######## in_synch ########
in_synch, wiring by layer:
(6 px per um)
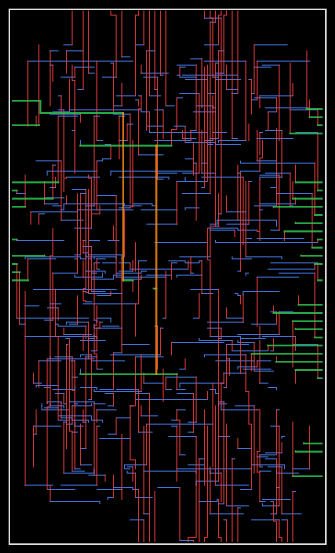

==> src/rtl/in_synch.sv <==
`default_nettype none
// ============================================================================
//  Module      : in_synch
//  Description : Input-side synchroniser for the stereovision AXI4-Stream
//                video path. Aligns to the first start of frame after reset,
//                forwards beats onto a ready-less internal pixel stream with
//                one cycle of latency, and inserts exactly TLAST_CYCLES idle
//                output cycles after every end-of-line beat.
//  Revision    : 1.0 - initial release
// ============================================================================
module in_synch #(
    parameter int AXIS_TDATA_WIDTH = 32,
    parameter int TLAST_CYCLES     = 10
) (
    input  logic                        aclk,
    input  logic                        aresetn,
    // Upstream AXI4-Stream (back-pressurable)
    input  logic [AXIS_TDATA_WIDTH-1:0] s_axis_tdata,
    input  logic                        s_axis_tvalid,
    output logic                        s_axis_tready,
    input  logic                        s_axis_tlast,
    input  logic                        s_axis_tuser,
    // Internal free-running pixel stream (no ready)
    output logic [AXIS_TDATA_WIDTH-1:0] m_axis_tdata,
    output logic                        m_axis_tvalid,
    output logic                        m_axis_tlast,
    output logic                        m_axis_tuser,
    // Start of frame seen in the middle of a line
    output logic                        sof_err
);

    // Counter sized to hold TLAST_CYCLES; it only counts down from a reload.
    localparam int CNT_W = $clog2(TLAST_CYCLES + 1);
    localparam logic [CNT_W-1:0] CNT_LOAD = CNT_W'(TLAST_CYCLES);
    localparam logic [CNT_W-1:0] CNT_ONE  = CNT_W'(1);

    typedef enum logic [1:0] {
        WAIT_SOF = 2'd0,
        PASS     = 2'd1,
        BLANK    = 2'd2
    } state_t;

    state_t                      state_q, state_d;
    logic [CNT_W-1:0]            cnt_q, cnt_d;
    logic                        line_active_q, line_active_d;
    logic                        tready_q, tready_d;
    logic [AXIS_TDATA_WIDTH-1:0] tdata_q, tdata_d;
    logic                        tvalid_q, tvalid_d;
    logic                        tlast_q, tlast_d;
    logic                        tuser_q, tuser_d;
    logic                        sof_err_q, sof_err_d;

    logic                        accept;
    logic                        fwd;

    // Handshake uses the registered ready, so acceptance is a pure Moore function.
    assign accept = s_axis_tvalid & tready_q;

    // Next-state, counter, line tracking and output-register inputs.
    always_comb begin
        state_d       = state_q;
        cnt_d         = cnt_q;
        line_active_d = line_active_q;
        fwd           = 1'b0;
        sof_err_d     = 1'b0;

        case (state_q)
            WAIT_SOF: begin
                line_active_d = 1'b0;
                if (accept && s_axis_tuser) begin
                    fwd = 1'b1;
                    if (s_axis_tlast) begin
                        state_d = BLANK;
                        cnt_d   = CNT_LOAD;
                    end else begin
                        state_d = PASS;
                    end
                end
            end
            PASS: begin
                if (accept) begin
                    fwd = 1'b1;
                    // A new frame mid-line is passed through but flagged.
                    sof_err_d = s_axis_tuser & line_active_q;
                    if (s_axis_tlast) begin
                        state_d = BLANK;
                        cnt_d   = CNT_LOAD;
                    end
                end
            end
            BLANK: begin
                cnt_d = cnt_q - CNT_ONE;
                if (cnt_q == CNT_ONE) begin
                    state_d = PASS;
                end
            end
            default: begin
                state_d = WAIT_SOF;
            end
        endcase

        // A forwarded beat decides whether a line is in progress.
        if (fwd) begin
            line_active_d = ~s_axis_tlast;
        end

        tready_d = (state_d != BLANK);
        tvalid_d = fwd;
        tlast_d  = fwd & s_axis_tlast;
        tuser_d  = fwd & s_axis_tuser;
        tdata_d  = fwd ? s_axis_tdata : tdata_q;
    end

    // State, counter and output registers with asynchronous active-low reset.
    always_ff @(posedge aclk or negedge aresetn) begin
        if (!aresetn) begin
            state_q       <= WAIT_SOF;
            cnt_q         <= '0;
            line_active_q <= 1'b0;
            tready_q      <= 1'b0;
            tdata_q       <= '0;
            tvalid_q      <= 1'b0;
            tlast_q       <= 1'b0;
            tuser_q       <= 1'b0;
            sof_err_q     <= 1'b0;
        end else begin
            state_q       <= state_d;
            cnt_q         <= cnt_d;
            line_active_q <= line_active_d;
            tready_q      <= tready_d;
            tdata_q       <= tdata_d;
            tvalid_q      <= tvalid_d;
            tlast_q       <= tlast_d;
            tuser_q       <= tuser_d;
            sof_err_q     <= sof_err_d;
        end
    end

    assign s_axis_tready = tready_q;
    assign m_axis_tdata  = tdata_q;
    assign m_axis_tvalid = tvalid_q;
    assign m_axis_tlast  = tlast_q;
    assign m_axis_tuser  = tuser_q;
    assign sof_err       = sof_err_q;

endmodule
`default_nettype wire

==> config.mk <==
export PLATFORM = sky130hd
export DESIGN_NAME = in_synch
export DESIGN_NICKNAME = d
export VERILOG_FILES = /design/src/rtl/in_synch.sv
export SDC_FILE = /design/constraint.sdc
export NUM_CORES = 1
export LEC_CHECK = 0
export CAP_MARGIN = 20
export CORE_ASPECT_RATIO = 1.75
export CORE_MARGIN = 2
export CORE_UTILIZATION = 42
export DETAILED_ROUTE_END_ITERATION = 8
export PLACE_DENSITY_LB_ADDON = 0.05
export SKIP_CTS_REPAIR_TIMING = 1
export SYNTH_ARGS = -nofsm -noshare
export SYNTH_HDL_FRONTEND = slang
export SYNTH_SLANG_ARGS = --single-unit
==> constraint.sdc <==
create_clock -name aclk -period 1.6 [get_ports aclk]
set_input_delay 0.16 -clock aclk [delete_from_list [all_inputs] [get_ports aclk]]
set_output_delay 0.16 -clock aclk [all_outputs]
set_load 0.02 [all_outputs]
######## vga_fb_arbiter ########
[config.mk]
export PLATFORM = sky130hd
export DESIGN_NAME = vga_fb_arbiter
export DESIGN_NICKNAME = d
export VERILOG_FILES = /design/src/rtl/vga_fb_arbiter.sv
export SDC_FILE = /design/constraint.sdc
export NUM_CORES = 1
export LEC_CHECK = 0
export CAP_MARGIN = 5
export CORE_ASPECT_RATIO = 0.8
export CORE_MARGIN = 1
export CORE_UTILIZATION = 48
export CTS_CLUSTER_SIZE = 10
export DETAILED_ROUTE_END_ITERATION = 6
export PLACE_DENSITY = 0.79
export SLEW_MARGIN = 20
export SYNTH_ARGS = -nofsm -noshare
export SYNTH_HDL_FRONTEND = slang
export SYNTH_SLANG_ARGS = --single-unit
[constraint.sdc]
create_clock -name clk -period 3.2 [get_ports clk]
set_input_delay 0.64 -clock clk [delete_from_list [all_inputs] [get_ports clk]]
set_output_delay 0.64 -clock clk [all_outputs]
set_load 0.005 [all_outputs]
[src/rtl/vga_fb_arbiter.sv]
// Frame-buffer arbiter: VGA scan-out reads have absolute priority on a single-port RAM,
// pixel-writer words queue in a small FIFO and drain in cycles scan-out leaves free.
module vga_fb_arbiter #(
    parameter int unsigned H_ACTIVE    = 640,
    parameter int unsigned V_ACTIVE    = 480,
    parameter int unsigned SCALE_SHIFT = 2,
    parameter int unsigned ADDR_W      = 15,
    parameter int unsigned DATA_W      = 12,
    parameter int unsigned FIFO_DEPTH  = 4
) (
    input  logic              clk,
    input  logic              rst_n,
    input  logic [9:0]        hcount,
    input  logic [9:0]        vcount,
    output logic [DATA_W-1:0] pix_rgb,
    input  logic              wr_valid,
    output logic              wr_ready,
    input  logic [ADDR_W-1:0] wr_addr,
    input  logic [DATA_W-1:0] wr_data,
    output logic              mem_en,
    output logic              mem_we,
    output logic [ADDR_W-1:0] mem_addr,
    output logic [DATA_W-1:0] mem_wdata,
    input  logic [DATA_W-1:0] mem_rdata,
    output logic [7:0]        drop_cnt
);

    localparam int unsigned FB_W     = H_ACTIVE >> SCALE_SHIFT;
    localparam int unsigned FB_H     = V_ACTIVE >> SCALE_SHIFT;
    localparam int unsigned FB_WORDS = FB_W * FB_H;
    localparam int unsigned BLK_MASK = (32'd1 << SCALE_SHIFT) - 32'd1;
    localparam int unsigned PTR_W    = $clog2(FIFO_DEPTH);
    localparam int unsigned CNT_W    = PTR_W + 1;

    typedef struct packed {
        logic [ADDR_W-1:0] addr;
        logic [DATA_W-1:0] data;
    } wr_entry_t;

    wr_entry_t         fifo_q [FIFO_DEPTH];
    logic [PTR_W-1:0]  rd_ptr_q, rd_ptr_d;
    logic [PTR_W-1:0]  wr_ptr_q, wr_ptr_d;
    logic [CNT_W-1:0]  count_q, count_d;
    logic              wr_ready_q, wr_ready_d;
    logic [7:0]        drop_q, drop_d;
    logic              act1_q, act1_d;
    logic              slot1_q, slot1_d;
    logic [DATA_W-1:0] blk_q, blk_d;
    logic [DATA_W-1:0] pix_q, pix_d;

    logic              active_c;
    logic              slot_c;
    logic [ADDR_W-1:0] scan_addr_c;
    logic              accept_c;
    logic              in_range_c;
    logic              push_c;
    logic              pop_c;
    wr_entry_t         head_c;

    // Scan position decode: a slot is the first pixel of each visible block
    always_comb begin
        active_c    = (32'(hcount) < H_ACTIVE) && (32'(vcount) < V_ACTIVE);
        slot_c      = active_c && ((32'(hcount) & BLK_MASK) == 32'd0);
        scan_addr_c = ADDR_W'((32'(vcount) >> SCALE_SHIFT) * FB_W + (32'(hcount) >> SCALE_SHIFT));
    end

    always_comb begin
        head_c     = fifo_q[rd_ptr_q];
        accept_c   = wr_valid && wr_ready_q;
        in_range_c = 32'(wr_addr) < FB_WORDS;
        push_c     = accept_c && in_range_c;
        pop_c      = !slot_c && (count_q != '0);
    end

    // RAM port mux; held idle while reset is asserted so no access escapes
    always_comb begin
        mem_en    = 1'b0;
        mem_we    = 1'b0;
        mem_addr  = '0;
        mem_wdata = '0;
        if (rst_n) begin
            if (slot_c) begin
                mem_en   = 1'b1;
                mem_addr = scan_addr_c;
            end else if (pop_c) begin
                mem_en    = 1'b1;
                mem_we    = 1'b1;
                mem_addr  = head_c.addr;
                mem_wdata = head_c.data;
            end
        end
    end

    always_comb begin
        rd_ptr_d = rd_ptr_q;
        wr_ptr_d = wr_ptr_q;
        count_d  = count_q;
        drop_d   = drop_q;
        if (push_c) wr_ptr_d = wr_ptr_q + PTR_W'(1);
        if (pop_c)  rd_ptr_d = rd_ptr_q + PTR_W'(1);
        case ({push_c, pop_c})
            2'b10:   count_d = count_q + CNT_W'(1);
            2'b01:   count_d = count_q - CNT_W'(1);
            default: count_d = count_q;
        endcase
        wr_ready_d = (count_d != CNT_W'(FIFO_DEPTH));
        if (accept_c && !in_range_c && (drop_q != 8'hFF)) drop_d = drop_q + 8'd1;
    end

    // Two-stage pixel pipeline; RAM data arrives one cycle after the slot
    always_comb begin
        act1_d  = active_c;
        slot1_d = slot_c;
        blk_d   = slot1_q ? mem_rdata : blk_q;
        pix_d   = act1_q ? (slot1_q ? mem_rdata : blk_q) : '0;
    end

    always_ff @(posedge clk or negedge rst_n) begin
        if (!rst_n) begin
            rd_ptr_q   <= '0;
            wr_ptr_q   <= '0;
            count_q    <= '0;
            wr_ready_q <= 1'b0;
            drop_q     <= 8'd0;
            act1_q     <= 1'b0;
            slot1_q    <= 1'b0;
            blk_q      <= '0;
            pix_q      <= '0;
        end else begin
            rd_ptr_q   <= rd_ptr_d;
            wr_ptr_q   <= wr_ptr_d;
            count_q    <= count_d;
            wr_ready_q <= wr_ready_d;
            drop_q     <= drop_d;
            act1_q     <= act1_d;
            slot1_q    <= slot1_d;
            blk_q      <= blk_d;
            pix_q      <= pix_d;
        end
    end

    // Storage needs no reset: validity is tracked by the pointers and count
    always_ff @(posedge clk) begin
        if (push_c) fifo_q[wr_ptr_q] <= '{addr: wr_addr, data: wr_data};
    end

    assign pix_rgb  = pix_q;
    assign wr_ready = wr_ready_q;
    assign drop_cnt = drop_q;

endmodule

######## sa_run_ctrl_flat ########
===== src/rtl/sa_run_if.sv =====
// sa_run_if: control, operand-read and drain signals between the run sequencer and its neighbours.
interface sa_run_if #(
    parameter int ROWS = 4,
    parameter int COLS = 4,
    parameter int KW   = 8
);
    localparam int RW = (ROWS > 1) ? $clog2(ROWS) : 1;
    logic               enable;
    logic               start;
    logic [KW-1:0]      k_len;
    logic               busy;
    logic               pe_clear;
    logic [ROWS-1:0]    a_rd_en;
    logic [ROWS*KW-1:0] a_rd_addr;
    logic [COLS-1:0]    b_rd_en;
    logic [COLS*KW-1:0] b_rd_addr;
    logic               out_valid;
    logic [RW-1:0]      out_row;
    logic               done;
    logic               timeout_err;
    modport master (
        output enable, start, k_len,
        input  busy, pe_clear, a_rd_en, a_rd_addr, b_rd_en, b_rd_addr, out_valid, out_row, done, timeout_err
    );
    modport slave (
        input  enable, start, k_len,
        output busy, pe_clear, a_rd_en, a_rd_addr, b_rd_en, b_rd_addr, out_valid, out_row, done, timeout_err
    );
endinterface


===== src/rtl/sa_run_ctrl.sv =====
// sa_run_ctrl: start/done run sequencer for an output-stationary systolic array.
// All outputs are registered from the next-state decode, so a pulse appears the cycle its state is entered.
module sa_run_ctrl #(
    parameter int ROWS   = 4,
    parameter int COLS   = 4,
    parameter int KW     = 8,
    parameter int PE_LAT = 1,
    parameter int TO_W   = 16
) (
    input logic     clk_i,
    input logic     rst_ni,
    sa_run_if.slave bus
);
    localparam int RW = (ROWS > 1) ? $clog2(ROWS) : 1;
    localparam int TW = KW + $clog2(ROWS + COLS) + 1;
    localparam logic [TO_W-1:0] WD_LAST = {{(TO_W-1){1'b1}}, 1'b0};

    typedef enum logic [2:0] {IDLE, CLEAR, RUN, DRAIN, DONE, ERR} state_t;

    state_t             state_q, state_d;
    logic [KW-1:0]      k_q, k_d;
    logic [TW-1:0]      t_q, t_d, t_end;
    logic [RW-1:0]      row_q, row_d, out_row_q, out_row_d;
    logic [TO_W-1:0]    wd_q, wd_d;
    logic               terr_q, terr_d, busy_q, busy_d, pe_clear_q, pe_clear_d;
    logic               out_valid_q, out_valid_d, done_q, done_d, run;
    logic [ROWS-1:0]    a_en_q, a_en_d;
    logic [ROWS*KW-1:0] a_addr_q, a_addr_d;
    logic [COLS-1:0]    b_en_q, b_en_d;
    logic [COLS*KW-1:0] b_addr_q, b_addr_d;

    assign t_end = TW'(k_q) + TW'(ROWS + COLS + PE_LAT - 3);

    always_comb begin
        state_d = state_q;
        k_d     = k_q;
        t_d     = t_q;
        row_d   = row_q;
        wd_d    = wd_q;
        terr_d  = terr_q;
        case (state_q)
            IDLE: if (bus.start && bus.enable) begin
                k_d     = bus.k_len;
                terr_d  = 1'b0;
                wd_d    = TO_W'(1);
                t_d     = '0;
                row_d   = '0;
                state_d = (bus.k_len != '0) ? CLEAR : DONE;
            end
            CLEAR: if (bus.enable) begin
                state_d = RUN;
                t_d     = '0;
            end
            RUN: if (bus.enable) begin
                state_d = (t_q == t_end) ? DRAIN : RUN;
                t_d     = (t_q == t_end) ? t_q : t_q + 1'b1;
                row_d   = '0;
            end
            DRAIN: if (bus.enable) begin
                state_d = (row_q == RW'(ROWS - 1)) ? DONE : DRAIN;
                row_d   = (row_q == RW'(ROWS - 1)) ? row_q : row_q + 1'b1;
            end
            default: state_d = IDLE;
        endcase
        // watchdog keeps counting through stalls and overrides whatever the FSM wanted
        if (state_q inside {CLEAR, RUN, DRAIN}) begin
            wd_d = wd_q + 1'b1;
            if (wd_q == WD_LAST) begin
                state_d = ERR;
                terr_d  = 1'b1;
            end
        end
    end

    always_comb begin
        run         = bus.enable && state_d == RUN;
        busy_d      = state_d != IDLE;
        pe_clear_d  = bus.enable && state_d == CLEAR;
        out_valid_d = bus.enable && state_d == DRAIN;
        out_row_d   = (state_d == DRAIN) ? row_d : '0;
        done_d      = bus.enable && state_d == DONE;
        a_en_d      = '0;
        a_addr_d    = '0;
        b_en_d      = '0;
        b_addr_d    = '0;
        for (int i = 0; i < ROWS; i++) begin
            a_en_d[i]            = run && t_d >= TW'(i) && t_d < TW'(i) + TW'(k_q);
            a_addr_d[i*KW +: KW] = a_en_d[i] ? KW'(t_d - TW'(i)) : '0;
        end
        for (int j = 0; j < COLS; j++) begin
            b_en_d[j]            = run && t_d >= TW'(j) && t_d < TW'(j) + TW'(k_q);
            b_addr_d[j*KW +: KW] = b_en_d[j] ? KW'(t_d - TW'(j)) : '0;
        end
    end

    always_ff @(posedge clk_i or negedge rst_ni) begin
        if (!rst_ni) begin
            state_q     <= IDLE;
            k_q         <= '0;
            t_q         <= '0;
            row_q       <= '0;
            wd_q        <= '0;
            terr_q      <= 1'b0;
            busy_q      <= 1'b0;
            pe_clear_q  <= 1'b0;
            out_valid_q <= 1'b0;
            out_row_q   <= '0;
            done_q      <= 1'b0;
            a_en_q      <= '0;
            a_addr_q    <= '0;
            b_en_q      <= '0;
            b_addr_q    <= '0;
        end else begin
            state_q     <= state_d;
            k_q         <= k_d;
            t_q         <= t_d;
            row_q       <= row_d;
            wd_q        <= wd_d;
            terr_q      <= terr_d;
            busy_q      <= busy_d;
            pe_clear_q  <= pe_clear_d;
            out_valid_q <= out_valid_d;
            out_row_q   <= out_row_d;
            done_q      <= done_d;
            a_en_q      <= a_en_d;
            a_addr_q    <= a_addr_d;
            b_en_q      <= b_en_d;
            b_addr_q    <= b_addr_d;
        end
    end

    assign bus.busy        = busy_q;
    assign bus.pe_clear    = pe_clear_q;
    assign bus.a_rd_en     = a_en_q;
    assign bus.a_rd_addr   = a_addr_q;
    assign bus.b_rd_en     = b_en_q;
    assign bus.b_rd_addr   = b_addr_q;
    assign bus.out_valid   = out_valid_q;
    assign bus.out_row     = out_row_q;
    assign bus.done        = done_q;
    assign bus.timeout_err = terr_q;
endmodule


===== src/flat_wrapper.sv =====
// flat-port wrapper written by rule: the top's interface ports become plain ports
module sa_run_ctrl_flat 
#(
    parameter int ROWS   = 4,
    parameter int COLS   = 4,
    parameter int KW     = 8,
    parameter int PE_LAT = 1,
    parameter int TO_W   = 16
)
  (clk_i, rst_ni, bus_enable, bus_start, bus_k_len, bus_busy, bus_pe_clear, bus_a_rd_en, bus_a_rd_addr, bus_b_rd_en, bus_b_rd_addr, bus_out_valid, bus_out_row, bus_done, bus_timeout_err);
  sa_run_if #(.ROWS(ROWS), .COLS(COLS), .KW(KW)) bus_i ();
  input logic clk_i;
  input logic rst_ni;
  input wire logic [$bits(bus_i.enable)-1:0] bus_enable;
  input wire logic [$bits(bus_i.start)-1:0] bus_start;
  input wire logic [$bits(bus_i.k_len)-1:0] bus_k_len;
  output wire logic [$bits(bus_i.busy)-1:0] bus_busy;
  output wire logic [$bits(bus_i.pe_clear)-1:0] bus_pe_clear;
  output wire logic [$bits(bus_i.a_rd_en)-1:0] bus_a_rd_en;
  output wire logic [$bits(bus_i.a_rd_addr)-1:0] bus_a_rd_addr;
  output wire logic [$bits(bus_i.b_rd_en)-1:0] bus_b_rd_en;
  output wire logic [$bits(bus_i.b_rd_addr)-1:0] bus_b_rd_addr;
  output wire logic [$bits(bus_i.out_valid)-1:0] bus_out_valid;
  output wire logic [$bits(bus_i.out_row)-1:0] bus_out_row;
  output wire logic [$bits(bus_i.done)-1:0] bus_done;
  output wire logic [$bits(bus_i.timeout_err)-1:0] bus_timeout_err;
  assign bus_i.enable = bus_enable;
  assign bus_i.start = bus_start;
  assign bus_i.k_len = bus_k_len;
  assign bus_busy = bus_i.busy;
  assign bus_pe_clear = bus_i.pe_clear;
  assign bus_a_rd_en = bus_i.a_rd_en;
  assign bus_a_rd_addr = bus_i.a_rd_addr;
  assign bus_b_rd_en = bus_i.b_rd_en;
  assign bus_b_rd_addr = bus_i.b_rd_addr;
  assign bus_out_valid = bus_i.out_valid;
  assign bus_out_row = bus_i.out_row;
  assign bus_done = bus_i.done;
  assign bus_timeout_err = bus_i.timeout_err;
  sa_run_ctrl #(.ROWS(ROWS), .COLS(COLS), .KW(KW), .PE_LAT(PE_LAT), .TO_W(TO_W)) u_core (.clk_i(clk_i), .rst_ni(rst_ni), .bus(bus_i));
endmodule

===== config.mk =====
export PLATFORM = sky130hd
export DESIGN_NAME = sa_run_ctrl_flat
export DESIGN_NICKNAME = d
export VERILOG_FILES = /design/src/rtl/sa_run_if.sv /design/src/rtl/sa_run_ctrl.sv /design/src/flat_wrapper.sv
export SDC_FILE = /design/constraint.sdc
export NUM_CORES = 1
export LEC_CHECK = 0
export CORE_MARGIN = 2
export CORE_UTILIZATION = 55
export CTS_BUF_LIST = sky130_fd_sc_hd__clkbuf_16
export DETAILED_ROUTE_END_ITERATION = 10
export GPL_TIMING_DRIVEN = 0
export HOLD_SLACK_MARGIN = 0.05
export PLACE_DENSITY = 0.85
export SLEW_MARGIN = 5
export SYNTH_ARGS = -nofsm -noshare
export SYNTH_HDL_FRONTEND = slang
export SYNTH_SLANG_ARGS = --single-unit

===== constraint.sdc =====
create_clock -name clk_i -period 5.4 [get_ports clk_i]
set_input_delay 1.08 -clock clk_i [delete_from_list [all_inputs] [get_ports clk_i]]
set_output_delay 1.08 -clock clk_i [all_outputs]
set_load 0.05 [all_outputs]

in_synch, PDN straps and rails:
(6 px per um) Pins as bars on the die edge. Tap cells in gray.
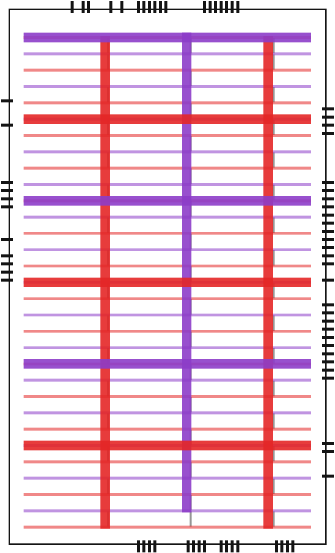
Key: VSS = red; VDD = purple
6 straps on met5. 48 tap cells. 3 straps on met4. 31 met1 rails follow the rows. The core has 30 rows.

About 'wiring by layer' of in_synch:
Key: M4 = orange [wire length 66.0 um]; M2 = red [wire length 2,110 um]; M1 = blue [wire length 1,310 um]; M3 = green [wire length 201 um]

==> flow_summary.ini, in_synch <==
; yosys + openroad results
[cells_and_area]
area.sequential_um2 = 1101
stdcell_area_um2 = 2654
logic_gate_count = 63
clockNetworkAreaShare_pct = 4.055
nonClockBufferCount = 79
diodes = 0
area_growth_pct = 53.36
largest_reg_flops = 32
seq_share_pct = 41.49

[power_and_ir_drop]
leakage_nw = 1.118
seqPwrFrac_pct = 37.3
top_power_group = combinational cells
powerSeq_w = 0.00195
power_clock_w = 0.000813

[grt]
overflow = 0
use_met1_pct = 18.64
use_met2_pct = 30.80
antenna_found_initial = 0

[job]
warning_count = 27

[clocking]
clock-sinks = 44
path_clk_slew_ps = 80
clk_latency_ps = 290
cts_max_level = 2

[status]
status = finished, final reports clean

[drt]
vias = 1206
wirelength_um = 3686
route.layer.met1.wl_um = 1312
firstDrtPassIters = 2
highest_layer = met4

[sta]
slew_violations = 0
hold_ws_ps = 472.1
fin_tns_setup_ps = 0
rsz0062_at_grt = false
min_period_over_period_pct = 93.04
finalHoldViolCount = 0
setup_ws_ps = 111.4

[place]
pre_cts_slack_ps = -82.57

[synthesis]
synth_nets = 153
numSynthFlops = 44
syn_area_um2 = 1730

[floorplanning]
dieArea_um2 = 4670
fp-utilization_pct = 44.33

[worst_setup_path]
crit_end = s_axis_tready
crit_cells = 1

[worst_hold_path]
holdCritPathClass = input pin to asynchronous set/reset pin
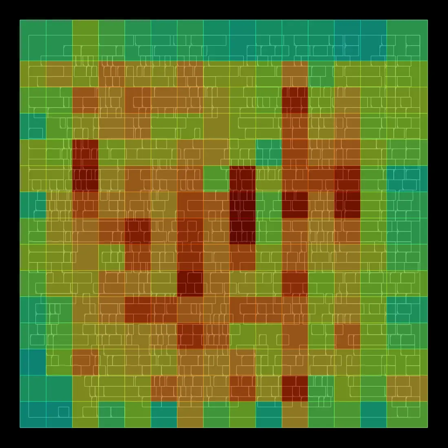
sa_run_ctrl_flat: routing congestion map
GR Util All Layers: 27.28%
GRT busiest layer: met2
GRT met1 Usage: 35.85%
Avg WL per Cell: 17.44 um

==> flow_summary.ini, sa_run_ctrl_flat <==
; yosys + openroad results
[power_and_ir_drop]
finalPower_w = 0.004693
seqPwrFrac_pct = 20.1
power_clock_w = 0.000622
p_per_area_nw_per_um2 = 640.0
pwr-share-clk_pct = 13.3

[cells_and_area]
drive_gt1_share_pct = 15.82
flops = 84
stdcell_area_um2 = 7332
buffer_area_share_pct = 19.22
largest_reg_flops = 32
largest_class = logic gates
fin_cells = 882

[status]
status = finished, final reports clean

[synthesis]
fa_ha_area_share_pct = 9.325
synth_nets = 690
yosys_cells = 635
async_flop_share_pct = 100.0
synthTopCellsByCount = dfrtp_1 (84), nor2_1 (60), nand2_1 (49), ha_1 (43), buf_4 (39)
logic_family = simple AND/OR/NAND/NOR gates
syn_inst = 635

[worst_hold_path]
hold_end = u_core.bus.timeout_err
worstHoldStart = u_core.bus.timeout_err

[floorplanning]
fp.dieW_um = 107.4
core-area_um2 = 10370
dieArea_um2 = 11530

[sta]
post-route-min-period_ps = 5090
setup_viol = 0
hold_ws_ps = 477.8

[drt]
met3WireLength_um = 1144

[worst_setup_path]
path_cells = clkbuf_8 > inv_1 > ha_1 > xnor2_1 > nor4_2 > o311ai_2 > nor3_4 > a21oi_1 > a221o_1 > ha_1 > a21o_1 > a21o_1 > a211oi_1 > inv_1 > nor3_1 > o211a_1 > o41ai_4 > a21oi_1
crit_fanout = 10
required_ps = 5630
path_class = flop to flop
r2r_cells = 18
path_delay_family = AND-OR/OR-AND gates
slowest_stage = a221o_1

[place]
place_inst = 862
port_buffers = 90
hpwl_um = 11540

[clocking]
numCtsBuffers = 9
cts_max_level = 3
path_clk_slew_ps = 70
cts_buffer_depth = 2

[job]
max_cap_violations = 0
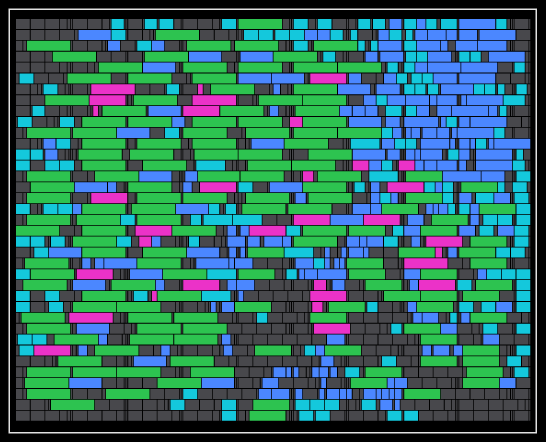
vga_fb_arbiter: placement by cell class
(4 px per um) Fill, decap, tap and diode cells in gray.
Key: remaining buffers and delay cells = cyan [cells 162, share of their area 17%]; remaining logic cells = blue [cells 214, share of their area 27%]; sequential cells = green [cells 150, share of their area 49%]; clock drivers and dummy loads = magenta [cells 32, share of their area 7.1%]

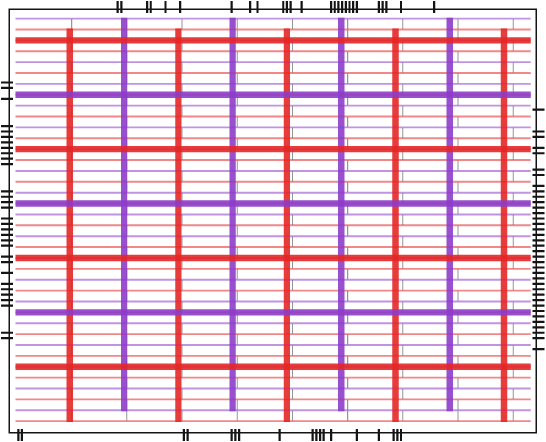
vga_fb_arbiter: PDN straps and rails
(4 px per um) Pins as bars on the die edge. Tap cells in gray.
Key: VSS = red; VDD = purple
112 signal pins sit on the boundary. 38 met1 rails follow the rows. The core has 37 rows. 7 straps on met5. 175 tap cells.

==> flow_summary.ini, vga_fb_arbiter <==
; yosys + openroad results
[status]
violations = negative setup slack
status = finished, violations left

[job]
max_cap_violations = 0

[worst_setup_path]
path_cells = buf_8 > ha_4 > ha_4 > inv_2 > fa_2 > nor2b_4 > o22ai_4 > xnor2_2 > buf_4 > nand3_2 > xnor2_1 > a22o_1 > buf_2
slowest_delay_ps = 370
r2r-start = count_q[0]
crit_end = mem_addr[13]
cpMostUsedCell = ha_4

[drt]
firstDrtPassIters = 4

[sta]
setup_viol = 4
setup_ws_ps = -122.9

[floorplanning]
fp.dieW_um = 131.4

[cells_and_area]
diodes = 1
fin_cells = 734

[synthesis]
yosysWarnings = 0
async_flop_share_pct = 28.00

[power_and_ir_drop]
seqPwrFrac_pct = 38.6

[place]
place_area_um2 = 8109

[grt]
use_met2_pct = 34.84

######## load_arbiter ########
load_arbiter, PDN straps and rails:
(6 px per um) Pins as bars on the die edge. Tap cells in gray.
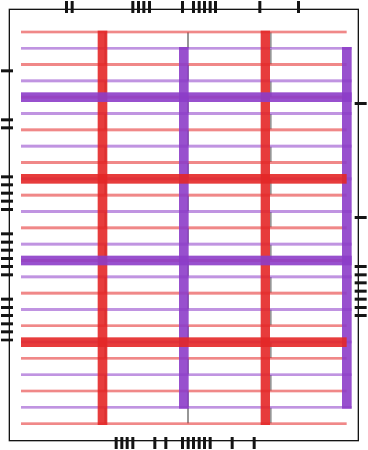

===== config.mk =====
export PLATFORM = sky130hd
export DESIGN_NAME = load_arbiter
export DESIGN_NICKNAME = d
export VERILOG_FILES = /design/src/rtl/load_arbiter.sv
export SDC_FILE = /design/constraint.sdc
export NUM_CORES = 1
export LEC_CHECK = 0
export CORE_ASPECT_RATIO = 1.25
export CORE_MARGIN = 1.5
export CORE_UTILIZATION = 50
export CTS_BUF_LIST = sky130_fd_sc_hd__clkbuf_4 sky130_fd_sc_hd__clkbuf_8
export CTS_CLUSTER_DIAMETER = 200
export DETAILED_ROUTE_END_ITERATION = 10
export DONT_BUFFER_PORTS = 1
export GPL_TIMING_DRIVEN = 0
export HOLD_SLACK_MARGIN = 0.02
export PLACE_DENSITY = 0.71
export REMOVE_ABC_BUFFERS = 1
export SETUP_SLACK_MARGIN = 0.05
export SLEW_MARGIN = 20
export SYNTH_ARGS = -nofsm -noshare
export SYNTH_HDL_FRONTEND = slang
export SYNTH_SLANG_ARGS = --single-unit

===== constraint.sdc =====
create_clock -name clk -period 3.3 [get_ports clk]
set_input_delay 0.33 -clock clk [delete_from_list [all_inputs] [get_ports clk]]
set_output_delay 0.33 -clock clk [all_outputs]
set_load 0.02 [all_outputs]

===== src/rtl/load_arbiter.sv =====
// load_arbiter: round-robin arbiter between a control-path and a UART-path
// time-load request. The granted BCD HH:MM time is range-checked for one
// cycle, then either loaded into the counter (o_load) or rejected (o_err).
// An accepted load is followed by HOLDOFF idle cycles before the next grant.
//
// Ports:
//   clk, reset      clock, asynchronous active-high reset
//   c_req, c_time   control-path request level and BCD time
//   c_ack           one-cycle pulse, control request captured
//   u_req, u_time   UART-path request level and BCD time
//   u_ack           one-cycle pulse, UART request captured
//   o_time          registered time presented to the counter
//   o_load          one-cycle pulse, counter loads o_time
//   o_err           one-cycle pulse, captured time rejected
//   o_busy          high whenever the arbiter is not idle
module load_arbiter #(
    parameter int unsigned HOLDOFF = 4
) (
    input  logic        clk,
    input  logic        reset,
    input  logic        c_req,
    input  logic [15:0] c_time,
    output logic        c_ack,
    input  logic        u_req,
    input  logic [15:0] u_time,
    output logic        u_ack,
    output logic [15:0] o_time,
    output logic        o_load,
    output logic        o_err,
    output logic        o_busy
);

    localparam int unsigned TW = 16;
    localparam int unsigned CW = 4;

    localparam logic [1:0] S_IDLE  = 2'd0;
    localparam logic [1:0] S_CHECK = 2'd1;
    localparam logic [1:0] S_HOLD  = 2'd2;

    logic [1:0]    state_q, state_d;
    logic [TW-1:0] cand_q, cand_d;
    logic          last_u_q, last_u_d;
    logic [CW-1:0] cnt_q, cnt_d;
    logic [TW-1:0] time_q, time_d;
    logic          c_ack_q, c_ack_d;
    logic          u_ack_q, u_ack_d;
    logic          load_q, load_d;
    logic          err_q, err_d;
    logic          busy_q, busy_d;
    logic          grant_u;
    logic          cand_ok;

    logic [3:0] dig3, dig2, dig1, dig0;

    assign dig3 = cand_q[15:12];
    assign dig2 = cand_q[11:8];
    assign dig1 = cand_q[7:4];
    assign dig0 = cand_q[3:0];

    // Valid HH:MM: 00:00 .. 23:59 in BCD
    assign cand_ok = (dig0 <= 4'd9) && (dig1 <= 4'd5) && (dig2 <= 4'd9) &&
                     (dig3 <= 4'd2) && !((dig3 == 4'd2) && (dig2 > 4'd3));

    // State register and registered outputs
    always_ff @(posedge clk or posedge reset) begin
        if (reset) begin
            state_q  <= S_IDLE;
            cand_q   <= '0;
            last_u_q <= 1'b1;
            cnt_q    <= '0;
            time_q   <= '0;
            c_ack_q  <= 1'b0;
            u_ack_q  <= 1'b0;
            load_q   <= 1'b0;
            err_q    <= 1'b0;
            busy_q   <= 1'b0;
        end else begin
            state_q  <= state_d;
            cand_q   <= cand_d;
            last_u_q <= last_u_d;
            cnt_q    <= cnt_d;
            time_q   <= time_d;
            c_ack_q  <= c_ack_d;
            u_ack_q  <= u_ack_d;
            load_q   <= load_d;
            err_q    <= err_d;
            busy_q   <= busy_d;
        end
    end

    // Next-state and output decode
    always_comb begin
        state_d  = state_q;
        cand_d   = cand_q;
        last_u_d = last_u_q;
        cnt_d    = cnt_q;
        time_d   = time_q;
        c_ack_d  = 1'b0;
        u_ack_d  = 1'b0;
        load_d   = 1'b0;
        err_d    = 1'b0;
        grant_u  = 1'b0;

        case (state_q)
            S_IDLE: begin
                if (c_req || u_req) begin
                    // UART wins only if alone or if control was granted last
                    grant_u  = u_req && !(c_req && last_u_q);
                    cand_d   = grant_u ? u_time : c_time;
                    last_u_d = grant_u;
                    u_ack_d  = grant_u;
                    c_ack_d  = !grant_u;
                    state_d  = S_CHECK;
                end
            end
            S_CHECK: begin
                if (cand_ok) begin
                    time_d = cand_q;
                    load_d = 1'b1;
                    if (HOLDOFF == 0) begin
                        state_d = S_IDLE;
                    end else begin
                        state_d = S_HOLD;
                        cnt_d   = CW'(HOLDOFF);
                    end
                end else begin
                    err_d   = 1'b1;
                    state_d = S_IDLE;
                end
            end
            S_HOLD: begin
                // Counter holds the remaining HOLD cycles including this one
                if (cnt_q <= 4'd1) begin
                    cnt_d   = '0;
                    state_d = S_IDLE;
                end else begin
                    cnt_d = cnt_q - 4'd1;
                end
            end
            default: begin
                state_d = S_IDLE;
            end
        endcase

        busy_d = (state_d != S_IDLE);
    end

    assign c_ack  = c_ack_q;
    assign u_ack  = u_ack_q;
    assign o_time = time_q;
    assign o_load = load_q;
    assign o_err  = err_q;
    assign o_busy = busy_q;

endmodule


######## player_damage_controller ########
===== src/rtl/player_defs.sv =====
`default_nettype none
// ============================================================================
// Package     : player_defs
// Description : Shared widths, player FSM state encoding and small arithmetic
//               helpers for the player damage stage and the render-side
//               collider.
// Revision    : 1.0 - initial release
// ============================================================================
package player_defs;

   localparam int COORD_W     = 10;   // screen coordinate / size width
   localparam int COORD_EXT_W = 11;   // coordinate sums, wide enough not to wrap
   localparam int HP_W        = 8;
   localparam int DMG_W       = 4;

   typedef enum logic [1:0] {
      ST_ALIVE      = 2'd0,
      ST_INVINCIBLE = 2'd1,
      ST_DEAD       = 2'd2
   } player_state_t;

   // HP subtraction that floors at zero instead of wrapping.
   function automatic logic [HP_W-1:0] hp_sat_sub(input logic [HP_W-1:0] hp,
                                                   input logic [HP_W-1:0] loss);
      return (hp > loss) ? (hp - loss) : '0;
   endfunction

   function automatic logic [DMG_W-1:0] dmg_max(input logic [DMG_W-1:0] a,
                                                 input logic [DMG_W-1:0] b);
      return (a > b) ? a : b;
   endfunction

endpackage
`default_nettype wire


===== src/rtl/player_damage_controller_rect_overlap_check.sv =====
`default_nettype none
// ============================================================================
// Module      : rect_overlap_check
// Description : Combinational AABB overlap test. Rectangle A (the player) is
//               shrunk by MARGIN px on every side before testing against B.
//               An A that is no larger than 2*MARGIN on either axis never hits.
// Ports       : i_a_x/i_a_y/i_a_w/i_a_h  rectangle A top-left and size
//               i_b_x/i_b_y/i_b_w/i_b_h  rectangle B top-left and size
//               o_overlap                 1 when shrunk A overlaps B
// Revision    : 1.0 - initial release
// ============================================================================
module rect_overlap_check
   import player_defs::*;
#(
   parameter int MARGIN = 4
) (
   input  logic [COORD_W-1:0] i_a_x,
   input  logic [COORD_W-1:0] i_a_y,
   input  logic [COORD_W-1:0] i_a_w,
   input  logic [COORD_W-1:0] i_a_h,
   input  logic [COORD_W-1:0] i_b_x,
   input  logic [COORD_W-1:0] i_b_y,
   input  logic [COORD_W-1:0] i_b_w,
   input  logic [COORD_W-1:0] i_b_h,
   output logic               o_overlap
);

   localparam logic [COORD_EXT_W-1:0] c_margin    = COORD_EXT_W'(MARGIN);
   localparam logic [COORD_EXT_W-1:0] c_min_extent = COORD_EXT_W'(2 * MARGIN);

   logic [COORD_EXT_W-1:0] w_ax0, w_ax1, w_ay0, w_ay1;
   logic [COORD_EXT_W-1:0] w_bx1, w_by1;
   logic                   w_a_too_small;

   // All sums are 11 bits so 1023 + 1023 cannot wrap.
   assign w_ax0 = {1'b0, i_a_x} + c_margin;
   assign w_ay0 = {1'b0, i_a_y} + c_margin;
   // Only meaningful when the extent exceeds 2*MARGIN; gated below otherwise.
   assign w_ax1 = {1'b0, i_a_x} + {1'b0, i_a_w} - c_margin;
   assign w_ay1 = {1'b0, i_a_y} + {1'b0, i_a_h} - c_margin;
   assign w_bx1 = {1'b0, i_b_x} + {1'b0, i_b_w};
   assign w_by1 = {1'b0, i_b_y} + {1'b0, i_b_h};

   assign w_a_too_small = ({1'b0, i_a_w} <= c_min_extent) || ({1'b0, i_a_h} <= c_min_extent);

   assign o_overlap = !w_a_too_small
                   && (w_ax0 < w_bx1) && ({1'b0, i_b_x} < w_ax1)
                   && (w_ay0 < w_by1) && ({1'b0, i_b_y} < w_ay1);

endmodule
`default_nettype wire


===== src/rtl/player_damage_controller.sv =====
`default_nettype none
// ============================================================================
// Module      : player_damage_controller
// Description : Accumulates per-frame hazard overlap against the player box,
//               commits the worst damage of the frame on the last beat and
//               runs the ALIVE / INVINCIBLE / DEAD player state with a blink
//               output for the renderer.
// Config      : PLAYER_KARMA_EN - a committed hit costs 1 HP immediately and
//               the rest is parked in karma_hp, drained 1 HP per
//               KARMA_DRAIN_TICKS ticks, never below 1 HP.
// Ports       : clk_player_control, reset (sync, active-high)
//               player_pos_x/y, player_w/h      live player box
//               obj_valid/x/y/w/h/damage/last   hazard beat stream
//               hp, karma_hp, hit_pulse, invincible, blink_visible,
//               player_dead                     status to HUD/game state
// Revision    : 1.0 - initial release
// ============================================================================
module player_damage_controller
   import player_defs::*;
#(
   parameter int MAX_HP            = 92,
   parameter int HITBOX_MARGIN     = 4,
   parameter int INVINCIBLE_TICKS  = 60,
   parameter int BLINK_PERIOD      = 4,
   parameter int KARMA_DRAIN_TICKS = 30
) (
   input  logic               clk_player_control,
   input  logic               reset,
   input  logic [COORD_W-1:0] player_pos_x,
   input  logic [COORD_W-1:0] player_pos_y,
   input  logic [COORD_W-1:0] player_w,
   input  logic [COORD_W-1:0] player_h,
   input  logic               obj_valid,
   input  logic [COORD_W-1:0] obj_x,
   input  logic [COORD_W-1:0] obj_y,
   input  logic [COORD_W-1:0] obj_w,
   input  logic [COORD_W-1:0] obj_h,
   input  logic [DMG_W-1:0]   obj_damage,
   input  logic               obj_last,
   output logic [HP_W-1:0]    hp,
   output logic [HP_W-1:0]    karma_hp,
   output logic               hit_pulse,
   output logic               invincible,
   output logic               blink_visible,
   output logic               player_dead
);

   localparam int                    c_inv_cnt_w = $clog2(INVINCIBLE_TICKS + 1);
   localparam logic [c_inv_cnt_w-1:0] c_inv_load  = c_inv_cnt_w'(INVINCIBLE_TICKS);
   localparam logic [c_inv_cnt_w-1:0] c_blink_per = c_inv_cnt_w'(BLINK_PERIOD);
   localparam logic [HP_W-1:0]       c_max_hp    = HP_W'(MAX_HP);

   if (MAX_HP < 1 || MAX_HP > 255 || INVINCIBLE_TICKS < 1 || BLINK_PERIOD < 1
       || KARMA_DRAIN_TICKS < 1) begin : g_bad_params
      $error("player_damage_controller: invalid parameter set");
   end

   // ---------------------------------------------------------------- overlap
   logic w_beat_hit;

   rect_overlap_check #(
      .MARGIN (HITBOX_MARGIN)
   ) u_overlap (
      .i_a_x     (player_pos_x),
      .i_a_y     (player_pos_y),
      .i_a_w     (player_w),
      .i_a_h     (player_h),
      .i_b_x     (obj_x),
      .i_b_y     (obj_y),
      .i_b_w     (obj_w),
      .i_b_h     (obj_h),
      .o_overlap (w_beat_hit)
   );

   // ----------------------------------------------------- frame accumulation
   logic             r_frame_hit;
   logic [DMG_W-1:0] r_frame_dmg;
   logic             w_frame_end;
   logic             w_commit_hit;
   logic [DMG_W-1:0] w_commit_dmg;
   logic             w_hit_commit;

   // The last beat is folded in combinationally so it counts in its own commit.
   assign w_frame_end  = obj_valid && obj_last;
   assign w_commit_hit = r_frame_hit || (obj_valid && w_beat_hit);
   assign w_commit_dmg = dmg_max(r_frame_dmg, (obj_valid && w_beat_hit) ? obj_damage : '0);

   always_ff @(posedge clk_player_control) begin
      if (reset || w_frame_end) begin
         r_frame_hit <= 1'b0;
         r_frame_dmg <= '0;
      end else if (obj_valid) begin
         r_frame_hit <= w_commit_hit;
         r_frame_dmg <= w_commit_dmg;
      end
   end

   // ------------------------------------------------------------ player FSM
   player_state_t          r_state, w_state_next;
   logic [HP_W-1:0]        r_hp, w_hp_next;
   logic [c_inv_cnt_w-1:0] r_inv_cnt, w_inv_cnt_next;
   logic                   r_blink, w_blink_next;
   logic                   r_hit_pulse, w_hit_pulse_next;
   logic [HP_W-1:0]        w_hit_loss;

   // Hits only land while ALIVE; a commit on the expiry edge is still ignored.
   assign w_hit_commit = w_frame_end && w_commit_hit && (w_commit_dmg != '0)
                      && (r_state == ST_ALIVE);

`ifdef PLAYER_KARMA_EN
   localparam int                   c_drain_w    = $clog2(KARMA_DRAIN_TICKS + 1);
   localparam logic [c_drain_w-1:0] c_drain_last = c_drain_w'(KARMA_DRAIN_TICKS - 1);

   logic [HP_W-1:0]      r_karma, w_karma_next;
   logic [c_drain_w-1:0] r_drain_cnt, w_drain_cnt_next;
   logic [HP_W:0]        w_karma_sum;
   logic [HP_W-1:0]      w_karma_sat;

   assign w_hit_loss  = HP_W'(1);
   // commit damage is at least 1 here, so the -1 cannot underflow
   assign w_karma_sum = {1'b0, r_karma} + (HP_W+1)'(w_commit_dmg) - (HP_W+1)'(1);
   assign w_karma_sat = w_karma_sum[HP_W] ? '1 : w_karma_sum[HP_W-1:0];
`else
   assign w_hit_loss  = HP_W'(w_commit_dmg);
`endif

   always_ff @(posedge clk_player_control) begin
      if (reset) begin
         r_state     <= ST_ALIVE;
         r_hp        <= c_max_hp;
         r_inv_cnt   <= '0;
         r_blink     <= 1'b1;
         r_hit_pulse <= 1'b0;
`ifdef PLAYER_KARMA_EN
         r_karma     <= '0;
         r_drain_cnt <= '0;
`endif
      end else begin
         r_state     <= w_state_next;
         r_hp        <= w_hp_next;
         r_inv_cnt   <= w_inv_cnt_next;
         r_blink     <= w_blink_next;
         r_hit_pulse <= w_hit_pulse_next;
`ifdef PLAYER_KARMA_EN
         r_karma     <= w_karma_next;
         r_drain_cnt <= w_drain_cnt_next;
`endif
      end
   end

   always_comb begin
      w_state_next     = r_state;
      w_hp_next        = r_hp;
      w_inv_cnt_next   = r_inv_cnt;
      w_blink_next     = r_blink;
      w_hit_pulse_next = 1'b0;
`ifdef PLAYER_KARMA_EN
      w_karma_next     = r_karma;
      w_drain_cnt_next = r_drain_cnt;
`endif
      case (r_state)
         ST_ALIVE: begin
            if (w_hit_commit) begin
               w_hit_pulse_next = 1'b1;
               w_hp_next        = hp_sat_sub(r_hp, w_hit_loss);
`ifdef PLAYER_KARMA_EN
               w_karma_next     = w_karma_sat;
`endif
               // A killing hit goes straight to DEAD, skipping invincibility.
               if (w_hp_next == '0) begin
                  w_state_next = ST_DEAD;
                  w_blink_next = 1'b1;
               end else begin
                  w_state_next   = ST_INVINCIBLE;
                  w_inv_cnt_next = c_inv_load;
               end
            end
         end
         ST_INVINCIBLE: begin
            w_inv_cnt_next = r_inv_cnt - c_inv_cnt_w'(1);
            if ((r_inv_cnt % c_blink_per) == '0) begin
               w_blink_next = !r_blink;
            end
            if (r_inv_cnt == c_inv_cnt_w'(1)) begin
               w_state_next = ST_ALIVE;
               w_blink_next = 1'b1;
            end
         end
         ST_DEAD: begin
            w_blink_next = 1'b1;
         end
         default: begin
            w_state_next = ST_ALIVE;
         end
      endcase
`ifdef PLAYER_KARMA_EN
      // Drain runs in any state while it cannot kill; on a hit edge the
      // counter holds so the drain lands one tick later.
      if ((r_karma != '0) && (r_hp > HP_W'(1))) begin
         if (!w_hit_commit) begin
            if (r_drain_cnt == c_drain_last) begin
               w_hp_next        = r_hp - HP_W'(1);
               w_karma_next     = r_karma - HP_W'(1);
               w_drain_cnt_next = '0;
            end else begin
               w_drain_cnt_next = r_drain_cnt + c_drain_w'(1);
            end
         end
      end else begin
         w_drain_cnt_next = '0;
      end
`endif
   end

   assign hp            = r_hp;
`ifdef PLAYER_KARMA_EN
   assign karma_hp      = r_karma;
`else
   assign karma_hp      = '0;
`endif
   assign hit_pulse     = r_hit_pulse;
   assign invincible    = (r_state == ST_INVINCIBLE);
   assign blink_visible = r_blink;
   assign player_dead   = (r_state == ST_DEAD);

endmodule
`default_nettype wire

===== config.mk =====
export PLATFORM = sky130hd
export DESIGN_NAME = player_damage_controller
export DESIGN_NICKNAME = d
export VERILOG_FILES = /design/src/rtl/player_defs.sv /design/src/rtl/player_damage_controller_rect_overlap_check.sv /design/src/rtl/player_damage_controller.sv
export SDC_FILE = /design/constraint.sdc
export NUM_CORES = 1
export LEC_CHECK = 0
export CORE_MARGIN = 4
export CORE_UTILIZATION = 53
export CTS_CLUSTER_DIAMETER = 40
export CTS_CLUSTER_SIZE = 24
export DETAILED_ROUTE_END_ITERATION = 7
export PLACE_DENSITY = 0.94
export SYNTH_ARGS = -nofsm -noshare
export SYNTH_HDL_FRONTEND = slang
export SYNTH_SLANG_ARGS = --single-unit

===== constraint.sdc =====
create_clock -name clk_player_control -period 9.9 [get_ports clk_player_control]
set_clock_uncertainty 0.05 [all_clocks]
set_input_delay 1.98 -clock clk_player_control [delete_from_list [all_inputs] [get_ports clk_player_control]]
set_output_delay 1.98 -clock clk_player_control [all_outputs]
set_load 0.03 [all_outputs]

######## mul_share_arbiter ########
File: config.mk
export PLATFORM = sky130hd
export DESIGN_NAME = mul_share_arbiter
export DESIGN_NICKNAME = d
export VERILOG_FILES = /design/src/rtl/mul_arb_pkg.sv /design/src/rtl/multiplier_wallace.sv /design/src/rtl/rr_arbiter.sv /design/src/rtl/mul_share_arbiter.sv
export SDC_FILE = /design/constraint.sdc
export NUM_CORES = 1
export LEC_CHECK = 0
export ABC_AREA = 1
export CORE_UTILIZATION = 30
export CTS_CLUSTER_SIZE = 12
export DETAILED_ROUTE_END_ITERATION = 10
export HOLD_SLACK_MARGIN = 0.05
export SYNTH_ARGS = -nofsm -noshare
export SYNTH_HDL_FRONTEND = slang
export SYNTH_SLANG_ARGS = --single-unit
File: constraint.sdc
create_clock -name i_clk -period 9.2 [get_ports i_clk]
set_clock_uncertainty 0.15 [all_clocks]
set_input_delay 0.92 -clock i_clk [delete_from_list [all_inputs] [get_ports i_clk]]
set_output_delay 0.92 -clock i_clk [all_outputs]
set_load 0.005 [all_outputs]
File: src/rtl/mul_arb_pkg.sv
// Shared types and helpers for the multiplier-sharing arbiter.
// No logic: constants, the pipeline stage record and a width helper.
// Stage fields are sized for the largest supported configuration.
package mul_arb_pkg;

    localparam int MAX_N_REQ = 16;
    localparam int MAX_ID_W  = 4;
    localparam int MAX_MUL_W = 64;

    typedef struct packed {
        logic                 valid;
        logic [MAX_ID_W-1:0]  id;
        logic [MAX_MUL_W-1:0] prod;
    } stage_t;

    // Index width that never collapses to zero bits (N=2 still needs one bit).
    function automatic int clog2_min1(input int n);
        return (n <= 2) ? 1 : $clog2(n);
    endfunction

endpackage

File: src/rtl/multiplier_wallace.sv
// Combinational multiplier, optionally signed, with optional low-column truncation.
// Latency: 0 cycles (pure combinational).
// Backpressure: none; the caller registers the product.
module multiplier_wallace #(
    parameter int IA_W        = 16,
    parameter int IB_W        = 16,
    parameter int SIGNED      = 0,
    parameter int APPROX_TYPE = 0
) (
    input  logic [IA_W-1:0]      i_a,
    input  logic [IB_W-1:0]      i_b,
    output logic [IA_W+IB_W-1:0] o_prod
);

    localparam int P_W = IA_W + IB_W;

    logic [P_W-1:0] w_a_ext;
    logic [P_W-1:0] w_b_ext;
    logic [P_W-1:0] w_full;
    logic [P_W-1:0] w_mask;

    // Extend operands to product width; the low P_W bits of the product are then
    // correct for both unsigned and two's-complement inputs.
    always_comb begin
        if (SIGNED != 0) begin
            w_a_ext = {{IB_W{i_a[IA_W-1]}}, i_a};
            w_b_ext = {{IA_W{i_b[IB_W-1]}}, i_b};
        end else begin
            w_a_ext = {{IB_W{1'b0}}, i_a};
            w_b_ext = {{IA_W{1'b0}}, i_b};
        end
    end

    // The partial-product reduction tree is left to the synthesis tool.
    assign w_full = w_a_ext * w_b_ext;

    // APPROX_TYPE>0 drops that many least-significant product columns.
    assign w_mask = {P_W{1'b1}} << APPROX_TYPE;
    assign o_prod = w_full & w_mask;

endmodule

File: src/rtl/rr_arbiter.sv
// Round-robin arbiter: first valid requester at or after the pointer wins.
// Latency: grant is combinational; pointer moves on the clock after an accept.
// Backpressure: no grant and pointer hold while i_advance is low.
module rr_arbiter
    import mul_arb_pkg::*;
#(
    parameter  int N    = 4,
    localparam int ID_W = clog2_min1(N)
) (
    input  logic            i_clk,
    input  logic            i_rst,
    input  logic [N-1:0]    i_valid,
    input  logic            i_advance,
    output logic [N-1:0]    o_grant,
    output logic [ID_W-1:0] o_grant_idx,
    output logic            o_any_valid
);

    logic [ID_W-1:0] r_ptr;
    logic [ID_W-1:0] w_idx;
    logic            w_any;

    // Rotating search starting at the pointer, wrapping modulo N.
    always_comb begin
        w_any = 1'b0;
        w_idx = '0;
        for (int i = 0; i < N; i++) begin
            if (!w_any && i_valid[(int'(r_ptr) + i) % N]) begin
                w_any = 1'b1;
                w_idx = ID_W'((int'(r_ptr) + i) % N);
            end
        end
    end

    // One-hot grant only when the downstream pipeline can move.
    always_comb begin
        o_grant = '0;
        if (i_advance && w_any) begin
            o_grant[w_idx] = 1'b1;
        end
    end

    assign o_grant_idx = w_idx;
    assign o_any_valid = w_any;

    // Pointer moves just past the winner on every accept.
    always_ff @(posedge i_clk) begin
        if (i_rst) begin
            r_ptr <= '0;
        end else if (i_advance && w_any) begin
            r_ptr <= (w_idx == ID_W'(N - 1)) ? '0 : w_idx + ID_W'(1);
        end
    end

endmodule

File: src/rtl/mul_share_arbiter.sv
// Shares one multiplier among N_REQ requesters with round-robin issue, one op per cycle.
// Latency: exactly LATENCY cycles from accept to o_rsp_valid when not stalled.
// Backpressure: i_rsp_ready low with a valid result freezes every stage and blocks grants.
module mul_share_arbiter
    import mul_arb_pkg::*;
#(
    parameter  int N_REQ       = 4,
    parameter  int IA_W        = 16,
    parameter  int IB_W        = 16,
    parameter  int MUL_W       = 32,
    parameter  int SIGNED      = 0,
    parameter  int APPROX_TYPE = 0,
    parameter  int LATENCY     = 2,
    localparam int ID_W        = clog2_min1(N_REQ),
    localparam int CNT_W       = clog2_min1(LATENCY + 1)
) (
    input  logic                  i_clk,
    input  logic                  i_rst,
    input  logic [N_REQ-1:0]      i_req_valid,
    input  logic [N_REQ*IA_W-1:0] i_req_a,
    input  logic [N_REQ*IB_W-1:0] i_req_b,
    output logic [N_REQ-1:0]      o_req_ready,
    output logic                  o_rsp_valid,
    output logic [ID_W-1:0]       o_rsp_id,
    output logic [MUL_W-1:0]      o_rsp_prod,
    input  logic                  i_rsp_ready,
    output logic                  o_busy,
    output logic [CNT_W-1:0]      o_inflight
);

    stage_t                r_stage [LATENCY];
    stage_t                w_unused_last;
    logic [CNT_W-1:0]      r_inflight;
    logic                  w_advance;
    logic                  w_grant_en;
    logic                  w_accept;
    logic                  w_rsp_fire;
    logic                  w_any;
    logic                  w_busy;
    logic [ID_W-1:0]       w_grant_idx;
    logic [IA_W-1:0]       w_sel_a;
    logic [IB_W-1:0]       w_sel_b;
    logic [IA_W+IB_W-1:0]  w_mul_prod;

    assign w_advance  = !o_rsp_valid || i_rsp_ready;
    // Grants are suppressed during reset so nothing is accepted into a clearing pipe.
    assign w_grant_en = w_advance && !i_rst;
    assign w_accept   = w_grant_en && w_any;
    assign w_rsp_fire = o_rsp_valid && i_rsp_ready;

    rr_arbiter #(.N(N_REQ)) u_rr (
        .i_clk       (i_clk),
        .i_rst       (i_rst),
        .i_valid     (i_req_valid),
        .i_advance   (w_grant_en),
        .o_grant     (o_req_ready),
        .o_grant_idx (w_grant_idx),
        .o_any_valid (w_any)
    );

    // Operand mux selected by the winning requester index.
    always_comb begin
        w_sel_a = '0;
        w_sel_b = '0;
        for (int k = 0; k < N_REQ; k++) begin
            if (w_grant_idx == ID_W'(k)) begin
                w_sel_a = i_req_a[k*IA_W +: IA_W];
                w_sel_b = i_req_b[k*IB_W +: IB_W];
            end
        end
    end

    multiplier_wallace #(
        .IA_W        (IA_W),
        .IB_W        (IB_W),
        .SIGNED      (SIGNED),
        .APPROX_TYPE (APPROX_TYPE)
    ) u_mul (
        .i_a    (w_sel_a),
        .i_b    (w_sel_b),
        .o_prod (w_mul_prod)
    );

    // Result pipeline: all stages shift together; bubbles travel as valid=0 entries.
    always_ff @(posedge i_clk) begin
        if (i_rst) begin
            for (int j = 0; j < LATENCY; j++) begin
                r_stage[j] <= '0;
            end
        end else if (w_advance) begin
            r_stage[0].valid <= w_accept;
            r_stage[0].id    <= MAX_ID_W'(w_grant_idx);
            r_stage[0].prod  <= MAX_MUL_W'(w_mul_prod);
            for (int j = 1; j < LATENCY; j++) begin
                r_stage[j] <= r_stage[j-1];
            end
        end
    end

    // In-flight count: up on accept, down on result handshake, unchanged when both.
    always_ff @(posedge i_clk) begin
        if (i_rst) begin
            r_inflight <= '0;
        end else if (w_accept && !w_rsp_fire) begin
            r_inflight <= r_inflight + CNT_W'(1);
        end else if (!w_accept && w_rsp_fire) begin
            r_inflight <= r_inflight - CNT_W'(1);
        end
    end

    // Busy whenever any stage carries a real result.
    always_comb begin
        w_busy = 1'b0;
        for (int j = 0; j < LATENCY; j++) begin
            w_busy = w_busy | r_stage[j].valid;
        end
    end

    // Upper bits of the max-width record are zero-extension only.
    assign w_unused_last = r_stage[LATENCY-1];

    assign o_rsp_valid = r_stage[LATENCY-1].valid;
    assign o_rsp_id    = r_stage[LATENCY-1].id[ID_W-1:0];
    assign o_rsp_prod  = r_stage[LATENCY-1].prod[MUL_W-1:0];
    assign o_busy      = w_busy;
    assign o_inflight  = r_inflight;

endmodule

######## hp_mult_result_buffer ########
`src/rtl/hp_mult_result_buffer.sv`:
```
// hp_mult_result_buffer
//   Result FIFO sitting behind a half-precision multiplier. Holds DEPTH
//   {product, exception} entries with a 1-cycle push-to-visible latency.
//   It also keeps sticky exception flags and, optionally, per-code
//   saturating event counters.
//
// Parameters
//   DEPTH        entry count; 2, 4, 8 or 16 (power of two, so pointers wrap freely)
//
// Ports
//   clk, rst_n              clock, asynchronous active-low reset
//   in_valid / in_ready     upstream handshake; in_ready depends only on registered level
//   in_product, in_exc      multiplier result and exception code (00/01 uf/10 of/11 nan)
//   out_valid / out_ready   downstream handshake for the head entry
//   out_product, out_exc    head entry, read combinationally from storage
//   out_zero                head product is +/-0
//   level                   current occupancy
//   sticky_exc              sticky flags [0] uf, [1] of, [2] nan
//   clear_sticky            synchronous clear of sticky flags (and counters)
//   cnt_uf, cnt_of, cnt_nan saturating 8-bit counters, present only when
//                           HP_RESBUF_EXC_CNT_EN is defined
module hp_mult_result_buffer #(
  parameter int unsigned DEPTH = 4
) (
  input  logic                      clk,
  input  logic                      rst_n,
  input  logic                      in_valid,
  output logic                      in_ready,
  input  logic [15:0]               in_product,
  input  logic [1:0]                in_exc,
  output logic                      out_valid,
  input  logic                      out_ready,
  output logic [15:0]               out_product,
  output logic [1:0]                out_exc,
  output logic                      out_zero,
  input  logic                      clear_sticky,
`ifdef HP_RESBUF_EXC_CNT_EN
  output logic [7:0]                cnt_uf,
  output logic [7:0]                cnt_of,
  output logic [7:0]                cnt_nan,
`endif
  output logic [$clog2(DEPTH):0]    level,
  output logic [2:0]                sticky_exc
);

  localparam int unsigned PTR_W = $clog2(DEPTH);
  localparam int unsigned LVL_W = PTR_W + 1;

  typedef struct packed {
    logic [1:0]  exc;
    logic [15:0] product;
  } entry_t;

  entry_t             mem_q [DEPTH];
  entry_t             mem_d [DEPTH];
  logic [PTR_W-1:0]   wr_ptr_q, wr_ptr_d;
  logic [PTR_W-1:0]   rd_ptr_q, rd_ptr_d;
  logic [LVL_W-1:0]   level_q, level_d;
  logic [2:0]         sticky_q, sticky_d;

  logic               push_c;
  logic               pop_c;
  entry_t             head_c;

  // Handshake status comes only from the registered level.
  assign in_ready  = (level_q < LVL_W'(DEPTH));
  assign out_valid = (level_q != '0);
  assign push_c    = in_valid && in_ready;
  assign pop_c     = out_valid && out_ready;

  // Head entry presented straight from storage.
  assign head_c      = mem_q[rd_ptr_q];
  assign out_product = head_c.product;
  assign out_exc     = head_c.exc;
  assign out_zero    = (head_c.product[14:0] == 15'd0);

  assign level      = level_q;
  assign sticky_exc = sticky_q;

  // Storage write.
  always_comb begin
    mem_d = mem_q;
    if (push_c) begin
      mem_d[wr_ptr_q] = entry_t'{exc: in_exc, product: in_product};
    end
  end

  // Pointer and occupancy update; DEPTH is a power of two so the
  // natural pointer overflow is the modulo-DEPTH wrap.
  always_comb begin
    wr_ptr_d = wr_ptr_q;
    rd_ptr_d = rd_ptr_q;
    level_d  = level_q;
    if (push_c) begin
      wr_ptr_d = wr_ptr_q + PTR_W'(1);
    end
    if (pop_c) begin
      rd_ptr_d = rd_ptr_q + PTR_W'(1);
    end
    case ({push_c, pop_c})
      2'b10:   level_d = level_q + LVL_W'(1);
      2'b01:   level_d = level_q - LVL_W'(1);
      default: level_d = level_q;
    endcase
  end

  // Sticky flags: clear first, then a push's flag overrides for its bit.
  always_comb begin
    sticky_d = clear_sticky ? 3'b000 : sticky_q;
    if (push_c) begin
      case (in_exc)
        2'b01:   sticky_d[0] = 1'b1;
        2'b10:   sticky_d[1] = 1'b1;
        2'b11:   sticky_d[2] = 1'b1;
        default: sticky_d    = sticky_d;
      endcase
    end
  end

  // Storage is intentionally not reset.
  always_ff @(posedge clk) begin
    mem_q <= mem_d;
  end

  always_ff @(posedge clk or negedge rst_n) begin
    if (!rst_n) begin
      wr_ptr_q <= '0;
      rd_ptr_q <= '0;
      level_q  <= '0;
      sticky_q <= '0;
    end else begin
      wr_ptr_q <= wr_ptr_d;
      rd_ptr_q <= rd_ptr_d;
      level_q  <= level_d;
      sticky_q <= sticky_d;
    end
  end

`ifdef HP_RESBUF_EXC_CNT_EN
  logic [7:0] cnt_uf_q, cnt_uf_d;
  logic [7:0] cnt_of_q, cnt_of_d;
  logic [7:0] cnt_nan_q, cnt_nan_d;
  logic       hit_uf_c, hit_of_c, hit_nan_c;

  assign hit_uf_c  = push_c && (in_exc == 2'b01);
  assign hit_of_c  = push_c && (in_exc == 2'b10);
  assign hit_nan_c = push_c && (in_exc == 2'b11);

  assign cnt_uf  = cnt_uf_q;
  assign cnt_of  = cnt_of_q;
  assign cnt_nan = cnt_nan_q;

  // Saturating counters; an increment in the same cycle as a clear
  // keeps counting from the current value.
  always_comb begin
    cnt_uf_d  = cnt_uf_q;
    cnt_of_d  = cnt_of_q;
    cnt_nan_d = cnt_nan_q;
    if (hit_uf_c) begin
      cnt_uf_d = (cnt_uf_q == 8'hFF) ? cnt_uf_q : cnt_uf_q + 8'd1;
    end else if (clear_sticky) begin
      cnt_uf_d = 8'd0;
    end
    if (hit_of_c) begin
      cnt_of_d = (cnt_of_q == 8'hFF) ? cnt_of_q : cnt_of_q + 8'd1;
    end else if (clear_sticky) begin
      cnt_of_d = 8'd0;
    end
    if (hit_nan_c) begin
      cnt_nan_d = (cnt_nan_q == 8'hFF) ? cnt_nan_q : cnt_nan_q + 8'd1;
    end else if (clear_sticky) begin
      cnt_nan_d = 8'd0;
    end
  end

  always_ff @(posedge clk or negedge rst_n) begin
    if (!rst_n) begin
      cnt_uf_q  <= '0;
      cnt_of_q  <= '0;
      cnt_nan_q <= '0;
    end else begin
      cnt_uf_q  <= cnt_uf_d;
      cnt_of_q  <= cnt_of_d;
      cnt_nan_q <= cnt_nan_d;
    end
  end
`endif

endmodule

```
`config.mk`:
```
export PLATFORM = sky130hd
export DESIGN_NAME = hp_mult_result_buffer
export DESIGN_NICKNAME = d
export VERILOG_FILES = /design/src/rtl/hp_mult_result_buffer.sv
export SDC_FILE = /design/constraint.sdc
export NUM_CORES = 1
export LEC_CHECK = 0
export CAP_MARGIN = 15
export CORE_MARGIN = 1.5
export CORE_UTILIZATION = 55
export DETAILED_ROUTE_END_ITERATION = 10
export DONT_BUFFER_PORTS = 1
export PLACE_DENSITY_LB_ADDON = 0.15
export SLEW_MARGIN = 30
export SYNTH_ARGS = -nofsm -noshare
export SYNTH_HDL_FRONTEND = slang
export SYNTH_SLANG_ARGS = --single-unit
export TNS_END_PERCENT = 5
```
`constraint.sdc`:
```
create_clock -name clk -period 1.8 [get_ports clk]
set_clock_uncertainty 0.1 [all_clocks]
set_input_delay 0.36 -clock clk [delete_from_list [all_inputs] [get_ports clk]]
set_output_delay 0.36 -clock clk [all_outputs]
set_load 0.01 [all_outputs]
```
hp_mult_result_buffer, clock wires, drivers and flops:
(4 px per um)
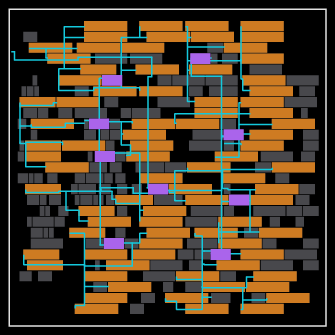
Key: clock-net drivers = purple [count 9]; clock wires = cyan [length 826 um]; flip-flops = orange [count 82]
Position of the flops: all over the die.

==> flow_summary.ini, hp_mult_result_buffer <==
; yosys + openroad results
[status]
status = finished, violations left
violations = negative setup slack

[sta]
setup_viol = 19
setup_ws_ps = -707.7
fin_tns_setup_ps = -5495

[drt]
highest_layer = met4
drt_iter0_markers = 93
met3WireLength_um = 291
drcViolationCount = 0

[worst_setup_path]
crit_fanout = 6
critPathCaptureType = output pin
path_class = flop to output pin

[job]
warning_count = 32

[cells_and_area]
stdcell_area_um2 = 3999
largest_class = flip-flops and latches
top_register = mem_q
n_all_inverters = 10
area_growth_pct = 26.57

[synthesis]
top_cell = edfxtp_1
synth_nets = 179
yosysWarnings = 0
synthFlopType = edfxtp_1
yosys_cells = 150
ys_area_um2 = 3159
edf_count = 72

[clocking]
cts_resized = 18
cts_max_level = 3

[grt]
antenna_found_initial = 0
track_usage_pct = 20.24
use_met2_pct = 35.34

[floorplanning]
rows = 27
io_pins = 50
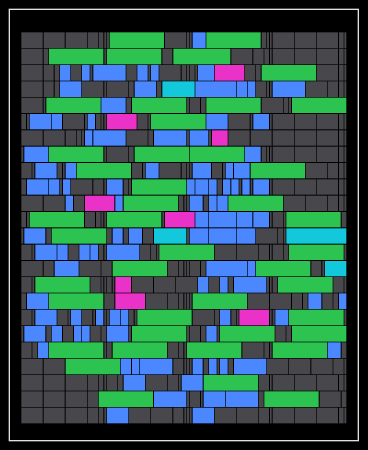
load_arbiter: placement by cell class
(6 px per um) Fill, decap, tap and diode cells in gray.
Key: remaining buffers and delay cells = cyan [cells 4, share of their area 3.3%]; remaining logic cells = blue [cells 100, share of their area 38%]; clock drivers and dummy loads = magenta [cells 8, share of their area 4.8%]; sequential cells = green [cells 44, share of their area 54%]

## Picture notes: 'PDN straps and rails' of load_arbiter
Key: VDD = purple; VSS = red
4 straps on met5. 4 straps on met4.

==> flow_summary.ini, load_arbiter <==
; yosys + openroad results
[synthesis]
yosysSeqAreaShare_pct = 58.46
yosysWarnings = 0
fa_ha_area_share_pct = 1.327
async_flop_share_pct = 100.0
edf_count = 0

[job]
max_cap_violations = 0

[worst_setup_path]
path_delay_family = simple AND/OR/NAND/NOR gates
required_ps = 3480
crit_arrival_ps = 2660

[place]
place_inst = 186

[clocking]
numCtsBuffers = 5
cts_hold_buf = 1
cts_resized = 0
clk_latency_ps = 300

[drt]
vias = 1123
vias_per_cell = 5.759
drcViolationCount = 2
met3WireLength_um = 184

[cells_and_area]
utilization_pct = 58.62
clockNetworkAreaShare_pct = 4.699
nonClockBufferCount = 4
seq_share_pct = 53.07

[sta]
hold_ws_ps = 237.3
min_period_over_period_pct = 75.07

[grt]
met3_usage_pct = 5.596
use_met2_pct = 30.05

[status]
status = finished, violations left
violations = design-rule violations
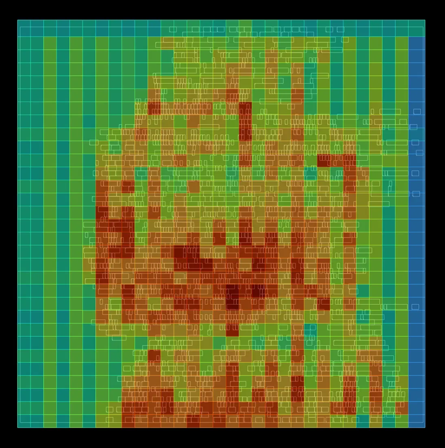
mul_share_arbiter: routing congestion map
GR Util met3: 1.832%
GR Util All Layers: 17.92%
GRT met1 Usage: 20.83%

==> flow_summary.ini, mul_share_arbiter <==
; yosys + openroad results
[synthesis]
async_flop_share_pct = 0
ys_area_um2 = 13720
top_cell = nand2_1
numSynthFlops = 74
synthDistinctLibCells = 39
yosysSeqAreaShare_pct = 15.91
synth_top_area_share_pct = 28.32
edf_count = 70

[worst_setup_path]
crit_fanout = 28
worst-path-buf-inv = 10
cp-startpoint = i_req_valid[0]

[job]
max_cap_violations = 0

[cells_and_area]
logic_gate_count = 1193
final_cell_mix = nand2_1 (441), inv_1 (429), nor2_1 (233), fa_1 (194), clkdlybuf4s50_1 (176)
clockNetworkAreaShare_pct = 2.022
flops = 74
buffer_area_share_pct = 12.48
comb_share_pct = 56.89
fillers = 4680
final_common_cell = nand2_1

[grt]
use_met2_pct = 33.16
overflow = 0

[sta]
max_freq_ghz = 0.1142
setup_viol = 0
finalHoldViolCount = 0
fin_tns_setup_ps = 0

[clocking]
cts_resized = 0
post_cts_buffers = 0
cts_root_buf = clkbuf_16
clk_latency_ps = 360
cts_buffer_depth = 2
cts_hold_buf = 0

[worst_hold_path]
worstHoldStart = o_inflight[1]

[status]
status = finished, final reports clean

[floorplanning]
dieArea_um2 = 46580
fp-utilization_pct = 30.68

[drt]
firstDrtPassIters = 5
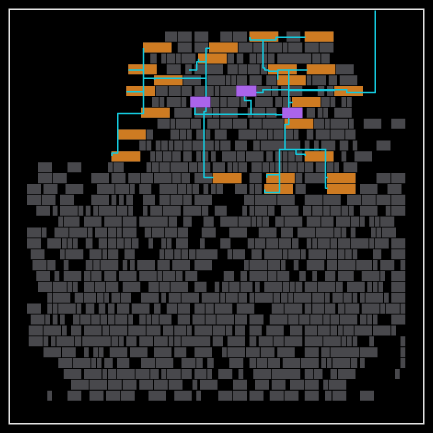
player_damage_controller: clock wires, drivers and flops
(4 px per um)
Key: clock-net drivers = purple [count 3]; flip-flops = orange [count 23]; clock wires = cyan [length 310 um]
There are 4 routed clock nets.

==> flow_summary.ini, player_damage_controller <==
; yosys + openroad results
[grt]
grt_max_degree = 22
use_met2_pct = 45.68
first_global_vias = 5014

[status]
status = finished, final reports clean

[worst_setup_path]
crit_arrival_ps = 9660
reg2reg_slack_ps = 5750

[cells_and_area]
diodes = 0
stdcell_area_um2 = 6040

[synthesis]
yosysWarnings = 0
syn_area_um2 = 4806
simple_gate_share_pct = 17.13
logic_family = adder cells

[clocking]
cts_buffer_depth = 2
post_cts_buffers = 0

[drt]
highest_layer = met4
met3WireLength_um = 935

[place]
routabilityCongestion = 1.031

[worst_hold_path]
worstHoldStart = hp[0]

######## hlsm_core_arbiter ########
hlsm_core_arbiter, routing congestion map:
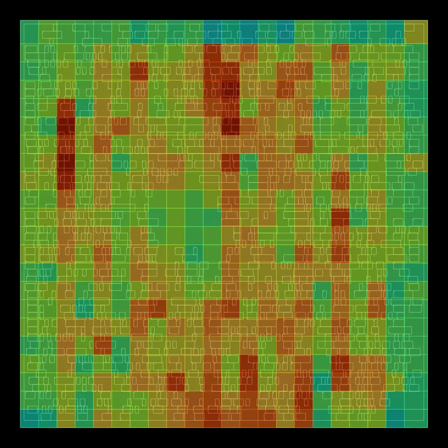

--- src/rtl/hlsm_core_arbiter.sv ---
// ---------------------------------------------------------------------------
// hlsm_core_arbiter
//
// Round-robin arbiter and sequencer that shares one HLSM compute core among
// NREQ requesters. It picks a requester, latches that requester's three
// operands into registers that feed the core, pulses CoreStart, waits for
// CoreDone, then returns the core result with a one-cycle Ack. A watchdog
// aborts a job whose core never finishes, returns an error response and
// pulses CoreRst.
//
// Parameters:
//   NREQ     number of requesters (2..8)
//   DW       operand/result width
//   TIMEOUT  number of WAIT cycles allowed before the job is aborted (>= 4)
//
// Ports:
//   Clk, Rst            clock; synchronous active-high reset
//   Req[NREQ]           request level per requester, held until Ack
//   ReqA/ReqB/ReqC      flattened operands, requester i owns [i*DW +: DW]
//   Ack[NREQ]           one-hot, one-cycle completion pulse
//   RespData, RespErr   result and timeout flag, valid while Ack is high
//   CoreStart, CoreRst  one-cycle start / abort pulses to the core
//   CoreA/CoreB/CoreC   registered operands to the core
//   CoreDone, CoreX     core completion and result
//   Busy                high in every state except IDLE
// All outputs are registered.
// ---------------------------------------------------------------------------
module hlsm_core_arbiter #(
    parameter int NREQ    = 4,
    parameter int DW      = 16,
    parameter int TIMEOUT = 64
) (
    input  logic              Clk,
    input  logic              Rst,
    input  logic [NREQ-1:0]   Req,
    input  logic [NREQ*DW-1:0] ReqA,
    input  logic [NREQ*DW-1:0] ReqB,
    input  logic [NREQ*DW-1:0] ReqC,
    output logic [NREQ-1:0]   Ack,
    output logic [DW-1:0]     RespData,
    output logic              RespErr,
    output logic              CoreStart,
    output logic              CoreRst,
    output logic [DW-1:0]     CoreA,
    output logic [DW-1:0]     CoreB,
    output logic [DW-1:0]     CoreC,
    input  logic              CoreDone,
    input  logic [DW-1:0]     CoreX,
    output logic              Busy
);

    localparam int PW = (NREQ > 1) ? $clog2(NREQ) : 1;
    localparam int WW = $clog2(TIMEOUT);
    localparam logic [WW-1:0]   WD_LAST = WW'(TIMEOUT - 1);
    localparam logic [NREQ-1:0] ONE_HOT = NREQ'(1);

    typedef enum logic [1:0] {
        S_IDLE,
        S_LAUNCH,
        S_WAIT,
        S_RESPOND
    } state_t;

    state_t            state_q, state_d;
    logic [PW-1:0]     ptr_q, ptr_d;
    logic [PW-1:0]     gnt_q, gnt_d;
    logic [WW-1:0]     wdog_q, wdog_d;
    logic [DW-1:0]     core_a_q, core_a_d;
    logic [DW-1:0]     core_b_q, core_b_d;
    logic [DW-1:0]     core_c_q, core_c_d;
    logic [DW-1:0]     resp_data_q, resp_data_d;
    logic              resp_err_q, resp_err_d;
    logic [NREQ-1:0]   ack_q, ack_d;
    logic              core_start_q, core_start_d;
    logic              core_rst_q, core_rst_d;
    logic              busy_q, busy_d;

    // Round-robin search: first set Req bit at or after ptr_q, wrapping.
    logic              arb_found;
    logic [PW-1:0]     arb_win;
    logic [PW-1:0]     arb_cand;

    always_comb begin
        arb_found = 1'b0;
        arb_win   = '0;
        arb_cand  = '0;
        for (int unsigned k = 0; k < NREQ; k++) begin
            arb_cand = PW'((32'(ptr_q) + k) % NREQ);
            if (!arb_found && Req[arb_cand]) begin
                arb_found = 1'b1;
                arb_win   = arb_cand;
            end
        end
    end

    // Next-state and registered-output logic.
    always_comb begin
        state_d      = state_q;
        ptr_d        = ptr_q;
        gnt_d        = gnt_q;
        wdog_d       = wdog_q;
        core_a_d     = core_a_q;
        core_b_d     = core_b_q;
        core_c_d     = core_c_q;
        resp_data_d  = resp_data_q;
        resp_err_d   = 1'b0;
        ack_d        = '0;
        core_start_d = 1'b0;
        core_rst_d   = 1'b0;

        unique case (state_q)
            S_IDLE: begin
                if (arb_found) begin
                    gnt_d        = arb_win;
                    core_a_d     = ReqA[arb_win*DW +: DW];
                    core_b_d     = ReqB[arb_win*DW +: DW];
                    core_c_d     = ReqC[arb_win*DW +: DW];
                    // Registered pulse: high for the whole LAUNCH cycle.
                    core_start_d = 1'b1;
                    state_d      = S_LAUNCH;
                end
            end

            S_LAUNCH: begin
                // CoreDone is deliberately not looked at here: it may still
                // be high from the core's previous job.
                wdog_d  = '0;
                state_d = S_WAIT;
            end

            S_WAIT: begin
                if (CoreDone) begin
                    // Done takes priority over an expiring watchdog.
                    resp_data_d = CoreX;
                    resp_err_d  = 1'b0;
                    ack_d       = ONE_HOT << gnt_q;
                    state_d     = S_RESPOND;
                end else if (wdog_q == WD_LAST) begin
                    // WAIT spans TIMEOUT cycles; this is its last edge.
                    resp_data_d = '0;
                    resp_err_d  = 1'b1;
                    core_rst_d  = 1'b1;
                    ack_d       = ONE_HOT << gnt_q;
                    state_d     = S_RESPOND;
                end else begin
                    wdog_d = wdog_q + WW'(1);
                end
            end

            S_RESPOND: begin
                ptr_d   = (gnt_q == PW'(NREQ - 1)) ? '0 : gnt_q + PW'(1);
                state_d = S_IDLE;
            end

            default: begin
                state_d = S_IDLE;
            end
        endcase

        busy_d = (state_d != S_IDLE);
    end

    always_ff @(posedge Clk) begin
        if (Rst) begin
            state_q      <= S_IDLE;
            ptr_q        <= '0;
            gnt_q        <= '0;
            wdog_q       <= '0;
            core_a_q     <= '0;
            core_b_q     <= '0;
            core_c_q     <= '0;
            resp_data_q  <= '0;
            resp_err_q   <= 1'b0;
            ack_q        <= '0;
            core_start_q <= 1'b0;
            core_rst_q   <= 1'b0;
            busy_q       <= 1'b0;
        end else begin
            state_q      <= state_d;
            ptr_q        <= ptr_d;
            gnt_q        <= gnt_d;
            wdog_q       <= wdog_d;
            core_a_q     <= core_a_d;
            core_b_q     <= core_b_d;
            core_c_q     <= core_c_d;
            resp_data_q  <= resp_data_d;
            resp_err_q   <= resp_err_d;
            ack_q        <= ack_d;
            core_start_q <= core_start_d;
            core_rst_q   <= core_rst_d;
            busy_q       <= busy_d;
        end
    end

    assign Ack       = ack_q;
    assign RespData  = resp_data_q;
    assign RespErr   = resp_err_q;
    assign CoreStart = core_start_q;
    assign CoreRst   = core_rst_q;
    assign CoreA     = core_a_q;
    assign CoreB     = core_b_q;
    assign CoreC     = core_c_q;
    assign Busy      = busy_q;

endmodule

--- config.mk ---
export PLATFORM = sky130hd
export DESIGN_NAME = hlsm_core_arbiter
export DESIGN_NICKNAME = d
export VERILOG_FILES = /design/src/rtl/hlsm_core_arbiter.sv
export SDC_FILE = /design/constraint.sdc
export NUM_CORES = 1
export LEC_CHECK = 0
export ABC_AREA = 1
export CAP_MARGIN = 0
export CELL_PAD_IN_SITES_DETAIL_PLACEMENT = 1
export CELL_PAD_IN_SITES_GLOBAL_PLACEMENT = 1
export CORE_UTILIZATION = 24
export CTS_BUF_LIST = sky130_fd_sc_hd__clkbuf_4 sky130_fd_sc_hd__clkbuf_8
export DETAILED_ROUTE_END_ITERATION = 7
export GPL_ROUTABILITY_DRIVEN = 0
export PLACE_DENSITY_LB_ADDON = 0.05
export SYNTH_ARGS = -nofsm -noshare
export SYNTH_HDL_FRONTEND = slang
export SYNTH_SLANG_ARGS = --single-unit
--- constraint.sdc ---
create_clock -name Clk -period 1.8 [get_ports Clk]
set_clock_uncertainty 0.05 [all_clocks]
set_input_delay 0.36 -clock Clk [delete_from_list [all_inputs] [get_ports Clk]]
set_output_delay 0.36 -clock Clk [all_outputs]
set_load 0.02 [all_outputs]
######## servo_keyframe_interp ########
**src/rtl/servo_keyframe_interp.sv**
```systemverilog
// ============================================================================
// Module   : servo_keyframe_interp
// Brief    : Slew-limited keyframe interpolator feeding the servo pulse timers.
// Revision : 1.0 - initial release
// ============================================================================
`default_nettype none

module servo_keyframe_interp #(
   parameter int STEP      = 1,
   parameter int MIN_PULSE = 15,
   parameter int MAX_PULSE = 59,
   parameter int CENTER    = 37,
   parameter int HOLD_W    = 8
) (
   input  logic              clk,
   input  logic              rst,
   input  logic              frame_tick,
   input  logic              kf_valid,
   output logic              kf_ready,
   input  logic [63:0]       kf_data,
   input  logic [HOLD_W-1:0] kf_hold,
   input  logic              abort,
   output logic [63:0]       data,
   output logic              busy,
   output logic              done
);

   localparam logic [15:0] c_step   = 16'(STEP);
   localparam logic [15:0] c_min    = 16'(MIN_PULSE);
   localparam logic [15:0] c_max    = 16'(MAX_PULSE);
   localparam logic [15:0] c_center = 16'(CENTER);

   typedef enum logic [1:0] {
      IDLE = 2'd0,
      MOVE = 2'd1,
      HOLD = 2'd2
   } state_t;

   state_t            r_state;
   state_t            w_next;
   logic [15:0]       r_pos   [4];
   logic [15:0]       r_tgt   [4];
   logic [15:0]       w_step  [4];
   logic [15:0]       w_clamp [4];
   logic [HOLD_W-1:0] r_hold;
   logic [HOLD_W-1:0] r_cnt;
   logic              r_done;
   logic              w_done_set;
   logic              w_all_eq;
   logic              w_accept;

   // Per-channel slew step toward target and input clamping.
   always_comb begin
      w_all_eq = 1'b1;
      for (int i = 0; i < 4; i++) begin
         w_clamp[i] = kf_data[16*i +: 16];
         if (w_clamp[i] < c_min) w_clamp[i] = c_min;
         if (w_clamp[i] > c_max) w_clamp[i] = c_max;
         if (r_tgt[i] >= r_pos[i]) begin
            w_step[i] = (r_tgt[i] - r_pos[i] <= c_step) ? r_tgt[i] : r_pos[i] + c_step;
         end else begin
            w_step[i] = (r_pos[i] - r_tgt[i] <= c_step) ? r_tgt[i] : r_pos[i] - c_step;
         end
         if (w_step[i] != r_tgt[i]) w_all_eq = 1'b0;
      end
   end

   assign w_accept = (r_state == IDLE) && kf_valid && !abort;

   always_ff @(posedge clk or posedge rst) begin
      if (rst) r_state <= IDLE;
      else     r_state <= w_next;
   end

   always_comb begin
      w_next     = r_state;
      w_done_set = 1'b0;
      if (abort) begin
         w_next = IDLE;
      end else begin
         case (r_state)
            IDLE: if (kf_valid) w_next = MOVE;
            MOVE: begin
               if (frame_tick && w_all_eq) begin
                  if (r_hold == '0) begin
                     w_next     = IDLE;
                     w_done_set = 1'b1;
                  end else begin
                     w_next = HOLD;
                  end
               end
            end
            HOLD: begin
               if (frame_tick && r_cnt <= HOLD_W'(1)) begin
                  w_next     = IDLE;
                  w_done_set = 1'b1;
               end
            end
            default: w_next = IDLE;
         endcase
      end
   end

   always_ff @(posedge clk or posedge rst) begin
      if (rst) begin
         for (int i = 0; i < 4; i++) begin
            r_pos[i] <= c_center;
            r_tgt[i] <= c_center;
         end
         r_hold <= '0;
         r_cnt  <= '0;
         r_done <= 1'b0;
      end else begin
         r_done <= w_done_set;
         // abort freezes positions, targets and the hold counter.
         if (!abort) begin
            if (w_accept) begin
               for (int i = 0; i < 4; i++) r_tgt[i] <= w_clamp[i];
               r_hold <= kf_hold;
            end
            if (r_state == MOVE && frame_tick) begin
               for (int i = 0; i < 4; i++) r_pos[i] <= w_step[i];
               if (w_all_eq) r_cnt <= r_hold;
            end
            if (r_state == HOLD && frame_tick) r_cnt <= r_cnt - 1'b1;
         end
      end
   end

   assign data     = {r_pos[3], r_pos[2], r_pos[1], r_pos[0]};
   assign busy     = (r_state != IDLE);
   assign done     = r_done;
   assign kf_ready = (r_state == IDLE) && !abort;

endmodule

`default_nettype wire

```
**config.mk**
```make
export PLATFORM = sky130hd
export DESIGN_NAME = servo_keyframe_interp
export DESIGN_NICKNAME = d
export VERILOG_FILES = /design/src/rtl/servo_keyframe_interp.sv
export SDC_FILE = /design/constraint.sdc
export NUM_CORES = 1
export LEC_CHECK = 0
export CORE_MARGIN = 2
export CORE_UTILIZATION = 64
export CTS_BUF_LIST = sky130_fd_sc_hd__clkbuf_8 sky130_fd_sc_hd__clkbuf_16
export CTS_CLUSTER_SIZE = 40
export DETAILED_ROUTE_END_ITERATION = 7
export PLACE_DENSITY = 0.87
export SETUP_SLACK_MARGIN = 0.2
export SLEW_MARGIN = 20
export SYNTH_ARGS = -nofsm -noshare
export SYNTH_HDL_FRONTEND = slang
export SYNTH_SLANG_ARGS = --single-unit
```
**constraint.sdc**
```tcl
create_clock -name clk -period 17.6 [get_ports clk]
set_input_delay 5.28 -clock clk [delete_from_list [all_inputs] [get_ports clk]]
set_output_delay 5.28 -clock clk [all_outputs]
set_load 0.02 [all_outputs]
```
######## ddr3_ca_lane_ctrl ########
### config.mk
export PLATFORM = sky130hd
export DESIGN_NAME = ddr3_ca_lane_ctrl
export DESIGN_NICKNAME = d
export VERILOG_FILES = /design/src/rtl/ddr3_ca_lane_ctrl.sv
export SDC_FILE = /design/constraint.sdc
export NUM_CORES = 1
export LEC_CHECK = 0
export CAP_MARGIN = 20
export CORE_ASPECT_RATIO = 0.75
export CORE_MARGIN = 8
export CORE_UTILIZATION = 44
export CTS_CLUSTER_SIZE = 28
export DETAILED_ROUTE_END_ITERATION = 16
export GPL_TIMING_DRIVEN = 0
export MAX_ROUTING_LAYER = met4
export PLACE_DENSITY = 0.76
export SLEW_MARGIN = 20
export SYNTH_ARGS = -nofsm -noshare
export SYNTH_HDL_FRONTEND = slang
export SYNTH_SLANG_ARGS = --single-unit
### constraint.sdc
create_clock -name FAB_CLK -period 5.55 [get_ports FAB_CLK]
set_input_delay 1.3875 -clock FAB_CLK [delete_from_list [all_inputs] [get_ports FAB_CLK]]
set_output_delay 1.3875 -clock FAB_CLK [all_outputs]
set_load 0.005 [all_outputs]
### src/rtl/ddr3_ca_lane_ctrl.sv
// ddr3_ca_lane_ctrl: DDR3 address/command lane data path with per-lane delay-line tap controller.
// Pulse outputs are registered and appear the cycle after the FSM decides to issue them.
module ddr3_ca_lane_ctrl #(
   parameter int LANES      = 15,
   parameter int RATIO      = 4,
   parameter int TAP_W      = 8,
   parameter int MAX_TAP    = 127,
   parameter int SETTLE_CYC = 3,
   parameter int PIPE       = 1,
   localparam int LW        = (LANES > 1) ? $clog2(LANES) : 1
) (
   input  logic                     FAB_CLK,
   input  logic                     TX_SYNC_RST,
   input  logic [LANES*RATIO-1:0]   CA_DATA,
   input  logic [RATIO-1:0]         CA_OE,
   output logic [LANES*RATIO-1:0]   TX_DATA,
   output logic [LANES*RATIO-1:0]   OE_DATA,
   input  logic                     DL_REQ_VALID,
   output logic                     DL_REQ_READY,
   input  logic [LW-1:0]            DL_REQ_LANE,
   input  logic [TAP_W-1:0]         DL_REQ_TAP,
   input  logic                     DL_REQ_LOAD,
   output logic [LANES-1:0]         DELAY_LINE_MOVE,
   output logic [LANES-1:0]         DELAY_LINE_DIRECTION,
   output logic [LANES-1:0]         DELAY_LINE_LOAD,
   input  logic [LANES-1:0]         DELAY_LINE_OUT_OF_RANGE,
   output logic                     DL_DONE,
   output logic                     DL_ERR,
   output logic [TAP_W-1:0]         DL_CUR_TAP
);
   localparam int DW = LANES * RATIO;
   localparam int CW = (SETTLE_CYC > 1) ? $clog2(SETTLE_CYC) : 1;
   localparam logic [TAP_W-1:0] MAX_T = TAP_W'(MAX_TAP);
   localparam logic [LW:0] LANES_V = (LW+1)'(LANES);

   typedef enum logic [2:0] {S_IDLE, S_LOAD, S_SETTLE, S_MOVE, S_DONE} state_t;

   state_t             state_q, state_d;
   logic [LW-1:0]      lane_q, lane_d;
   logic [TAP_W-1:0]   tgt_q, tgt_d, cur_q, cur_d;
   logic               bad_q, bad_d, err_q, err_d, done_q, done_d, rdy_q, rdy_d;
   logic [LANES-1:0]   move_q, move_d, load_q, load_d, dir_q, dir_d;
   logic [CW-1:0]      cnt_q, cnt_d;
   logic [TAP_W-1:0]   tap_q [LANES];
   logic [TAP_W-1:0]   tap_d [LANES];
   logic [DW-1:0]      tx_q [PIPE];
   logic [DW-1:0]      tx_d [PIPE];
   logic [DW-1:0]      oe_q [PIPE];
   logic [DW-1:0]      oe_d [PIPE];

   always_comb begin
      tx_d[0] = CA_DATA;
      oe_d[0] = {LANES{CA_OE}};
      for (int i = 1; i < PIPE; i++) begin
         tx_d[i] = tx_q[i-1];
         oe_d[i] = oe_q[i-1];
      end
   end

   always_comb begin
      state_d = state_q;
      lane_d  = lane_q;
      tgt_d   = tgt_q;
      bad_d   = bad_q;
      err_d   = err_q;
      done_d  = 1'b0;
      move_d  = '0;
      load_d  = '0;
      dir_d   = dir_q;
      cnt_d   = cnt_q;
      tap_d   = tap_q;
      case (state_q)
         S_IDLE: if (DL_REQ_VALID && rdy_q) begin
            lane_d  = DL_REQ_LANE;
            tgt_d   = DL_REQ_TAP;
            bad_d   = (DL_REQ_TAP > MAX_T) || ({1'b0, DL_REQ_LANE} >= LANES_V);
            err_d   = bad_d;
            // an illegal request still passes through MOVE so its DONE lands two cycles out
            state_d = (!bad_d && DL_REQ_LOAD) ? S_LOAD : S_MOVE;
         end
         S_LOAD: begin
            load_d[lane_q] = 1'b1;
            tap_d[lane_q]  = '0;
            cnt_d          = '0;
            state_d        = S_SETTLE;
         end
         S_SETTLE: begin
            if (DELAY_LINE_OUT_OF_RANGE[lane_q]) begin
               err_d   = 1'b1;
               done_d  = 1'b1;
               state_d = S_DONE;
            end else if (cnt_q == CW'(SETTLE_CYC - 1)) state_d = S_MOVE;
            else cnt_d = cnt_q + CW'(1);
         end
         S_MOVE: begin
            if (bad_q || tap_q[lane_q] == tgt_q) begin
               done_d  = 1'b1;
               state_d = S_DONE;
            end else begin
               move_d[lane_q] = 1'b1;
               dir_d[lane_q]  = tgt_q > tap_q[lane_q];
               tap_d[lane_q]  = (tgt_q > tap_q[lane_q]) ? tap_q[lane_q] + TAP_W'(1) : tap_q[lane_q] - TAP_W'(1);
               cnt_d          = '0;
               state_d        = S_SETTLE;
            end
         end
         default: state_d = S_IDLE;
      endcase
      rdy_d = state_d == S_IDLE;
      cur_d = bad_q ? cur_q : tap_q[lane_q];
   end

   always_ff @(posedge FAB_CLK) begin
      if (TX_SYNC_RST) begin
         state_q <= S_IDLE;
         lane_q  <= '0;
         tgt_q   <= '0;
         bad_q   <= 1'b0;
         err_q   <= 1'b0;
         done_q  <= 1'b0;
         rdy_q   <= 1'b0;
         move_q  <= '0;
         load_q  <= '0;
         dir_q   <= '0;
         cnt_q   <= '0;
         cur_q   <= '0;
         tap_q   <= '{default: '0};
         tx_q    <= '{default: '0};
         oe_q    <= '{default: '0};
      end else begin
         state_q <= state_d;
         lane_q  <= lane_d;
         tgt_q   <= tgt_d;
         bad_q   <= bad_d;
         err_q   <= err_d;
         done_q  <= done_d;
         rdy_q   <= rdy_d;
         move_q  <= move_d;
         load_q  <= load_d;
         dir_q   <= dir_d;
         cnt_q   <= cnt_d;
         cur_q   <= cur_d;
         tap_q   <= tap_d;
         tx_q    <= tx_d;
         oe_q    <= oe_d;
      end
   end

   assign TX_DATA              = tx_q[PIPE-1];
   assign OE_DATA              = oe_q[PIPE-1];
   assign DL_REQ_READY         = rdy_q;
   assign DELAY_LINE_MOVE      = move_q;
   assign DELAY_LINE_DIRECTION = dir_q;
   assign DELAY_LINE_LOAD      = load_q;
   assign DL_DONE              = done_q;
   assign DL_ERR               = err_q;
   assign DL_CUR_TAP           = cur_q;
endmodule

######## dmem_arbiter ########
## src/rtl/dmem_arbiter.sv

```systemverilog
// Data-memory arbiter between the core MEM stage and a loader port.
// The core has priority, the loader is protected from starvation, and the loader may lock memory for bursts.
module dmem_arbiter #(
    parameter int ADDR_WIDTH = 11,
    parameter int DATA_WIDTH = 32,
    parameter int DATA_BYTES = DATA_WIDTH / 8,
    parameter int STARVE_MAX = 8
) (
    input  logic                              i_clk,
    input  logic                              i_reset_n,
    // core port
    input  logic                              i_c_req,
    input  logic                              i_c_we,
    input  logic [ADDR_WIDTH-1:0]             i_c_addr,
    input  logic [DATA_WIDTH-1:0]             i_c_wdata,
    input  logic [DATA_BYTES-1:0]             i_c_be,
    output logic                              o_c_gnt,
    output logic                              o_c_rvalid,
    output logic [DATA_WIDTH-1:0]             o_c_rdata,
    output logic                              o_c_stall,
    // loader port
    input  logic                              i_d_req,
    input  logic                              i_d_we,
    input  logic [ADDR_WIDTH-1:0]             i_d_addr,
    input  logic [DATA_WIDTH-1:0]             i_d_wdata,
    input  logic [DATA_BYTES-1:0]             i_d_be,
    input  logic                              i_d_lock,
    output logic                              o_d_gnt,
    output logic                              o_d_rvalid,
    output logic [DATA_WIDTH-1:0]             o_d_rdata,
    // memory side
    output logic [ADDR_WIDTH-1:0]             o_mem_addr,
    output logic [DATA_WIDTH-1:0]             o_mem_wdata,
    output logic                              o_mem_we,
    output logic [DATA_BYTES-1:0]             o_mem_be,
    input  logic [DATA_WIDTH-1:0]             i_mem_rdata,
    // debug visibility of the arbitration state
    output logic                              dbg_state,
    output logic [$clog2(STARVE_MAX+1)-1:0]   dbg_starve
);

    localparam int CNT_W = $clog2(STARVE_MAX + 1);
    localparam logic [CNT_W-1:0] STARVE_LIM = CNT_W'(STARVE_MAX);

    typedef enum logic {
        OPEN  = 1'b0,
        DLOCK = 1'b1
    } state_t;

    state_t           state;
    logic [CNT_W-1:0] starve_cnt;
    logic             rd_pend;
    logic             rd_owner;   // 1 = loader owns the pending read
    logic             c_gnt;
    logic             d_gnt;

    // Core wins in OPEN unless the loader has waited STARVE_MAX cycles; DLOCK excludes the core.
    assign c_gnt = (state == OPEN) && i_c_req && (starve_cnt < STARVE_LIM);
    assign d_gnt = i_d_req && !c_gnt;

    assign o_c_gnt    = c_gnt;
    assign o_d_gnt    = d_gnt;
    assign o_c_stall  = i_c_req && !c_gnt;
    assign o_c_rvalid = rd_pend && !rd_owner;
    assign o_d_rvalid = rd_pend && rd_owner;
    assign o_c_rdata  = o_c_rvalid ? i_mem_rdata : '0;
    assign o_d_rdata  = o_d_rvalid ? i_mem_rdata : '0;
    assign dbg_state  = state;
    assign dbg_starve = starve_cnt;

    always_comb begin
        o_mem_addr  = i_c_addr;
        o_mem_wdata = i_c_wdata;
        o_mem_we    = 1'b0;
        o_mem_be    = '0;
        if (c_gnt) begin
            o_mem_we = i_c_we;
            o_mem_be = i_c_be;
        end else if (d_gnt) begin
            o_mem_addr  = i_d_addr;
            o_mem_wdata = i_d_wdata;
            o_mem_we    = i_d_we;
            o_mem_be    = i_d_be;
        end
    end

    always_ff @(posedge i_clk or negedge i_reset_n) begin
        if (!i_reset_n) begin
            state      <= OPEN;
            starve_cnt <= '0;
            rd_pend    <= 1'b0;
            rd_owner   <= 1'b0;
        end else begin
            case (state)
                OPEN:    if (d_gnt && i_d_lock) state <= DLOCK;
                DLOCK:   if (!i_d_lock) state <= OPEN;
                default: state <= OPEN;
            endcase

            if (i_d_req && !d_gnt)
                starve_cnt <= (starve_cnt == STARVE_LIM) ? starve_cnt : starve_cnt + 1'b1;
            else
                starve_cnt <= '0;

            // Memory data arrives one cycle after the access edge, so the owner is tagged here.
            rd_pend  <= (c_gnt && !i_c_we) || (d_gnt && !i_d_we);
            rd_owner <= d_gnt;
        end
    end

endmodule

```

## config.mk

```make
export PLATFORM = sky130hd
export DESIGN_NAME = dmem_arbiter
export DESIGN_NICKNAME = d
export VERILOG_FILES = /design/src/rtl/dmem_arbiter.sv
export SDC_FILE = /design/constraint.sdc
export NUM_CORES = 1
export LEC_CHECK = 0
export CORE_AREA = 4 4 97 99
export DETAILED_ROUTE_END_ITERATION = 12
export DIE_AREA = 0 0 101 103
export PLACE_DENSITY = 0.77
export SLEW_MARGIN = 10
export SYNTH_ARGS = -nofsm -noshare
export SYNTH_HDL_FRONTEND = slang
export SYNTH_SLANG_ARGS = --single-unit
export TNS_END_PERCENT = 20
```

## constraint.sdc

```tcl
create_clock -name i_clk -period 1.5 [get_ports i_clk]
set_clock_uncertainty 0.15 [all_clocks]
set_input_delay 0.15 -clock i_clk [delete_from_list [all_inputs] [get_ports i_clk]]
set_output_delay 0.15 -clock i_clk [all_outputs]
set_load 0.1 [all_outputs]
```

servo_keyframe_interp, clock wires, drivers and flops:
(2 px per um)
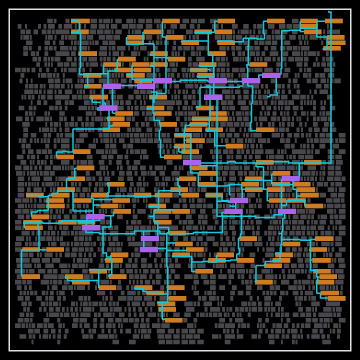
Key: clock-net drivers = purple [count 17]; flip-flops = orange [count 147]; clock wires = cyan [length 2,190 um]
Position of the flops: all over the die. There are 18 routed clock nets.

==> flow_summary.ini, servo_keyframe_interp <==
; yosys + openroad results
[floorplanning]
io_pins = 144

[worst_hold_path]
hold_end = r_hold[7]
worstHoldStart = r_hold[7]
holdCritPathClass = flop to flop

[drt]
routed-wl-met2_um = 27100
vias = 19260
drcViolationCount = 0
highest_layer = met4
wirelength_um = 59150

[cells_and_area]
flops = 147
layout.nets = 2612
comb_share_pct = 64.77
comb_area_um2 = 12730

[power_and_ir_drop]
leakage_nw = 7.809
comb_power_share_pct = 61.6
vdd_drop_max_v = 0.00008984

[status]
status = finished, final reports clean

[worst_setup_path]
slowest_stage = clkdlybuf4s50_1
cpMostUsedCell = clkdlybuf4s50_1
required_ps = 12320
crit_fanout = 13
critPathCaptureType = output pin
worst-path-buf-inv = 2

[clocking]
cts_root_buf = clkbuf_16
cts_hold_buf = 0

[place]
place_area_um2 = 19030

[sta]
fin_tns_setup_ps = 0
max_freq_ghz = 0.08286
slew_headroom_pct = 28.92
setup_ws_ps = 5532
slew_violations = 0

[synthesis]
yosysWarnings = 0
logic_family = AND-OR/OR-AND gates
syn_area_um2 = 17650
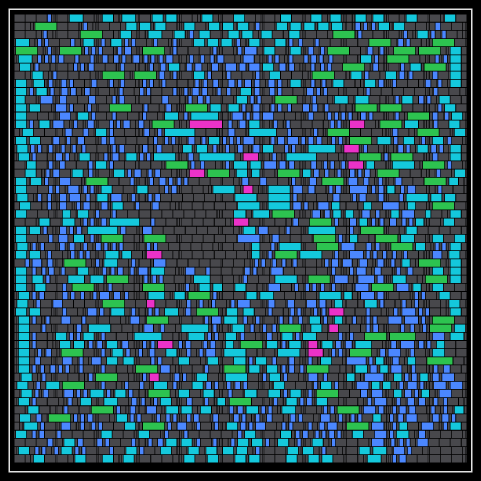
hlsm_core_arbiter: placement by cell class
(3 px per um) Fill, decap, tap and diode cells in gray.
Key: clock drivers and dummy loads = magenta [cells 16, share of their area 2.1%]; sequential cells = green [cells 83, share of their area 17%]; remaining logic cells = blue [cells 809, share of their area 40%]; remaining buffers and delay cells = cyan [cells 370, share of their area 41%]

About 'routing congestion map' of hlsm_core_arbiter:
GR Util met3: 5.665%
GRT met1 Usage: 24.43%
GR Util All Layers: 20.44%
post-layout util: 45.75%
GRT busiest layer: met2

==> flow_summary.ini, hlsm_core_arbiter <==
; yosys + openroad results
[clocking]
cts_resized = 67
clock-sinks = 83
cts_max_level = 3
cts_tree = built

[worst_setup_path]
cpMostUsedCell = nand2_4
rr_endpoint = CoreC[4]
reg2reg_slack_ps = -300
slowest_stage = dfxtp_4
path_class = flop to flop

[power_and_ir_drop]
vdd_drop_max_v = 0.0004950
powerSeq_w = 0.00272

[floorplanning]
dieArea_um2 = 23620
tap_cells = 285
fp-utilization_pct = 24.46

[sta]
setup_ws_ps = -295.8
post-route-min-period_ps = 2096
setup_viol = 52
max_freq_ghz = 0.4772

[drt]
ant_nets = 0

[worst_hold_path]
whs_path_depth = 4

[status]
status = finished, violations left
violations = negative setup slack

[synthesis]
synth_top_area_share_pct = 30.09
synthTopCellsByCount = nand2_1 (289), inv_1 (173), nor2_1 (99), dfxtp_1 (83), nand3_1 (66)

[job]
max_cap_violations = 0
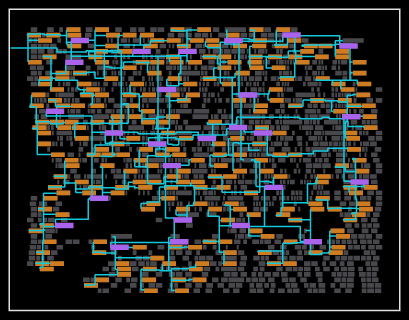
ddr3_ca_lane_ctrl: clock wires, drivers and flops
(2 px per um)
Key: clock wires = cyan [length 3,160 um]; clock-net drivers = purple [count 26]; flip-flops = orange [count 258]
There are 27 routed clock nets. Position of the flops: all over the die.

==> flow_summary.ini, ddr3_ca_lane_ctrl <==
; yosys + openroad results
[status]
status = finished, final reports clean

[power_and_ir_drop]
vdd_drop_max_v = 0.0002118
powerComb_w = 0.000789
leakage_nw = 5.601

[drt]
drcViolationCount = 0
met3WireLength_um = 4784

[cells_and_area]
diodes = 0
utilization_pct = 62.60

[synthesis]
fa_ha_area_share_pct = 2.093
avgSynthCellArea_um2 = 9.325
yosysTopAreaCell = dfxtp_1
simple_gate_share_pct = 17.51

[worst_setup_path]
slowest_stage = mux4_2
crit_cells = 21
rr_endpoint = tap_q[107]

[sta]
skew_ps = 12.09
slew_headroom_pct = 41.31
max_freq_ghz = 0.1852
hold_ws_ps = 450.9

[clocking]
cts_tree = built

[place]
pre_cts_slack_ps = -2183

[grt]
met3_usage_pct = 7.933
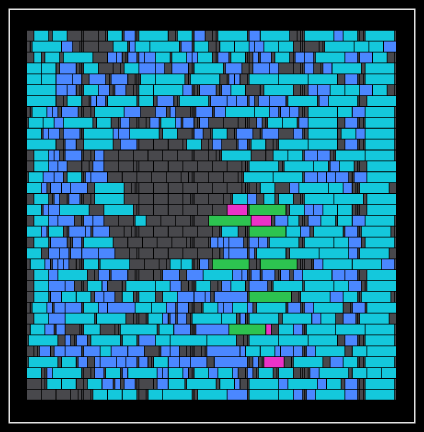
dmem_arbiter: placement by cell class
(4 px per um) Fill, decap, tap and diode cells in gray.
Key: remaining buffers and delay cells = cyan [cells 270, share of their area 64%]; clock drivers and dummy loads = magenta [cells 4, share of their area 0.73%]; sequential cells = green [cells 7, share of their area 3.0%]; remaining logic cells = blue [cells 271, share of their area 32%]

==> flow_summary.ini, dmem_arbiter <==
; yosys + openroad results
[status]
status = finished, violations left
violations = negative setup slack

[synthesis]
async_flop_share_pct = 100.0
top_cells_by_area = nand4bb_1 (22%), o211ai_1 (15%), nand2b_1 (12%)
synthFlopType = dfrtp_1
avgSynthCellArea_um2 = 7.028
numSynthFlops = 7
yosys.area_share.xor_xnor_pct = 0.3944

[drt]
routed-wl-met2_um = 6976
wl_per_cell_um = 19.38
vias_per_cell = 5.082
ant_nets = 0

[grt]
busiest_layer = met2
use_met1_pct = 23.50
antenna_found_initial = 0
grt_max_degree = 48

[clocking]
numCtsBuffers = 3
post_cts_buffers = 0
cts_hold_buf = 0
clk_latency_ps = 230

[power_and_ir_drop]
power_clock_w = 0.000274
p_per_area_nw_per_um2 = 692.6
seqPwrFrac_pct = 4.9
powerSeq_w = 0.000212

[sta]
setup_viol = 116
fin_tns_setup_ps = -29550
setup_ws_ps = -523.9
hold_ws_ps = 30.44

[worst_setup_path]
crit_end = o_mem_wdata[4]
path_cells = nor3b_4 > buf_6 > buf_6 > o211ai_1 > clkbuf_16
worst-path-buf-inv = 3

[job]
warning_count = 32

[cells_and_area]
final_cell_mix = clkdlybuf4s50_1 (131), buf_12 (123), nand2_1 (50), nand2b_1 (44)
buffer_area_share_pct = 62.50
comb_share_pct = 31.34
utilization_pct = 73.82
nClkBuffers = 4
fillers = 571

[place]
place_area_um2 = 6123

[floorplanning]
die_h_um = 103

[worst_hold_path]
holdCritPathClass = input pin to asynchronous set/reset pin

######## phase_sequencer_flat ########
phase_sequencer_flat, wiring by layer:
(8 px per um)
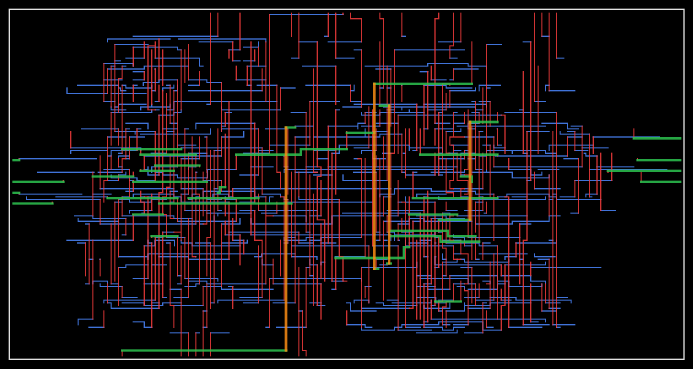

File: src/rtl/phase_sequencer_if.sv
`default_nettype none
// ============================================================================
//  Module      : phase_sequencer_if
//  Description : Handshake bundle between the SIMPLE control path and the
//                phase sequencer: start/step/halt/memory-ready inputs and the
//                phase, enable and status outputs.
//  Revision    : 1.0  initial release
// ============================================================================
interface phase_sequencer_if #(
  parameter int CNT_W = 16
);
  logic             exec;
  logic             step;
  logic             halt;
  logic             mem_access;
  logic             mem_ready;
  logic [2:0]       phase;
  logic [4:0]       ph_en;
  logic             executing;
  logic             pc_e;
  logic             bus_err;
  logic [CNT_W-1:0] instr_count;

  // Control side: drives button/decoder/memory status, observes the phases
  modport master (
    output exec, step, halt, mem_access, mem_ready,
    input  phase, ph_en, executing, pc_e, bus_err, instr_count
  );

  // Sequencer side
  modport slave (
    input  exec, step, halt, mem_access, mem_ready,
    output phase, ph_en, executing, pc_e, bus_err, instr_count
  );
endinterface
`default_nettype wire

File: src/rtl/phase_sequencer.sv
`default_nettype none
// ============================================================================
//  Module      : phase_sequencer
//  Description : Five-phase instruction-cycle controller for the SIMPLE
//                16-bit processor. Start/stop from the exec button, single
//                step, HLT, P4 memory stall with timeout, retired counter.
//  Revision    : 1.0  initial release
// ============================================================================
module phase_sequencer #(
  parameter int WAIT_MAX = 15,
  parameter int CNT_W    = 16
) (
  input  logic              clk,
  input  logic              rst,
  phase_sequencer_if.slave  sif
);

  typedef enum logic [2:0] {
    ST_IDLE = 3'd0,
    ST_P1   = 3'd1,
    ST_P2   = 3'd2,
    ST_P3   = 3'd3,
    ST_P4   = 3'd4,
    ST_P5   = 3'd5
  } phase_t;

  // Stall counter is sized for the largest legal WAIT_MAX (255)
  localparam logic [7:0] c_wait_max = 8'(WAIT_MAX);

  phase_t           phase_q,       phase_d;
  logic             stop_req_q,    stop_req_d;
  logic [7:0]       wait_cnt_q,    wait_cnt_d;
  logic             exec_prev_q,   exec_prev_d;
  logic             bus_err_q,     bus_err_d;
  logic [CNT_W-1:0] instr_count_q, instr_count_d;
  logic [4:0]       ph_en_q,       ph_en_d;
  logic             pc_e_q,        pc_e_d;
  logic             executing_q,   executing_d;

  logic             exec_rise;

  // A held button yields a single rise
  assign exec_rise = sif.exec & ~exec_prev_q;

  // Next-state logic for the phase machine, stall counter and status flags
  always_comb begin
    phase_d       = phase_q;
    stop_req_d    = stop_req_q;
    wait_cnt_d    = wait_cnt_q;
    bus_err_d     = bus_err_q;
    instr_count_d = instr_count_q;
    exec_prev_d   = sif.exec;

    // A press while running asks to stop at the end of the current instruction
    if ((phase_q != ST_IDLE) && exec_rise) begin
      stop_req_d = 1'b1;
    end

    case (phase_q)
      ST_IDLE: begin
        if (exec_rise) begin
          phase_d    = ST_P1;
          stop_req_d = 1'b0;
          bus_err_d  = 1'b0;
          wait_cnt_d = 8'd0;
        end
      end
      ST_P1: phase_d = ST_P2;
      ST_P2: phase_d = ST_P3;
      ST_P3: phase_d = ST_P4;
      ST_P4: begin
        if (!sif.mem_access || sif.mem_ready) begin
          phase_d    = ST_P5;
          wait_cnt_d = 8'd0;
        end else if (wait_cnt_q == c_wait_max) begin
          // Memory never answered: abandon the instruction without retiring it
          phase_d    = ST_IDLE;
          bus_err_d  = 1'b1;
          wait_cnt_d = 8'd0;
        end else begin
          wait_cnt_d = wait_cnt_q + 8'd1;
        end
      end
      ST_P5: begin
        instr_count_d = instr_count_q + 1'b1;
        // A press landing in P5 stops after this instruction, never restarts
        if (stop_req_q || exec_rise || sif.halt || sif.step) begin
          phase_d = ST_IDLE;
        end else begin
          phase_d = ST_P1;
        end
      end
      default: phase_d = ST_IDLE;
    endcase

    // Outputs are decoded from the next phase so they register alongside it
    executing_d = (phase_d != ST_IDLE);
    pc_e_d      = (phase_d == ST_P5);
    case (phase_d)
      ST_P1:   ph_en_d = 5'b00001;
      ST_P2:   ph_en_d = 5'b00010;
      ST_P3:   ph_en_d = 5'b00100;
      ST_P4:   ph_en_d = 5'b01000;
      ST_P5:   ph_en_d = 5'b10000;
      default: ph_en_d = 5'b00000;
    endcase
  end

  // State registers with synchronous active-low reset
  always_ff @(posedge clk) begin
    if (!rst) begin
      phase_q       <= ST_IDLE;
      stop_req_q    <= 1'b0;
      wait_cnt_q    <= 8'd0;
      exec_prev_q   <= 1'b0;
      bus_err_q     <= 1'b0;
      instr_count_q <= '0;
      ph_en_q       <= 5'b00000;
      pc_e_q        <= 1'b0;
      executing_q   <= 1'b0;
    end else begin
      phase_q       <= phase_d;
      stop_req_q    <= stop_req_d;
      wait_cnt_q    <= wait_cnt_d;
      exec_prev_q   <= exec_prev_d;
      bus_err_q     <= bus_err_d;
      instr_count_q <= instr_count_d;
      ph_en_q       <= ph_en_d;
      pc_e_q        <= pc_e_d;
      executing_q   <= executing_d;
    end
  end

  assign sif.phase       = phase_q;
  assign sif.ph_en       = ph_en_q;
  assign sif.executing   = executing_q;
  assign sif.pc_e        = pc_e_q;
  assign sif.bus_err     = bus_err_q;
  assign sif.instr_count = instr_count_q;

endmodule
`default_nettype wire

File: src/flat_wrapper.sv
// flat-port wrapper written by rule: the top's interface ports become plain ports
module phase_sequencer_flat 
#(
  parameter int WAIT_MAX = 15,
  parameter int CNT_W    = 16
)
  (clk, rst, sif_exec, sif_step, sif_halt, sif_mem_access, sif_mem_ready, sif_phase, sif_ph_en, sif_executing, sif_pc_e, sif_bus_err, sif_instr_count);
  phase_sequencer_if #(.CNT_W(CNT_W)) sif_i ();
  input  logic clk;
  input  logic rst;
  input wire logic [$bits(sif_i.exec)-1:0] sif_exec;
  input wire logic [$bits(sif_i.step)-1:0] sif_step;
  input wire logic [$bits(sif_i.halt)-1:0] sif_halt;
  input wire logic [$bits(sif_i.mem_access)-1:0] sif_mem_access;
  input wire logic [$bits(sif_i.mem_ready)-1:0] sif_mem_ready;
  output wire logic [$bits(sif_i.phase)-1:0] sif_phase;
  output wire logic [$bits(sif_i.ph_en)-1:0] sif_ph_en;
  output wire logic [$bits(sif_i.executing)-1:0] sif_executing;
  output wire logic [$bits(sif_i.pc_e)-1:0] sif_pc_e;
  output wire logic [$bits(sif_i.bus_err)-1:0] sif_bus_err;
  output wire logic [$bits(sif_i.instr_count)-1:0] sif_instr_count;
  assign sif_i.exec = sif_exec;
  assign sif_i.step = sif_step;
  assign sif_i.halt = sif_halt;
  assign sif_i.mem_access = sif_mem_access;
  assign sif_i.mem_ready = sif_mem_ready;
  assign sif_phase = sif_i.phase;
  assign sif_ph_en = sif_i.ph_en;
  assign sif_executing = sif_i.executing;
  assign sif_pc_e = sif_i.pc_e;
  assign sif_bus_err = sif_i.bus_err;
  assign sif_instr_count = sif_i.instr_count;
  phase_sequencer #(.WAIT_MAX(WAIT_MAX), .CNT_W(CNT_W)) u_core (.clk(clk), .rst(rst), .sif(sif_i));
endmodule
File: config.mk
export PLATFORM = sky130hd
export DESIGN_NAME = phase_sequencer_flat
export DESIGN_NICKNAME = d
export VERILOG_FILES = /design/src/rtl/phase_sequencer_if.sv /design/src/rtl/phase_sequencer.sv /design/src/flat_wrapper.sv
export SDC_FILE = /design/constraint.sdc
export NUM_CORES = 1
export LEC_CHECK = 0
export CORE_ASPECT_RATIO = 0.5
export CORE_MARGIN = 1.5
export CORE_UTILIZATION = 50
export DETAILED_ROUTE_END_ITERATION = 16
export GPL_TIMING_DRIVEN = 0
export PLACE_DENSITY = 0.88
export SYNTH_ARGS = -nofsm -noshare
export SYNTH_HDL_FRONTEND = slang
export SYNTH_SLANG_ARGS = --single-unit
File: constraint.sdc
create_clock -name clk -period 2.1 [get_ports clk]
set_input_delay 0.21 -clock clk [delete_from_list [all_inputs] [get_ports clk]]
set_output_delay 0.21 -clock clk [all_outputs]
set_load 0.05 [all_outputs]
######## pipe_sched ########
<file path="src/rtl/pipe_sched.sv">
`default_nettype none
// ============================================================================
//  Module   : pipe_sched
//  Purpose  : Central pipeline scheduler for the 5-stage core. Merges ID/EX/MEM
//             stall requests, sequences the multi-cycle divider, arbitrates the
//             PC write sources (exception > ERET > EX branch) and drives the
//             per-register stall vector and flush controls.
//  Ports    : clk, rst_n          - clock, asynchronous active-low reset
//             stallreq_id_i       - ID load-use hazard
//             stallreq_mem_i      - MEM waiting on the bus
//             div_start_i         - EX holds a divide (pulse or level)
//             div_done_o          - one-cycle pulse, divide result valid
//             br_taken_i/_target_i- EX-stage taken branch and its target
//             exc_i/exc_pc_i      - MEM-stage exception and faulting PC
//             eret_i              - MEM-stage ERET
//             stall_o[5:0]        - [5]=PC .. [0]=WB, 1 = hold
//             flush_o             - clear IF/ID, ID/EX, EX/MEM
//             flush_ifid_o        - clear IF/ID only
//             pcwr_en_o/address_o - PC load strobe and value
//             epc_o               - saved exception PC
//  Revision : 1.0 - initial release
// ============================================================================
module pipe_sched #(
  parameter int unsigned DIV_CYCLES = 32,
  parameter logic [31:0] EXC_VECTOR = 32'h0000_0020
) (
  input  logic        clk,
  input  logic        rst_n,
  input  logic        stallreq_id_i,
  input  logic        stallreq_mem_i,
  input  logic        div_start_i,
  output logic        div_done_o,
  input  logic        br_taken_i,
  input  logic [31:0] br_target_i,
  input  logic        exc_i,
  input  logic [31:0] exc_pc_i,
  input  logic        eret_i,
  output logic [5:0]  stall_o,
  output logic        flush_o,
  output logic        flush_ifid_o,
  output logic        pcwr_en_o,
  output logic [31:0] address_o,
  output logic [31:0] epc_o
);

  typedef enum logic [0:0] {
    S_IDLE     = 1'b0,
    S_DIV_BUSY = 1'b1
  } state_t;

  // Counter load value: the start cycle itself is one of the DIV_CYCLES
  // stall cycles, so the busy phase counts down from DIV_CYCLES-1 to 0.
  localparam logic [5:0] C_DIV_LOAD = 6'(DIV_CYCLES - 1);

  localparam logic [5:0] C_STALL_MEM = 6'b111110;
  localparam logic [5:0] C_STALL_EX  = 6'b111100;
  localparam logic [5:0] C_STALL_ID  = 6'b111000;

  state_t      state_q, state_d;
  logic [5:0]  div_cnt_q, div_cnt_d;
  logic        done_seen_q, done_seen_d;
  logic [31:0] epc_q, epc_d;
  logic        ex_busy;

  always_ff @(posedge clk or negedge rst_n) begin
    if (!rst_n) begin
      state_q     <= S_IDLE;
      div_cnt_q   <= 6'd0;
      done_seen_q <= 1'b0;
      epc_q       <= 32'd0;
    end else begin
      state_q     <= state_d;
      div_cnt_q   <= div_cnt_d;
      done_seen_q <= done_seen_d;
      epc_q       <= epc_d;
    end
  end

  // EX is busy while counting, or when a fresh divide appears in IDLE. The
  // done_seen flag masks the stale div_start of the instruction that just
  // finished and is still leaving EX.
  assign ex_busy = ((state_q == S_DIV_BUSY) && (div_cnt_q != 6'd0)) ||
                   ((state_q == S_IDLE) && div_start_i && !done_seen_q);

  always_comb begin
    state_d      = state_q;
    div_cnt_d    = div_cnt_q;
    done_seen_d  = 1'b0;
    epc_d        = epc_q;
    stall_o      = 6'b000000;
    flush_o      = 1'b0;
    flush_ifid_o = 1'b0;
    pcwr_en_o    = 1'b0;
    address_o    = 32'd0;
    div_done_o   = 1'b0;

    if (exc_i) begin
      pcwr_en_o = 1'b1;
      address_o = EXC_VECTOR;
      flush_o   = 1'b1;
      epc_d     = exc_pc_i;
      state_d   = S_IDLE;
      div_cnt_d = 6'd0;
    end else if (eret_i) begin
      // ERET flushes EX as well, so any divide in flight is dropped.
      pcwr_en_o = 1'b1;
      address_o = epc_q;
      flush_o   = 1'b1;
      state_d   = S_IDLE;
      div_cnt_d = 6'd0;
    end else if (stallreq_mem_i) begin
      // Divider progress is frozen; done can never coincide with this.
      stall_o = C_STALL_MEM;
    end else if (ex_busy) begin
      stall_o = C_STALL_EX;
      if (state_q == S_IDLE) begin
        state_d   = S_DIV_BUSY;
        div_cnt_d = C_DIV_LOAD;
      end else begin
        div_cnt_d = div_cnt_q - 6'd1;
      end
    end else begin
      if (state_q == S_DIV_BUSY) begin
        // Count exhausted: result valid, EX releases this cycle.
        div_done_o  = 1'b1;
        done_seen_d = 1'b1;
        state_d     = S_IDLE;
      end
      if (br_taken_i) begin
        // The ID instruction is wrong-path, so its hazard is irrelevant.
        pcwr_en_o    = 1'b1;
        address_o    = br_target_i;
        flush_ifid_o = 1'b1;
      end else if (stallreq_id_i) begin
        stall_o = C_STALL_ID;
      end
    end
  end

  assign epc_o = epc_q;

endmodule
`default_nettype wire

</file>
<file path="config.mk">
export PLATFORM = sky130hd
export DESIGN_NAME = pipe_sched
export DESIGN_NICKNAME = d
export VERILOG_FILES = /design/src/rtl/pipe_sched.sv
export SDC_FILE = /design/constraint.sdc
export NUM_CORES = 1
export LEC_CHECK = 0
export ABC_AREA = 1
export CAP_MARGIN = 20
export CORE_MARGIN = 5
export CORE_UTILIZATION = 37
export DETAILED_ROUTE_END_ITERATION = 8
export HOLD_SLACK_MARGIN = 0.03
export PLACE_DENSITY = 0.91
export SLEW_MARGIN = 10
export SYNTH_ARGS = -nofsm -noshare
export SYNTH_HDL_FRONTEND = slang
export SYNTH_SLANG_ARGS = --single-unit
</file>
<file path="constraint.sdc">
create_clock -name clk -period 1.52 [get_ports clk]
set_input_delay 0.152 -clock clk [delete_from_list [all_inputs] [get_ports clk]]
set_output_delay 0.152 -clock clk [all_outputs]
set_load 0.01 [all_outputs]
</file>
######## mem_access_unit ########
**src/rtl/mem_access_unit.sv**
```systemverilog
`default_nettype none
// ============================================================================
//  Module   : mem_access_unit
//  Purpose  : Requester-side front end for the data memory. Accepts load/store
//             requests over valid/ready, drives memory enable/address/data,
//             bounds-checks addresses and returns load data after a fixed
//             read latency on a valid/ready response channel.
//  Options  : define MAU_PERF_CNT_EN to add saturating load/store/fault
//             response counters (load_count, store_count, fault_count).
//  Revision : 1.0 - initial release
// ============================================================================
module mem_access_unit #(
   parameter int ADDR_W       = 8,
   parameter int DATA_W       = 8,
   parameter int MEM_DEPTH    = 32,
   parameter int READ_LATENCY = 1
) (
   input  logic              clk,
   input  logic              rst,
   input  logic              req_valid,
   output logic              req_ready,
   input  logic              req_write,
   input  logic [ADDR_W-1:0] req_addr,
   input  logic [DATA_W-1:0] req_wdata,
   output logic              resp_valid,
   input  logic              resp_ready,
   output logic [DATA_W-1:0] resp_data,
   output logic              resp_err,
   output logic              mem_we,
   output logic [ADDR_W-1:0] mem_addr,
   output logic [DATA_W-1:0] mem_wdata,
   input  logic [DATA_W-1:0] mem_rdata
`ifdef MAU_PERF_CNT_EN
   ,
   output logic [15:0]       load_count,
   output logic [15:0]       store_count,
   output logic [7:0]        fault_count
`endif
);

   // One extra bit so MEM_DEPTH == 2**ADDR_W is still representable.
   localparam logic [ADDR_W:0] c_DEPTH = (ADDR_W+1)'(MEM_DEPTH);
   localparam logic [2:0]      c_LAT   = 3'(READ_LATENCY);

   typedef enum logic [1:0] {
      S_IDLE  = 2'd0,
      S_WRITE = 2'd1,
      S_READ  = 2'd2,
      S_RESP  = 2'd3
   } state_t;

   state_t            state_q, state_d;
   logic              mem_we_q, mem_we_d;
   logic [ADDR_W-1:0] mem_addr_q, mem_addr_d;
   logic [DATA_W-1:0] mem_wdata_q, mem_wdata_d;
   logic              resp_valid_q, resp_valid_d;
   logic [DATA_W-1:0] resp_data_q, resp_data_d;
   logic              resp_err_q, resp_err_d;
   logic [2:0]        cnt_q, cnt_d;

   logic              w_accept;
   logic              w_fault;

   assign req_ready  = (state_q == S_IDLE);
   assign w_accept   = req_valid && (state_q == S_IDLE);
   assign w_fault    = ({1'b0, req_addr} >= c_DEPTH);

   assign mem_we     = mem_we_q;
   assign mem_addr   = mem_addr_q;
   assign mem_wdata  = mem_wdata_q;
   assign resp_valid = resp_valid_q;
   assign resp_data  = resp_data_q;
   assign resp_err   = resp_err_q;

   // State and registered outputs; async reset aborts any transaction in flight.
   always_ff @(posedge clk or posedge rst) begin
      if (rst) begin
         state_q      <= S_IDLE;
         mem_we_q     <= 1'b0;
         mem_addr_q   <= '0;
         mem_wdata_q  <= '0;
         resp_valid_q <= 1'b0;
         resp_data_q  <= '0;
         resp_err_q   <= 1'b0;
         cnt_q        <= '0;
      end else begin
         state_q      <= state_d;
         mem_we_q     <= mem_we_d;
         mem_addr_q   <= mem_addr_d;
         mem_wdata_q  <= mem_wdata_d;
         resp_valid_q <= resp_valid_d;
         resp_data_q  <= resp_data_d;
         resp_err_q   <= resp_err_d;
         cnt_q        <= cnt_d;
      end
   end

   // Next-state logic: everything holds by default, write enable self-clears.
   always_comb begin
      state_d      = state_q;
      mem_we_d     = 1'b0;
      mem_addr_d   = mem_addr_q;
      mem_wdata_d  = mem_wdata_q;
      resp_valid_d = resp_valid_q;
      resp_data_d  = resp_data_q;
      resp_err_d   = resp_err_q;
      cnt_d        = cnt_q;

      case (state_q)
         S_IDLE: begin
            if (w_accept) begin
               mem_addr_d  = req_addr;
               mem_wdata_d = req_wdata;
               if (w_fault) begin
                  // Out-of-range: answer immediately, memory is never touched.
                  resp_valid_d = 1'b1;
                  resp_err_d   = 1'b1;
                  resp_data_d  = '0;
                  state_d      = S_RESP;
               end else if (req_write) begin
                  mem_we_d = 1'b1;
                  state_d  = S_WRITE;
               end else begin
                  cnt_d   = c_LAT;
                  state_d = S_READ;
               end
            end
         end
         S_WRITE: begin
            resp_valid_d = 1'b1;
            resp_err_d   = 1'b0;
            resp_data_d  = '0;
            state_d      = S_RESP;
         end
         S_READ: begin
            // Address stays put; read data is valid on the last counted edge.
            cnt_d = cnt_q - 3'd1;
            if (cnt_q == 3'd1) begin
               resp_data_d  = mem_rdata;
               resp_valid_d = 1'b1;
               resp_err_d   = 1'b0;
               state_d      = S_RESP;
            end
         end
         S_RESP: begin
            if (resp_ready) begin
               resp_valid_d = 1'b0;
               state_d      = S_IDLE;
            end
         end
         default: state_d = S_IDLE;
      endcase
   end

`ifdef MAU_PERF_CNT_EN
   localparam logic [1:0] c_OP_LOAD  = 2'd0;
   localparam logic [1:0] c_OP_STORE = 2'd1;
   localparam logic [1:0] c_OP_FAULT = 2'd2;

   logic [1:0]  op_q;
   logic [15:0] load_cnt_q;
   logic [15:0] store_cnt_q;
   logic [7:0]  fault_cnt_q;
   logic        w_consume;

   assign w_consume   = (state_q == S_RESP) && resp_ready;
   assign load_count  = load_cnt_q;
   assign store_count = store_cnt_q;
   assign fault_count = fault_cnt_q;

   // Remember the kind of the accepted request until its response is consumed.
   always_ff @(posedge clk or posedge rst) begin
      if (rst) begin
         op_q <= c_OP_LOAD;
      end else if (w_accept) begin
         op_q <= w_fault ? c_OP_FAULT : (req_write ? c_OP_STORE : c_OP_LOAD);
      end
   end

   // Saturating counters stepped when a response leaves the unit.
   always_ff @(posedge clk or posedge rst) begin
      if (rst) begin
         load_cnt_q  <= '0;
         store_cnt_q <= '0;
         fault_cnt_q <= '0;
      end else if (w_consume) begin
         if (op_q == c_OP_LOAD && load_cnt_q != 16'hFFFF)
            load_cnt_q <= load_cnt_q + 16'd1;
         if (op_q == c_OP_STORE && store_cnt_q != 16'hFFFF)
            store_cnt_q <= store_cnt_q + 16'd1;
         if (op_q == c_OP_FAULT && fault_cnt_q != 8'hFF)
            fault_cnt_q <= fault_cnt_q + 8'd1;
      end
   end
`endif

endmodule
`default_nettype wire

```
**config.mk**
```make
export PLATFORM = sky130hd
export DESIGN_NAME = mem_access_unit
export DESIGN_NICKNAME = d
export VERILOG_FILES = /design/src/rtl/mem_access_unit.sv
export SDC_FILE = /design/constraint.sdc
export NUM_CORES = 1
export LEC_CHECK = 0
export ABC_AREA = 0
export CORE_MARGIN = 1
export CORE_UTILIZATION = 45
export CTS_BUF_LIST = sky130_fd_sc_hd__clkbuf_4
export DETAILED_ROUTE_END_ITERATION = 10
export PLACE_DENSITY = 0.82
export SYNTH_ARGS = -nofsm -noshare
export SYNTH_HDL_FRONTEND = slang
export SYNTH_SLANG_ARGS = --single-unit
export TNS_END_PERCENT = 5
```
**constraint.sdc**
```tcl
create_clock -name clk -period 2.23 [get_ports clk]
set_clock_uncertainty 0.05 [all_clocks]
set_input_delay 0.669 -clock clk [delete_from_list [all_inputs] [get_ports clk]]
set_output_delay 0.669 -clock clk [all_outputs]
set_load 0.1 [all_outputs]
```
######## key_load_ctrl ########
[config.mk]
export PLATFORM = sky130hd
export DESIGN_NAME = key_load_ctrl
export DESIGN_NICKNAME = d
export VERILOG_FILES = /design/src/rtl/key_load_ctrl.sv
export SDC_FILE = /design/constraint.sdc
export NUM_CORES = 1
export LEC_CHECK = 0
export CAP_MARGIN = 10
export CORE_ASPECT_RATIO = 0.6
export CORE_MARGIN = 4
export CORE_UTILIZATION = 53
export CTS_CLUSTER_DIAMETER = 40
export DETAILED_ROUTE_END_ITERATION = 8
export PLACE_DENSITY_LB_ADDON = 0.2
export SLEW_MARGIN = 0
export SYNTH_ARGS = -nofsm -noshare
export SYNTH_HDL_FRONTEND = slang
export SYNTH_SLANG_ARGS = --single-unit
[constraint.sdc]
create_clock -name clk -period 1.85 [get_ports clk]
set_input_delay 0.37 -clock clk [delete_from_list [all_inputs] [get_ports clk]]
set_output_delay 0.37 -clock clk [all_outputs]
set_load 0.01 [all_outputs]
[src/rtl/key_load_ctrl.sv]
// -----------------------------------------------------------------------------
// key_load_ctrl
//
// Sequential key-delivery controller for a logic-locked core. A key is
// streamed in as CHUNK_WIDTH-bit beats (most significant chunk first),
// followed by one check chunk equal to the XOR-fold of all key chunks.
// The key bus only carries the streamed key after a successful check;
// otherwise it carries DECOY_KEY. Failed checks are counted, and MAX_FAIL
// failures lock the controller until reset.
//
// Ports:
//   clk         in   clock, rising edge
//   rst_n       in   synchronous active-low reset
//   load_start  in   one-cycle request to begin / restart a key load
//   in_valid    in   stream beat valid
//   in_ready    out  stream beat ready (decoded from state)
//   in_data     in   key chunk, or the trailing check chunk
//   key_out     out  key bus to the locked core (registered)
//   key_valid   out  key_out holds a verified key (registered)
//   busy        out  loading or checking (decoded from state)
//   err         out  one-cycle pulse after a failed check (registered)
//   lockout     out  sticky lockout flag (registered)
//   fail_cnt    out  failed checks since last success or reset (registered)
// -----------------------------------------------------------------------------
module key_load_ctrl #(
  parameter int                    KEY_WIDTH   = 16,
  parameter int                    CHUNK_WIDTH = 4,
  parameter logic [KEY_WIDTH-1:0]  DECOY_KEY   = '0,
  parameter int                    MAX_FAIL    = 3
) (
  input  logic                             clk,
  input  logic                             rst_n,
  input  logic                             load_start,
  input  logic                             in_valid,
  output logic                             in_ready,
  input  logic [CHUNK_WIDTH-1:0]           in_data,
  output logic [KEY_WIDTH-1:0]             key_out,
  output logic                             key_valid,
  output logic                             busy,
  output logic                             err,
  output logic                             lockout,
  output logic [$clog2(MAX_FAIL+1)-1:0]    fail_cnt
);

  localparam int NCHUNKS = KEY_WIDTH / CHUNK_WIDTH;
  localparam int NBEATS  = NCHUNKS + 1;
  localparam int CNT_W   = $clog2(NBEATS);
  localparam int FAIL_W  = $clog2(MAX_FAIL + 1);

  localparam logic [CNT_W-1:0]  LAST_BEAT  = CNT_W'(NBEATS - 1);
  localparam logic [FAIL_W-1:0] FAIL_LIMIT = FAIL_W'(MAX_FAIL);

  // Parameter sanity: the key must split into whole chunks, and at least
  // one failure must be tolerated before lockout can be reached.
  if (KEY_WIDTH % CHUNK_WIDTH != 0) begin : g_bad_chunk
    $error("key_load_ctrl: CHUNK_WIDTH must divide KEY_WIDTH exactly");
  end
  if (MAX_FAIL < 1) begin : g_bad_max_fail
    $error("key_load_ctrl: MAX_FAIL must be at least 1");
  end

  typedef enum logic [2:0] {
    ST_IDLE,
    ST_LOAD,
    ST_CHECK,
    ST_ARMED,
    ST_LOCKOUT
  } state_e;

  state_e                 state_q;
  logic [CNT_W-1:0]       beat_cnt_q;
  logic [KEY_WIDTH-1:0]   shift_q;
  logic [CHUNK_WIDTH-1:0] check_q;
  logic [KEY_WIDTH-1:0]   key_out_q;
  logic                   key_valid_q;
  logic                   err_q;
  logic                   lockout_q;
  logic [FAIL_W-1:0]      fail_cnt_q;

  logic [KEY_WIDTH-1:0]   shift_d;
  logic [FAIL_W-1:0]      fail_cnt_d;
  logic [CHUNK_WIDTH-1:0] fold;

  // Split the assembled key into its chunks; the fold is the XOR of all.
  logic [CHUNK_WIDTH-1:0] chunk_w [NCHUNKS];

  for (genvar gi = 0; gi < NCHUNKS; gi++) begin : g_chunk
    assign chunk_w[gi] = shift_q[gi*CHUNK_WIDTH +: CHUNK_WIDTH];
  end

  always_comb begin
    fold = '0;
    for (int i = 0; i < NCHUNKS; i++) begin
      fold = fold ^ chunk_w[i];
    end
  end

  // New chunk enters at the bottom so the first (MSB) chunk ends up on top.
  // Written as a shift rather than a slice so KEY_WIDTH == CHUNK_WIDTH works.
  assign shift_d = (shift_q << CHUNK_WIDTH) | KEY_WIDTH'(in_data);

  // Saturating increment; lockout normally stops counting first, the
  // saturation just guarantees the counter can never wrap.
  assign fail_cnt_d = (fail_cnt_q == FAIL_LIMIT) ? fail_cnt_q
                                                 : fail_cnt_q + FAIL_W'(1);

  always_ff @(posedge clk) begin
    if (!rst_n) begin
      state_q     <= ST_IDLE;
      beat_cnt_q  <= '0;
      shift_q     <= '0;
      check_q     <= '0;
      key_out_q   <= DECOY_KEY;
      key_valid_q <= 1'b0;
      err_q       <= 1'b0;
      lockout_q   <= 1'b0;
      fail_cnt_q  <= '0;
    end else begin
      // err is a single-cycle pulse; only a failing CHECK raises it.
      err_q <= 1'b0;

      unique case (state_q)
        ST_IDLE: begin
          if (load_start) begin
            state_q    <= ST_LOAD;
            beat_cnt_q <= '0;
            shift_q    <= '0;
          end
        end

        ST_LOAD: begin
          if (load_start) begin
            // Restart wins over a beat presented in the same cycle.
            beat_cnt_q <= '0;
            shift_q    <= '0;
          end else if (in_valid) begin
            if (beat_cnt_q == LAST_BEAT) begin
              check_q <= in_data;
              state_q <= ST_CHECK;
            end else begin
              shift_q    <= shift_d;
              beat_cnt_q <= beat_cnt_q + CNT_W'(1);
            end
          end
        end

        ST_CHECK: begin
          if (fold == check_q) begin
            state_q     <= ST_ARMED;
            key_out_q   <= shift_q;
            key_valid_q <= 1'b1;
            fail_cnt_q  <= '0;
          end else begin
            err_q      <= 1'b1;
            fail_cnt_q <= fail_cnt_d;
            if (fail_cnt_d == FAIL_LIMIT) begin
              state_q   <= ST_LOCKOUT;
              lockout_q <= 1'b1;
            end else begin
              state_q <= ST_IDLE;
            end
          end
          // Do not keep key material around once it has been judged.
          shift_q    <= '0;
          beat_cnt_q <= '0;
        end

        ST_ARMED: begin
          if (load_start) begin
            // Withdraw the old key immediately so it is never visible
            // while the replacement is being streamed in.
            state_q     <= ST_LOAD;
            beat_cnt_q  <= '0;
            shift_q     <= '0;
            key_out_q   <= DECOY_KEY;
            key_valid_q <= 1'b0;
          end
        end

        ST_LOCKOUT: begin
          // Terminal until reset; hold the safe output values.
          key_out_q   <= DECOY_KEY;
          key_valid_q <= 1'b0;
          lockout_q   <= 1'b1;
        end

        default: begin
          state_q     <= ST_IDLE;
          key_out_q   <= DECOY_KEY;
          key_valid_q <= 1'b0;
        end
      endcase
    end
  end

  assign in_ready  = (state_q == ST_LOAD);
  assign busy      = (state_q == ST_LOAD) || (state_q == ST_CHECK);
  assign key_out   = key_out_q;
  assign key_valid = key_valid_q;
  assign err       = err_q;
  assign lockout   = lockout_q;
  assign fail_cnt  = fail_cnt_q;

endmodule

phase_sequencer_flat, routing congestion map:
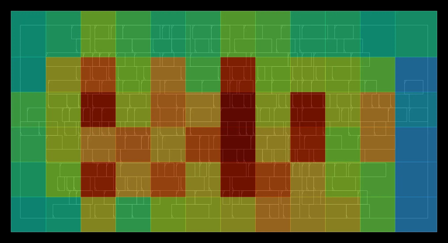
post-layout util: 69.71%
GRT met1 Usage: 25.53%

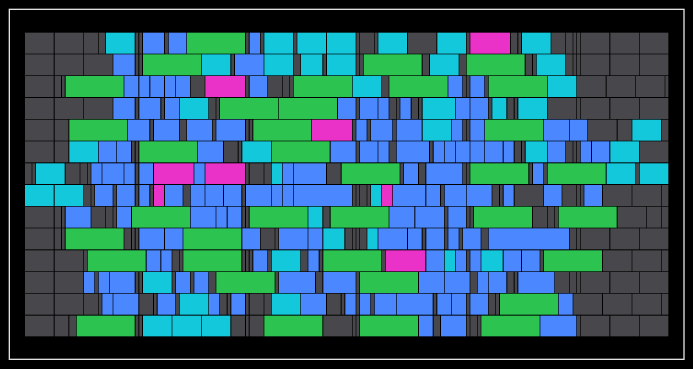
phase_sequencer_flat: placement by cell class
(8 px per um) Fill, decap, tap and diode cells in gray.
Key: remaining logic cells = blue [cells 134, share of their area 42%]; clock drivers and dummy loads = magenta [cells 8, share of their area 4.3%]; remaining buffers and delay cells = cyan [cells 44, share of their area 19%]; sequential cells = green [cells 36, share of their area 35%]

About 'wiring by layer' of phase_sequencer_flat:
Key: M2 = red [wire length 2,000 um]; M3 = green [wire length 244 um]; M4 = orange [wire length 83.0 um]; M1 = blue [wire length 1,730 um]

==> flow_summary.ini, phase_sequencer_flat <==
; yosys + openroad results
[clocking]
clock-sinks = 36
numCtsBuffers = 5
post_cts_buffers = 0

[synthesis]
top_cell = dfxtp_1
simple_gate_share_pct = 26.52
synth_nets = 189
yosysSeqAreaShare_pct = 43.77
synth_top_area_share_pct = 43.77
fa_ha_area_share_pct = 1.520
ys_area_um2 = 1647

[cells_and_area]
logic_gate_count = 129
seq_share_pct = 33.72
area.sequential_um2 = 720.7
fin_cells = 262
diodes = 0
comb_area_um2 = 860.8
nClkBuffers = 8

[worst_setup_path]
path_delay_family = AND-OR/OR-AND gates
crit_fanout = 7
cp-startpoint = u_core.wait_cnt_q[0]
crit_end = u_core.wait_cnt_q[5]
required_ps = 2320
crit_arrival_ps = 2140
rr_endpoint = u_core.wait_cnt_q[5]

[status]
status = finished, final reports clean

[sta]
max_slew.worst_pin.slew_ps = 598.9
rsz0062_at_grt = false
min_period_over_period_pct = 91.18
slew_headroom_pct = 59.71
slew_violations = 0

[job]
warning_count = 26

[floorplanning]
rows = 14
core-area_um2 = 3065
fp-utilization_pct = 53.71
fp.dieW_um = 84.16

[grt]
overflow = 0
busiest_layer = met2
grt_pass1_wl_um = 6423

[place]
place_inst = 253
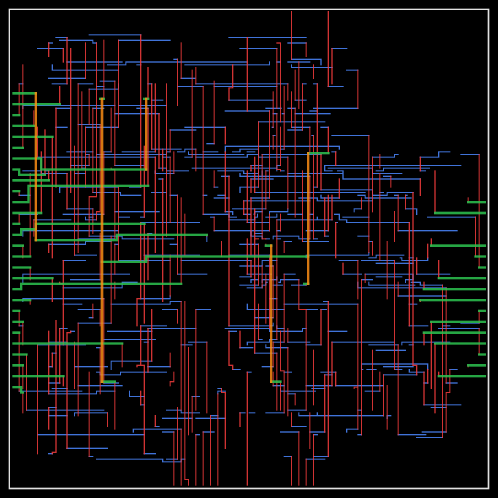
mem_access_unit: wiring by layer
(8 px per um)
Key: M3 = green [wire length 270 um]; M2 = red [wire length 1,700 um]; M4 = orange [wire length 95.9 um]; M1 = blue [wire length 1,260 um]

==> flow_summary.ini, mem_access_unit <==
; yosys + openroad results
[synthesis]
ys_sh_aoi_pct = 5.927
logic_family = multiplexers
mux_area_share_pct = 20.20
simple_gate_share_pct = 9.766

[cells_and_area]
seq_share_pct = 35.87
buffer_area_share_pct = 27.35

[clocking]
cts_max_level = 2
cts_buffer_depth = 2
numCtsBuffers = 5
cts_tree = built

[grt]
met3_usage_pct = 6.926
use_met2_pct = 38.57

[worst_setup_path]
slowest_stage = dfrtp_1
start_kind = flop
reg2reg_slack_ps = 280
crit_cells = 3

[sta]
finalHoldViolCount = 0
min_period_over_period_pct = 95.79
max_freq_ghz = 0.4681
setup_ws_ps = 93.78
max_slew.worst_pin.slew_ps = 574.8

[drt]
wirelength_um = 3321
drcViolationCount = 0

[floorplanning]
tap_cells = 44

[status]
status = finished, final reports clean

[place]
place_area_um2 = 2142

[job]
max_cap_violations = 0

[worst_hold_path]
worstHoldStart = cnt_q[0]
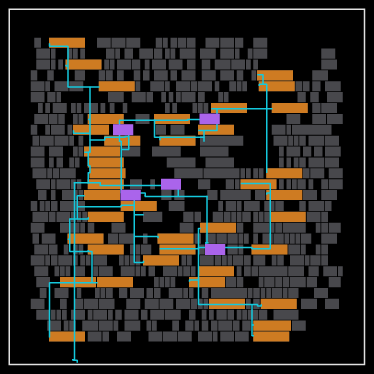
pipe_sched: clock wires, drivers and flops
(4 px per um)
Key: clock wires = cyan [length 499 um]; clock-net drivers = purple [count 5]; flip-flops = orange [count 40]
There are 6 routed clock nets.

==> flow_summary.ini, pipe_sched <==
; yosys + openroad results
[grt]
busiest_layer = met2
grt_pass1_wl_um = 13170
use_met1_pct = 23.57

[synthesis]
yosys.area_share.xor_xnor_pct = 0
top_cells_by_area = dfrtp_1 (44%), nand2_1 (27%), nand3_1 (7.9%)
avgSynthCellArea_um2 = 7.090
logic_family = simple AND/OR/NAND/NOR gates
edf_count = 0
synth_nets = 395
yosysTopAreaCell = dfrtp_1

[drt]
routed-wl-met2_um = 4526

[clocking]
path_clk_slew_ps = 80
clock-sinks = 40
cts_hold_buf = 1
cts_max_level = 2

[worst_setup_path]
r2r_cells = 15
cp-startpoint = div_cnt_q[0]
crit_end = pcwr_en_o
worst-path-buf-inv = 6
rr_endpoint = div_cnt_q[5]
path_class = flop to output pin

[floorplanning]
core-area_um2 = 5956

[sta]
setup_viol = 46
setup_ws_ps = -487.6

[status]
status = finished, violations left
violations = negative setup slack

[worst_hold_path]
holdCritPathClass = input pin to asynchronous set/reset pin

[place]
routabilityCongestion = 0.9426
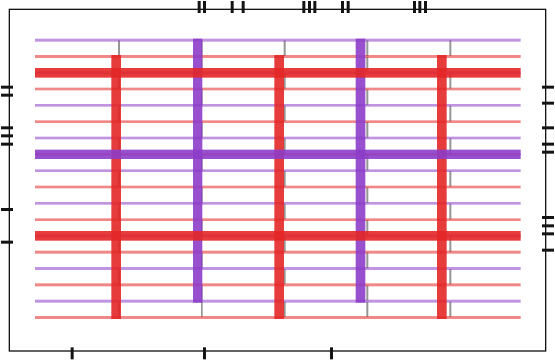
key_load_ctrl: PDN straps and rails
(6 px per um) Pins as bars on the die edge. Tap cells in gray.
Key: VDD = purple; VSS = red
5 straps on met4. 18 met1 rails follow the rows.

==> flow_summary.ini, key_load_ctrl <==
; yosys + openroad results
[synthesis]
synthDistinctLibCells = 32
yosysSeqAreaShare_pct = 44.92
logic_family = simple AND/OR/NAND/NOR gates
yosys_cells = 213
synth_top_area_share_pct = 44.92
top_cell = dfxtp_1
syn_inst = 213
avgSynthCellArea_um2 = 9.833

[status]
status = finished, final reports clean

[drt]
drt_iter0_markers = 53
ant_nets = 0
vias = 1626
vias_per_cell = 5.331
highest_layer = met4

[clocking]
cts_tree = built
cts_buffer_depth = 2
post_cts_buffers = 1
path_clk_slew_ps = 80

[sta]
fin_tns_setup_ps = 0
min_period_over_period_pct = 96.04
hold_ws_ps = 483.4

[worst_setup_path]
r2r_cells = 6
worst-path-buf-inv = 1
crit_fanout = 7

[place]
port_buffers = 30

[floorplanning]
fp-utilization_pct = 55.95

[cells_and_area]
area_growth_pct = 30.23
largest_class = logic gates
drive_gt1_share_pct = 16.67
area.sequential_um2 = 948.4
clockNetworkAreaShare_pct = 3.807

[grt]
grt_max_degree = 21
met3_usage_pct = 5.865
use_met1_pct = 26.73
use_met2_pct = 27.70

[worst_hold_path]
whs_path_depth = 2
holdCritPathClass = flop to flop


## Gallery

Wiring by layer.
panel A
(6 px per um)
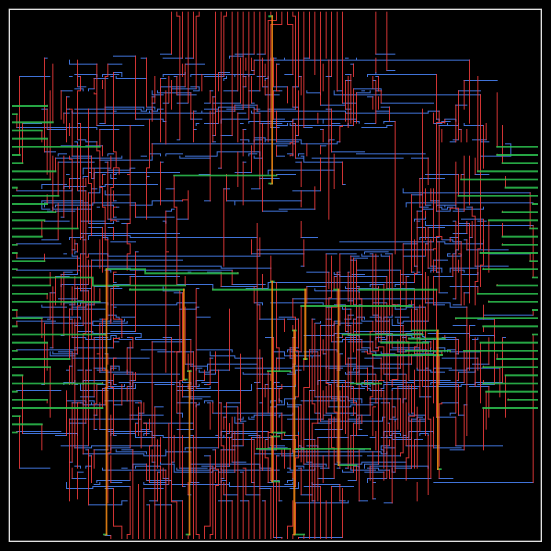
panel B
(4 px per um)
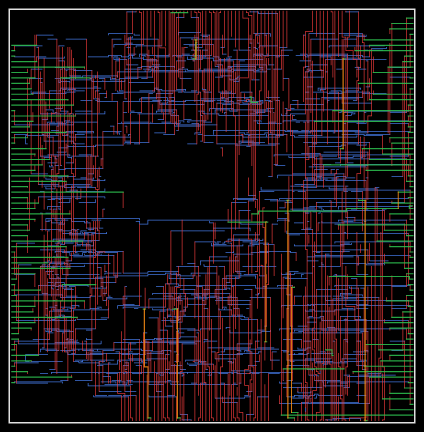
panel C
(3 px per um)
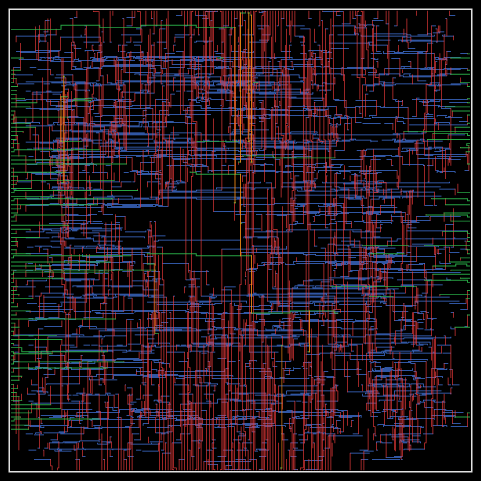
panel D
(4 px per um)
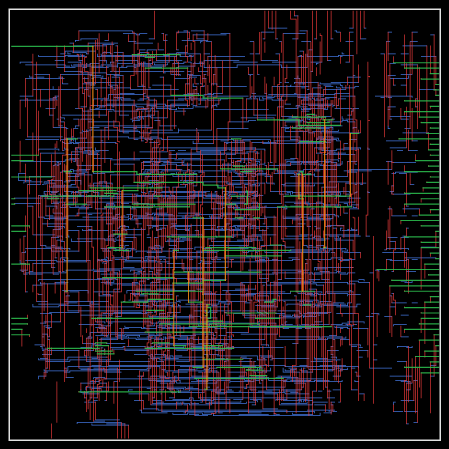
panel E
(2 px per um)
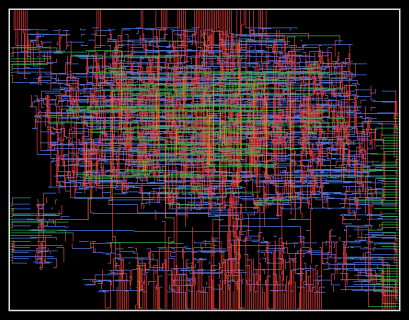
panel F
(4 px per um)
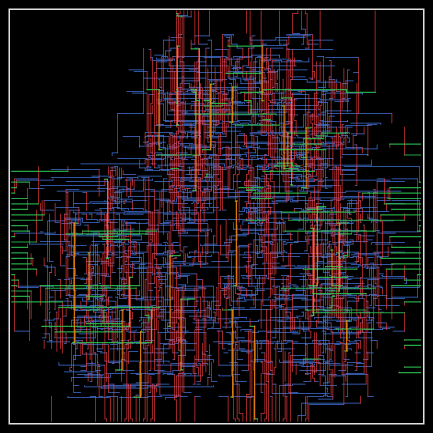
- most wire: panel E
- ddr3_ca_lane_ctrl = panel E
- player_damage_controller = panel F
- hlsm_core_arbiter = panel C
- sa_run_ctrl_flat = panel D
- dmem_arbiter = panel B
- pipe_sched = panel A

Key to panel E:
Key: M2 = red [wire length 16,800 um]; M1 = blue [wire length 15,000 um]; M3 = green [wire length 4,780 um]; M4 = orange [wire length 921 um]


==> screenshots <==
Wiring by layer.
image #1
(2 px per um)
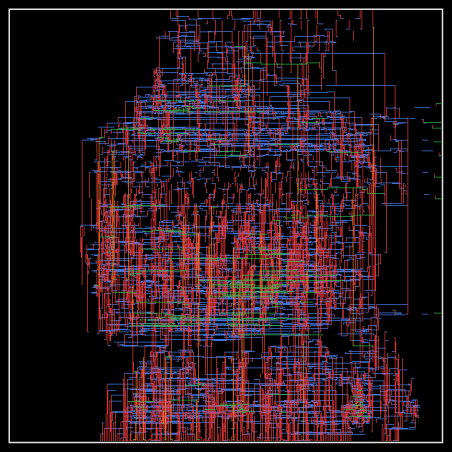
image #2
(4 px per um)
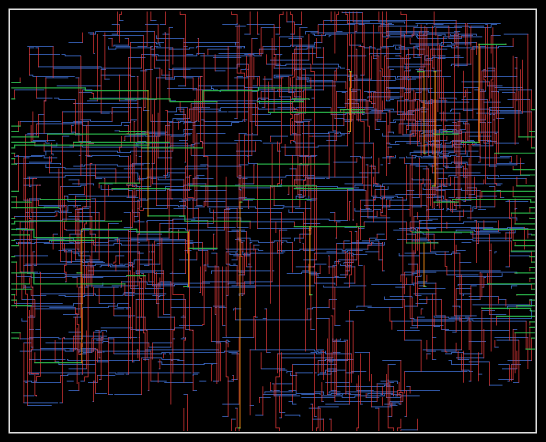
image #3
(6 px per um)
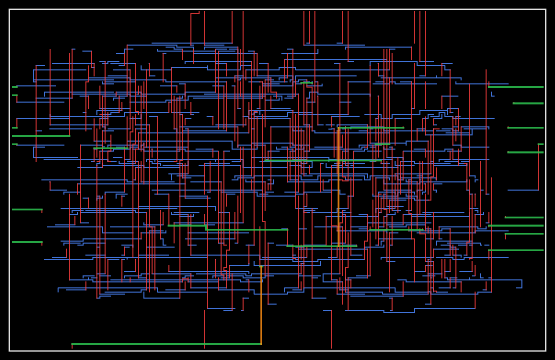
image #4
(3 px per um)
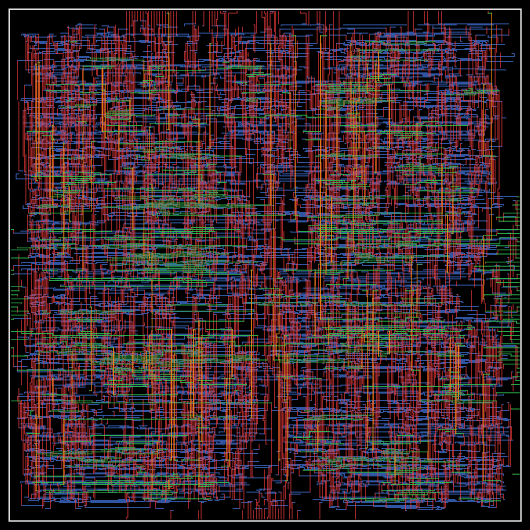
image #5
(6 px per um)
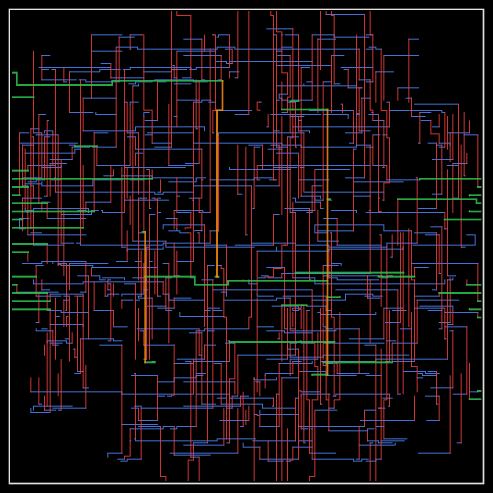
image #6
(6 px per um)
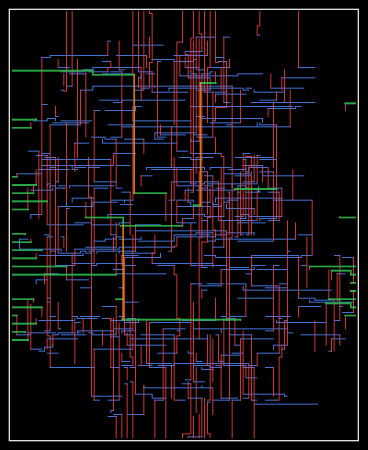
- smallest die: image #6
- most wire: image #4
load_arbiter: image #6
hp_mult_result_buffer: image #5
key_load_ctrl: image #3
mul_share_arbiter: image #1
vga_fb_arbiter: image #2
servo_keyframe_interp: image #4

Power and IR drop assume default switching activity.
